==================== design 1
**Design 1: signal wires on met2**

Scale bar: 20 um.
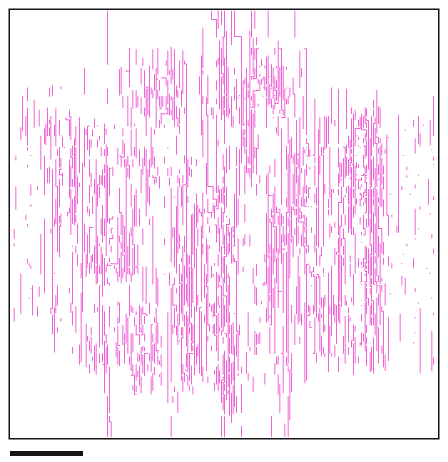

## src/rtl/ahb_burst_ctrl.sv

```systemverilog
// AHB burst master sequencer: accepts one burst command and drives the AHB address phase.
// Define AHB_BURST_CTRL_BUSY_EN to let cmd_hold insert BUSY transfers between beats.
module ahb_burst_ctrl #(
    parameter int ADDR_W = 32,
    parameter int DATA_W = 32
) (
    input  logic              HCLK,
    input  logic              HRESETn,
    input  logic              cmd_valid,
    output logic              cmd_ready,
    input  logic [ADDR_W-1:0] cmd_addr,
    input  logic [2:0]        cmd_burst,
    input  logic [2:0]        cmd_size,
    input  logic              cmd_write,
    input  logic [4:0]        cmd_len,
    input  logic              cmd_hold,
    input  logic              HREADY,
    input  logic              HRESP,
    output logic [ADDR_W-1:0] HADDR,
    output logic [1:0]        HTRANS,
    output logic [2:0]        HBURST,
    output logic [2:0]        HSIZE,
    output logic              HWRITE,
    output logic              done,
    output logic              err
);

    localparam logic [1:0] TR_IDLE   = 2'd0;
    localparam logic [1:0] TR_NONSEQ = 2'd2;
    localparam logic [1:0] TR_SEQ    = 2'd3;
`ifdef AHB_BURST_CTRL_BUSY_EN
    localparam logic [1:0] TR_BUSY   = 2'd1;
`endif

    localparam logic [2:0] B_SINGLE = 3'd0;
    localparam logic [2:0] B_INCR   = 3'd1;
    localparam logic [2:0] B_WRAP4  = 3'd2;
    localparam logic [2:0] B_INCR4  = 3'd3;
    localparam logic [2:0] B_WRAP8  = 3'd4;
    localparam logic [2:0] B_INCR8  = 3'd5;
    localparam logic [2:0] B_WRAP16 = 3'd6;
    localparam logic [2:0] B_INCR16 = 3'd7;

    localparam logic [2:0] MAX_SIZE = (DATA_W >= 32) ? 3'd2 : (DATA_W >= 16) ? 3'd1 : 3'd0;

    typedef enum logic [2:0] {
        S_IDLE  = 3'd0,
        S_NSEQ  = 3'd1,
        S_SEQB  = 3'd2,
        S_LASTD = 3'd3,
`ifdef AHB_BURST_CTRL_BUSY_EN
        S_BUSYB = 3'd5,
`endif
        S_ERRW  = 3'd4
    } state_t;

    state_t      r_state;
    logic [4:0]  r_beats;
    logic        r_rej;

    function automatic logic [4:0] f_beats(input logic [2:0] burst, input logic [4:0] len);
        case (burst)
            B_SINGLE:          f_beats = 5'd1;
            B_INCR:            f_beats = (len == 5'd0 || len > 5'd16) ? 5'd16 : len;
            B_WRAP4, B_INCR4:  f_beats = 5'd4;
            B_WRAP8, B_INCR8:  f_beats = 5'd8;
            B_WRAP16, B_INCR16: f_beats = 5'd16;
            default:           f_beats = 5'd16;
        endcase
    endfunction

    // Command legality, evaluated against the request itself.
    logic [4:0]        w_cmd_beats;
    logic [ADDR_W-1:0] w_cmd_step;
    logic [12:0]       w_cmd_span;
    logic              w_cmd_wrap;
    logic              w_cmd_fixed;
    logic              w_reject;

    assign w_cmd_beats = f_beats(cmd_burst, cmd_len);
    assign w_cmd_step  = ADDR_W'(1) << cmd_size;
    assign w_cmd_span  = 13'(w_cmd_beats) << cmd_size;
    assign w_cmd_wrap  = (cmd_burst != B_SINGLE) && !cmd_burst[0];
    assign w_cmd_fixed = (cmd_burst != B_INCR) && cmd_burst[0];
    assign w_reject    = (cmd_size > MAX_SIZE)
                      || (w_cmd_wrap && |(cmd_addr & (w_cmd_step - ADDR_W'(1))))
                      || (w_cmd_fixed && ((13'(cmd_addr[9:0]) + w_cmd_span) > 13'd1024));

    // Next-beat address generation from the live address phase.
    logic [ADDR_W-1:0] w_step;
    logic [ADDR_W-1:0] w_wrap_mask;
    logic [ADDR_W-1:0] w_incr;
    logic [ADDR_W-1:0] w_next;
    logic              w_page_cross;

    assign w_step       = ADDR_W'(1) << HSIZE;
    assign w_wrap_mask  = (ADDR_W'(f_beats(HBURST, 5'd16)) << HSIZE) - ADDR_W'(1);
    assign w_incr       = HADDR + w_step;
    assign w_next       = ((HBURST != B_SINGLE) && !HBURST[0])
                        ? ((HADDR & ~w_wrap_mask) | (w_incr & w_wrap_mask)) : w_incr;
    assign w_page_cross = (HBURST == B_INCR) && (w_incr[ADDR_W-1:10] != HADDR[ADDR_W-1:10]);

`ifndef AHB_BURST_CTRL_BUSY_EN
    logic w_unused_hold;
    assign w_unused_hold = cmd_hold;
`endif

    logic w_active;
    assign w_active = (r_state != S_IDLE) && (r_state != S_ERRW);

    // Completion flags qualify on the slave's HREADY in the very cycle the data phase ends.
    assign done = (r_state == S_LASTD) && HREADY && !HRESP;
    assign err  = r_rej || ((r_state == S_ERRW) && HREADY) || (w_active && HREADY && HRESP);

    always_ff @(posedge HCLK or negedge HRESETn) begin
        if (!HRESETn) begin
            r_state   <= S_IDLE;
            r_beats   <= 5'd0;
            r_rej     <= 1'b0;
            cmd_ready <= 1'b0;
            HADDR     <= '0;
            HTRANS    <= TR_IDLE;
            HBURST    <= B_SINGLE;
            HSIZE     <= 3'd0;
            HWRITE    <= 1'b0;
        end else begin
            r_rej <= 1'b0;
            case (r_state)
                S_IDLE: begin
                    cmd_ready <= 1'b1;
                    if (cmd_valid && cmd_ready) begin
                        if (w_reject) begin
                            r_rej <= 1'b1;
                        end else begin
                            r_state   <= S_NSEQ;
                            cmd_ready <= 1'b0;
                            HTRANS    <= TR_NONSEQ;
                            HADDR     <= cmd_addr;
                            HBURST    <= cmd_burst;
                            HSIZE     <= cmd_size;
                            HWRITE    <= cmd_write;
                            r_beats   <= w_cmd_beats;
                        end
                    end
                end
                S_ERRW: begin
                    if (HREADY) begin
                        r_state   <= S_IDLE;
                        cmd_ready <= 1'b1;
                    end
                end
                default: begin
                    if (HRESP) begin
                        HTRANS  <= TR_IDLE;
                        r_beats <= 5'd0;
                        if (HREADY) begin
                            r_state   <= S_IDLE;
                            cmd_ready <= 1'b1;
                        end else begin
                            r_state <= S_ERRW;
                        end
                    end else if (HREADY) begin
                        if (r_state == S_LASTD) begin
                            r_state   <= S_IDLE;
                            cmd_ready <= 1'b1;
`ifdef AHB_BURST_CTRL_BUSY_EN
                        end else if (r_state == S_BUSYB) begin
                            if (!cmd_hold) begin
                                HTRANS  <= TR_SEQ;
                                r_state <= S_SEQB;
                            end
`endif
                        end else begin
                            r_beats <= r_beats - 5'd1;
                            if (r_beats == 5'd1) begin
                                HTRANS  <= TR_IDLE;
                                r_state <= S_LASTD;
                            end else begin
                                HADDR <= w_next;
                                if (w_page_cross) begin
                                    HTRANS  <= TR_NONSEQ;
                                    HBURST  <= B_INCR;
                                    r_state <= S_NSEQ;
`ifdef AHB_BURST_CTRL_BUSY_EN
                                end else if (cmd_hold) begin
                                    HTRANS  <= TR_BUSY;
                                    r_state <= S_BUSYB;
`endif
                                end else begin
                                    HTRANS  <= TR_SEQ;
                                    r_state <= S_SEQB;
                                end
                            end
                        end
                    end
                end
            endcase
        end
    end

endmodule

```

## config.mk

```make
export PLATFORM = sky130hd
export DESIGN_NAME = ahb_burst_ctrl
export DESIGN_NICKNAME = d
export VERILOG_FILES = /design/src/rtl/ahb_burst_ctrl.sv
export SDC_FILE = /design/constraint.sdc
export NUM_CORES = 1
export LEC_CHECK = 0
export ABC_CLOCK_PERIOD_IN_PS = 6350
export CORE_UTILIZATION = 35
export DETAILED_ROUTE_END_ITERATION = 12
export PLACE_DENSITY = 0.66
export RECOVER_POWER = 50
export SLEW_MARGIN = 20
export SYNTH_ARGS = -nofsm -noshare
export SYNTH_HDL_FRONTEND = slang
export SYNTH_SLANG_ARGS = --single-unit
```

## constraint.sdc

```tcl
create_clock -name HCLK -period 6.35 [get_ports HCLK]
set_input_delay 0.9525 -clock HCLK [delete_from_list [all_inputs] [get_ports HCLK]]
set_output_delay 0.9525 -clock HCLK [all_outputs]
set_load 0.02 [all_outputs]
```

==================== design 2
`config.mk`:
```
export PLATFORM = sky130hd
export DESIGN_NAME = key_debouncer
export DESIGN_NICKNAME = d
export VERILOG_FILES = /design/src/rtl/key_debouncer.sv
export SDC_FILE = /design/constraint.sdc
export NUM_CORES = 1
export LEC_CHECK = 0
export CAP_MARGIN = 5
export CORE_ASPECT_RATIO = 1.25
export CORE_MARGIN = 2
export CORE_UTILIZATION = 55
export DETAILED_ROUTE_END_ITERATION = 12
export GPL_ROUTABILITY_DRIVEN = 0
export PLACE_DENSITY_LB_ADDON = 0.3
export SYNTH_ARGS = -nofsm -noshare
export SYNTH_HDL_FRONTEND = slang
export SYNTH_SLANG_ARGS = --single-unit
```
`constraint.sdc`:
```
create_clock -name CLOCK_50 -period 4.9 [get_ports CLOCK_50]
set_clock_uncertainty 0.05 [all_clocks]
set_input_delay 1.47 -clock CLOCK_50 [delete_from_list [all_inputs] [get_ports CLOCK_50]]
set_output_delay 1.47 -clock CLOCK_50 [all_outputs]
set_load 0.02 [all_outputs]
```
`src/rtl/key_debouncer.sv`:
```
// Pushbutton conditioning: 2-flop sync, per-key debounce FSM, press/release pulses and key-0 press counter.
// Optional auto-repeat of KEY_PRESS while held is enabled by defining KEY_AUTOREPEAT_EN.
module key_debouncer #(
    parameter int NUM_KEYS        = 4,
    parameter int DEBOUNCE_CYCLES = 1_000_000,
    parameter int REPEAT_DELAY    = 25_000_000,
    parameter int REPEAT_PERIOD   = 5_000_000
) (
    input  logic                CLOCK_50,
    input  logic                RESET,
    input  logic [NUM_KEYS-1:0] KEY,
    output logic [NUM_KEYS-1:0] KEY_DOWN,
    output logic [NUM_KEYS-1:0] KEY_PRESS,
    output logic [NUM_KEYS-1:0] KEY_RELEASE,
    output logic [7:0]          PRESS_COUNT
);

    typedef enum logic [1:0] {
        IDLE         = 2'd0,
        PRESS_WAIT   = 2'd1,
        PRESSED      = 2'd2,
        RELEASE_WAIT = 2'd3
    } state_t;

    localparam int RPT_MAX_C = (REPEAT_DELAY > REPEAT_PERIOD) ? REPEAT_DELAY : REPEAT_PERIOD;
    localparam int CNT_MAX_C = (DEBOUNCE_CYCLES > RPT_MAX_C) ? DEBOUNCE_CYCLES : RPT_MAX_C;
    localparam int CW        = $clog2(CNT_MAX_C + 1);

    localparam logic [CW-1:0] DB_LAST_C  = CW'(DEBOUNCE_CYCLES);
    localparam logic [CW-1:0] CNT_ONE_C  = CW'(1);
    localparam logic [CW-1:0] CNT_ZERO_C = {CW{1'b0}};

    logic [NUM_KEYS-1:0] sync1_r;
    logic [NUM_KEYS-1:0] sync2_r;
    logic [NUM_KEYS-1:0] pressed_s;
    state_t              state_r [NUM_KEYS];
    state_t              state_s [NUM_KEYS];
    logic [CW-1:0]       cnt_r   [NUM_KEYS];
    logic [CW-1:0]       cnt_s   [NUM_KEYS];
    logic [NUM_KEYS-1:0] down_s;
    logic [NUM_KEYS-1:0] press_s;
    logic [NUM_KEYS-1:0] release_s;
`ifdef KEY_AUTOREPEAT_EN
    localparam logic [CW-1:0] RPT_DELAY_C  = CW'(REPEAT_DELAY);
    localparam logic [CW-1:0] RPT_PERIOD_C = CW'(REPEAT_PERIOD);
    logic [CW-1:0]       rpt_cnt_r [NUM_KEYS];
    logic [CW-1:0]       rpt_cnt_s [NUM_KEYS];
    logic [NUM_KEYS-1:0] rpt_phase_r;
    logic [NUM_KEYS-1:0] rpt_phase_s;
`endif

    assign pressed_s = ~sync2_r;

    // Two-flop synchroniser for the asynchronous, active-low keys
    always_ff @(posedge CLOCK_50 or posedge RESET) begin
        if (RESET) begin
            sync1_r <= {NUM_KEYS{1'b1}};
            sync2_r <= {NUM_KEYS{1'b1}};
        end else begin
            sync1_r <= KEY;
            sync2_r <= sync1_r;
        end
    end

    // Per-key debounce next-state, pulse and level decode
    always_comb begin
        for (int i = 0; i < NUM_KEYS; i++) begin
            state_s[i]   = state_r[i];
            cnt_s[i]     = cnt_r[i];
            down_s[i]    = KEY_DOWN[i];
            press_s[i]   = 1'b0;
            release_s[i] = 1'b0;
`ifdef KEY_AUTOREPEAT_EN
            rpt_cnt_s[i]   = rpt_cnt_r[i];
            rpt_phase_s[i] = rpt_phase_r[i];
`endif
            case (state_r[i])
                IDLE: begin
                    if (pressed_s[i]) begin
                        state_s[i] = PRESS_WAIT;
                        cnt_s[i]   = CNT_ONE_C;
                    end else begin
                        cnt_s[i]   = CNT_ZERO_C;
                    end
                end
                PRESS_WAIT: begin
                    if (!pressed_s[i]) begin
                        state_s[i] = IDLE;
                        cnt_s[i]   = CNT_ZERO_C;
                    end else if (cnt_r[i] == DB_LAST_C) begin
                        state_s[i] = PRESSED;
                        cnt_s[i]   = CNT_ZERO_C;
                        press_s[i] = 1'b1;
                        down_s[i]  = 1'b1;
`ifdef KEY_AUTOREPEAT_EN
                        rpt_cnt_s[i]   = CNT_ZERO_C;
                        rpt_phase_s[i] = 1'b0;
`endif
                    end else begin
                        cnt_s[i]   = cnt_r[i] + CNT_ONE_C;
                    end
                end
                PRESSED: begin
                    if (!pressed_s[i]) begin
                        state_s[i] = RELEASE_WAIT;
                        cnt_s[i]   = CNT_ONE_C;
                    end else begin
                        state_s[i] = PRESSED;
`ifdef KEY_AUTOREPEAT_EN
                        // First repeat after the delay, then one per period
                        if (!rpt_phase_r[i] && ((rpt_cnt_r[i] + CNT_ONE_C) == RPT_DELAY_C)) begin
                            press_s[i]     = 1'b1;
                            rpt_cnt_s[i]   = CNT_ZERO_C;
                            rpt_phase_s[i] = 1'b1;
                        end else if (rpt_phase_r[i] && ((rpt_cnt_r[i] + CNT_ONE_C) == RPT_PERIOD_C)) begin
                            press_s[i]     = 1'b1;
                            rpt_cnt_s[i]   = CNT_ZERO_C;
                        end else begin
                            rpt_cnt_s[i]   = rpt_cnt_r[i] + CNT_ONE_C;
                        end
`endif
                    end
                end
                RELEASE_WAIT: begin
                    if (pressed_s[i]) begin
                        state_s[i]   = PRESSED;
                        cnt_s[i]     = CNT_ZERO_C;
                    end else if (cnt_r[i] == DB_LAST_C) begin
                        state_s[i]   = IDLE;
                        cnt_s[i]     = CNT_ZERO_C;
                        release_s[i] = 1'b1;
                        down_s[i]    = 1'b0;
`ifdef KEY_AUTOREPEAT_EN
                        rpt_cnt_s[i]   = CNT_ZERO_C;
                        rpt_phase_s[i] = 1'b0;
`endif
                    end else begin
                        cnt_s[i]     = cnt_r[i] + CNT_ONE_C;
                    end
                end
                default: begin
                    state_s[i] = IDLE;
                    cnt_s[i]   = CNT_ZERO_C;
                    down_s[i]  = 1'b0;
                end
            endcase
        end
    end

    // Debounce state, counters and registered key outputs
    always_ff @(posedge CLOCK_50 or posedge RESET) begin
        if (RESET) begin
            for (int i = 0; i < NUM_KEYS; i++) begin
                state_r[i] <= IDLE;
                cnt_r[i]   <= CNT_ZERO_C;
`ifdef KEY_AUTOREPEAT_EN
                rpt_cnt_r[i] <= CNT_ZERO_C;
`endif
            end
`ifdef KEY_AUTOREPEAT_EN
            rpt_phase_r <= {NUM_KEYS{1'b0}};
`endif
            KEY_DOWN    <= {NUM_KEYS{1'b0}};
            KEY_PRESS   <= {NUM_KEYS{1'b0}};
            KEY_RELEASE <= {NUM_KEYS{1'b0}};
        end else begin
            for (int i = 0; i < NUM_KEYS; i++) begin
                state_r[i] <= state_s[i];
                cnt_r[i]   <= cnt_s[i];
`ifdef KEY_AUTOREPEAT_EN
                rpt_cnt_r[i] <= rpt_cnt_s[i];
`endif
            end
`ifdef KEY_AUTOREPEAT_EN
            rpt_phase_r <= rpt_phase_s;
`endif
            KEY_DOWN    <= down_s;
            KEY_PRESS   <= press_s;
            KEY_RELEASE <= release_s;
        end
    end

    // Key-0 press counter, wraps naturally at 8 bits
    always_ff @(posedge CLOCK_50 or posedge RESET) begin
        if (RESET) begin
            PRESS_COUNT <= 8'd0;
        end else if (press_s[0]) begin
            PRESS_COUNT <= PRESS_COUNT + 8'd1;
        end else begin
            PRESS_COUNT <= PRESS_COUNT;
        end
    end

endmodule

```
==================== design 3
--- src/rtl/fetch_pkg.sv ---
// Shared types and constants for the instruction fetch stage and the
// microcode tables that reuse the opcode length decoder.
package fetch_pkg;

  typedef enum logic [2:0] {
    FETCH_OP,
    FETCH_CB,
    FETCH_LO,
    FETCH_HI,
    ISSUE
  } fetch_state_t;

  localparam logic [7:0] CB_PREFIX = 8'hCB;

  // Instruction length in bytes, excluding any 0xCB prefix handling.
  typedef enum logic [1:0] {
    LEN_1 = 2'd1,
    LEN_2 = 2'd2,
    LEN_3 = 2'd3
  } instr_len_t;

endpackage

--- src/rtl/instr_len_mod.sv ---
// Combinational opcode-to-length decoder. Unlisted and illegal opcodes are
// treated as single-byte instructions.
module instr_len_mod
  import fetch_pkg::*;
(
  input  logic [7:0] opcode,
  output instr_len_t len
);

  always_comb begin
    // NOTE: a default before the case keeps every path assigned, so no latch is inferred.
    len = LEN_1;
    case (opcode)
      8'h06, 8'h0E, 8'h16, 8'h1E, 8'h26, 8'h2E, 8'h36, 8'h3E,
      8'h18, 8'h20, 8'h28, 8'h30, 8'h38,
      8'hC6, 8'hCE, 8'hD6, 8'hDE, 8'hE6, 8'hEE, 8'hF6, 8'hFE,
      8'hE0, 8'hF0, 8'hE8, 8'hF8:
        len = LEN_2;
      8'h01, 8'h11, 8'h21, 8'h31, 8'h08,
      8'hC2, 8'hC3, 8'hC4, 8'hCA, 8'hCC, 8'hCD,
      8'hD2, 8'hD4, 8'hDA, 8'hDC, 8'hEA, 8'hFA:
        len = LEN_3;
      default: len = LEN_1;
    endcase
  end

endmodule

--- src/rtl/instr_fetch_mod.sv ---
// Instruction fetch stage: reads opcode/immediate bytes at the PC, folds the
// 0xCB prefix into a flag and issues one instruction over valid/ready.
module instr_fetch_mod
  import fetch_pkg::*;
#(
  parameter logic [15:0] RESET_PC = 16'h0000
) (
  input  logic        clk,
  input  logic        rst,
  output logic [15:0] mem_addr,
  output logic        mem_rd,
  input  logic [7:0]  mem_rdata,
  input  logic        mem_ack,
  output logic [7:0]  opcode,
  output logic        cb_prefix,
  output logic [15:0] imm,
  output logic [15:0] instr_pc,
  output logic        instr_valid,
  input  logic        instr_ready,
  input  logic        jump,
  input  logic [15:0] jump_addr
);

  fetch_state_t state, state_next;
  logic [15:0]  pc;
  logic         is_len3;
  instr_len_t   rdata_len;

  instr_len_mod u_len (
    .opcode (mem_rdata),
    .len    (rdata_len)
  );

  assign mem_addr    = pc;
  assign mem_rd      = (state != ISSUE);
  assign instr_valid = (state == ISSUE);

  // NOTE: sequential state uses non-blocking assignments so every register samples pre-edge values.
  always_ff @(posedge clk) begin
    if (rst) state <= FETCH_OP;
    else     state <= state_next;
  end

  always_comb begin
    state_next = state;
    if (jump) begin
      state_next = FETCH_OP;
    end else begin
      case (state)
        FETCH_OP: if (mem_ack) begin
          if (mem_rdata == CB_PREFIX)  state_next = FETCH_CB;
          else if (rdata_len == LEN_1) state_next = ISSUE;
          else                         state_next = FETCH_LO;
        end
        FETCH_CB: if (mem_ack) state_next = ISSUE;
        FETCH_LO: if (mem_ack) state_next = is_len3 ? FETCH_HI : ISSUE;
        FETCH_HI: if (mem_ack) state_next = ISSUE;
        ISSUE:    if (instr_ready) state_next = FETCH_OP;
        default:  state_next = FETCH_OP;
      endcase
    end
  end

  // Datapath; jump discards any byte acked in the same cycle.
  always_ff @(posedge clk) begin
    if (rst) begin
      pc        <= RESET_PC;
      opcode    <= '0;
      cb_prefix <= 1'b0;
      imm       <= '0;
      instr_pc  <= '0;
      is_len3   <= 1'b0;
    end else if (jump) begin
      pc        <= jump_addr;
      imm       <= '0;
      cb_prefix <= 1'b0;
    end else begin
      case (state)
        FETCH_OP: if (mem_ack) begin
          opcode   <= mem_rdata;
          instr_pc <= pc;
          pc       <= pc + 16'd1;
          is_len3  <= (rdata_len == LEN_3);
        end
        FETCH_CB: if (mem_ack) begin
          opcode    <= mem_rdata;
          cb_prefix <= 1'b1;
          pc        <= pc + 16'd1;
        end
        FETCH_LO: if (mem_ack) begin
          imm[7:0] <= mem_rdata;
          pc       <= pc + 16'd1;
        end
        FETCH_HI: if (mem_ack) begin
          imm[15:8] <= mem_rdata;
          pc        <= pc + 16'd1;
        end
        ISSUE: if (instr_ready) begin
          imm       <= '0;
          cb_prefix <= 1'b0;
        end
        default: ;
      endcase
    end
  end

endmodule

--- config.mk ---
export PLATFORM = sky130hd
export DESIGN_NAME = instr_fetch_mod
export DESIGN_NICKNAME = d
export VERILOG_FILES = /design/src/rtl/fetch_pkg.sv /design/src/rtl/instr_len_mod.sv /design/src/rtl/instr_fetch_mod.sv
export SDC_FILE = /design/constraint.sdc
export NUM_CORES = 1
export LEC_CHECK = 0
export ABC_AREA = 1
export CORE_ASPECT_RATIO = 1.1
export CORE_MARGIN = 8
export CORE_UTILIZATION = 50
export CTS_BUF_LIST = sky130_fd_sc_hd__clkbuf_16
export CTS_CLUSTER_DIAMETER = 60
export DETAILED_ROUTE_END_ITERATION = 16
export GPL_ROUTABILITY_DRIVEN = 1
export GPL_TIMING_DRIVEN = 0
export PLACE_DENSITY = 0.85
export SLEW_MARGIN = 20
export SYNTH_ARGS = -nofsm -noshare
export SYNTH_HDL_FRONTEND = slang
export SYNTH_SLANG_ARGS = --single-unit
--- constraint.sdc ---
create_clock -name clk -period 4.1 [get_ports clk]
set_input_delay 0.82 -clock clk [delete_from_list [all_inputs] [get_ports clk]]
set_output_delay 0.82 -clock clk [all_outputs]
set_load 0.02 [all_outputs]
**Design 3: signal wires by layer**

Two of the layers only.
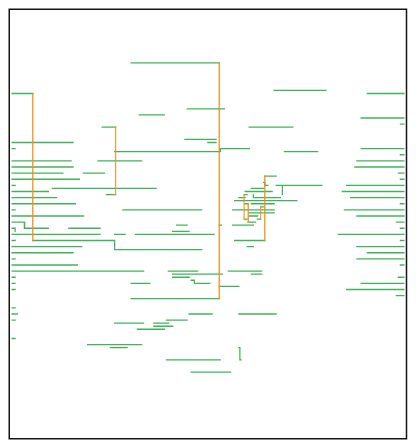
| layer | color | wire length |
|---|---|---|
| metal 3 | green | 878 um |
| metal 4 | orange | 127 um |

==> results.cfg, design 3 <==
; yosys + openroad results
[clock_tree]
clockBufferDepth = 2

[die]
die_h_um = 95.0

[yosys]
synth_area_um2 = 2840
edf_count = 0
yosysWarnings = 0

[global_routing]
met1_usage_pct = 23.6

[setup_path]
path_buffers = 4
crit_end = mem_rd
worst_path_max_delay_cell = clkdlybuf4s50_1

[detailed_routing]
dr.pass1.iters = 6

[final_layout]
final_util_pct = 72.6

[outcome]
status = completed

[power]
clock_net_power_uw = 777
clkPwrFrac_pct = 46.4

[min_path]
hold_class = register to register
## design 3: kinds of logic after synthesis
group | synth area share (%)
flops | 43.0
compound gates | 17.8
simple gates | 28.2
buf+inv | 8.41
xor+xnor | 2.16
fa+ha+maj | 0.440
## design 3: metrics by stage
stage | cells | setup slack (ns) | hold slack [ns] | area [um^2]
after floorplan | 406 | 1.99 | 0.520 | 2840
after global placement | 567 | 1.51 | 0.432 | 3780
after detailed placement | 567 | 1.47 | 0.440 | 3780
after CTS | 583 | 1.15 | 0.448 | 4080
after global routing | 583 | 1.06 | 0.463 | 4080
final | 583 | 1.16 | 0.444 | 4080
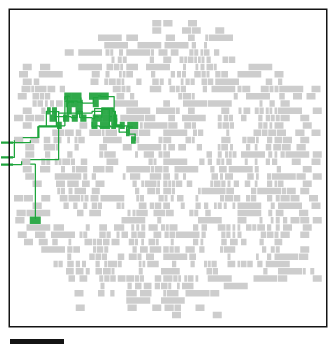
**Above:** design 1 (wires at chosen ports, followed through buffers).
Scale bar: 20 um.
| port | color | direction | end cells | buffers | wire |
|---|---|---|---|---|---|
| cmd_size | green | input | 33 | 3 | 292 um |

About 'signal wires on met2' of design 1:
wire length on this layer: 6740 um
nets with wire on the layer: 632
longest straight run: 40.8 um
main direction: vertical
vias: 5082
post-detailed-routing wire length: 15.3 mm
met2 Track Usage GR: 33.6%

==> results.cfg, design 1 <==
; yosys + openroad results
[outcome]
status = finished with violations
violations = capacitance limit, slew limit

[timing]
finalSetupViolations = 0
slew_violations = 52
timing_hold_violations_final = 0
fin_ws_ns = 0.479
clock_skew_ns = 0.00566

[detailed_routing]
met2_length_mm = 6.74
drc = 0

[clock_tree]
cts_tree = built
cts_resized = 0
numClockSinks = 51

[yosys]
aoi_share_pct = 30.3
yosysSeqAreaShare_pct = 27.2
syn_avg_cell_area_um2 = 7.77
numSynthFlops = 51
largest_area_cell = dfrtp_1

[final_layout]
area_share_clock_buf_inv_pct = 2.40
top_area_cell_class = logic gates
area_growth_pct = 25.4

[setup_path]
cp_slowest_stage_delay_ns = 0.59
worstSetupStartpointType = input pin
cp_cell_sequence = clkdlybuf4s50_1, or4_1, ha_1, nor2b_1, a21oi_1, or2_2, mux2i_1, mux2i_1, o22ai_1, ha_1, a21oi_1, o21ai_0, o41a_1, o41ai_4, o21a_1, buf_12, o21ai_1, mux2_1
path_class = input pin to register
cp_max_fo = 47
worst_path_max_delay_cell = o41ai_4

[die]
ios = 94
die_h_um = 118
num_tap_cells = 172

[placement]
place_ws_ns = 0.176
place_inst = 841

[power]
powerDensity_nw_per_um2 = 466

[job]
cap_violations = 1
design 1: worst min path at each step:
stage,cells past startpoint,to
6_report,1,HWRITE
5_1_grt,1,HWRITE
4_1_cts,1,HWRITE
3_5_place_dp,1,HTRANS[0]
3_3_place_gp,1,HWRITE
2_1_floorplan,2,r_beats[4]
design 1: power breakdown:
group / switching [mW] / internal (mW)
sequential: 0.262 / 0.471
combinational: 1.00 / 0.727
clock: 0.135 / 0.146
design 1: per-layer routing:
layer / vias up / track usage [%]
met4: 0 / 6.73
met3: 24 / 5.14
met2: 224 / 33.6
met5: - / 0
met1: 2421 / 30.7
li1: 2413 / -
**Design 2: where the registers sit**

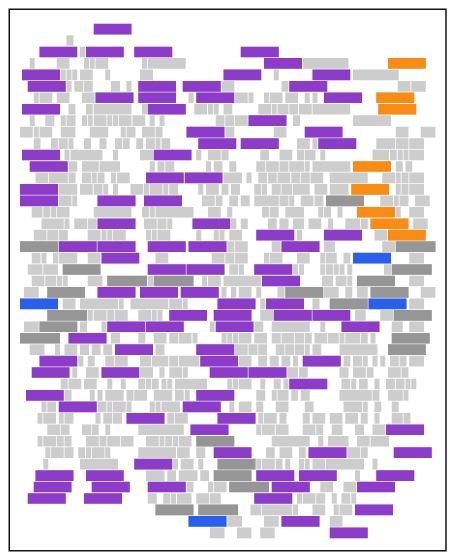
| netlist name | color | sequential cells |
|---|---|---|
| cnt_r | purple | 100 |
| KEY_DOWN | blue | 4 |
| PRESS_COUNT | orange | 8 |
not colored: 24

**Design 2: cell placement**

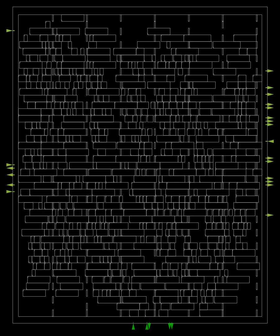
Placement Rows: 45
core box area: 12100 um^2
TAP cells: 164

==> results.cfg, design 2 <==
; yosys + openroad results
[outcome]
status = completed

[clock_tree]
clock_latency_ns = 0.42
numClockSinks = 136
ctsHtreeMaxLevel = 4

[die]
ios = 26

[final_layout]
layout-drive-gt1-share_pct = 8.27
final_util_pct = 64.2
num-clock-buffers = 23
num-fill-cells = 998
largest_register_ffs = 100
final_cell_mix = dfrtp_1, nor2_1, xor2_1
sh_seq_area_pct = 43.9
comb_share_pct = 41.1

[yosys]
largest_area_cell = dfrtp_1
synthTopLogicFamily = simple AND/OR/NAND/NOR gates
yosysSeqAreaShare_pct = 50.2
ys_cells = 675
synthCells = 675
async_flop_share_pct = 100
synth-main-ff-cell = dfrtp_1
synthXorXnorAreaFrac_pct = 12.2
ys_types = 56
yosysWarnings = 0
aoi_share_pct = 5.93

[placement]
place_ws_ns = 2.27

[power]
pwr-share-comb_pct = 3.2
power.internal_mw = 1.99

[job]
cap_violations = 0
warnings = 32

[min_path]
whs_endpoint = sync2_r[1]

[detailed_routing]
drt-initial-drc-count = 217
routed_via_density = 5.68
totalWireLength_mm = 12.8

[setup_path]
crit_end = PRESS_COUNT[0]
cp_max_fo = 6

[timing]
fmax_ghz = 0.333
-- design 2: power by group through the flow --
stage | clock, mW | sequential, mW | combinational [mW]
2_1_floorplan | 0 | 1.17 | 0.0699
5_1_grt | 1.35 | 1.16 | 0.0933
3_5_place_dp | 0 | 1.18 | 0.0814
6_report | 1.27 | 1.16 | 0.0798
3_3_place_gp | 0 | 1.18 | 0.0792
4_1_cts | 1.29 | 1.16 | 0.0821
-- design 2: layer usage --
metal	vias to the layer above	GRT usage, %	part of all wire [%]
met1	2456	27.2	44
met2	77	36.5	52
met4	0	7.82	1.6
li1	2428	-	-
met5	-	0	0
met3	18	5.62	3.2

==================== design 4
**Design 4: where the registers sit**

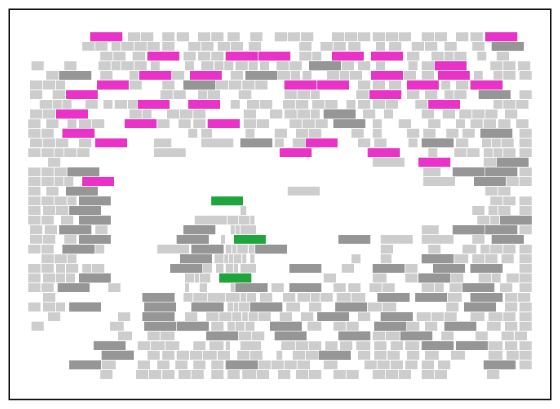

### config.mk
export PLATFORM = sky130hd
export DESIGN_NAME = mem_port_arbiter
export DESIGN_NICKNAME = d
export VERILOG_FILES = /design/src/rtl/memarb_pkg.sv /design/src/rtl/memarb_pick.sv /design/src/rtl/mem_port_arbiter.sv
export SDC_FILE = /design/constraint.sdc
export NUM_CORES = 1
export LEC_CHECK = 0
export ABC_AREA = 0
export CAP_MARGIN = 15
export CORE_ASPECT_RATIO = 0.7
export CORE_MARGIN = 5
export CORE_UTILIZATION = 35
export DETAILED_ROUTE_END_ITERATION = 12
export GPL_ROUTABILITY_DRIVEN = 0
export PLACE_DENSITY = 0.83
export RECOVER_POWER = 25
export SYNTH_ARGS = -nofsm -noshare
export SYNTH_HDL_FRONTEND = slang
export SYNTH_SLANG_ARGS = --single-unit
### constraint.sdc
create_clock -name clk -period 7.1 [get_ports clk]
set_input_delay 1.42 -clock clk [delete_from_list [all_inputs] [get_ports clk]]
set_output_delay 1.42 -clock clk [all_outputs]
set_load 0.02 [all_outputs]
### src/rtl/memarb_pkg.sv
// memarb_pkg: shared types for the unified memory port arbiter.
//   state_t    - arbiter FSM states
//   port_idx_t - requester index (0 = CPU datapath, 1 = debug/program loader)
//   CNT_W      - width of the read-latency counter (RD_LAT up to 7)
package memarb_pkg;

  localparam int unsigned CNT_W = 3;

  typedef enum logic [1:0] {
    IDLE,
    ISSUE,
    WAIT,
    RESP
  } state_t;

  typedef logic port_idx_t;

  // Index of the granted port from a one-hot (or zero) winner vector.
  function automatic port_idx_t onehot_to_idx(input logic [1:0] oh);
    return port_idx_t'(oh[1]);
  endfunction

endpackage

### src/rtl/memarb_pick.sv
// memarb_pick: winner selection for the two-port memory arbiter.
// Ports:
//   req      in  2  request vector {m1_req, m0_req}
//   ptr      in  1  round-robin pointer: port preferred on a conflict (RR build only)
//   next_ptr out 1  pointer value after this winner is issued (RR build only)
//   win      out 2  one-hot winner, zero when nothing is requested
// Build option: MEMARB_FIXED_PRIO_EN selects fixed priority (port 1 wins every
// conflict) and removes the pointer ports entirely.
module memarb_pick
  import memarb_pkg::*;
(
  input  logic [1:0] req,
`ifndef MEMARB_FIXED_PRIO_EN
  input  port_idx_t  ptr,
  output port_idx_t  next_ptr,
`endif
  output logic [1:0] win
);

`ifdef MEMARB_FIXED_PRIO_EN
  always_comb begin
    win = '0;
    if (req[1])      win = 2'b10;
    else if (req[0]) win = 2'b01;
  end
`else
  always_comb begin
    win = req;
    // Only a true conflict consults the pointer; a lone requester always wins.
    if (req == 2'b11) win = ptr ? 2'b10 : 2'b01;
  end

  // After issue the pointer moves to the port that did not win.
  assign next_ptr = port_idx_t'(~win[1]);
`endif

endmodule

### src/rtl/mem_port_arbiter.sv
// mem_port_arbiter: shares one unified instruction/data memory port between
// the multicycle CPU datapath (port 0) and the debug/program loader (port 1).
// A command is arbitrated in IDLE, registered and driven to memory for one
// ISSUE cycle; reads wait RD_LAT cycles and return data with a per-port
// rvalid pulse in RESP. All outputs are registered.
// Parameters: AW address width, DW data width, RD_LAT read latency (1..7).
// Ports:
//   clk, reset                      clock, async active-high reset
//   mX_req/we/addr/wdata   in       requester command (held until mX_gnt)
//   mX_gnt                 out      command accepted (1-cycle pulse)
//   mX_rvalid/mX_rdata     out      read data and its valid pulse
//   mem_addr/wdata/we/re   out      memory command
//   mem_rdata              in       memory read data
// Build option: MEMARB_FIXED_PRIO_EN -> port 1 always wins a conflict,
// no round-robin pointer.
module mem_port_arbiter
  import memarb_pkg::*;
#(
  parameter int unsigned AW     = 32,
  parameter int unsigned DW     = 32,
  parameter int unsigned RD_LAT = 1
) (
  input  logic          clk,
  input  logic          reset,
  input  logic          m0_req,
  input  logic          m0_we,
  input  logic [AW-1:0] m0_addr,
  input  logic [DW-1:0] m0_wdata,
  output logic          m0_gnt,
  output logic          m0_rvalid,
  output logic [DW-1:0] m0_rdata,
  input  logic          m1_req,
  input  logic          m1_we,
  input  logic [AW-1:0] m1_addr,
  input  logic [DW-1:0] m1_wdata,
  output logic          m1_gnt,
  output logic          m1_rvalid,
  output logic [DW-1:0] m1_rdata,
  output logic [AW-1:0] mem_addr,
  output logic [DW-1:0] mem_wdata,
  output logic          mem_we,
  output logic          mem_re,
  input  logic [DW-1:0] mem_rdata
);

  localparam logic [CNT_W-1:0] LAT_LOAD = CNT_W'(RD_LAT - 1);

  state_t           state;
  logic [CNT_W-1:0] cnt;
  port_idx_t        win_q;
  logic [DW-1:0]    rdata_q;

  logic [1:0]       req;
  logic [1:0]       win;
  port_idx_t        win_idx;
  logic             cmd_we;
  logic [AW-1:0]    cmd_addr;
  logic [DW-1:0]    cmd_wdata;

`ifndef MEMARB_FIXED_PRIO_EN
  port_idx_t        ptr;
  port_idx_t        ptr_next;
  port_idx_t        ptr_pend;
`endif

  assign req = {m1_req, m0_req};

  memarb_pick u_pick (
    .req      (req),
`ifndef MEMARB_FIXED_PRIO_EN
    .ptr      (ptr),
    .next_ptr (ptr_next),
`endif
    .win      (win)
  );

  assign win_idx = onehot_to_idx(win);

  always_comb begin
    cmd_we    = m0_we;
    cmd_addr  = m0_addr;
    cmd_wdata = m0_wdata;
    if (win_idx) begin
      cmd_we    = m1_we;
      cmd_addr  = m1_addr;
      cmd_wdata = m1_wdata;
    end
  end

  assign m0_rdata = rdata_q;
  assign m1_rdata = rdata_q;

  always_ff @(posedge clk or posedge reset) begin
    if (reset) begin
      state     <= IDLE;
      cnt       <= '0;
      win_q     <= 1'b0;
      rdata_q   <= '0;
      m0_gnt    <= 1'b0;
      m1_gnt    <= 1'b0;
      m0_rvalid <= 1'b0;
      m1_rvalid <= 1'b0;
      mem_we    <= 1'b0;
      mem_re    <= 1'b0;
      mem_addr  <= '0;
      mem_wdata <= '0;
`ifndef MEMARB_FIXED_PRIO_EN
      ptr       <= 1'b0;
      ptr_pend  <= 1'b0;
`endif
    end else begin
      // Pulse outputs default low; each is raised for exactly one state.
      m0_gnt    <= 1'b0;
      m1_gnt    <= 1'b0;
      m0_rvalid <= 1'b0;
      m1_rvalid <= 1'b0;
      mem_we    <= 1'b0;
      mem_re    <= 1'b0;

      case (state)
        IDLE: begin
          if (|req) begin
            // Outputs for the ISSUE cycle are loaded here so they are registered.
            win_q     <= win_idx;
            mem_we    <= cmd_we;
            mem_re    <= ~cmd_we;
            mem_addr  <= cmd_addr;
            mem_wdata <= cmd_wdata;
            m0_gnt    <= win[0];
            m1_gnt    <= win[1];
`ifndef MEMARB_FIXED_PRIO_EN
            // Requests may change after IDLE, so the pick result is held
            // until the pointer commits in ISSUE.
            ptr_pend  <= ptr_next;
`endif
            state     <= ISSUE;
          end
        end

        ISSUE: begin
`ifndef MEMARB_FIXED_PRIO_EN
          ptr <= ptr_pend;
`endif
          if (mem_we) begin
            state <= IDLE;
          end else begin
            cnt   <= LAT_LOAD;
            state <= WAIT;
          end
        end

        WAIT: begin
          if (cnt == '0) begin
            rdata_q   <= mem_rdata;
            m0_rvalid <= ~win_q;
            m1_rvalid <= win_q;
            state     <= RESP;
          end else begin
            cnt <= cnt - 1'b1;
          end
        end

        RESP: begin
          state <= IDLE;
        end

        default: state <= IDLE;
      endcase
    end
  end

endmodule

==================== design 5
### src/rtl/quad_decoder_array.sv
// Multi-channel quadrature decoder: per-pin sync + glitch filter, 4x decode,
// detent divider and clamped/wrapping position with synchronous preset.

module qd_pin_filter #(
   parameter int FILTER = 3
) (
   input  logic clk,
   input  logic reset,
   input  logic raw,
   output logic filt
);
   localparam int CW = (FILTER > 1) ? $clog2(FILTER) : 1;

   logic [1:0]    sync_q, sync_d;
   logic [CW-1:0] cnt_q, cnt_d;
   logic          filt_q, filt_d;

   // Counter only runs while synced and filtered disagree; any agreement restarts it.
   always_comb begin
      sync_d = {sync_q[0], raw};
      filt_d = filt_q;
      cnt_d  = '0;
      if (sync_q[1] != filt_q) begin
         if (cnt_q == CW'(FILTER - 1)) filt_d = sync_q[1];
         else                          cnt_d  = cnt_q + 1'b1;
      end
   end

   always_ff @(posedge clk) begin
      if (reset) begin
         sync_q <= '0;
         cnt_q  <= '0;
         filt_q <= 1'b0;
      end else begin
         sync_q <= sync_d;
         cnt_q  <= cnt_d;
         filt_q <= filt_d;
      end
   end

   assign filt = filt_q;
endmodule

module qd_lane #(
   parameter int WIDTH           = 8,
   parameter int INCREMENT       = 1,
   parameter int FILTER          = 3,
   parameter int COUNTS_PER_STEP = 4,
   parameter int MIN_VAL         = 0,
   parameter int MAX_VAL         = 255,
   parameter int WRAP            = 0
) (
   input  logic             clk,
   input  logic             reset,
   input  logic             enc_a,
   input  logic             enc_b,
   input  logic             load,
   input  logic [WIDTH-1:0] load_value,
   input  logic             error_clear,
   output logic [WIDTH-1:0] value,
   output logic             step_pulse,
   output logic             step_dir,
   output logic             error
);
   localparam int W1    = WIDTH + 1;
   localparam int ACC_W = $clog2(COUNTS_PER_STEP) + 2;
   localparam logic [WIDTH:0] MIN_E = W1'(MIN_VAL);
   localparam logic [WIDTH:0] MAX_E = W1'(MAX_VAL);
   localparam logic [WIDTH:0] INC_E = W1'(INCREMENT);
   localparam logic signed [ACC_W-1:0] CPS_S = ACC_W'(COUNTS_PER_STEP);
   localparam logic signed [ACC_W-1:0] ONE   = ACC_W'(1);

   logic             fa, fb;
   logic [1:0]       prev_q, prev_d, cur_idx, prev_idx, dlt;
   logic             fwd, rev, ill, up, dn;
   logic signed [ACC_W-1:0] acc_q, acc_d, acc_n;
   logic [WIDTH-1:0] value_q, value_d, up_v, dn_v, ld_v;
   logic [WIDTH:0]   v_e, sum_e, lv_e;
   logic             pulse_q, pulse_d, dir_q, dir_d, err_q, err_d;

   qd_pin_filter #(.FILTER(FILTER)) u_fa (.clk(clk), .reset(reset), .raw(enc_a), .filt(fa));
   qd_pin_filter #(.FILTER(FILTER)) u_fb (.clk(clk), .reset(reset), .raw(enc_b), .filt(fb));

   always_comb begin
      // Gray {A,B} to position 0..3; the mod-4 difference classifies the move.
      cur_idx  = {fa, fa ^ fb};
      prev_idx = {prev_q[1], prev_q[1] ^ prev_q[0]};
      dlt      = cur_idx - prev_idx;
      fwd      = (dlt == 2'b01);
      rev      = (dlt == 2'b11);
      ill      = (dlt == 2'b10);
      prev_d   = {fa, fb};

      acc_n = acc_q;
      if (fwd)      acc_n = acc_q + ONE;
      else if (rev) acc_n = acc_q - ONE;
      up = (acc_n == CPS_S);
      dn = (acc_n == -CPS_S);

      v_e   = {1'b0, value_q};
      sum_e = v_e + INC_E;
      up_v  = (sum_e <= MAX_E) ? sum_e[WIDTH-1:0]
            : ((WRAP != 0) ? MIN_E[WIDTH-1:0] : MAX_E[WIDTH-1:0]);
      dn_v  = (v_e >= MIN_E + INC_E) ? (value_q - INC_E[WIDTH-1:0])
            : ((WRAP != 0) ? MAX_E[WIDTH-1:0] : MIN_E[WIDTH-1:0]);

      lv_e = {1'b0, load_value};
      if (lv_e < MIN_E)      ld_v = MIN_E[WIDTH-1:0];
      else if (lv_e > MAX_E) ld_v = MAX_E[WIDTH-1:0];
      else                   ld_v = load_value;

      value_d = value_q;
      acc_d   = acc_n;
      pulse_d = 1'b0;
      dir_d   = dir_q;
      err_d   = ill | (err_q & ~error_clear);
      if (load) begin
         value_d = ld_v;
         acc_d   = '0;
      end else if (up) begin
         value_d = up_v;
         acc_d   = '0;
         pulse_d = 1'b1;
         dir_d   = 1'b1;
      end else if (dn) begin
         value_d = dn_v;
         acc_d   = '0;
         pulse_d = 1'b1;
         dir_d   = 1'b0;
      end
   end

   always_ff @(posedge clk) begin
      if (reset) begin
         prev_q  <= '0;
         acc_q   <= '0;
         value_q <= MIN_E[WIDTH-1:0];
         pulse_q <= 1'b0;
         dir_q   <= 1'b0;
         err_q   <= 1'b0;
      end else begin
         prev_q  <= prev_d;
         acc_q   <= acc_d;
         value_q <= value_d;
         pulse_q <= pulse_d;
         dir_q   <= dir_d;
         err_q   <= err_d;
      end
   end

   assign value      = value_q;
   assign step_pulse = pulse_q;
   assign step_dir   = dir_q;
   assign error      = err_q;
endmodule

module quad_decoder_array #(
   parameter int CHANNELS        = 2,
   parameter int WIDTH           = 8,
   parameter int INCREMENT       = 1,
   parameter int FILTER          = 3,
   parameter int COUNTS_PER_STEP = 4,
   parameter int MIN_VAL         = 0,
   parameter int MAX_VAL         = 2**WIDTH - 1,
   parameter int WRAP            = 0
) (
   input  logic                      clk,
   input  logic                      reset,
   input  logic [CHANNELS-1:0]       enc_a,
   input  logic [CHANNELS-1:0]       enc_b,
   input  logic [CHANNELS-1:0]       load,
   input  logic [CHANNELS*WIDTH-1:0] load_value,
   input  logic [CHANNELS-1:0]       error_clear,
   output logic [CHANNELS*WIDTH-1:0] value,
   output logic [CHANNELS-1:0]       step_pulse,
   output logic [CHANNELS-1:0]       step_dir,
   output logic [CHANNELS-1:0]       error
);
   logic [CHANNELS-1:0][WIDTH-1:0] ld_arr, val_arr;

   assign ld_arr = load_value;
   assign value  = val_arr;

   for (genvar i = 0; i < CHANNELS; i++) begin : g_lane
      qd_lane #(
         .WIDTH(WIDTH), .INCREMENT(INCREMENT), .FILTER(FILTER),
         .COUNTS_PER_STEP(COUNTS_PER_STEP), .MIN_VAL(MIN_VAL),
         .MAX_VAL(MAX_VAL), .WRAP(WRAP)
      ) u_lane (
         .clk(clk), .reset(reset), .enc_a(enc_a[i]), .enc_b(enc_b[i]),
         .load(load[i]), .load_value(ld_arr[i]), .error_clear(error_clear[i]),
         .value(val_arr[i]), .step_pulse(step_pulse[i]),
         .step_dir(step_dir[i]), .error(error[i])
      );
   end
endmodule

### config.mk
export PLATFORM = sky130hd
export DESIGN_NAME = quad_decoder_array
export DESIGN_NICKNAME = d
export VERILOG_FILES = /design/src/rtl/quad_decoder_array.sv
export SDC_FILE = /design/constraint.sdc
export NUM_CORES = 1
export LEC_CHECK = 0
export ABC_AREA = 1
export CAP_MARGIN = 20
export CORE_MARGIN = 3
export CORE_UTILIZATION = 50
export DETAILED_ROUTE_END_ITERATION = 8
export GPL_ROUTABILITY_DRIVEN = 0
export PLACE_DENSITY_LB_ADDON = 0.25
export SLEW_MARGIN = 20
export SYNTH_ARGS = -nofsm -noshare
export SYNTH_HDL_FRONTEND = slang
export SYNTH_SLANG_ARGS = --single-unit
### constraint.sdc
create_clock -name clk -period 2.1 [get_ports clk]
set_clock_uncertainty 0.2 [all_clocks]
set_input_delay 0.315 -clock clk [delete_from_list [all_inputs] [get_ports clk]]
set_output_delay 0.315 -clock clk [all_outputs]
set_load 0.05 [all_outputs]
==================== design 6
<file path="config.mk">
export PLATFORM = sky130hd
export DESIGN_NAME = mm_swdt
export DESIGN_NICKNAME = d
export VERILOG_FILES = /design/src/rtl/mm_swdt_pkg.sv /design/src/rtl/mm_swdt_prescaler.sv /design/src/rtl/mm_swdt.sv
export SDC_FILE = /design/constraint.sdc
export NUM_CORES = 1
export LEC_CHECK = 0
export CAP_MARGIN = 20
export CORE_MARGIN = 3
export CORE_UTILIZATION = 41
export DETAILED_ROUTE_END_ITERATION = 10
export HOLD_SLACK_MARGIN = 0.15
export PLACE_DENSITY = 0.65
export REMOVE_ABC_BUFFERS = 1
export SLEW_MARGIN = 40
export SYNTH_ARGS = -nofsm -noshare
export SYNTH_HDL_FRONTEND = slang
export SYNTH_SLANG_ARGS = --single-unit
</file>
<file path="constraint.sdc">
create_clock -name clk_sys_i -period 3.01 [get_ports clk_sys_i]
set_input_delay 0.301 -clock clk_sys_i [delete_from_list [all_inputs] [get_ports clk_sys_i]]
set_output_delay 0.301 -clock clk_sys_i [all_outputs]
set_load 0.01 [all_outputs]
</file>
<file path="src/rtl/mm_swdt_pkg.sv">
// mm_swdt_pkg: shared constants for the system watchdog (slave S2).
// Holds the register addresses (also used by the interconnect decoder),
// the SWDT_CTRL bit positions and the watchdog FSM state type.
package mm_swdt_pkg;

    localparam logic [7:0] SWDT_CTRL_ADDR = 8'h0A;
    localparam logic [7:0] SWDT_VAL_ADDR  = 8'h0C;

    localparam int unsigned CTRL_EN_BIT     = 0;
    localparam int unsigned CTRL_RST_EN_BIT = 1;
    localparam int unsigned CTRL_KICK_BIT   = 2;
    localparam int unsigned CTRL_TO_BIT     = 3;

    typedef enum logic [1:0] {
        SWDT_IDLE  = 2'd0,
        SWDT_RUN   = 2'd1,
        SWDT_PULSE = 2'd2
    } swdt_state_e;

endpackage

</file>
<file path="src/rtl/mm_swdt_prescaler.sv">
// swdt_prescaler: divides clk_i into a one-cycle watchdog tick.
// Ports:
//   clk_i     system clock
//   rst_n_i   synchronous active-low reset
//   enable_i  count enable; the count holds while low
//   clear_i   forces the count to 0, dominates enable_i
//   tick_o    high for one cycle when the count sits at PRESCALE_DIV-1
module swdt_prescaler #(
    parameter int unsigned PRESCALE_DIV = 1000
) (
    input  logic clk_i,
    input  logic rst_n_i,
    input  logic enable_i,
    input  logic clear_i,
    output logic tick_o
);

    localparam int unsigned CNT_W = $clog2(PRESCALE_DIV);
    localparam logic [CNT_W-1:0] TERM = CNT_W'(PRESCALE_DIV - 1);

    logic [CNT_W-1:0] cnt_q;

    always_ff @(posedge clk_i) begin
        if (!rst_n_i) begin
            cnt_q <= '0;
        end else if (clear_i) begin
            cnt_q <= '0;
        end else if (enable_i) begin
            cnt_q <= (cnt_q == TERM) ? '0 : cnt_q + 1'b1;
        end
    end

    // A clear in the terminal cycle swallows the tick.
    always_comb begin
        tick_o = enable_i & ~clear_i & (cnt_q == TERM);
    end

endmodule

</file>
<file path="src/rtl/mm_swdt.sv">
// mm_swdt: memory-mapped system watchdog timer, bus slave S2.
// Ports:
//   clk_sys_i    system clock
//   rst_n_i      synchronous active-low reset
//   s_addr_i     register address from the interconnect
//   s_wdata_i    write data
//   s_we_i       level write enable; a write commits on its rising edge
//   s_rdata_o    combinational read data (0 while in reset)
//   wdt_int_o    timeout interrupt, mirrors CTRL.TO
//   wdt_rst_n_o  active-low system reset pulse, RST_PULSE_LEN cycles
module mm_swdt
    import mm_swdt_pkg::*;
#(
    parameter int unsigned MM_ADDR_WIDTH = 8,
    parameter int unsigned MM_DATA_WIDTH = 16,
    parameter logic [MM_ADDR_WIDTH-1:0] REG_ADDR_SWDT_CTRL = MM_ADDR_WIDTH'(SWDT_CTRL_ADDR),
    parameter logic [MM_ADDR_WIDTH-1:0] REG_ADDR_SWDT_VAL  = MM_ADDR_WIDTH'(SWDT_VAL_ADDR),
    parameter int unsigned PRESCALE_DIV  = 1000,
    parameter logic [MM_DATA_WIDTH-1:0] RELOAD_DEF = MM_DATA_WIDTH'(16'hFFFF),
    parameter int unsigned RST_PULSE_LEN = 16
) (
    input  logic                     clk_sys_i,
    input  logic                     rst_n_i,
    input  logic [MM_ADDR_WIDTH-1:0] s_addr_i,
    input  logic [MM_DATA_WIDTH-1:0] s_wdata_i,
    input  logic                     s_we_i,
    output logic [MM_DATA_WIDTH-1:0] s_rdata_o,
    output logic                     wdt_int_o,
    output logic                     wdt_rst_n_o
);

    localparam int unsigned PW = $clog2(RST_PULSE_LEN + 1);

    logic                     we_q;
    logic                     en_q;
    logic                     rst_en_q;
    logic                     to_q;
    logic [MM_DATA_WIDTH-1:0] reload_q;
    logic [MM_DATA_WIDTH-1:0] cnt_q;
    logic [PW-1:0]            pcnt_q;
    logic                     rst_n_q;
    swdt_state_e              state_q;

    logic commit, wr_ctrl, wr_val, kick;
    logic pre_en, pre_clr, tick, timeout;

    always_comb begin
        commit  = s_we_i & ~we_q;
        wr_ctrl = commit & (s_addr_i == REG_ADDR_SWDT_CTRL);
        wr_val  = commit & (s_addr_i == REG_ADDR_SWDT_VAL);
        kick    = wr_ctrl & s_wdata_i[CTRL_KICK_BIT];
        // Kicks and VAL writes restart the tick period as well as the count.
        pre_clr = ~en_q | kick | wr_val;
        pre_en  = en_q & (state_q != SWDT_PULSE);
        // tick is already masked by pre_clr, so a write always beats a timeout.
        timeout = tick & (state_q == SWDT_RUN) & (cnt_q <= MM_DATA_WIDTH'(1));
    end

    swdt_prescaler #(
        .PRESCALE_DIV(PRESCALE_DIV)
    ) u_prescaler (
        .clk_i   (clk_sys_i),
        .rst_n_i (rst_n_i),
        .enable_i(pre_en),
        .clear_i (pre_clr),
        .tick_o  (tick)
    );

    always_ff @(posedge clk_sys_i) begin
        if (!rst_n_i) begin
            we_q     <= 1'b0;
            en_q     <= 1'b0;
            rst_en_q <= 1'b0;
            to_q     <= 1'b0;
            reload_q <= RELOAD_DEF;
            cnt_q    <= RELOAD_DEF;
            pcnt_q   <= '0;
            rst_n_q  <= 1'b1;
            state_q  <= SWDT_IDLE;
        end else begin
            we_q <= s_we_i;

            if (wr_ctrl) begin
                en_q     <= s_wdata_i[CTRL_EN_BIT];
                rst_en_q <= s_wdata_i[CTRL_RST_EN_BIT];
            end

            // A new timeout outranks a simultaneous write-1-to-clear.
            if (timeout) begin
                to_q <= 1'b1;
            end else if (wr_ctrl && s_wdata_i[CTRL_TO_BIT]) begin
                to_q <= 1'b0;
            end

            if (wr_val) begin
                reload_q <= s_wdata_i;
                cnt_q    <= s_wdata_i;
            end else if (kick) begin
                cnt_q <= reload_q;
            end else if (tick && state_q == SWDT_RUN) begin
                cnt_q <= (cnt_q > MM_DATA_WIDTH'(1)) ? cnt_q - 1'b1 : reload_q;
            end

            case (state_q)
                SWDT_IDLE: begin
                    if (en_q) begin
                        state_q <= SWDT_RUN;
                    end
                end
                SWDT_RUN: begin
                    if (timeout && rst_en_q) begin
                        state_q <= SWDT_PULSE;
                        rst_n_q <= 1'b0;
                        pcnt_q  <= '0;
                    end else if (!en_q) begin
                        state_q <= SWDT_IDLE;
                    end
                end
                SWDT_PULSE: begin
                    if (pcnt_q == PW'(RST_PULSE_LEN - 1)) begin
                        rst_n_q <= 1'b1;
                        state_q <= en_q ? SWDT_RUN : SWDT_IDLE;
                    end else begin
                        pcnt_q <= pcnt_q + 1'b1;
                    end
                end
                default: begin
                    state_q <= SWDT_IDLE;
                end
            endcase
        end
    end

    always_comb begin
        s_rdata_o = '0;
        if (rst_n_i) begin
            if (s_addr_i == REG_ADDR_SWDT_CTRL) begin
                s_rdata_o[CTRL_EN_BIT]     = en_q;
                s_rdata_o[CTRL_RST_EN_BIT] = rst_en_q;
                s_rdata_o[CTRL_TO_BIT]     = to_q;
            end else if (s_addr_i == REG_ADDR_SWDT_VAL) begin
                s_rdata_o = cnt_q;
            end
        end
    end

    assign wdt_int_o   = to_q;
    assign wdt_rst_n_o = rst_n_q;

endmodule

</file>
**Design 4: cell placement**

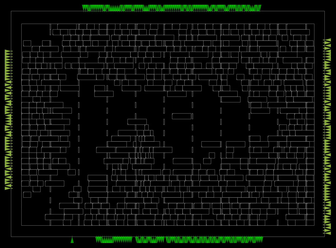
Seq area share: 34.1%
Placement Rows: 36
post-layout util: 58.0%

About 'where the registers sit' of design 4:
| netlist name | color | sequential cells |
|---|---|---|
| mem_wdata | magenta | 32 |
| cnt | green | 3 |
not colored: 75

==> results.cfg, design 4 <==
; yosys + openroad results
[yosys]
synth_area_um2 = 4950
mux_area_share_pct = 7.50
top_cell = dfrtp_1
ys_types = 24

[power]
power.leakage_nw = 3.29
clock_net_power_uw = 503
power.internal_mw = 2.32
clkPwrFrac_pct = 13.4
power_leader = combinational logic
p_total_mw = 3.75
netSwitchingFraction_pct = 38.2

[final_layout]
ff_count = 110
top_area_cell_class = non-clock buffers

[timing]
fin_crit_ns = 3.64
fin_ws_ns = 3.46
slew_violations = 82
timing_hold_violations_final = 0
finalClockPeriodUsage_pct = 51.3
max_slew.worst_pin.slew_ns = 1.98
holdWs_ns = 0.468

[outcome]
status = finished with violations
violations = capacitance limit, slew limit

[placement]
io_buffer_count = 299

[detailed_routing]
totalWireLength_mm = 15.7

[die]
die_h_um = 110

[setup_path]
crit_family = buffers and inverters
path_buffers = 3

[global_routing]
grt_util_all_layers_pct = 18.1

[clock_tree]
clockBufferDepth = 2
clock_latency_ns = 0.33
postCtsSetupRepairBufs = 0

[job]
cap_violations = 2
==> design 4: metal layers <==
| layer | vias up | wire, um | track usage (%) |
|---|---|---|---|
| met5 | - | 0 | 0 |
| met4 | 0 | 201 | 4.94 |
| met3 | 17 | 1030 | 4.60 |
| met2 | 197 | 8170 | 33.1 |
| met1 | 2075 | 6290 | 21.4 |
| li1 | 1896 | - | - |
**Design 6: signal wires by layer**

Two of the layers only.
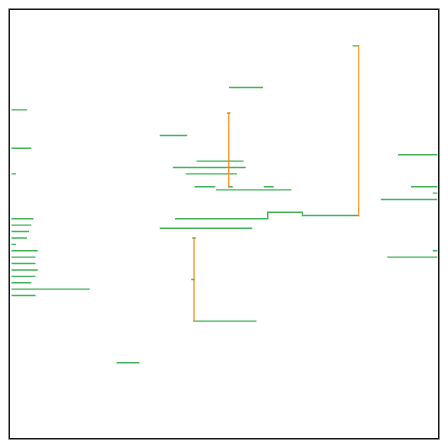
| layer | color | wire length |
|---|---|---|
| metal 3 | green | 260 um |
| metal 4 | orange | 69.4 um |
WL per Instance: 13.8 um
vias: 2736
post-detailed-routing wire length: 7.10 mm
GR Util All Layers: 17.5%

==> results.cfg, design 6 <==
; yosys + openroad results
[yosys]
yosysSeqAreaShare_pct = 36.6
mux_area_share_pct = 1.35
ys_types = 49
syn_avg_cell_area_um2 = 7.86
synthXorXnorAreaFrac_pct = 5.63
synthAdderAreaFrac_pct = 3.81
synthTopLogicFamily = simple AND/OR/NAND/NOR gates
yosysWarnings = 0
synth_area_um2 = 2960

[placement]
place_inst = 508
place.gp.congestion = 0.812

[setup_path]
path_class = input pin to primary output
path_buffers = 3
crit_family = buffers and inverters
cp_slowest_stage_delay_ns = 0.57

[final_layout]
multi_input_comb_cells = 289
final_util_pct = 53.0
layout.area.comb_um2 = 1750
ff_count = 54
comb_share_pct = 47.8
final-nonclk-buf-share_pct = 15.0
antenna_cells = 0

[detailed_routing]
drt-initial-drc-count = 138
wl_met1_mm = 3.60
postRouteAntennaNets = 0

[job]
warnings = 29

[timing]
timing_hold_violations_final = 0

[global_routing]
grt-ovfl-total = 0
met1_usage_pct = 24.3
grt_pass1_wl_mm = 12.2

[min_path]
hold_class = register to register

[die]
die_h_um = 90.9
chipArea_um2 = 8270

[clock_tree]
holdBufCountCts = 0
cts_resized = 0

[power]
p_total_mw = 1.32

[outcome]
status = completed
==> design 6: tightest hold or removal path, stage by stage, from the launching register on <==
cell and delay (ns):
dfxtp_1 0.33, nand2_1 0.06, o2bb2ai_1 0.05
==> design 6: power by group <==
group          internal, mW  leakage, nW  switching, mW
clock                 0.267       0.0573          0.233
combinational        0.0543        0.876         0.0453
sequential            0.719        0.437        0.00401
total                  1.04         1.37          0.282
**Design 5: signal wires by layer**

Two of the layers only.
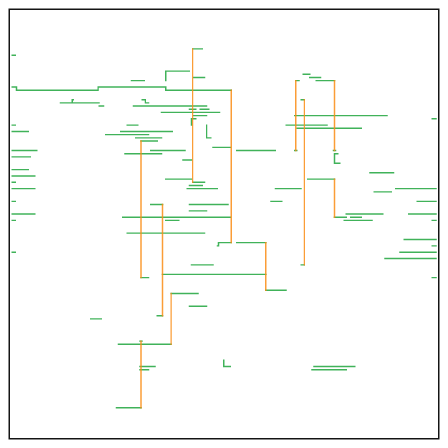
| layer | color | wire length |
|---|---|---|
| metal 4 | orange | 223 um |
| metal 3 | green | 525 um |

==> results.cfg, design 5 <==
; yosys + openroad results
[outcome]
status = finished with violations
violations = setup timing

[setup_path]
regToRegStartpoint = g_lane[0].u_lane.u_fa.filt
r2r-end = g_lane[0].u_lane.value[3]
cp-end-kind = register
regToRegSetupSlack_ns = -0.06
reg2reg_depth = 13
worst_path_max_delay_cell = dfxtp_4
cp_max_fo = 5

[final_layout]
layout.area.comb_um2 = 2540
final-nonclk-buf-share_pct = 18.9
antenna_cells = 0
seqCellArea_um2 = 1110
top_area_cell_class = logic gates
finalNonFillerCells = 765
final_cell_mix = nand2_1, nor2_1, inv_1
multi_input_comb_cells = 412
buffers = 111
layout_top_cell = nand2_1

[yosys]
synthTopLogicFamily = simple AND/OR/NAND/NOR gates
topCellsByArea = dfxtp_1, nand2_1, nor2_1
yosysSeqAreaShare_pct = 29.5
yosysWarnings = 0
top_cell = nand2_1

[clock_tree]
numClockSinks = 54
numCtsBuffers = 5
cts_tree = built
clock_latency_ns = 0.32
cts_root_buf = clkbuf_8

[power]
powerDensity_nw_per_um2 = 470
p_sw_uw = 855
pwr-share-comb_pct = 28.5

[detailed_routing]
postRouteAntennaNets = 0
wl_per_cell_um = 13.8
met2_length_mm = 5.33

[die]
num_tap_cells = 96
core.rowCount = 30

[timing]
finalSetupViolations = 18
fin_crit_ns = 2.16
rsz0062_at_grt = yes
fin_ws_ns = -0.0602

[placement]
io_buffer_count = 47
place_ws_ns = -0.148

[min_path]
hold_class = register to register
hold_path_depth = 2
hp-start = g_lane[0].u_lane.u_fa.sync_q[0]

[global_routing]
use_met2_pct = 39.6
grt_pass1_vias = 3719
grt-ovfl-total = 0

[job]
warnings = 37
## design 5: how the worst max path moves through the flow
stage,endpoint,slack (ns),cells past startpoint
3_5_place_dp,g_lane[1].u_lane.value[4],-0.15,14
5_1_grt,g_lane[0].u_lane.value[3],-0.17,13
2_1_floorplan,g_lane[1].u_lane.value[4],-0.03,14
4_1_cts,g_lane[0].u_lane.value[3],-0.06,11
6_report,g_lane[0].u_lane.value[3],-0.06,13
3_3_place_gp,g_lane[1].u_lane.value[4],-0.10,14

==================== design 7
**Design 7: where the registers sit**

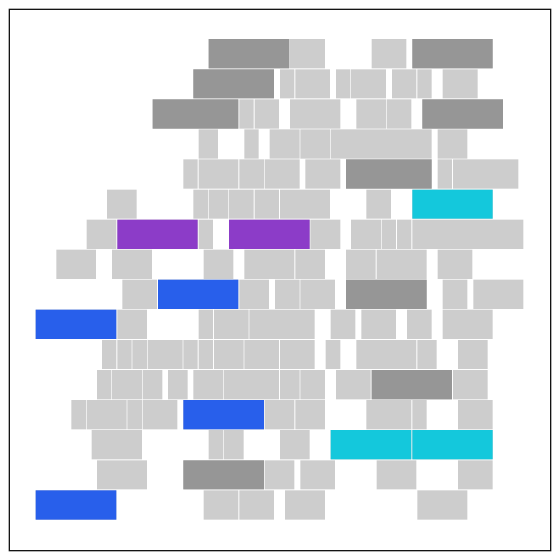

$ cat config.mk
export PLATFORM = sky130hd
export DESIGN_NAME = gate_sweep_ctrl
export DESIGN_NICKNAME = d
export VERILOG_FILES = /design/src/rtl/gate_sweep_ctrl.sv
export SDC_FILE = /design/constraint.sdc
export NUM_CORES = 1
export LEC_CHECK = 0
export CAP_MARGIN = 40
export CORE_MARGIN = 2
export CORE_UTILIZATION = 44
export CTS_CLUSTER_DIAMETER = 80
export DETAILED_ROUTE_END_ITERATION = 16
export PLACE_DENSITY = 0.79
export SYNTH_ARGS = -nofsm -noshare
export SYNTH_HDL_FRONTEND = slang
export SYNTH_SLANG_ARGS = --single-unit
export TNS_END_PERCENT = 1
$ cat constraint.sdc
create_clock -name clk -period 1.8 [get_ports clk]
set_clock_uncertainty 0.2 [all_clocks]
set_input_delay 0.36 -clock clk [delete_from_list [all_inputs] [get_ports clk]]
set_output_delay 0.36 -clock clk [all_outputs]
set_load 0.02 [all_outputs]
$ cat src/rtl/gate_sweep_ctrl.sv
// ----------------------------------------------------------------------------
// gate_sweep_ctrl
//
// Self-test sequencer for a 2-input OR datapath (a, b -> c). A start request
// makes it drive the four input vectors 00, 01, 10, 11 in order. Each vector is
// held for HOLD_CYCLES cycles. On the last cycle of each hold window the
// returned c is compared with a|b. The block records which vectors failed,
// counts mismatches (saturating) and reports an overall pass flag.
//
// Parameters:
//   HOLD_CYCLES  cycles each vector is held (>= 1)
//   ERR_W        width of err_count
//
// Ports:
//   clk        rising-edge clock
//   rst        synchronous active-high reset
//   start      sweep request, only acted on while idle
//   a, b       registered drive to the datapath inputs
//   c          datapath output under test
//   busy       high while a sweep is in progress
//   done       one-cycle pulse when a sweep completes
//   pass       last completed sweep had zero mismatches
//   err_count  mismatch count of the last/current sweep (saturating)
//   fail_vec   bit i set when vector i ({a,b} == i) mismatched
// ----------------------------------------------------------------------------
module gate_sweep_ctrl #(
    parameter int unsigned HOLD_CYCLES = 10,
    parameter int unsigned ERR_W       = 3
) (
    input  logic             clk,
    input  logic             rst,
    input  logic             start,
    output logic             a,
    output logic             b,
    input  logic             c,
    output logic             busy,
    output logic             done,
    output logic             pass,
    output logic [ERR_W-1:0] err_count,
    output logic [3:0]       fail_vec
);

    // A 1-bit counter is kept even for HOLD_CYCLES == 1; it simply stays at 0.
    localparam int unsigned CntW = (HOLD_CYCLES > 1) ? $clog2(HOLD_CYCLES) : 1;
    localparam logic [CntW-1:0]  CntLast = CntW'(HOLD_CYCLES - 1);
    localparam logic [CntW-1:0]  CntOne  = CntW'(1);
    localparam logic [ERR_W-1:0] ErrMax  = '1;
    localparam logic [ERR_W-1:0] ErrOne  = ERR_W'(1);

    typedef enum logic [1:0] {
        StIdle,
        StDrive,
        StFinish
    } state_e;

    state_e           state_q;
    logic [1:0]       idx_q;
    logic [CntW-1:0]  cnt_q;
    logic             a_q;
    logic             b_q;
    logic             busy_q;
    logic             done_q;
    logic             pass_q;
    logic [ERR_W-1:0] err_count_q;
    logic [3:0]       fail_vec_q;

    // Result update for the compare at the end of the current hold window.
    logic             window_end;
    logic             mismatch;
    logic [ERR_W-1:0] err_count_d;
    logic [3:0]       fail_vec_d;

    always_comb begin
        window_end  = (cnt_q == CntLast);
        mismatch    = (c != (a_q | b_q));
        err_count_d = err_count_q;
        fail_vec_d  = fail_vec_q;
        if (mismatch) begin
            fail_vec_d = fail_vec_q | (4'b0001 << idx_q);
            if (err_count_q != ErrMax) begin
                err_count_d = err_count_q + ErrOne;
            end
        end
    end

    always_ff @(posedge clk) begin
        if (rst) begin
            state_q     <= StIdle;
            idx_q       <= 2'd0;
            cnt_q       <= '0;
            a_q         <= 1'b0;
            b_q         <= 1'b0;
            busy_q      <= 1'b0;
            done_q      <= 1'b0;
            pass_q      <= 1'b0;
            err_count_q <= '0;
            fail_vec_q  <= 4'b0000;
        end else begin
            done_q <= 1'b0;
            unique case (state_q)
                StIdle: begin
                    if (start) begin
                        state_q     <= StDrive;
                        idx_q       <= 2'd0;
                        cnt_q       <= '0;
                        a_q         <= 1'b0;
                        b_q         <= 1'b0;
                        busy_q      <= 1'b1;
                        pass_q      <= 1'b0;
                        err_count_q <= '0;
                        fail_vec_q  <= 4'b0000;
                    end
                end

                StDrive: begin
                    if (window_end) begin
                        err_count_q <= err_count_d;
                        fail_vec_q  <= fail_vec_d;
                        cnt_q       <= '0;
                        if (idx_q == 2'd3) begin
                            // Final compare is folded into pass so it is valid
                            // during the done cycle.
                            state_q <= StFinish;
                            idx_q   <= 2'd0;
                            a_q     <= 1'b0;
                            b_q     <= 1'b0;
                            busy_q  <= 1'b0;
                            done_q  <= 1'b1;
                            pass_q  <= (err_count_d == '0);
                        end else begin
                            idx_q      <= idx_q + 2'd1;
                            {a_q, b_q} <= idx_q + 2'd1;
                        end
                    end else begin
                        cnt_q <= cnt_q + CntOne;
                    end
                end

                StFinish: begin
                    state_q <= StIdle;
                end

                default: begin
                    state_q <= StIdle;
                end
            endcase
        end
    end

    assign a         = a_q;
    assign b         = b_q;
    assign busy      = busy_q;
    assign done      = done_q;
    assign pass      = pass_q;
    assign err_count = err_count_q;
    assign fail_vec  = fail_vec_q;

endmodule

==================== design 8
## src/rtl/source_injection_arbiter.sv

```systemverilog
// Round-robin arbiter sharing one router injection port among NSRC traffic sources,
// with a PIR-cycle injection gap. Define ARB_STATS_EN to add saturating statistics outputs.
`ifndef PAYLOAD_SIZE
`define PAYLOAD_SIZE 8
`endif
`ifndef ADDR_BITS
`define ADDR_BITS 8
`endif

module source_injection_arbiter #(
  parameter int NSRC = 4,
  parameter int WIN  = 4,
  parameter int PIR  = 16
) (
  input  logic                                          clk,
  input  logic                                          reset,
  input  logic [NSRC-1:0]                               i_src_en,
  input  logic [NSRC-1:0]                               i_src_req,
  input  logic [NSRC*(`PAYLOAD_SIZE+`ADDR_BITS)-1:0]    i_src_data,
  output logic [NSRC-1:0]                               o_src_send,
  output logic [NSRC-1:0]                               o_src_busy,
  output logic                                          o_net_req,
  output logic [(`PAYLOAD_SIZE+`ADDR_BITS)-1:0]         o_net_data,
`ifdef ARB_STATS_EN
  output logic [15:0]                                   o_st_inj,
  output logic [15:0]                                   o_st_tmo,
  output logic [15:0]                                   o_st_drop,
`endif
  input  logic                                          i_net_busy
);

  localparam int W   = `PAYLOAD_SIZE + `ADDR_BITS;
  localparam int GW  = (NSRC > 1) ? $clog2(NSRC) : 1;
  localparam int WCW = (WIN > 1) ? $clog2(WIN) : 1;

  typedef enum logic [1:0] {
    S_IDLE  = 2'd0,
    S_GRANT = 2'd1,
    S_GAP   = 2'd2
  } state_t;

  state_t          r_state;
  logic [GW-1:0]   r_g;
  logic [GW-1:0]   r_ptr;
  logic [WCW-1:0]  r_wcnt;
  logic [7:0]      r_gcnt;
  logic            r_net_req;
  logic [W-1:0]    r_net_data;

  logic [GW-1:0]   w_sel;
  logic            w_found;
  logic [NSRC-1:0] w_onehot;
  logic            w_in_grant;
  logic            w_cap;
  logic            w_tmo;
  logic [W-1:0]    w_gdata;

  function automatic logic [GW-1:0] f_next(input logic [GW-1:0] x);
    return (x == GW'(NSRC-1)) ? '0 : x + 1'b1;
  endfunction

  // First enabled source at or after the round-robin pointer, wrapping at NSRC-1.
  always_comb begin
    logic [GW-1:0] idx;
    w_sel   = r_ptr;
    w_found = 1'b0;
    idx     = r_ptr;
    for (int k = 0; k < NSRC; k++) begin
      if (!w_found && i_src_en[idx]) begin
        w_sel   = idx;
        w_found = 1'b1;
      end
      idx = f_next(idx);
    end
  end

  assign w_in_grant = (r_state == S_GRANT);
  assign w_onehot   = NSRC'(1) << r_g;
  assign w_gdata    = i_src_data[r_g*W +: W];
  assign w_cap      = w_in_grant && i_src_req[r_g];
  assign w_tmo      = w_in_grant && !i_src_req[r_g] && (r_wcnt == '0);

  always_ff @(posedge clk or posedge reset) begin
    if (reset) begin
      r_state    <= S_IDLE;
      r_g        <= '0;
      r_ptr      <= '0;
      r_wcnt     <= '0;
      r_gcnt     <= '0;
      r_net_req  <= 1'b0;
      r_net_data <= '0;
    end else begin
      r_net_req <= 1'b0;
      case (r_state)
        S_IDLE: begin
          if (!i_net_busy && w_found) begin
            r_g     <= w_sel;
            r_wcnt  <= WCW'(WIN-1);
            r_state <= S_GRANT;
          end
        end
        S_GRANT: begin
          // A request on the last window cycle still wins over the timeout.
          if (i_src_req[r_g]) begin
            r_net_req  <= 1'b1;
            r_net_data <= w_gdata;
            r_gcnt     <= 8'(PIR-1);
            r_ptr      <= f_next(r_g);
            r_state    <= S_GAP;
          end else if (r_wcnt == '0) begin
            r_ptr   <= f_next(r_g);
            r_state <= S_IDLE;
          end else begin
            r_wcnt <= r_wcnt - 1'b1;
          end
        end
        S_GAP: begin
          if (r_gcnt == 8'd0) r_state <= S_IDLE;
          else                r_gcnt  <= r_gcnt - 8'd1;
        end
        default: r_state <= S_IDLE;
      endcase
    end
  end

  assign o_src_send = w_in_grant ? w_onehot : '0;
  assign o_src_busy = w_in_grant ? (~w_onehot | ({NSRC{i_net_busy}} & w_onehot)) : '1;
  assign o_net_req  = r_net_req;
  assign o_net_data = r_net_data;

`ifdef ARB_STATS_EN
  logic [15:0]     r_st_inj;
  logic [15:0]     r_st_tmo;
  logic [15:0]     r_st_drop;
  logic [NSRC-1:0] w_ign;

  function automatic logic [15:0] f_sat_inc(input logic [15:0] x);
    return (x == 16'hFFFF) ? x : x + 16'd1;
  endfunction

  // Requests from non-granted sources, or any request outside GRANT, are dropped.
  assign w_ign = w_in_grant ? (i_src_req & ~w_onehot) : i_src_req;

  always_ff @(posedge clk or posedge reset) begin
    if (reset) begin
      r_st_inj  <= '0;
      r_st_tmo  <= '0;
      r_st_drop <= '0;
    end else begin
      if (w_cap)  r_st_inj  <= f_sat_inc(r_st_inj);
      if (w_tmo)  r_st_tmo  <= f_sat_inc(r_st_tmo);
      if (|w_ign) r_st_drop <= f_sat_inc(r_st_drop);
    end
  end

  assign o_st_inj  = r_st_inj;
  assign o_st_tmo  = r_st_tmo;
  assign o_st_drop = r_st_drop;
`endif

endmodule

```

## config.mk

```make
export PLATFORM = sky130hd
export DESIGN_NAME = source_injection_arbiter
export DESIGN_NICKNAME = d
export VERILOG_FILES = /design/src/rtl/source_injection_arbiter.sv
export SDC_FILE = /design/constraint.sdc
export NUM_CORES = 1
export LEC_CHECK = 0
export CAP_MARGIN = 15
export CORE_MARGIN = 3
export CORE_UTILIZATION = 39
export DETAILED_ROUTE_END_ITERATION = 16
export PLACE_DENSITY_LB_ADDON = 0.05
export SYNTH_ARGS = -nofsm -noshare
export SYNTH_HDL_FRONTEND = slang
export SYNTH_SLANG_ARGS = --single-unit
export TNS_END_PERCENT = 100
```

## constraint.sdc

```tcl
create_clock -name clk -period 1.9 [get_ports clk]
set_input_delay 0.38 -clock clk [delete_from_list [all_inputs] [get_ports clk]]
set_output_delay 0.38 -clock clk [all_outputs]
set_load 0.02 [all_outputs]
```

==================== design 9
==> src/rtl/nios2_mul_sequencer.sv <==
// rtl/nios2_mul_sequencer.sv - 32x32 multiply sequencer driving a 32x4 multiplier cell
module nios2_mul_sequencer #(
  parameter int CELL_LATENCY = 1,
  parameter int EARLY_EXIT   = 0
) (
  input  logic        clk,
  input  logic        reset_n,
  input  logic        start,
  input  logic [31:0] src1,
  input  logic [31:0] src2,
  output logic        busy,
  output logic        done,
  output logic [31:0] result,
  output logic [31:0] cell_src1,
  output logic [31:0] cell_src2,
  input  logic [31:0] cell_result
);

  typedef enum logic [1:0] {S_IDLE, S_RUN, S_DRAIN, S_DONE} state_e;

  state_e      state_q, state_d;
  logic [31:0] a_q, a_d;
  logic [31:0] b_q, b_d;
  logic [31:0] acc_q, acc_d;
  logic [31:0] result_q, result_d;
  logic [2:0]  k_q, k_d;

  // (valid, shift) tracking for products still inside the cell; index
  // CELL_LATENCY-1 lines up with the value currently on cell_result.
  logic [CELL_LATENCY-1:0] vld_q;
  logic [2:0]              sh_q [CELL_LATENCY];

  logic        issue;
  logic        accept;
  logic        older_in_flight;
  logic        last_nibble;
  logic [3:0]  nibble;
  logic [5:0]  rest_sh;
  logic [31:0] b_rest;
  logic [31:0] acc_sum;

  // Nibble selection, early-exit test and the shifted accumulate of the arriving product.
  always_comb begin
    nibble      = b_q[{k_q, 2'b00} +: 4];
    rest_sh     = {1'b0, k_q, 2'b00} + 6'd4;
    b_rest      = b_q >> rest_sh;
    last_nibble = (k_q == 3'd7) || ((EARLY_EXIT != 0) && (b_rest == 32'd0));
    acc_sum     = acc_q + (cell_result << {sh_q[CELL_LATENCY-1], 2'b00});
  end

  // Any product still in flight behind the one now arriving from the cell.
  always_comb begin
    older_in_flight = 1'b0;
    for (int i = 0; i < CELL_LATENCY - 1; i++) begin
      older_in_flight = older_in_flight | vld_q[i];
    end
  end

  // Next-state and output decode.
  always_comb begin
    state_d   = state_q;
    a_d       = a_q;
    b_d       = b_q;
    k_d       = k_q;
    acc_d     = acc_q;
    result_d  = result_q;
    issue     = 1'b0;
    accept    = 1'b0;
    busy      = 1'b0;
    done      = 1'b0;
    cell_src1 = 32'd0;
    cell_src2 = 32'd0;

    if (vld_q[CELL_LATENCY-1]) begin
      acc_d = acc_sum;
    end

    case (state_q)
      S_IDLE: begin
        accept = start;
      end
      S_RUN: begin
        busy      = 1'b1;
        issue     = 1'b1;
        cell_src1 = a_q;
        cell_src2 = {28'd0, nibble};
        k_d       = k_q + 3'd1;
        if (last_nibble) begin
          state_d = S_DRAIN;
        end
      end
      S_DRAIN: begin
        busy = 1'b1;
        if (vld_q[CELL_LATENCY-1] && !older_in_flight) begin
          state_d  = S_DONE;
          result_d = acc_sum;
        end
      end
      S_DONE: begin
        done = 1'b1;
        if (start) begin
          accept = 1'b1;
        end else begin
          state_d = S_IDLE;
        end
      end
      default: begin
        state_d = S_IDLE;
      end
    endcase

    if (accept) begin
      a_d     = src1;
      b_d     = src2;
      acc_d   = 32'd0;
      k_d     = 3'd0;
      state_d = S_RUN;
    end
  end

  assign result = result_q;

  // Control and datapath registers.
  always_ff @(posedge clk or negedge reset_n) begin
    if (!reset_n) begin
      state_q  <= S_IDLE;
      a_q      <= 32'd0;
      b_q      <= 32'd0;
      acc_q    <= 32'd0;
      result_q <= 32'd0;
      k_q      <= 3'd0;
    end else begin
      state_q  <= state_d;
      a_q      <= a_d;
      b_q      <= b_d;
      acc_q    <= acc_d;
      result_q <= result_d;
      k_q      <= k_d;
    end
  end

  // Shift pipeline mirroring the cell latency.
  always_ff @(posedge clk or negedge reset_n) begin
    if (!reset_n) begin
      vld_q <= '0;
      for (int i = 0; i < CELL_LATENCY; i++) begin
        sh_q[i] <= 3'd0;
      end
    end else begin
      vld_q[0] <= issue;
      sh_q[0]  <= k_q;
      for (int i = 1; i < CELL_LATENCY; i++) begin
        vld_q[i] <= vld_q[i-1];
        sh_q[i]  <= sh_q[i-1];
      end
    end
  end

endmodule

==> config.mk <==
export PLATFORM = sky130hd
export DESIGN_NAME = nios2_mul_sequencer
export DESIGN_NICKNAME = d
export VERILOG_FILES = /design/src/rtl/nios2_mul_sequencer.sv
export SDC_FILE = /design/constraint.sdc
export NUM_CORES = 1
export LEC_CHECK = 0
export ABC_AREA = 1
export CORE_MARGIN = 3
export CORE_UTILIZATION = 25
export DETAILED_ROUTE_END_ITERATION = 10
export PLACE_DENSITY = 0.52
export SLEW_MARGIN = 20
export SYNTH_ARGS = -nofsm -noshare
export SYNTH_HDL_FRONTEND = slang
export SYNTH_SLANG_ARGS = --single-unit
export TNS_END_PERCENT = 100
==> constraint.sdc <==
create_clock -name clk -period 6.27 [get_ports clk]
set_input_delay 0.9405 -clock clk [delete_from_list [all_inputs] [get_ports clk]]
set_output_delay 0.9405 -clock clk [all_outputs]
set_load 0.01 [all_outputs]
==================== design 10
**config.mk**
```make
export PLATFORM = sky130hd
export DESIGN_NAME = mem_request_arbiter_flat
export DESIGN_NICKNAME = d
export VERILOG_FILES = /design/src/rtl/mem_request_arbiter_if.sv /design/src/rtl/mem_request_arbiter.sv /design/src/flat_wrapper.sv
export SDC_FILE = /design/constraint.sdc
export NUM_CORES = 1
export LEC_CHECK = 0
export CORE_ASPECT_RATIO = 1.1
export CORE_UTILIZATION = 33
export CTS_BUF_LIST = sky130_fd_sc_hd__clkbuf_16
export DETAILED_ROUTE_END_ITERATION = 8
export HOLD_SLACK_MARGIN = 0.12
export PLACE_DENSITY_LB_ADDON = 0.08
export SLEW_MARGIN = 20
export SYNTH_ARGS = -nofsm -noshare
export SYNTH_HDL_FRONTEND = slang
export SYNTH_SLANG_ARGS = --single-unit
```
**constraint.sdc**
```tcl
create_clock -name CLK -period 3.1 [get_ports CLK]
set_clock_uncertainty 0.15 [all_clocks]
set_input_delay 0.93 -clock CLK [delete_from_list [all_inputs] [get_ports CLK]]
set_output_delay 0.93 -clock CLK [all_outputs]
set_load 0.02 [all_outputs]
```
**src/rtl/mem_request_arbiter_if.sv**
```systemverilog
`default_nettype none
// ============================================================================
//  Module   : mem_request_arbiter_if
//  Brief    : Datapath request lines and unified-RAM port bundled into one interface
//  Revision : 1.0
// ============================================================================
interface mem_request_arbiter_if;
    logic        iREN;
    logic [31:0] iaddr;
    logic        dREN;
    logic        dWEN;
    logic [31:0] daddr;
    logic [31:0] dstore;
    logic        ihit;
    logic [31:0] iload;
    logic        dhit;
    logic [31:0] dload;
    logic        ramREN;
    logic        ramWEN;
    logic [31:0] ramaddr;
    logic [31:0] ramstore;
    logic [31:0] ramload;
    logic [1:0]  ramstate;
    logic        mem_timeout;

    // master: the arbiter itself; slave: the datapath plus RAM around it
    modport master (
        input  iREN, iaddr, dREN, dWEN, daddr, dstore, ramload, ramstate,
        output ihit, iload, dhit, dload, ramREN, ramWEN, ramaddr, ramstore, mem_timeout
    );

    modport slave (
        output iREN, iaddr, dREN, dWEN, daddr, dstore, ramload, ramstate,
        input  ihit, iload, dhit, dload, ramREN, ramWEN, ramaddr, ramstore, mem_timeout
    );
endinterface
`default_nettype wire

```
**src/rtl/mem_request_arbiter.sv**
```systemverilog
`default_nettype none
// ============================================================================
//  Module   : mem_request_arbiter
//  Brief    : Serializes instruction/data requests onto one RAM port, data first
//  Revision : 1.0
// ============================================================================
module mem_request_arbiter #(
    parameter int WAIT_LIMIT = 255
) (
    input  logic                   CLK,
    input  logic                   nRST,
    mem_request_arbiter_if.master  bus
);

    typedef enum logic [2:0] {
        S_IDLE   = 3'd0,
        S_DSERVE = 3'd1,
        S_ISERVE = 3'd2,
        S_DRESP  = 3'd3,
        S_IRESP  = 3'd4
    } state_t;

    localparam logic [1:0]  c_ram_access = 2'd2;
    localparam logic [15:0] c_wait_limit = 16'(WAIT_LIMIT);

    state_t      state_q, state_d;
    logic [31:0] iload_q, iload_d;
    logic [31:0] dload_q, dload_d;
    logic [15:0] wcnt_q, wcnt_d;
    logic        timeout_q, timeout_d;
    logic        w_access;
    logic        w_serving;

    assign w_access = (bus.ramstate == c_ram_access);

    always_ff @(posedge CLK or negedge nRST) begin
        if (!nRST) begin
            state_q   <= S_IDLE;
            iload_q   <= '0;
            dload_q   <= '0;
            wcnt_q    <= '0;
            timeout_q <= 1'b0;
        end else begin
            state_q   <= state_d;
            iload_q   <= iload_d;
            dload_q   <= dload_d;
            wcnt_q    <= wcnt_d;
            timeout_q <= timeout_d;
        end
    end

    always_comb begin
        state_d   = state_q;
        iload_d   = iload_q;
        dload_d   = dload_q;
        wcnt_d    = wcnt_q;
        timeout_d = timeout_q;
        w_serving = 1'b0;
        case (state_q)
            S_IDLE: begin
                if (bus.dREN || bus.dWEN) begin
                    state_d = S_DSERVE;
                end else if (bus.iREN) begin
                    state_d = S_ISERVE;
                end
            end
            S_DSERVE: begin
                w_serving = 1'b1;
                if (!bus.dREN && !bus.dWEN) begin
                    state_d = S_IDLE;
                end else if (w_access) begin
                    state_d = S_DRESP;
                    // a simultaneous dREN/dWEN is a store, so it leaves dload alone
                    if (!bus.dWEN) begin
                        dload_d = bus.ramload;
                    end
                end
            end
            S_ISERVE: begin
                w_serving = 1'b1;
                if (!bus.iREN) begin
                    state_d = S_IDLE;
                end else if (w_access) begin
                    state_d = S_IRESP;
                    iload_d = bus.ramload;
                end
            end
            S_DRESP, S_IRESP: begin
                state_d = S_IDLE;
            end
            default: begin
                state_d = S_IDLE;
            end
        endcase

        if (w_serving && !w_access) begin
            if (wcnt_q != c_wait_limit) begin
                wcnt_d = wcnt_q + 16'd1;
            end
            if (wcnt_d == c_wait_limit) begin
                timeout_d = 1'b1;
            end
        end
        if (state_d == S_IDLE) begin
            wcnt_d = '0;
        end
    end

    always_comb begin
        bus.ramREN   = 1'b0;
        bus.ramWEN   = 1'b0;
        bus.ramaddr  = '0;
        bus.ramstore = '0;
        case (state_q)
            S_DSERVE: begin
                bus.ramaddr  = bus.daddr;
                bus.ramstore = bus.dstore;
                bus.ramWEN   = bus.dWEN;
                bus.ramREN   = bus.dREN && !bus.dWEN;
            end
            S_ISERVE: begin
                bus.ramaddr  = bus.iaddr;
                bus.ramREN   = 1'b1;
            end
            default: begin
                bus.ramREN   = 1'b0;
            end
        endcase
    end

    assign bus.ihit        = (state_q == S_IRESP);
    assign bus.dhit        = (state_q == S_DRESP);
    assign bus.iload       = iload_q;
    assign bus.dload       = dload_q;
    assign bus.mem_timeout = timeout_q;

endmodule
`default_nettype wire

```
**src/flat_wrapper.sv**
```systemverilog
// flat-port wrapper written by rule: the top's interface ports become plain ports
module mem_request_arbiter_flat 
#(
    parameter int WAIT_LIMIT = 255
)
  (CLK, nRST, bus_iREN, bus_iaddr, bus_dREN, bus_dWEN, bus_daddr, bus_dstore, bus_ramload, bus_ramstate, bus_ihit, bus_iload, bus_dhit, bus_dload, bus_ramREN, bus_ramWEN, bus_ramaddr, bus_ramstore, bus_mem_timeout);
  mem_request_arbiter_if bus_i ();
  input  logic CLK;
  input  logic nRST;
  input wire logic [$bits(bus_i.iREN)-1:0] bus_iREN;
  input wire logic [$bits(bus_i.iaddr)-1:0] bus_iaddr;
  input wire logic [$bits(bus_i.dREN)-1:0] bus_dREN;
  input wire logic [$bits(bus_i.dWEN)-1:0] bus_dWEN;
  input wire logic [$bits(bus_i.daddr)-1:0] bus_daddr;
  input wire logic [$bits(bus_i.dstore)-1:0] bus_dstore;
  input wire logic [$bits(bus_i.ramload)-1:0] bus_ramload;
  input wire logic [$bits(bus_i.ramstate)-1:0] bus_ramstate;
  output wire logic [$bits(bus_i.ihit)-1:0] bus_ihit;
  output wire logic [$bits(bus_i.iload)-1:0] bus_iload;
  output wire logic [$bits(bus_i.dhit)-1:0] bus_dhit;
  output wire logic [$bits(bus_i.dload)-1:0] bus_dload;
  output wire logic [$bits(bus_i.ramREN)-1:0] bus_ramREN;
  output wire logic [$bits(bus_i.ramWEN)-1:0] bus_ramWEN;
  output wire logic [$bits(bus_i.ramaddr)-1:0] bus_ramaddr;
  output wire logic [$bits(bus_i.ramstore)-1:0] bus_ramstore;
  output wire logic [$bits(bus_i.mem_timeout)-1:0] bus_mem_timeout;
  assign bus_i.iREN = bus_iREN;
  assign bus_i.iaddr = bus_iaddr;
  assign bus_i.dREN = bus_dREN;
  assign bus_i.dWEN = bus_dWEN;
  assign bus_i.daddr = bus_daddr;
  assign bus_i.dstore = bus_dstore;
  assign bus_i.ramload = bus_ramload;
  assign bus_i.ramstate = bus_ramstate;
  assign bus_ihit = bus_i.ihit;
  assign bus_iload = bus_i.iload;
  assign bus_dhit = bus_i.dhit;
  assign bus_dload = bus_i.dload;
  assign bus_ramREN = bus_i.ramREN;
  assign bus_ramWEN = bus_i.ramWEN;
  assign bus_ramaddr = bus_i.ramaddr;
  assign bus_ramstore = bus_i.ramstore;
  assign bus_mem_timeout = bus_i.mem_timeout;
  mem_request_arbiter #(.WAIT_LIMIT(WAIT_LIMIT)) u_core (.CLK(CLK), .nRST(nRST), .bus(bus_i));
endmodule
```
==================== design 11
[src/rtl/lieat_ifu_bpu.sv]
// Purpose : gshare branch predictor on the fetch side. It holds 2-bit counters and a global
//           history, trains on committed branch outcomes, and passes mispredict redirects through.
// Latency : 0-cycle lookup and redirect. Training becomes visible on the cycle after prdt_en.
// Backpressure: there is no buffering. flush_sh = prdt_flush & ifu_flush_ready, and the commit
//           unit holds prdt_flush and prdt_pc until flush_sh.
//
// Ports:
//   clock, reset                    rising-edge clock, synchronous active-high reset
//   ifu_req_valid/pc/bxx/jal/imm    fetch-side lookup request (combinational)
//   ifu_prdt_taken/pc/index         lookup response: taken, target (pc+imm), table index
//   prdt_en/index/res               training pulse from commit (resolved conditional branch)
//   prdt_flush/prdt_pc -> flush_sh  redirect request from commit and its acceptance
//   ifu_flush_valid/pc/ready        redirect towards the PC generator
module lieat_ifu_bpu #(
    parameter int BHT_IDX = 5,
    parameter int XLEN    = 32
) (
    input  logic                clock,
    input  logic                reset,
    // lookup
    input  logic                ifu_req_valid,
    input  logic [XLEN-1:0]     ifu_req_pc,
    input  logic                ifu_req_bxx,
    input  logic                ifu_req_jal,
    input  logic [XLEN-1:0]     ifu_req_imm,
    output logic                ifu_prdt_taken,
    output logic [XLEN-1:0]     ifu_prdt_pc,
    output logic [BHT_IDX-1:0]  ifu_prdt_index,
    // training / redirect from commit
    input  logic                prdt_en,
    input  logic [BHT_IDX-1:0]  prdt_index,
    input  logic                prdt_res,
    input  logic                prdt_flush,
    input  logic [XLEN-1:0]     prdt_pc,
    output logic                flush_sh,
    // redirect to PC generator
    output logic                ifu_flush_valid,
    output logic [XLEN-1:0]     ifu_flush_pc,
    input  logic                ifu_flush_ready
);

    localparam int BHT_N = 1 << BHT_IDX;

    logic [1:0]         bht_q [BHT_N];
    logic [1:0]         bht_d [BHT_N];
    logic [BHT_IDX-1:0] ghr_q;
    logic [BHT_IDX-1:0] ghr_d;

    logic [BHT_IDX-1:0] lkp_idx;
    logic [1:0]         lkp_cnt;
    logic [1:0]         upd_cnt;

    // PC bits outside the index window do not take part in the hash.
    logic               unused_pc_bits;
    assign unused_pc_bits = ^{ifu_req_pc[XLEN-1:BHT_IDX+2], ifu_req_pc[1:0]};

    // ------------------------------------------------------------------
    // Lookup: reads flops only, so a same-cycle update to the same entry
    // is not seen until the following cycle.
    // ------------------------------------------------------------------
    always_comb begin
        lkp_idx        = ifu_req_pc[BHT_IDX+1:2] ^ ghr_q;
        lkp_cnt        = bht_q[lkp_idx];
        ifu_prdt_index = lkp_idx;
        ifu_prdt_pc    = ifu_req_pc + ifu_req_imm;
        // A pending redirect makes the current fetch stream stale, so no
        // taken prediction is issued while it is outstanding.
        ifu_prdt_taken = ifu_req_valid & ~ifu_flush_valid
                       & (ifu_req_jal | (ifu_req_bxx & lkp_cnt[1]));
    end

    // ------------------------------------------------------------------
    // Redirect passthrough
    // ------------------------------------------------------------------
    always_comb begin
        ifu_flush_valid = prdt_flush;
        ifu_flush_pc    = prdt_pc;
        flush_sh        = prdt_flush & ifu_flush_ready;
    end

    // ------------------------------------------------------------------
    // Training: saturating counter update plus a history shift. The history
    // only advances at commit, so nothing needs restoring on a flush.
    // ------------------------------------------------------------------
    always_comb begin
        bht_d   = bht_q;
        ghr_d   = ghr_q;
        upd_cnt = bht_q[prdt_index];
        if (prdt_en) begin
            if (prdt_res) begin
                if (upd_cnt != 2'b11) begin
                    bht_d[prdt_index] = upd_cnt + 2'b01;
                end
            end else begin
                if (upd_cnt != 2'b00) begin
                    bht_d[prdt_index] = upd_cnt - 2'b01;
                end
            end
            ghr_d = {ghr_q[BHT_IDX-2:0], prdt_res};
        end
    end

    always_ff @(posedge clock) begin
        if (reset) begin
            for (int i = 0; i < BHT_N; i++) begin
                bht_q[i] <= 2'b01;
            end
            ghr_q <= '0;
        end else begin
            bht_q <= bht_d;
            ghr_q <= ghr_d;
        end
    end

endmodule

[config.mk]
export PLATFORM = sky130hd
export DESIGN_NAME = lieat_ifu_bpu
export DESIGN_NICKNAME = d
export VERILOG_FILES = /design/src/rtl/lieat_ifu_bpu.sv
export SDC_FILE = /design/constraint.sdc
export NUM_CORES = 1
export LEC_CHECK = 0
export ABC_CLOCK_PERIOD_IN_PS = 6000
export CORE_MARGIN = 10
export CORE_UTILIZATION = 40
export DETAILED_ROUTE_END_ITERATION = 6
export PLACE_DENSITY = 0.72
export SLEW_MARGIN = 10
export SYNTH_ARGS = -nofsm -noshare
export SYNTH_HDL_FRONTEND = slang
export SYNTH_SLANG_ARGS = --single-unit
[constraint.sdc]
create_clock -name clock -period 6 [get_ports clock]
set_input_delay 0.6 -clock clock [delete_from_list [all_inputs] [get_ports clock]]
set_output_delay 0.6 -clock clock [all_outputs]
set_load 0.02 [all_outputs]

==> gallery <==
Signal wires on met2.
image #1
Scale bar: 20 um.
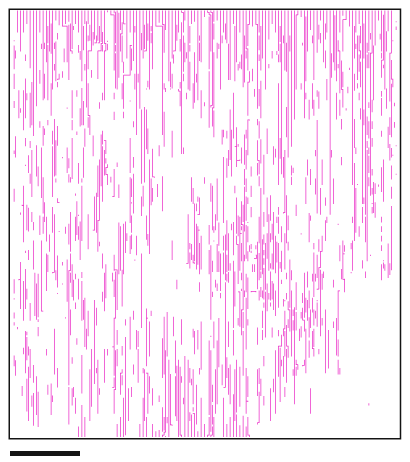
image #2
Scale bar: 50 um.
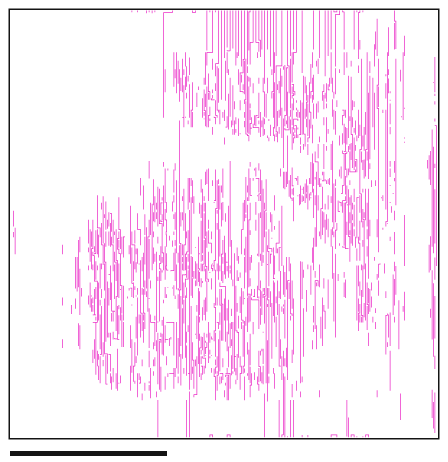
image #3
Scale bar: 10 um.
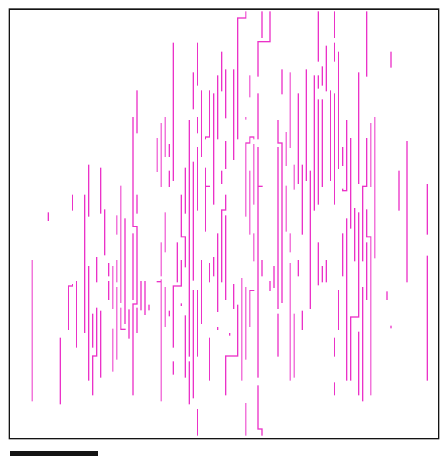
image #4
Scale bar: 20 um.
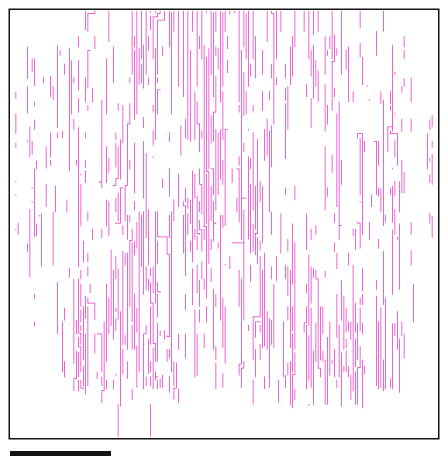
image #5
Scale bar: 50 um.
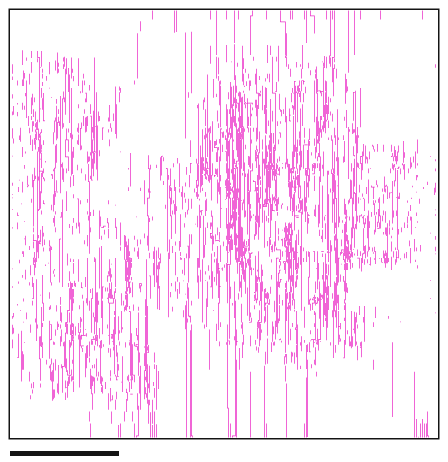
design 8 -> image #4
design 10 -> image #1
design 9 -> image #5
design 11 -> image #2
design 7 -> image #3
The one with the smallest die is image #3.
The one with the largest die is image #5.

Key to image #5:
longest straight run: 78.0 um
nets with wire on the layer: 1210
main direction: vertical
share of all routed wire: 41%

**Design 9: signal wires by layer**

Two of the layers only.
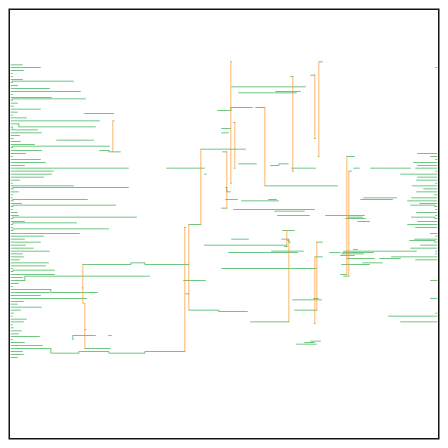
| layer | color | wire length |
|---|---|---|
| metal 3 | green | 2660 um |
| metal 4 | orange | 650 um |

**Design 9: where the registers sit**

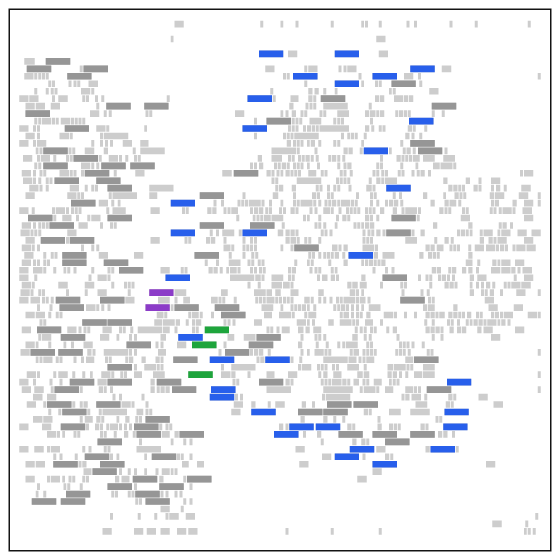
| netlist name | color | sequential cells |
|---|---|---|
| result | blue | 32 |
| state_q | purple | 2 |
| sh_q | green | 3 |
Seq. pwr: 1.59 mW
post-layout util: 32.7%

==> results.cfg, design 9 <==
; yosys + openroad results
[yosys]
largest_area_cell = dfrtp_1
ys_types = 38
synth-main-ff-cell = dfrtp_1
edf_count = 0
top_cell = nand2_1
syn_avg_cell_area_um2 = 6.63
synth_area_um2 = 9110

[timing]
slew_violations = 0
holdWs_ns = 0.475
finalSetupViolations = 0
fin_setup_tns_ns = 0
finalClockPeriodUsage_pct = 62.7
clock_skew_ns = 0.0147

[final_layout]
ff_count = 137
antenna_cells = 0
multi_input_comb_cells = 1026
layout_top_cell = nand2_1
seqCellArea_um2 = 3430
final_cell_mix = nand2_1, clkdlybuf4s50_1, inv_1

[detailed_routing]
drt-initial-drc-count = 510
totalWireLength_mm = 29.6
wl_met3_mm = 2.66

[min_path]
hold_path_depth = 2

[placement]
io_buffer_count = 168
place_inst = 1960
hpwl_mm = 22.1

[setup_path]
cp.required_ns = 5.33
path_buffers = 2
crit_path_start = k_q[0]

[global_routing]
grt_util_all_layers_pct = 15.5
grt_use_met3_pct = 5.28
antenna_found_initial = 0

[clock_tree]
ctsHtreeMaxLevel = 4
cts_resized = 0
postCtsSetupRepairBufs = 0

[power]
vdd_drop_max_v = 0.000169
power.leakage_nw = 6.31

[job]
warnings = 28

[die]
ios = 197
die_w_um = 197
chipArea_um2 = 38800

[outcome]
status = completed
==> design 9: report_power, final <==
part / switching (mW) / internal (mW) / total [mW]
Clock: 0.420 / 0.601 / 1.02
Sequential: 0.291 / 1.30 / 1.59
Combinational: 2.51 / 1.44 / 3.94
Total: 3.22 / 3.34 / 6.55
==> design 9: cell families after synthesis <==
family | Yosys count | share of synthesized area [%]
xor+xnor | 14 | 1.35
other cells | 1 | 0.0412
fa+ha+maj | 37 | 5.16
mux | 7 | 0.769
simple gates | 832 | 37.0
flops | 137 | 37.6
compound gates | 108 | 6.66
buf+inv | 238 | 11.3
**Design 7: signal wires by layer**

Two of the layers only.
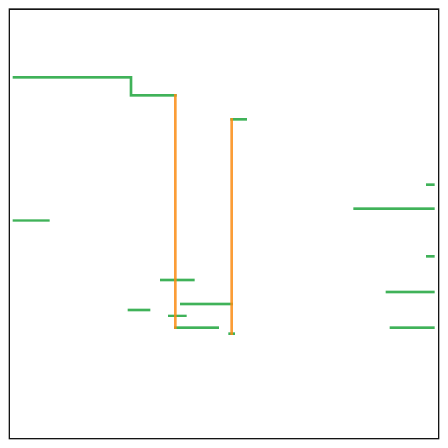
| layer | color | wire length |
|---|---|---|
| metal 3 | green | 65.1 um |
| metal 4 | orange | 51.0 um |
vias: 788
GR Util All Layers: 19.2%

Notes on 'where the registers sit' of design 7 above:
| netlist name | color | sequential cells |
|---|---|---|
| err_count | cyan | 3 |
| cnt_q | blue | 4 |
| state_q | purple | 2 |
not colored: 9

==> results.cfg, design 7 <==
; yosys + openroad results
[placement]
hpwl_mm = 1.55
place.gp.congestion = 0.815

[final_layout]
stdcell_area_um2 = 1250
layout.area.comb_um2 = 556
antenna_cells = 0
nNetsFinal = 139

[clock_tree]
clock_latency_ns = 0.30
numCtsBuffers = 3
postCtsSetupRepairBufs = 0

[yosys]
ys_types = 35
synth-main-ff-cell = dfxtp_1
synthXorXnorAreaFrac_pct = 2.97
synthCells = 94
edf_count = 0

[detailed_routing]
top_layer = met4
met2_length_mm = 1.12
dr.pass1.iters = 4
totalWireLength_mm = 2.10

[global_routing]
grt_use_met3_pct = 3.99
use_met2_pct = 36.3
met1_usage_pct = 19.0
grt_pass1_vias = 796
grt.busiest_layer = met2

[power]
p_seq_share_pct = 50.4
powerSeq_uw = 423
netSwitchingFraction_pct = 27.2

[setup_path]
cp_max_fo = 4
path_class = register to register
crit_path_start = cnt_q[1]

[job]
cap_violations = 0

[outcome]
status = completed

[timing]
timing_hold_violations_final = 0
holdWs_ns = 0.274

[die]
ios = 16
-- design 7: cell usage after synthesis, drive strengths merged, types with 2 or more instances --
library cell  count  area (um^2)
and2              2         12.5
nor2             16         60.1
nor3              4         20.0
dfxtp            18          360
nand3b            2         15.0
inv               4         15.0
ha                8          100
nor2b             2         15.0
xor2              2         17.5
mux2i             3         30.0
nand2b            3         21.3
nand2             3         11.3
a21oi             4         23.8
a31oi             5         31.3
-- design 7: worst max-delay path: stages (launching register included) --
cell	delay, ns
dfxtp_1	0.35
inv_1	0.06
ha_1	0.16
nand4b_1	0.19
a211o_1	0.32
and3b_1	0.17
a31o_1	0.17
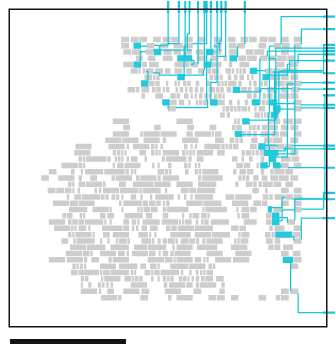
**Above:** design 11 (wires at chosen ports, followed through buffers).
Scale bar: 50 um.
| port | color | direction | end cells | buffers | wire |
|---|---|---|---|---|---|
| ifu_prdt_pc | cyan | output | 32 | 32 | 1210 um |

==> results.cfg, design 11 <==
; yosys + openroad results
[outcome]
status = completed

[setup_path]
crit_path_start = ifu_req_pc[0]
cp_common_cell = clkdlybuf4s50_1
crit_family = AND-OR/OR-AND gates
cp_cell_sequence = clkdlybuf4s50_1, ha_1, fa_1, a211o_1, a211oi_1, nor3_1, o2bb2ai_1, o21ai_0, mux2i_1, xor2_1, clkdlybuf4s50_1
worst_path_max_delay_cell = clkdlybuf4s50_1
cp.required_ns = 5.40
path_class = input pin to primary output

[clock_tree]
clock_latency_ns = 0.33
numClockSinks = 69
cts_tree = built
clkTransAtPathRegs_ns = 0.05
clockBufferDepth = 2

[die]
initial_core_util_pct = 41.0
die_h_um = 136
core_um2 = 13200

[yosys]
synth_top_area_share_pct = 25.5
ys_cells = 645
aoi_share_pct = 20.6
top_cell = nand2_1
synthSimpleGateAreaFrac_pct = 17.4
edf_count = 0
syn_avg_cell_area_um2 = 8.41
numSynthFlops = 69
mux_area_share_pct = 13.7
yosysSeqAreaShare_pct = 25.5
synthTopLogicFamily = AND-OR/OR-AND gates
largest_area_cell = dfxtp_1
ys_area_um2 = 5430

[timing]
rsz0062_at_grt = no
fmax_ghz = 0.206
timing_hold_violations_final = 0
fin_crit_ns = 4.85
max_slew.worst_pin.slew_ns = 1.26
slew_violations = 0

[power]
p_total_mw = 1.44
powerSeq_uw = 468
netSwitchingFraction_pct = 32.3
vdd_drop_max_v = 0.000140
power.leakage_nw = 2.50

[global_routing]
grt_pass1_vias = 4942
use_met2_pct = 29.0
grt_pass1_wl_mm = 25.9
grt.busiest_layer = met2

[final_layout]
num-fill-cells = 1229
final_util_pct = 50.8
seqCellArea_um2 = 1380
stdcell_area_um2 = 6730
layout-drive-gt1-share_pct = 7.54
nNetsFinal = 855

[detailed_routing]
wl_met1_mm = 6.73
drc = 0

[placement]
io_buffer_count = 117
placed_area_um2 = 6470

[min_path]
hold_class = register to register
design 11: area by class of cell:
cell class | count | share of cell area (%)
clock buffers | 10 | 3.40
clock inverters | 6 | 0.447
inverters | 13 | 0.726
multi-input cells | 492 | 53.3
flip-flops and latches | 69 | 20.5
well taps | 176 | 3.27
repair buffers | 126 | 18.3
design 11: through the flow:
stage	setup WS, ns	instances
3_5_place_dp	1.02	876
6_report	1.15	892
5_1_grt	0.904	892
2_1_floorplan	2.23	645
3_3_place_gp	1.17	876
4_1_cts	1.17	892
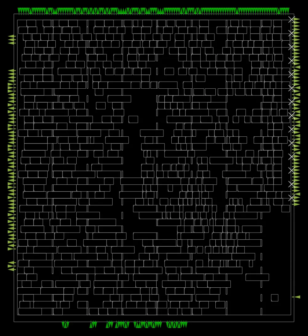
**Above:** design 10 (cell placement).
Seq area share: 28.3%
core box area: 12700 um^2
post-layout util: 58.6%
TAP cells: 157

==> results.cfg, design 10 <==
; yosys + openroad results
[setup_path]
path_class = input pin to primary output
r2r-end = u_core.bus.mem_timeout
cp_slowest_stage_delay_ns = 0.50
cp-end-kind = primary output

[yosys]
synthXorXnorAreaFrac_pct = 3.24
synthTopLogicFamily = multiplexers
synthSimpleGateAreaFrac_pct = 14.8
synthAdderAreaFrac_pct = 0.289
common_cells = dfrtp_1, mux2_2, and2_1
yosysSeqAreaShare_pct = 48.6
synth-main-ff-cell = dfrtp_1
syn_avg_cell_area_um2 = 11.5
yosysWarnings = 0

[placement]
place_inst = 785

[final_layout]
finalNonFillerCells = 801
area_growth_pct = 72.1
seqCellArea_um2 = 2100
num-clock-buffers = 9
comb_share_pct = 27.7

[detailed_routing]
drc = 28
drt-initial-drc-count = 158
dr.pass1.iters = 6
postRouteAntennaNets = 0

[min_path]
hold_class = register to register

[clock_tree]
cts_root_buf = clkbuf_16
holdBufCountCts = 0
clockBufferDepth = 2
numCtsBuffers = 9
cts_tree = built

[timing]
finalClockPeriodUsage_pct = 97.1
fin_ws_ns = 0.0907
timing_hold_violations_final = 0
max_slew.worst_pin.slew_ns = 0.602
finalSetupViolations = 0

[power]
clock_net_power_mw = 1.06
power.internal_mw = 2.85

[outcome]
violations = DRC
status = finished with violations

[global_routing]
grt_max_degree = 46
grt_pass1_vias = 4087

[die]
ios = 268
chipArea_um2 = 13600
core.rowCount = 43
-- design 10: metal layers --
| layer | part of all wire, % | GRT usage [%] | up-vias |
|---|---|---|---|
| met2 | 50 | 35.3 | 155 |
| met1 | 39 | 24.2 | 1936 |
| met4 | 1.5 | 6.42 | 0 |
| met5 | 0 | 0 | - |
| met3 | 9.6 | 8.51 | 15 |
| li1 | - | - | 1894 |
-- design 10: state kept, by name (all words and copies together), names as in the netlist --
register,cells
u_core.state_q,3
u_core.bus.dload,32
u_core.bus.iload,32
u_core.wcnt_q,16
u_core.bus.mem_timeout,1
**Design 8: signal wires by layer**

Two of the layers only.
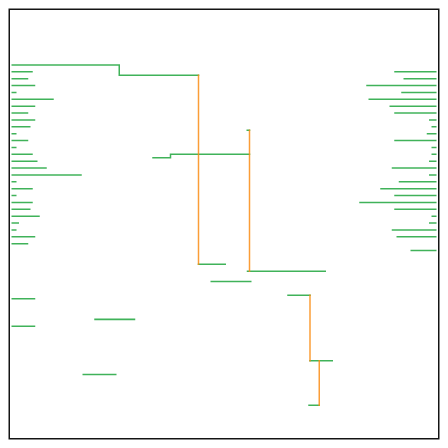
| layer | color | wire length |
|---|---|---|
| metal 4 | orange | 87.0 um |
| metal 3 | green | 377 um |

==> results.cfg, design 8 <==
; yosys + openroad results
[outcome]
violations = setup timing
status = finished with violations

[yosys]
top_cell = dfrtp_1
synth_area_um2 = 2410
yosysWarnings = 0

[setup_path]
cp_cell_sequence = or4_4, buf_6, nor3_2, or4_4, nor2_4, mux2_4, a22o_1
cp-end-kind = register
worstSetupStartpointType = register
crit_end = r_gcnt[7]

[job]
warnings = 35

[placement]
io_buffer_count = 99
place_ws_ns = -0.351

[timing]
finalSetupViolations = 6
fin_ws_ns = -0.0592
fin_setup_tns_ns = -0.198

[power]
power.internal_mw = 3.89

[final_layout]
stdcell_area_um2 = 4310
num-fill-cells = 476
design 8: state kept, by name, indices dropped and copies added (netlist names):
name,flops
r_wcnt,2
r_g,2
r_gcnt,8
r_ptr,2
r_state,2
o_net_data,16
o_net_req,1
design 8: final cells by class:
class | instances | share of cell area [%]
multi-input cells | 157 | 38.2
well taps | 75 | 2.18
inverters | 19 | 1.71
flip-flops and latches | 33 | 19.2
clock buffers | 7 | 2.01
repair buffers | 170 | 35.9
clock inverters | 1 | 0.697

==================== design 12
**Design 12: signal wires by layer**

Two of the layers only.
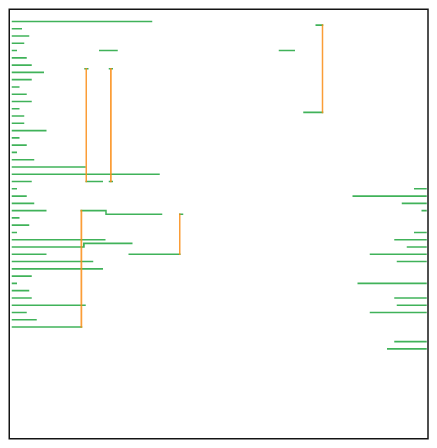

**src/rtl/control.sv**
```systemverilog
// Hazard/redirect controller for the dual-issue pipeline: redirect selection, flush/stall generation, forwarding selects.
// Optional EARLY_JAL_EN: when defined, a decode-stage JAL redirects fetch early; otherwise jal_schedule/jal_addr are ignored.
module control (
    input  logic        clk,
    input  logic        rst_n,
    input  logic        fifo_full,
    input  logic        buffer_full,
    input  logic        jal_schedule,
    input  logic [31:0] jal_addr,
    input  logic        instr1_jump,
    input  logic        instr1_jump_accept,
    input  logic [31:0] instr1_jump_addr,
    input  logic        instr2_jump,
    input  logic        instr2_jump_accept,
    input  logic [31:0] instr2_jump_addr,
    input  logic [4:0]  instr1_rs1_decode,
    input  logic [4:0]  instr1_rs2_decode,
    input  logic [4:0]  instr2_rs1_decode,
    input  logic [4:0]  rd1_execute,
    input  logic [4:0]  rd2_execute,
    input  logic [4:0]  rd1_wb,
    input  logic [4:0]  rd2_wb,
    input  logic [2:0]  au_mul_lsu1,
    input  logic [2:0]  au_mul_lsu2,
    input  logic        lsu_work,
    input  logic        lsu_done,
    output logic        stop_fetch,
    output logic        jump,
    output logic [31:0] jump_addr,
    output logic        fifo_rst,
    output logic        buffer_rst,
    output logic        fifo_stall,
    output logic        buffer_stall,
    output logic        transfer_decode1_rst,
    output logic        transfer_decode2_rst,
    output logic        transfer_execute_rst,
    output logic [2:0]  hazard_select1,
    output logic [2:0]  hazard_select2
);

    logic t1, t2, jal_v, redirect;
    logic lsu_busy_q, lsu_busy_d;
    logic flush_hold_q, flush_hold_d;
    logic [4:0] rs_src [2];
    logic [2:0] sel [2];
    logic [1:0] load_use;
    logic rs2_hazard, stall;

`ifdef EARLY_JAL_EN
    assign jal_v = jal_schedule;
    logic unused_lane;
    assign unused_lane = ^{au_mul_lsu1[1:0], au_mul_lsu2[1:0]};
`else
    assign jal_v = 1'b0;
    logic unused_lane;
    assign unused_lane = ^{au_mul_lsu1[1:0], au_mul_lsu2[1:0], jal_schedule, jal_addr};
`endif

    assign t1       = instr1_jump & instr1_jump_accept;
    assign t2       = instr2_jump & instr2_jump_accept;
    assign redirect = t1 | t2 | jal_v;

    assign rs_src[0] = instr1_rs1_decode;
    assign rs_src[1] = instr2_rs1_decode;

    // Younger execute result wins over older, execute over writeback.
    for (genvar gi = 0; gi < 2; gi++) begin : g_fwd
        always_comb begin
            sel[gi] = 3'd0;
            if (rs_src[gi] == 5'd0)              sel[gi] = 3'd0;
            else if (rs_src[gi] == rd2_execute)  sel[gi] = 3'd2;
            else if (rs_src[gi] == rd1_execute)  sel[gi] = 3'd1;
            else if (rs_src[gi] == rd2_wb)       sel[gi] = 3'd4;
            else if (rs_src[gi] == rd1_wb)       sel[gi] = 3'd3;
        end
        assign load_use[gi] = ((sel[gi] == 3'd1) & au_mul_lsu1[2]) |
                              ((sel[gi] == 3'd2) & au_mul_lsu2[2]);
    end

    assign rs2_hazard = (instr1_rs2_decode != 5'd0) &&
                        ((instr1_rs2_decode == rd1_execute) || (instr1_rs2_decode == rd2_execute));
    assign stall = (|load_use) | rs2_hazard | lsu_busy_q;

    assign flush_hold_d = redirect;
    assign lsu_busy_d   = lsu_done ? 1'b0 : (lsu_work ? 1'b1 : lsu_busy_q);

    always_ff @(posedge clk or negedge rst_n) begin
        if (!rst_n) begin
            lsu_busy_q   <= 1'b0;
            flush_hold_q <= 1'b0;
        end else begin
            lsu_busy_q   <= lsu_busy_d;
            flush_hold_q <= flush_hold_d;
        end
    end

    always_comb begin
        stop_fetch           = 1'b0;
        jump                 = 1'b0;
        jump_addr            = 32'd0;
        fifo_rst             = 1'b0;
        buffer_rst           = 1'b0;
        fifo_stall           = 1'b0;
        buffer_stall         = 1'b0;
        transfer_decode1_rst = 1'b0;
        transfer_decode2_rst = 1'b0;
        transfer_execute_rst = 1'b0;
        hazard_select1       = 3'd0;
        hazard_select2       = 3'd0;
        if (!rst_n) begin
            stop_fetch           = 1'b1;
            fifo_rst             = 1'b1;
            buffer_rst           = 1'b1;
            transfer_decode1_rst = 1'b1;
            transfer_decode2_rst = 1'b1;
            transfer_execute_rst = 1'b1;
        end else begin
            jump       = redirect;
            fifo_rst   = redirect | flush_hold_q;
            buffer_rst = redirect | flush_hold_q;
            if (t1) begin
                jump_addr            = instr1_jump_addr;
                transfer_decode1_rst = 1'b1;
                transfer_decode2_rst = 1'b1;
                transfer_execute_rst = 1'b1;
            end else if (t2) begin
                jump_addr            = instr2_jump_addr;
                transfer_decode1_rst = 1'b1;
                transfer_decode2_rst = 1'b1;
            end else if (jal_v) begin
`ifdef EARLY_JAL_EN
                jump_addr            = jal_addr;
`endif
                transfer_decode2_rst = 1'b1;
            end
            // A redirect discards the stalled instructions, so stall is moot.
            if (stall && !redirect) begin
                fifo_stall           = 1'b1;
                buffer_stall         = 1'b1;
                stop_fetch           = 1'b1;
                transfer_execute_rst = 1'b1;
            end
            if (fifo_full || buffer_full) stop_fetch = 1'b1;
            hazard_select1 = sel[0];
            hazard_select2 = sel[1];
        end
    end

endmodule

```
**config.mk**
```make
export PLATFORM = sky130hd
export DESIGN_NAME = control
export DESIGN_NICKNAME = d
export VERILOG_FILES = /design/src/rtl/control.sv
export SDC_FILE = /design/constraint.sdc
export NUM_CORES = 1
export LEC_CHECK = 0
export CORE_AREA = 2 2 76 78
export CTS_CLUSTER_SIZE = 12
export DETAILED_ROUTE_END_ITERATION = 8
export DIE_AREA = 0 0 78 80
export GPL_TIMING_DRIVEN = 1
export PLACE_DENSITY_LB_ADDON = 0.25
export SYNTH_ARGS = -nofsm -noshare
export SYNTH_HDL_FRONTEND = slang
export SYNTH_SLANG_ARGS = --single-unit
```
**constraint.sdc**
```tcl
create_clock -name clk -period 5.17 [get_ports clk]
set_input_delay 1.034 -clock clk [delete_from_list [all_inputs] [get_ports clk]]
set_output_delay 1.034 -clock clk [all_outputs]
set_load 0.01 [all_outputs]
```
==================== design 13
**src/rtl/dc_bsp_pkg.sv**
```systemverilog
// Shared BSP constants: CSR word offsets, DFH field values and the CSR responder FSM states.
package dc_bsp_pkg;

    localparam int unsigned CSR_DFH      = 0;
    localparam int unsigned CSR_GUID_L   = 1;
    localparam int unsigned CSR_GUID_H   = 2;
    localparam int unsigned CSR_SCRATCH  = 3;
    localparam int unsigned CSR_COUNTERS = 4;

    localparam logic [3:0]  DFH_TYPE_AFU = 4'h1;
    localparam logic [3:0]  DFH_REV      = 4'h0;
    localparam logic [11:0] DFH_ID       = 12'h000;

    typedef enum logic [1:0] {
        ST_IDLE,
        ST_RD_BURST,
        ST_WR_BURST
    } csr_state_e;

    function automatic logic [63:0] dfh_word(input logic [23:0] next_addr, input logic eol);
        return {DFH_TYPE_AFU, 19'd0, eol, next_addr, DFH_REV, DFH_ID};
    endfunction

endpackage

```
**src/rtl/mmio64_csr_responder.sv**
```systemverilog
// Avalon-MM MMIO64 CSR sink: DFH, GUID, scratch and traffic counters with a
// fixed two-stage read pipeline, read/write bursts and write responses.
module mmio64_csr_responder
    import dc_bsp_pkg::*;
#(
    parameter int unsigned ADDR_WIDTH      = 16,
    parameter int unsigned BURST_CNT_WIDTH = 4,
    parameter logic [23:0] DFH_NEXT_ADDR   = 24'h0,
    parameter logic        DFH_EOL         = 1'b1,
    parameter logic [63:0] GUID_L          = 64'h0,
    parameter logic [63:0] GUID_H          = 64'h0
) (
    input  logic                       clk,
    input  logic                       reset_n,
    input  logic [ADDR_WIDTH-1:0]      address,
    input  logic                       read,
    input  logic                       write,
    input  logic [BURST_CNT_WIDTH-1:0] burstcount,
    input  logic [63:0]                writedata,
    input  logic [7:0]                 byteenable,
    output logic                       waitrequest,
    output logic [63:0]                readdata,
    output logic                       readdatavalid,
    output logic                       writeresponsevalid,
    output logic [1:0]                 response
);

    csr_state_e                 state_q, state_d;
    logic [ADDR_WIDTH-1:0]      burst_addr_q, burst_addr_d;
    logic [BURST_CNT_WIDTH-1:0] beats_left_q, beats_left_d;
    logic                       init_q;

    logic [BURST_CNT_WIDTH-1:0] req_beats;
    logic                       rd_accept;
    logic                       wr_accept;
    logic                       wr_last;
    logic [ADDR_WIDTH-1:0]      wr_addr;
    logic                       issue_valid;
    logic [ADDR_WIDTH-1:0]      issue_addr;
    logic [63:0]                issue_data;
    logic                       counters_clear;

    logic [63:0] scratch_q;
    logic [31:0] rd_count_q;
    logic [31:0] wr_count_q;
    logic        s1_valid_q, s2_valid_q;
    logic [63:0] s1_data_q, s2_data_q;
    logic        wresp_q;

    assign req_beats = (burstcount == '0) ? BURST_CNT_WIDTH'(1) : burstcount;

    always_ff @(posedge clk or negedge reset_n) begin
        if (!reset_n) begin
            state_q      <= ST_IDLE;
            burst_addr_q <= '0;
            beats_left_q <= '0;
            init_q       <= 1'b1;
        end else begin
            state_q      <= state_d;
            burst_addr_q <= burst_addr_d;
            beats_left_q <= beats_left_d;
            init_q       <= 1'b0;
        end
    end

    always_comb begin
        state_d      = state_q;
        burst_addr_d = burst_addr_q;
        beats_left_d = beats_left_q;
        unique case (state_q)
            ST_IDLE: begin
                if (rd_accept && req_beats != BURST_CNT_WIDTH'(1)) begin
                    state_d      = ST_RD_BURST;
                    burst_addr_d = address + ADDR_WIDTH'(1);
                    beats_left_d = req_beats - BURST_CNT_WIDTH'(1);
                end else if (wr_accept && !wr_last) begin
                    state_d      = ST_WR_BURST;
                    burst_addr_d = address;
                    beats_left_d = req_beats - BURST_CNT_WIDTH'(1);
                end
            end
            ST_RD_BURST: begin
                burst_addr_d = burst_addr_q + ADDR_WIDTH'(1);
                beats_left_d = beats_left_q - BURST_CNT_WIDTH'(1);
                if (beats_left_q == BURST_CNT_WIDTH'(1)) begin
                    state_d = ST_IDLE;
                end
            end
            ST_WR_BURST: begin
                if (wr_accept) begin
                    burst_addr_d = burst_addr_q + ADDR_WIDTH'(1);
                    beats_left_d = beats_left_q - BURST_CNT_WIDTH'(1);
                    if (wr_last) begin
                        state_d = ST_IDLE;
                    end
                end
            end
            default: state_d = ST_IDLE;
        endcase
    end

    // The first write beat lands at the command address; data beats that follow
    // in WR_BURST walk from the latched address, starting at offset 0.
    always_comb begin
        waitrequest = init_q || (state_q == ST_RD_BURST);
        rd_accept   = !init_q && read && (state_q == ST_IDLE);
        wr_accept   = !init_q && write &&
                      (((state_q == ST_IDLE) && !read) || (state_q == ST_WR_BURST));
        wr_last     = (state_q == ST_WR_BURST) ? (beats_left_q == BURST_CNT_WIDTH'(1))
                                               : (req_beats == BURST_CNT_WIDTH'(1));
        wr_addr     = (state_q == ST_WR_BURST) ? burst_addr_q : address;
        issue_valid = rd_accept || (state_q == ST_RD_BURST);
        issue_addr  = (state_q == ST_RD_BURST) ? burst_addr_q : address;
        response    = 2'b00;
    end

    always_comb begin
        issue_data = '0;
        case (issue_addr)
            ADDR_WIDTH'(CSR_DFH):      issue_data = dfh_word(DFH_NEXT_ADDR, DFH_EOL);
            ADDR_WIDTH'(CSR_GUID_L):   issue_data = GUID_L;
            ADDR_WIDTH'(CSR_GUID_H):   issue_data = GUID_H;
            ADDR_WIDTH'(CSR_SCRATCH):  issue_data = scratch_q;
            ADDR_WIDTH'(CSR_COUNTERS): issue_data = {wr_count_q, rd_count_q};
            default:                   issue_data = '0;
        endcase
    end

    assign counters_clear = wr_accept && (wr_addr == ADDR_WIDTH'(CSR_COUNTERS)) && (|byteenable);

    always_ff @(posedge clk or negedge reset_n) begin
        if (!reset_n) begin
            scratch_q  <= '0;
            rd_count_q <= '0;
            wr_count_q <= '0;
        end else begin
            if (wr_accept && (wr_addr == ADDR_WIDTH'(CSR_SCRATCH))) begin
                for (int unsigned i = 0; i < 8; i++) begin
                    if (byteenable[i]) begin
                        scratch_q[8*i +: 8] <= writedata[8*i +: 8];
                    end
                end
            end
            // A clear in the same cycle as an increment leaves the counters at zero.
            if (counters_clear) begin
                rd_count_q <= '0;
                wr_count_q <= '0;
            end else begin
                if (rd_accept) begin
                    rd_count_q <= rd_count_q + 32'd1;
                end
                if (wr_accept && wr_last) begin
                    wr_count_q <= wr_count_q + 32'd1;
                end
            end
        end
    end

    always_ff @(posedge clk or negedge reset_n) begin
        if (!reset_n) begin
            s1_valid_q <= 1'b0;
            s1_data_q  <= '0;
            s2_valid_q <= 1'b0;
            s2_data_q  <= '0;
            wresp_q    <= 1'b0;
        end else begin
            s1_valid_q <= issue_valid;
            s1_data_q  <= issue_valid ? issue_data : '0;
            s2_valid_q <= s1_valid_q;
            s2_data_q  <= s1_valid_q ? s1_data_q : '0;
            wresp_q    <= wr_accept && wr_last;
        end
    end

    assign readdata           = s2_data_q;
    assign readdatavalid      = s2_valid_q;
    assign writeresponsevalid = wresp_q;

endmodule

```
**config.mk**
```make
export PLATFORM = sky130hd
export DESIGN_NAME = mmio64_csr_responder
export DESIGN_NICKNAME = d
export VERILOG_FILES = /design/src/rtl/dc_bsp_pkg.sv /design/src/rtl/mmio64_csr_responder.sv
export SDC_FILE = /design/constraint.sdc
export NUM_CORES = 1
export LEC_CHECK = 0
export CAP_MARGIN = 20
export CELL_PAD_IN_SITES_DETAIL_PLACEMENT = 2
export CELL_PAD_IN_SITES_GLOBAL_PLACEMENT = 2
export CORE_ASPECT_RATIO = 0.7
export CORE_MARGIN = 10
export CORE_UTILIZATION = 33
export DETAILED_ROUTE_END_ITERATION = 6
export PLACE_DENSITY = 0.87
export SKIP_CTS_REPAIR_TIMING = 1
export SLEW_MARGIN = 15
export SYNTH_ARGS = -nofsm -noshare
export SYNTH_HDL_FRONTEND = slang
export SYNTH_SLANG_ARGS = --single-unit
```
**constraint.sdc**
```tcl
create_clock -name clk -period 2.42 [get_ports clk]
set_input_delay 0.605 -clock clk [delete_from_list [all_inputs] [get_ports clk]]
set_output_delay 0.605 -clock clk [all_outputs]
set_load 0.01 [all_outputs]
```
==================== design 14
==> config.mk <==
export PLATFORM = sky130hd
export DESIGN_NAME = ps2_movement_decoder
export DESIGN_NICKNAME = d
export VERILOG_FILES = /design/src/rtl/ps2_pkg.sv /design/src/rtl/ps2_rx_frame.sv /design/src/rtl/ps2_movement_decoder.sv
export SDC_FILE = /design/constraint.sdc
export NUM_CORES = 1
export LEC_CHECK = 0
export CAP_MARGIN = 20
export CORE_MARGIN = 2
export CORE_UTILIZATION = 54
export CTS_BUF_LIST = sky130_fd_sc_hd__clkbuf_4
export DETAILED_ROUTE_END_ITERATION = 16
export GPL_TIMING_DRIVEN = 0
export PLACE_DENSITY = 0.88
export SKIP_CTS_REPAIR_TIMING = 1
export SLEW_MARGIN = 40
export SYNTH_ARGS = -nofsm -noshare
export SYNTH_HDL_FRONTEND = slang
export SYNTH_HIERARCHICAL = 1
export SYNTH_SLANG_ARGS = --single-unit
==> constraint.sdc <==
create_clock -name clock -period 1.9 [get_ports clock]
set_clock_uncertainty 0.15 [all_clocks]
set_input_delay 0.38 -clock clock [delete_from_list [all_inputs] [get_ports clock]]
set_output_delay 0.38 -clock clock [all_outputs]
set_load 0.03 [all_outputs]
==> src/rtl/ps2_pkg.sv <==
// ----------------------------------------------------------------------------
// ps2_pkg
// Shared definitions for the PS/2 movement decoder:
//   - PS/2 set-2 scancode constants (prefixes, arrow keys, WASD letters)
//   - receiver state encoding for ps2_rx_frame
//   - key index positions inside the 4-bit held-key vectors
//   - helpers: odd-parity check, scancode-to-key masks, held-state update
// ----------------------------------------------------------------------------
package ps2_pkg;

  // Prefix codes
  localparam logic [7:0] SC_EXT   = 8'hE0;
  localparam logic [7:0] SC_BREAK = 8'hF0;

  // Extended (E0-prefixed) arrow keys
  localparam logic [7:0] SC_UP    = 8'h75;
  localparam logic [7:0] SC_DOWN  = 8'h72;
  localparam logic [7:0] SC_LEFT  = 8'h6B;
  localparam logic [7:0] SC_RIGHT = 8'h74;

  // Non-extended letter keys
  localparam logic [7:0] SC_W     = 8'h1D;
  localparam logic [7:0] SC_S     = 8'h1B;
  localparam logic [7:0] SC_A     = 8'h1C;
  localparam logic [7:0] SC_D     = 8'h23;

  // Bit positions in the held-key vectors
  localparam int KEY_FWD   = 0;
  localparam int KEY_BWD   = 1;
  localparam int KEY_LEFT  = 2;
  localparam int KEY_RIGHT = 3;

  typedef enum logic [1:0] {
    RX_IDLE   = 2'd0,
    RX_DATA   = 2'd1,
    RX_PARITY = 2'd2,
    RX_STOP   = 2'd3
  } rx_state_e;

  // PS/2 uses odd parity: data bits plus parity bit must hold an odd count of ones
  function automatic logic odd_parity_ok(input logic [7:0] data, input logic par);
    return ^{data, par};
  endfunction

  // One-hot key mask for an extended arrow code, zero when not an arrow
  function automatic logic [3:0] arrow_key_mask(input logic [7:0] code);
    logic [3:0] mask;
    case (code)
      SC_UP:    mask = 4'b0001;
      SC_DOWN:  mask = 4'b0010;
      SC_LEFT:  mask = 4'b0100;
      SC_RIGHT: mask = 4'b1000;
      default:  mask = 4'b0000;
    endcase
    return mask;
  endfunction

  // One-hot key mask for a non-extended WASD code, zero otherwise
  function automatic logic [3:0] wasd_key_mask(input logic [7:0] code);
    logic [3:0] mask;
    case (code)
      SC_W:    mask = 4'b0001;
      SC_S:    mask = 4'b0010;
      SC_A:    mask = 4'b0100;
      SC_D:    mask = 4'b1000;
      default: mask = 4'b0000;
    endcase
    return mask;
  endfunction

  // Make sets the masked bits, break clears them; a zero mask leaves state alone
  function automatic logic [3:0] apply_key(input logic [3:0] held,
                                           input logic [3:0] mask,
                                           input logic       brk);
    logic [3:0] res;
    if (brk) begin
      res = held & ~mask;
    end else begin
      res = held | mask;
    end
    return res;
  endfunction

endpackage

==> src/rtl/ps2_rx_frame.sv <==
// ----------------------------------------------------------------------------
// ps2_rx_frame
// PS/2 frame receiver: synchronises the raw PS/2 clock/data, detects falling
// edges of the PS/2 clock, shifts in start/8 data/parity/stop bits, checks
// odd parity and the stop bit, and aborts a partial frame after a stall.
//
// Parameters:
//   SYNC_STAGES    synchroniser depth (values below 2 are treated as 2)
//   TIMEOUT_CYCLES clocks without a PS/2 falling edge before a frame aborts
// Ports:
//   clock       in   system clock, rising edge
//   reset       in   synchronous active-high reset
//   kb_clock    in   raw PS/2 clock (asynchronous)
//   kb_dat      in   raw PS/2 data (asynchronous)
//   byte_valid  out  one-cycle pulse for a good frame
//   byte_data   out  last good byte, held between frames
//   rx_error    out  one-cycle pulse on parity/stop error or timeout
// ----------------------------------------------------------------------------
module ps2_rx_frame
  import ps2_pkg::*;
#(
  parameter int SYNC_STAGES    = 2,
  parameter int TIMEOUT_CYCLES = 50000
) (
  input  logic       clock,
  input  logic       reset,
  input  logic       kb_clock,
  input  logic       kb_dat,
  output logic       byte_valid,
  output logic [7:0] byte_data,
  output logic       rx_error
);

  localparam int SS    = (SYNC_STAGES < 2) ? 2 : SYNC_STAGES;
  localparam int CNT_W = (TIMEOUT_CYCLES > 2) ? $clog2(TIMEOUT_CYCLES) : 1;
  localparam logic [CNT_W-1:0] TO_LAST = CNT_W'(TIMEOUT_CYCLES - 1);

  logic [SS-1:0]    r_clk_sync;
  logic [SS-1:0]    r_dat_sync;
  logic             r_clk_prev;
  rx_state_e        r_state;
  logic [2:0]       r_bit_cnt;
  logic [7:0]       r_shift;
  logic             r_par;
  logic [CNT_W-1:0] r_to_cnt;
  logic             r_byte_valid;
  logic [7:0]       r_byte_data;
  logic             r_rx_error;

  logic w_clk;
  logic w_dat;
  logic w_fe;

  assign w_clk = r_clk_sync[SS-1];
  assign w_dat = r_dat_sync[SS-1];
  // The clock chain resets low so a line that is already high after reset
  // can never produce a spurious falling edge.
  assign w_fe  = r_clk_prev & ~w_clk;

  // Input synchronisers and previous-clock register for edge detection
  always_ff @(posedge clock) begin
    if (reset) begin
      r_clk_sync <= {SS{1'b0}};
      r_dat_sync <= {SS{1'b1}};
      r_clk_prev <= 1'b0;
    end else begin
      r_clk_sync <= {r_clk_sync[SS-2:0], kb_clock};
      r_dat_sync <= {r_dat_sync[SS-2:0], kb_dat};
      r_clk_prev <= w_clk;
    end
  end

  // Receiver FSM with stall timeout and registered result pulses
  always_ff @(posedge clock) begin
    if (reset) begin
      r_state      <= RX_IDLE;
      r_bit_cnt    <= 3'd0;
      r_shift      <= 8'h00;
      r_par        <= 1'b0;
      r_to_cnt     <= {CNT_W{1'b0}};
      r_byte_valid <= 1'b0;
      r_byte_data  <= 8'h00;
      r_rx_error   <= 1'b0;
    end else begin
      r_byte_valid <= 1'b0;
      r_rx_error   <= 1'b0;
      if (r_state == RX_IDLE) begin
        r_to_cnt <= {CNT_W{1'b0}};
        // A high data bit on the first edge is not a start bit; ignore it
        if (w_fe && !w_dat) begin
          r_state   <= RX_DATA;
          r_bit_cnt <= 3'd0;
        end else begin
          r_state <= RX_IDLE;
        end
      end else if (w_fe) begin
        r_to_cnt <= {CNT_W{1'b0}};
        case (r_state)
          RX_DATA: begin
            r_shift   <= {w_dat, r_shift[7:1]};
            r_bit_cnt <= r_bit_cnt + 3'd1;
            if (r_bit_cnt == 3'd7) begin
              r_state <= RX_PARITY;
            end else begin
              r_state <= RX_DATA;
            end
          end
          RX_PARITY: begin
            r_par   <= w_dat;
            r_state <= RX_STOP;
          end
          RX_STOP: begin
            if (w_dat && odd_parity_ok(r_shift, r_par)) begin
              r_byte_valid <= 1'b1;
              r_byte_data  <= r_shift;
            end else begin
              r_rx_error <= 1'b1;
            end
            r_state <= RX_IDLE;
          end
          default: begin
            r_state <= RX_IDLE;
          end
        endcase
      end else if (r_to_cnt == TO_LAST) begin
        r_state    <= RX_IDLE;
        r_to_cnt   <= {CNT_W{1'b0}};
        r_rx_error <= 1'b1;
      end else begin
        r_to_cnt <= r_to_cnt + CNT_W'(1);
      end
    end
  end

  assign byte_valid = r_byte_valid;
  assign byte_data  = r_byte_data;
  assign rx_error   = r_rx_error;

endmodule

==> src/rtl/ps2_movement_decoder.sv <==
// ----------------------------------------------------------------------------
// ps2_movement_decoder
// Turns PS/2 set-2 make/break sequences for the arrow keys into held-key
// levels for the player update stage. Frame reception lives in ps2_rx_frame;
// this level tracks the E0 / F0 prefixes and the held state of each key.
//
// Build option: define WASD_EN to also decode non-extended W/S/A/D codes.
// Letter and arrow held states are kept separately and ORed at the outputs,
// so releasing one key does not drop the other.
//
// Ports:
//   clock          in   system clock, rising edge
//   reset          in   synchronous active-high reset
//   kb_clock       in   raw PS/2 clock (asynchronous)
//   kb_dat         in   raw PS/2 data (asynchronous)
//   turn_right     out  right held
//   turn_left      out  left held
//   move_forward   out  up/forward held
//   move_backward  out  down/backward held
//   byte_valid     out  one-cycle pulse per good frame
//   byte_data      out  last good byte
//   rx_error       out  one-cycle pulse on a bad or aborted frame
// ----------------------------------------------------------------------------
module ps2_movement_decoder
  import ps2_pkg::*;
#(
  parameter int SYNC_STAGES    = 2,
  parameter int TIMEOUT_CYCLES = 50000
) (
  input  logic       clock,
  input  logic       reset,
  input  logic       kb_clock,
  input  logic       kb_dat,
  output logic       turn_right,
  output logic       turn_left,
  output logic       move_forward,
  output logic       move_backward,
  output logic       byte_valid,
  output logic [7:0] byte_data,
  output logic       rx_error
);

  logic       w_byte_valid;
  logic [7:0] w_byte_data;
  logic       w_rx_error;

  logic       r_ext;
  logic       r_brk;
  logic [3:0] r_arrow;
  logic       w_ext_nxt;
  logic       w_brk_nxt;
  logic [3:0] w_arrow_nxt;
  logic [3:0] w_keys;
`ifdef WASD_EN
  logic [3:0] r_wasd;
  logic [3:0] w_wasd_nxt;
  logic [3:0] r_keys;
`endif

  ps2_rx_frame #(
    .SYNC_STAGES    (SYNC_STAGES),
    .TIMEOUT_CYCLES (TIMEOUT_CYCLES)
  ) u_rx (
    .clock      (clock),
    .reset      (reset),
    .kb_clock   (kb_clock),
    .kb_dat     (kb_dat),
    .byte_valid (w_byte_valid),
    .byte_data  (w_byte_data),
    .rx_error   (w_rx_error)
  );

  // Next-state of the prefix flags and held-key vectors
  always_comb begin
    w_ext_nxt   = r_ext;
    w_brk_nxt   = r_brk;
    w_arrow_nxt = r_arrow;
`ifdef WASD_EN
    w_wasd_nxt  = r_wasd;
`endif
    if (w_rx_error) begin
      // A corrupted frame may have been part of a prefixed sequence
      w_ext_nxt = 1'b0;
      w_brk_nxt = 1'b0;
    end else if (w_byte_valid) begin
      if (w_byte_data == SC_EXT) begin
        w_ext_nxt = 1'b1;
      end else if (w_byte_data == SC_BREAK) begin
        w_brk_nxt = 1'b1;
      end else begin
        if (r_ext) begin
          w_arrow_nxt = apply_key(r_arrow, arrow_key_mask(w_byte_data), r_brk);
        end else begin
`ifdef WASD_EN
          w_wasd_nxt = apply_key(r_wasd, wasd_key_mask(w_byte_data), r_brk);
`else
          w_arrow_nxt = r_arrow;
`endif
        end
        // Any non-prefix byte ends the sequence, recognised or not
        w_ext_nxt = 1'b0;
        w_brk_nxt = 1'b0;
      end
    end else begin
      w_ext_nxt = r_ext;
      w_brk_nxt = r_brk;
    end
  end

  // Decoder state registers
  always_ff @(posedge clock) begin
    if (reset) begin
      r_ext   <= 1'b0;
      r_brk   <= 1'b0;
      r_arrow <= 4'b0000;
`ifdef WASD_EN
      r_wasd  <= 4'b0000;
      r_keys  <= 4'b0000;
`endif
    end else begin
      r_ext   <= w_ext_nxt;
      r_brk   <= w_brk_nxt;
      r_arrow <= w_arrow_nxt;
`ifdef WASD_EN
      r_wasd  <= w_wasd_nxt;
      r_keys  <= w_arrow_nxt | w_wasd_nxt;
`endif
    end
  end

`ifdef WASD_EN
  assign w_keys = r_keys;
`else
  assign w_keys = r_arrow;
`endif

  assign move_forward  = w_keys[KEY_FWD];
  assign move_backward = w_keys[KEY_BWD];
  assign turn_left     = w_keys[KEY_LEFT];
  assign turn_right    = w_keys[KEY_RIGHT];
  assign byte_valid    = w_byte_valid;
  assign byte_data     = w_byte_data;
  assign rx_error      = w_rx_error;

endmodule

==================== design 15
<file path="src/rtl/moonbase_xbus_master.sv">
`default_nettype none
// ============================================================================
//  Module   : moonbase_xbus_master
//  Purpose  : Nibble-serial external bus master for the moonbase 8-bit pad
//             interface. Turns single-word read/write requests into the
//             address-latch / SRAM / device pin sequence.
//  Ports    : clk, reset          - clock, synchronous active-high reset
//             req_valid/req_ready - request handshake
//             req_write, req_dev  - 1 = write / 1 = device space
//             req_addr, req_wdata - word address and write data
//             rsp_valid           - one-cycle completion pulse
//             rsp_rdata           - read data (0 on write completions)
//             bus_out             - pads {strobe, idx, payload[5:0]}
//             bus_in              - pads [3:0] SRAM nibble, [5:4] device bits
//  Revision : 1.0 - initial release
// ============================================================================
module moonbase_xbus_master #(
  parameter int ADDR_W      = 12,
  parameter int DATA_W      = 8,
  parameter int WAIT_STATES = 0
) (
  input  logic              clk,
  input  logic              reset,
  input  logic              req_valid,
  output logic              req_ready,
  input  logic              req_write,
  input  logic              req_dev,
  input  logic [ADDR_W-1:0] req_addr,
  input  logic [DATA_W-1:0] req_wdata,
  output logic              rsp_valid,
  output logic [DATA_W-1:0] rsp_rdata,
  output logic [7:0]        bus_out,
  input  logic [5:0]        bus_in
);

  localparam int c_A = (ADDR_W > 6) ? 2 : 1;
  localparam int c_D = DATA_W / 4;

  localparam logic [2:0] c_A_LAST = 3'(c_A - 1);
  localparam logic [2:0] c_W_LAST = 3'(WAIT_STATES - 1);
  localparam logic [2:0] c_D_LAST = 3'(c_D - 1);

  typedef enum logic [2:0] {
    S_IDLE = 3'd0,
    S_ADDR = 3'd1,
    S_WAIT = 3'd2,
    S_DATA = 3'd3,
    S_RESP = 3'd4
  } state_t;

  state_t              r_state;
  state_t              w_state_nxt;
  logic [2:0]          r_cnt;
  logic [2:0]          w_cnt_nxt;
  logic                r_write;
  logic                r_dev;
  logic [ADDR_W-1:0]   r_addr;
  logic [DATA_W-1:0]   r_wdata;
  logic [DATA_W-1:0]   r_rdata;

  logic                w_accept;
  logic [3:0]          w_in_nib;
  logic [DATA_W+3:0]   w_shift;
  logic [11:0]         w_addr_ext;
  logic [7:0]          w_wdata_ext;
  logic [3:0]          w_wnib;
  logic                w_we_ram_n;
  logic                w_we_dev_n;

  assign w_accept    = (r_state == S_IDLE) && req_valid;
  // Device space only drives two bits; they land in the low end of the nibble.
  assign w_in_nib    = r_dev ? {2'b00, bus_in[5:4]} : bus_in[3:0];
  assign w_shift     = {r_rdata, w_in_nib};
  assign w_addr_ext  = 12'(r_addr);
  assign w_wdata_ext = 8'(r_wdata);
  // Most-significant nibble goes first; an 8-bit word uses the high nibble
  // on data cycle 0, a 4-bit word only ever has the low nibble.
  assign w_wnib      = (c_D == 2 && !r_cnt[0]) ? w_wdata_ext[7:4] : w_wdata_ext[3:0];
  assign w_we_ram_n  = !(r_write && !r_dev);
  assign w_we_dev_n  = !(r_write && r_dev);
  assign rsp_rdata   = r_rdata;

  always_ff @(posedge clk) begin
    if (reset) begin
      r_state <= S_IDLE;
      r_cnt   <= 3'd0;
      r_write <= 1'b0;
      r_dev   <= 1'b0;
      r_addr  <= '0;
      r_wdata <= '0;
      r_rdata <= '0;
    end else begin
      r_state <= w_state_nxt;
      r_cnt   <= w_cnt_nxt;
      if (w_accept) begin
        r_write <= req_write;
        r_dev   <= req_dev;
        r_addr  <= req_addr;
        r_wdata <= req_wdata;
        // Cleared here so write completions report zero read data.
        r_rdata <= '0;
      end else if (r_state == S_DATA && !r_write) begin
        r_rdata <= w_shift[DATA_W-1:0];
      end
    end
  end

  always_comb begin
    w_state_nxt = r_state;
    w_cnt_nxt   = r_cnt;
    req_ready   = 1'b0;
    rsp_valid   = 1'b0;
    bus_out     = 8'h80;
    case (r_state)
      S_IDLE: begin
        req_ready = 1'b1;
        if (req_valid) begin
          w_state_nxt = S_ADDR;
          w_cnt_nxt   = 3'd0;
        end
      end
      S_ADDR: begin
        bus_out = {1'b1, r_cnt[0], (r_cnt[0] ? w_addr_ext[11:6] : w_addr_ext[5:0])};
        if (r_cnt == c_A_LAST) begin
          w_cnt_nxt   = 3'd0;
          w_state_nxt = (WAIT_STATES > 0) ? S_WAIT : S_DATA;
        end else begin
          w_cnt_nxt = r_cnt + 3'd1;
        end
      end
      S_WAIT: begin
        bus_out = 8'h30;
        if (r_cnt == c_W_LAST) begin
          w_cnt_nxt   = 3'd0;
          w_state_nxt = S_DATA;
        end else begin
          w_cnt_nxt = r_cnt + 3'd1;
        end
      end
      S_DATA: begin
        bus_out = {1'b0, r_cnt[0], w_we_ram_n, w_we_dev_n, (r_write ? w_wnib : 4'h0)};
        if (r_cnt == c_D_LAST) begin
          w_cnt_nxt   = 3'd0;
          w_state_nxt = S_RESP;
        end else begin
          w_cnt_nxt = r_cnt + 3'd1;
        end
      end
      S_RESP: begin
        rsp_valid   = 1'b1;
        w_state_nxt = S_IDLE;
      end
      default: begin
        w_state_nxt = S_IDLE;
        w_cnt_nxt   = 3'd0;
      end
    endcase
    // Reset overrides the pads immediately so no write strobe can escape
    // during the reset cycle.
    if (reset) begin
      req_ready = 1'b0;
      rsp_valid = 1'b0;
      bus_out   = 8'h80;
    end
  end

endmodule
`default_nettype wire

</file>
<file path="config.mk">
export PLATFORM = sky130hd
export DESIGN_NAME = moonbase_xbus_master
export DESIGN_NICKNAME = d
export VERILOG_FILES = /design/src/rtl/moonbase_xbus_master.sv
export SDC_FILE = /design/constraint.sdc
export NUM_CORES = 1
export LEC_CHECK = 0
export CAP_MARGIN = 10
export CORE_ASPECT_RATIO = 1.1
export CORE_MARGIN = 2
export CORE_UTILIZATION = 47
export DETAILED_ROUTE_END_ITERATION = 7
export PLACE_DENSITY = 0.75
export SYNTH_ARGS = -nofsm -noshare
export SYNTH_HDL_FRONTEND = slang
export SYNTH_SLANG_ARGS = --single-unit
</file>
<file path="constraint.sdc">
create_clock -name clk -period 2.15 [get_ports clk]
set_clock_uncertainty 0.2 [all_clocks]
set_input_delay 0.215 -clock clk [delete_from_list [all_inputs] [get_ports clk]]
set_output_delay 0.215 -clock clk [all_outputs]
set_load 0.02 [all_outputs]
</file>

==> screenshots <==
Signal wires on met2.
shot_01.png
Scale bar: 20 um.
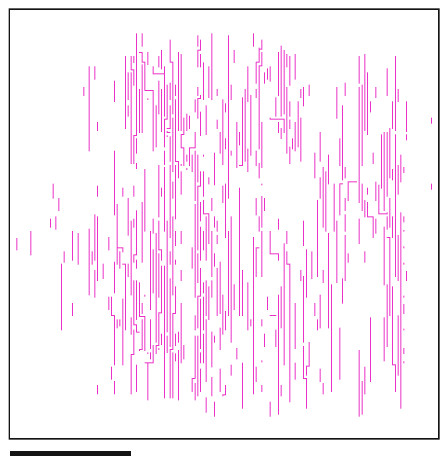
shot_02.png
Scale bar: 20 um.
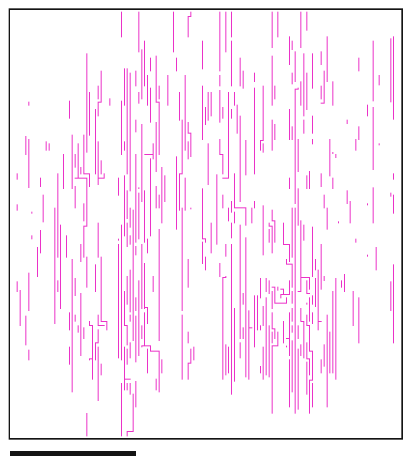
shot_03.png
Scale bar: 100 um.
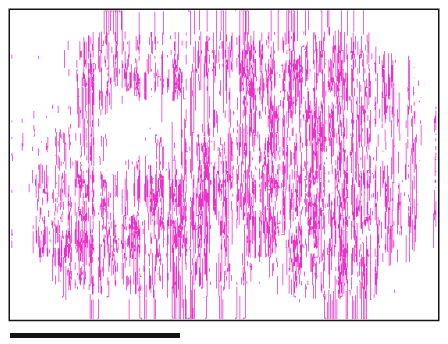
shot_04.png
Scale bar: 20 um.
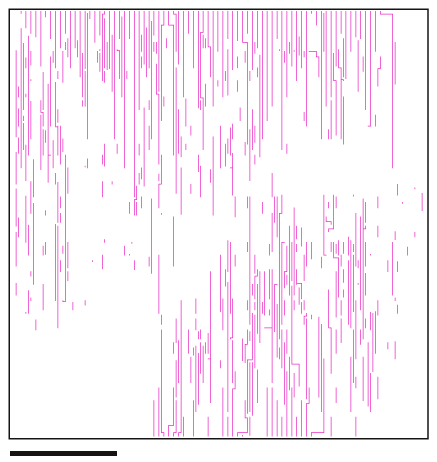
| picture | from |
|---|---|
| shot_04.png | design 12 |
| shot_02.png | design 15 |
| shot_03.png | design 13 |
| shot_01.png | design 14 |
- largest die: shot_03.png

**Design 15: cell placement**

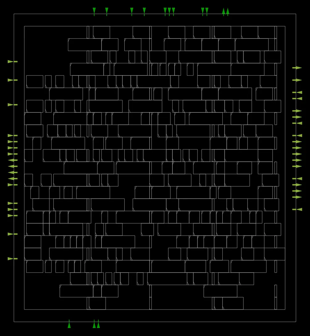
TAP cells: 50
Flops: 36
non-filler cells, final: 307
Fillers: 330
Placement Rows: 23

**Design 15: wires at chosen ports, followed through buffers**

Scale bar: 20 um.
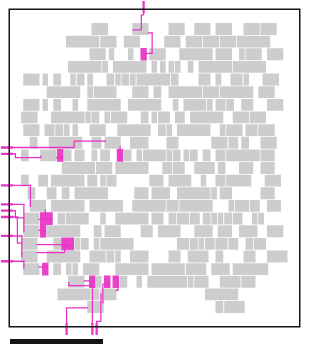
| port | color | direction | end cells | buffers | wire |
|---|---|---|---|---|---|
| req_addr | magenta | input | 12 | 12 | 152 um |
Port-buffer cells: 48
I/O pin count: 49

==> results.cfg, design 15 <==
; yosys + openroad results
[clock_tree]
cts_tree = built
clockBufferDepth = 2
numCtsBuffers = 5

[final_layout]
layout-drive-gt1-share_pct = 12.8
multi_input_comb_cells = 152
top_area_cell_class = logic gates
layout_top_cell = nand2_1
antenna_cells = 0
final_cell_mix = nand2_1, clkdlybuf4s50_1, dfxtp_1

[power]
power.leakage_nw = 0.881

[global_routing]
antenna_found_initial = 0

[timing]
fin_ws_ns = 0.100
fmax_ghz = 0.488

[setup_path]
crit_path_start = reset
cp_slowest_stage_delay_ns = 0.45

[detailed_routing]
wl_per_cell_um = 12.5
top_layer = met4

[outcome]
status = completed
design 15: critical path: cells and delay by family:
kind | cells | cell delay (ns)
simple gates | 2 | 0.45
buf+inv | 3 | 0.96
design 15: power by group:
group	total, mW	switching (mW)	internal [mW]
clock network	0.438	0.218	0.220
logic	0.264	0.125	0.139
registers	0.719	0.0200	0.699
total	1.42	0.363	1.06
design 15: state kept, by name (all words and copies together), names as in the netlist:
signal	flops
r_wdata	8
r_state	3
r_cnt	3
r_write	1
r_addr	12
rsp_rdata	8
r_dev	1
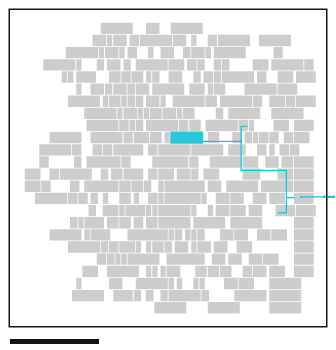
**Above:** design 14 (wires at chosen ports, followed through buffers).
Scale bar: 20 um.
| port | color | direction | end cells | buffers | wire |
|---|---|---|---|---|---|
| rx_error | cyan | output | 1 | 1 | 49.1 um |

==> results.cfg, design 14 <==
; yosys + openroad results
[outcome]
status = completed

[yosys]
synth_top_area_share_pct = 42.4
synthTopLogicFamily = simple AND/OR/NAND/NOR gates
synthXorXnorAreaFrac_pct = 8.06
synth-main-ff-cell = dfxtp_1
async_flop_share_pct = 0
synthCells = 253
top_cell = dfxtp_1
synthSimpleGateAreaFrac_pct = 30.5

[clock_tree]
cts_tree = built
clock_latency_ns = 0.38

[global_routing]
grt_util_all_layers_pct = 18.2
grt_pass1_wl_mm = 7.38
grt.busiest_layer = met2
grt_use_met3_pct = 4.27

[final_layout]
num-nonclk-inverters = 6
nNetsFinal = 297
finalNonFillerCells = 339
area_share_clock_buf_inv_pct = 2.19
multi_input_comb_cells = 190
layout.area.comb_um2 = 1360
antenna_cells = 0

[power]
vdd_drop_max_v = 0.000343
powerDensity_nw_per_um2 = 567

[min_path]
hp-start = u_rx/r_dat_sync[0]
whs_endpoint = u_rx/r_dat_sync[1]

[setup_path]
cp_max_fo = 9
cp-end-kind = register

[detailed_routing]
wl_met1_mm = 2.06
wl_per_cell_um = 13.2
met2_length_mm = 2.17
totalWireLength_mm = 4.48

[timing]
max_slew.worst_pin.slew_ns = 0.464
timing_hold_violations_final = 0

[placement]
hpwl_mm = 3.10
place_inst = 322

[job]
warnings = 29
-- design 14: worst reg2reg max path, cell delays in order, from the launching register on --
cell	delay [ns]
dfxtp_2	0.35
inv_1	0.08
ha_4	0.20
nor3b_4	0.27
nand4_1	0.18
mux2i_4	0.20
buf_12	0.15
mux2i_1	0.19
-- design 14: power by group --
| part | internal, mW | leakage, nW | total [mW] | switching (mW) |
|---|---|---|---|---|
| clock network | 0.149 | 0.0314 | 0.507 | 0.358 |
| registers | 1.07 | 0.413 | 1.08 | 0.00362 |
| logic | 0.0167 | 0.815 | 0.0359 | 0.0192 |
| total | 1.24 | 1.26 | 1.62 | 0.381 |
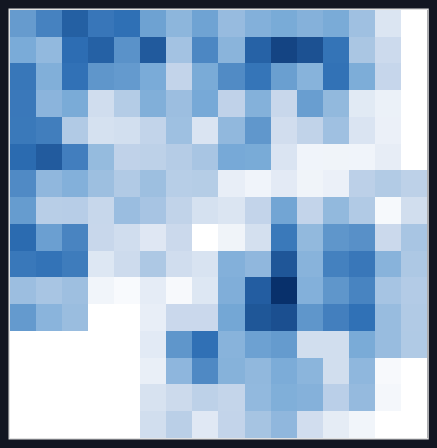
**Above:** design 12 (routed metal per tile).
16 x 16 tiles, from white (low) to dark blue (high), scaled to the fullest tile. Values are wire area over tile area, all layers added.
densest ninth of the die: north-west
emptiest ninth of the die: south-west
mean over tiles: 0.15
tiles over half the peak: 25%
fullest tile: 0.41
post-detailed-routing wire length: 5.72 mm
WL per Instance: 14.8 um
GR Util All Layers: 17.2%
vias: 1770

## Picture notes: 'signal wires by layer' of design 12
| layer | color | wire length |
|---|---|---|
| metal 4 | orange | 87.7 um |
| metal 3 | green | 394 um |

==> results.cfg, design 12 <==
; yosys + openroad results
[global_routing]
grt_pass1_vias = 1779
grt_use_met3_pct = 4.52

[timing]
timing_hold_violations_final = 0
holdWs_ns = 0.572

[yosys]
yosysWarnings = 0
topCellsByArea = a22o_1, xnor2_1, xor2_1
synth_area_um2 = 1240

[outcome]
status = completed

[setup_path]
path_buffers = 2
cp-end-kind = primary output
regToRegStartpoint = lsu_busy_q
regToRegSetupSlack_ns = 4.51

[die]
core_um2 = 5410
die_h_um = 80

[final_layout]
area_growth_pct = 131
final_util_pct = 53.2
finalNonFillerCells = 386
antenna_cells = 0
sh_seq_area_pct = 1.74
final-nonclk-buf-share_pct = 55.4
area_share_clock_buf_inv_pct = 1.43
num-nonclk-inverters = 0
buffers = 160

[power]
vdd_drop_max_v = 0.0000602
power.leakage_nw = 1.04

[placement]
place_ws_ns = 0.502
place_inst = 383

[job]
cap_violations = 0
warnings = 63

[clock_tree]
clock_latency_ns = 0.21
postCtsSetupRepairBufs = 0
## design 12: flip-flops by register name, indices dropped and copies added, names as in the netlist
signal,cells
lsu_busy_q,1
flush_hold_q,1
## design 12: per-layer routing
metal  routed length, um  up-vias
li1                    -      901
met1                2190      789
met2                3050       70
met3                 394       10
met4                  87        0
met5                   0        -
## design 12: power groups by stage
stage               clock (mW)  combinational, mW  sequential, mW
finish                  0.0600              0.222          0.0178
floorplan                    0             0.0875          0.0176
CTS                     0.0617              0.223          0.0178
global route            0.0641              0.238          0.0179
detailed placement           0              0.222          0.0180
global placement             0              0.221          0.0179
**Design 13: where the registers sit**

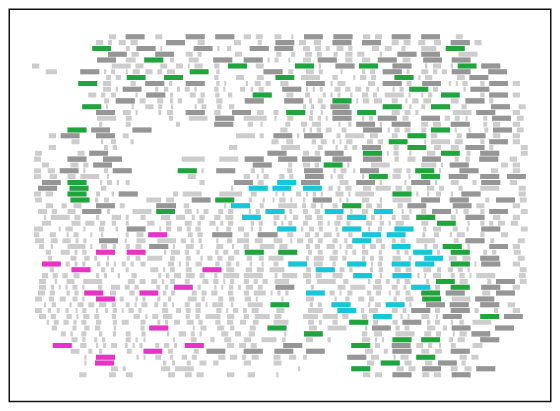
| netlist name | color | sequential cells |
|---|---|---|
| wr_count_q | cyan | 32 |
| scratch_q | green | 64 |
| burst_addr_q | magenta | 16 |

==> results.cfg, design 13 <==
; yosys + openroad results
[power]
power.leakage_nw = 7.36
clkPwrFrac_pct = 35.1
p_seq_share_pct = 41.5
powerDensity_nw_per_um2 = 773
p_total_mw = 13.0

[die]
die_w_um = 252
core_um2 = 37200
num_tap_cells = 488
core.rowCount = 59
initial_core_util_pct = 33.5

[final_layout]
ff_count = 282
finalNonFillerCells = 1913
layout_top_cell = dfrtp_1
num-nonclk-inverters = 18
sh_seq_area_pct = 41.8
antenna_cells = 2
nNetsFinal = 1512
final-nonclk-buf-share_pct = 17.2
multi_input_comb_cells = 775

[setup_path]
path_buffers = 3
cp.required_ns = 2.88
regToRegStartpoint = state_q[1]
worst_path_max_delay_cell = or4_4
crit_family = simple AND/OR/NAND/NOR gates
cp_max_fo = 7
arrival_ns = 3.02
critical_path_depth = 9
reg2reg_depth = 9
crit_path_start = state_q[1]
worstSetupStartpointType = register
cp-end-kind = register

[yosys]
yosysSeqAreaShare_pct = 56.7
edf_count = 0
common_cells = dfrtp_1, nor2_1, and2_1
ys_cells = 1140
synthAdderAreaFrac_pct = 1.21
aoi_share_pct = 9.88
ys_area_um2 = 12500
synthCells = 1140
ys_types = 64
async_flop_share_pct = 100

[min_path]
hold_class = register to register

[detailed_routing]
dr.pass1.iters = 5
dr_total_vias = 10158
routed_via_density = 5.31

[placement]
placed_area_um2 = 15700
io_buffer_count = 162
hpwl_mm = 32.5

[global_routing]
grt_pass1_wl_mm = 71.8
antenna_found_initial = 2
grt_util_all_layers_pct = 19.7

[timing]
slew_violations = 0
fmax_ghz = 0.391
max_slew.worst_pin.slew_ns = 0.649
finalSetupViolations = 10
fin_ws_ns = -0.139
clock_skew_ns = 0.0315
rsz0062_at_grt = yes
fin_setup_tns_ns = -0.665

[clock_tree]
numCtsBuffers = 30
cts_root_buf = clkbuf_16
clkTransAtPathRegs_ns = 0.06
clockBufferDepth = 3
ctsHtreeMaxLevel = 1
numClockSinks = 282

[outcome]
violations = setup timing
status = finished with violations

[job]
warnings = 33
[design 13: state kept, by name, indices dropped and copies added, names as in the netlist]
register / count
writeresponsevalid: 1
s1_valid_q: 1
scratch_q: 64
burst_addr_q: 16
readdatavalid: 1
state_q: 2
wr_count_q: 32
rd_count_q: 32
init_q: 1
s1_data_q: 64
beats_left_q: 4
readdata: 64
[design 13: per-layer routing]
| layer | track usage, % | share of wire [%] |
|---|---|---|
| met1 | 25.8 | 44 |
| met2 | 33.7 | 49 |
| met3 | 3.46 | 4.3 |
| met4 | 3.96 | 2.0 |
| met5 | 0 | 0 |


==> notes/layouts.md <==
Pictures saved along the way, in no particular order.

Signal wires by layer.
Two of the layers only.
picture 1
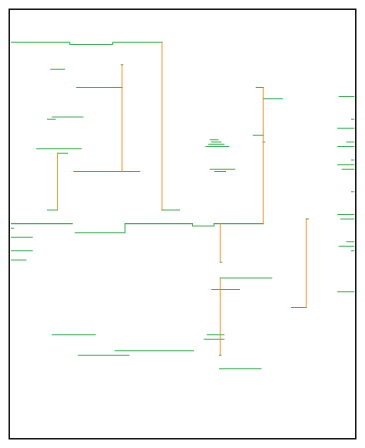
picture 2
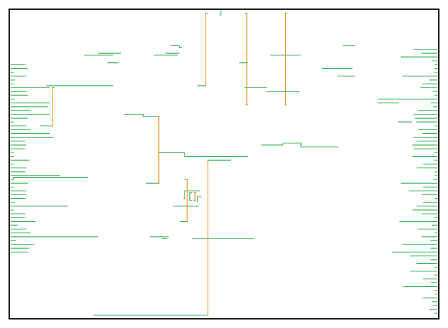
picture 3
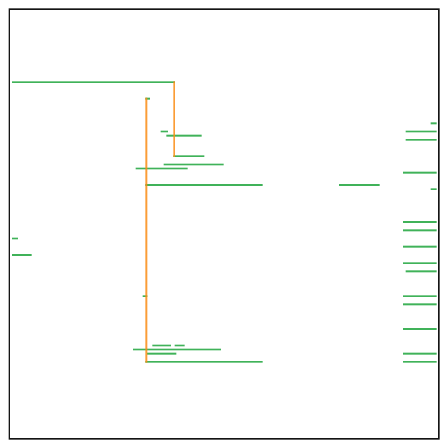
picture 4
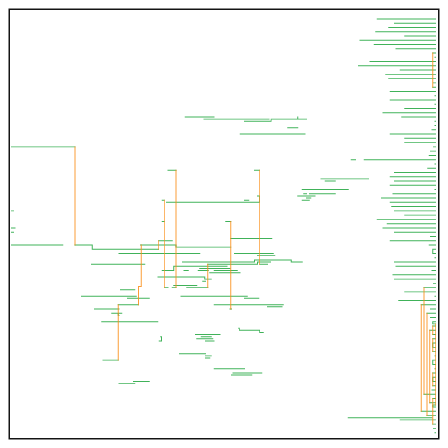
picture 5
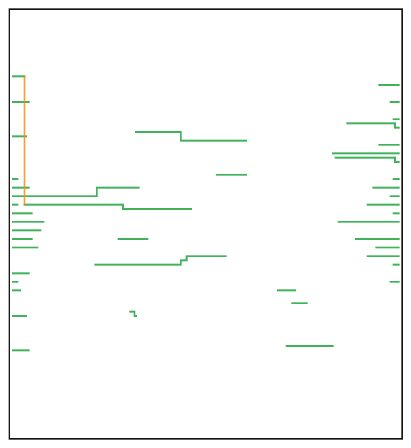
picture 6
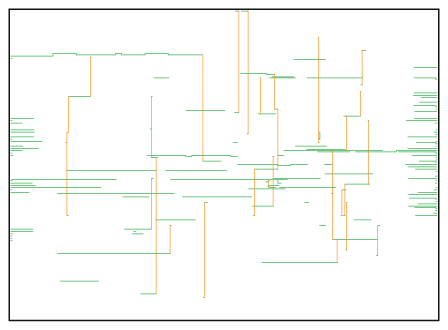
picture 6 -> design 13
picture 1 -> design 2
picture 2 -> design 4
picture 3 -> design 14
picture 4 -> design 11
picture 5 -> design 15
- least wire: picture 5
- most wire: picture 6

Key to picture 1:
| layer | color | wire length |
|---|---|---|
| metal 4 | orange | 201 um |
| metal 3 | green | 406 um |


==> notes/layouts.md <==
Pictures saved along the way, in no particular order.

Where the registers sit.
Plate I
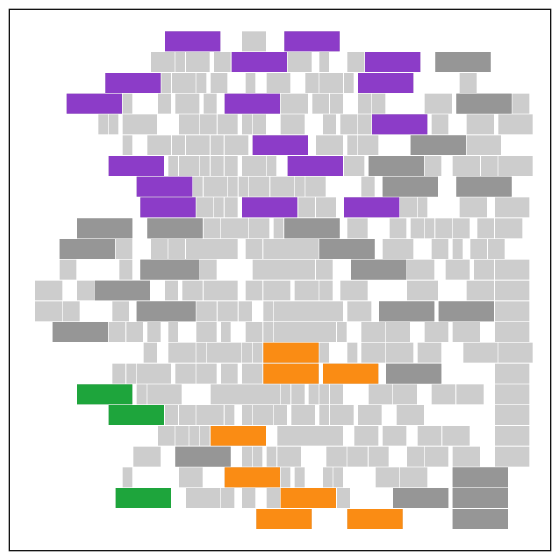
Plate II
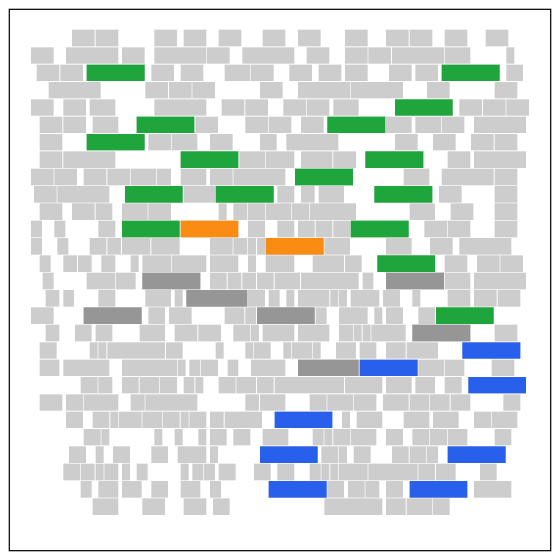
Plate III
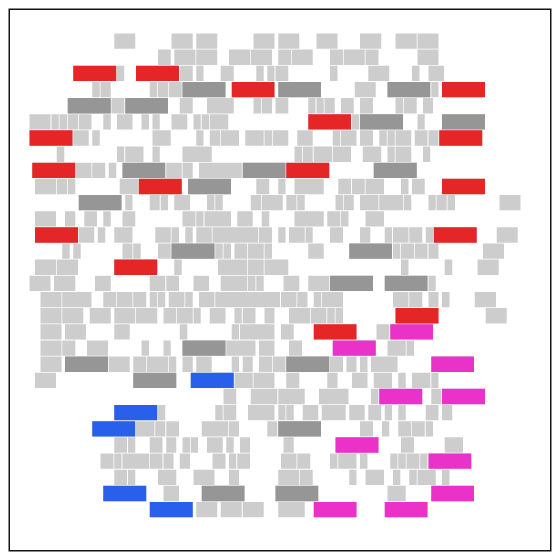
Plate IV
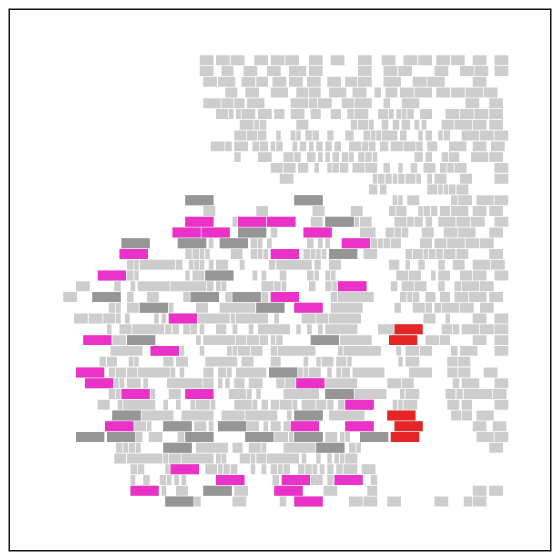
Plate V
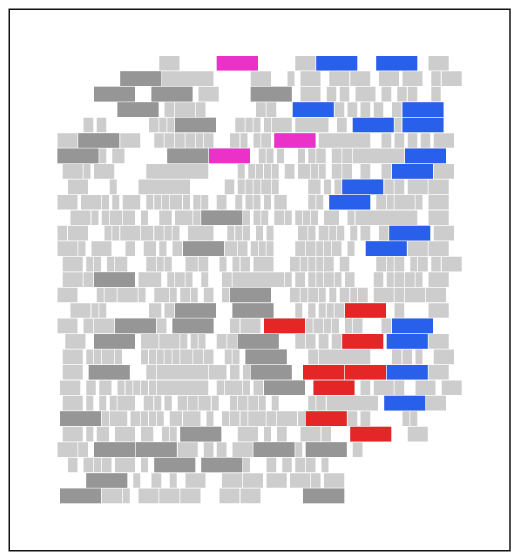
Plate VI
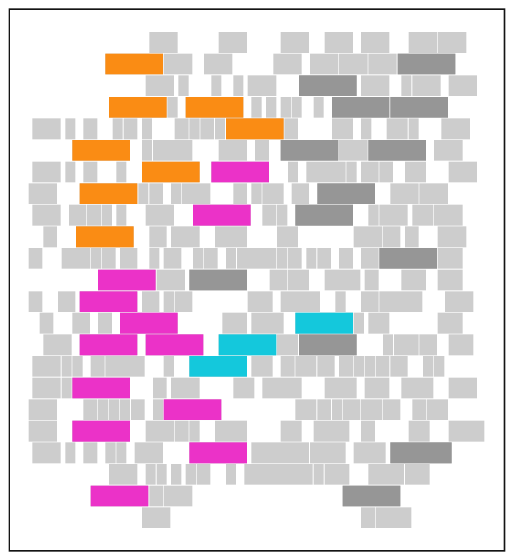
| picture | from |
|---|---|
| Plate VI | design 15 |
| Plate IV | design 11 |
| Plate III | design 6 |
| Plate II | design 8 |
| Plate V | design 3 |
| Plate I | design 14 |
The one with the most cells is Plate IV.

Power is estimated from default activity; no workload was simulated.
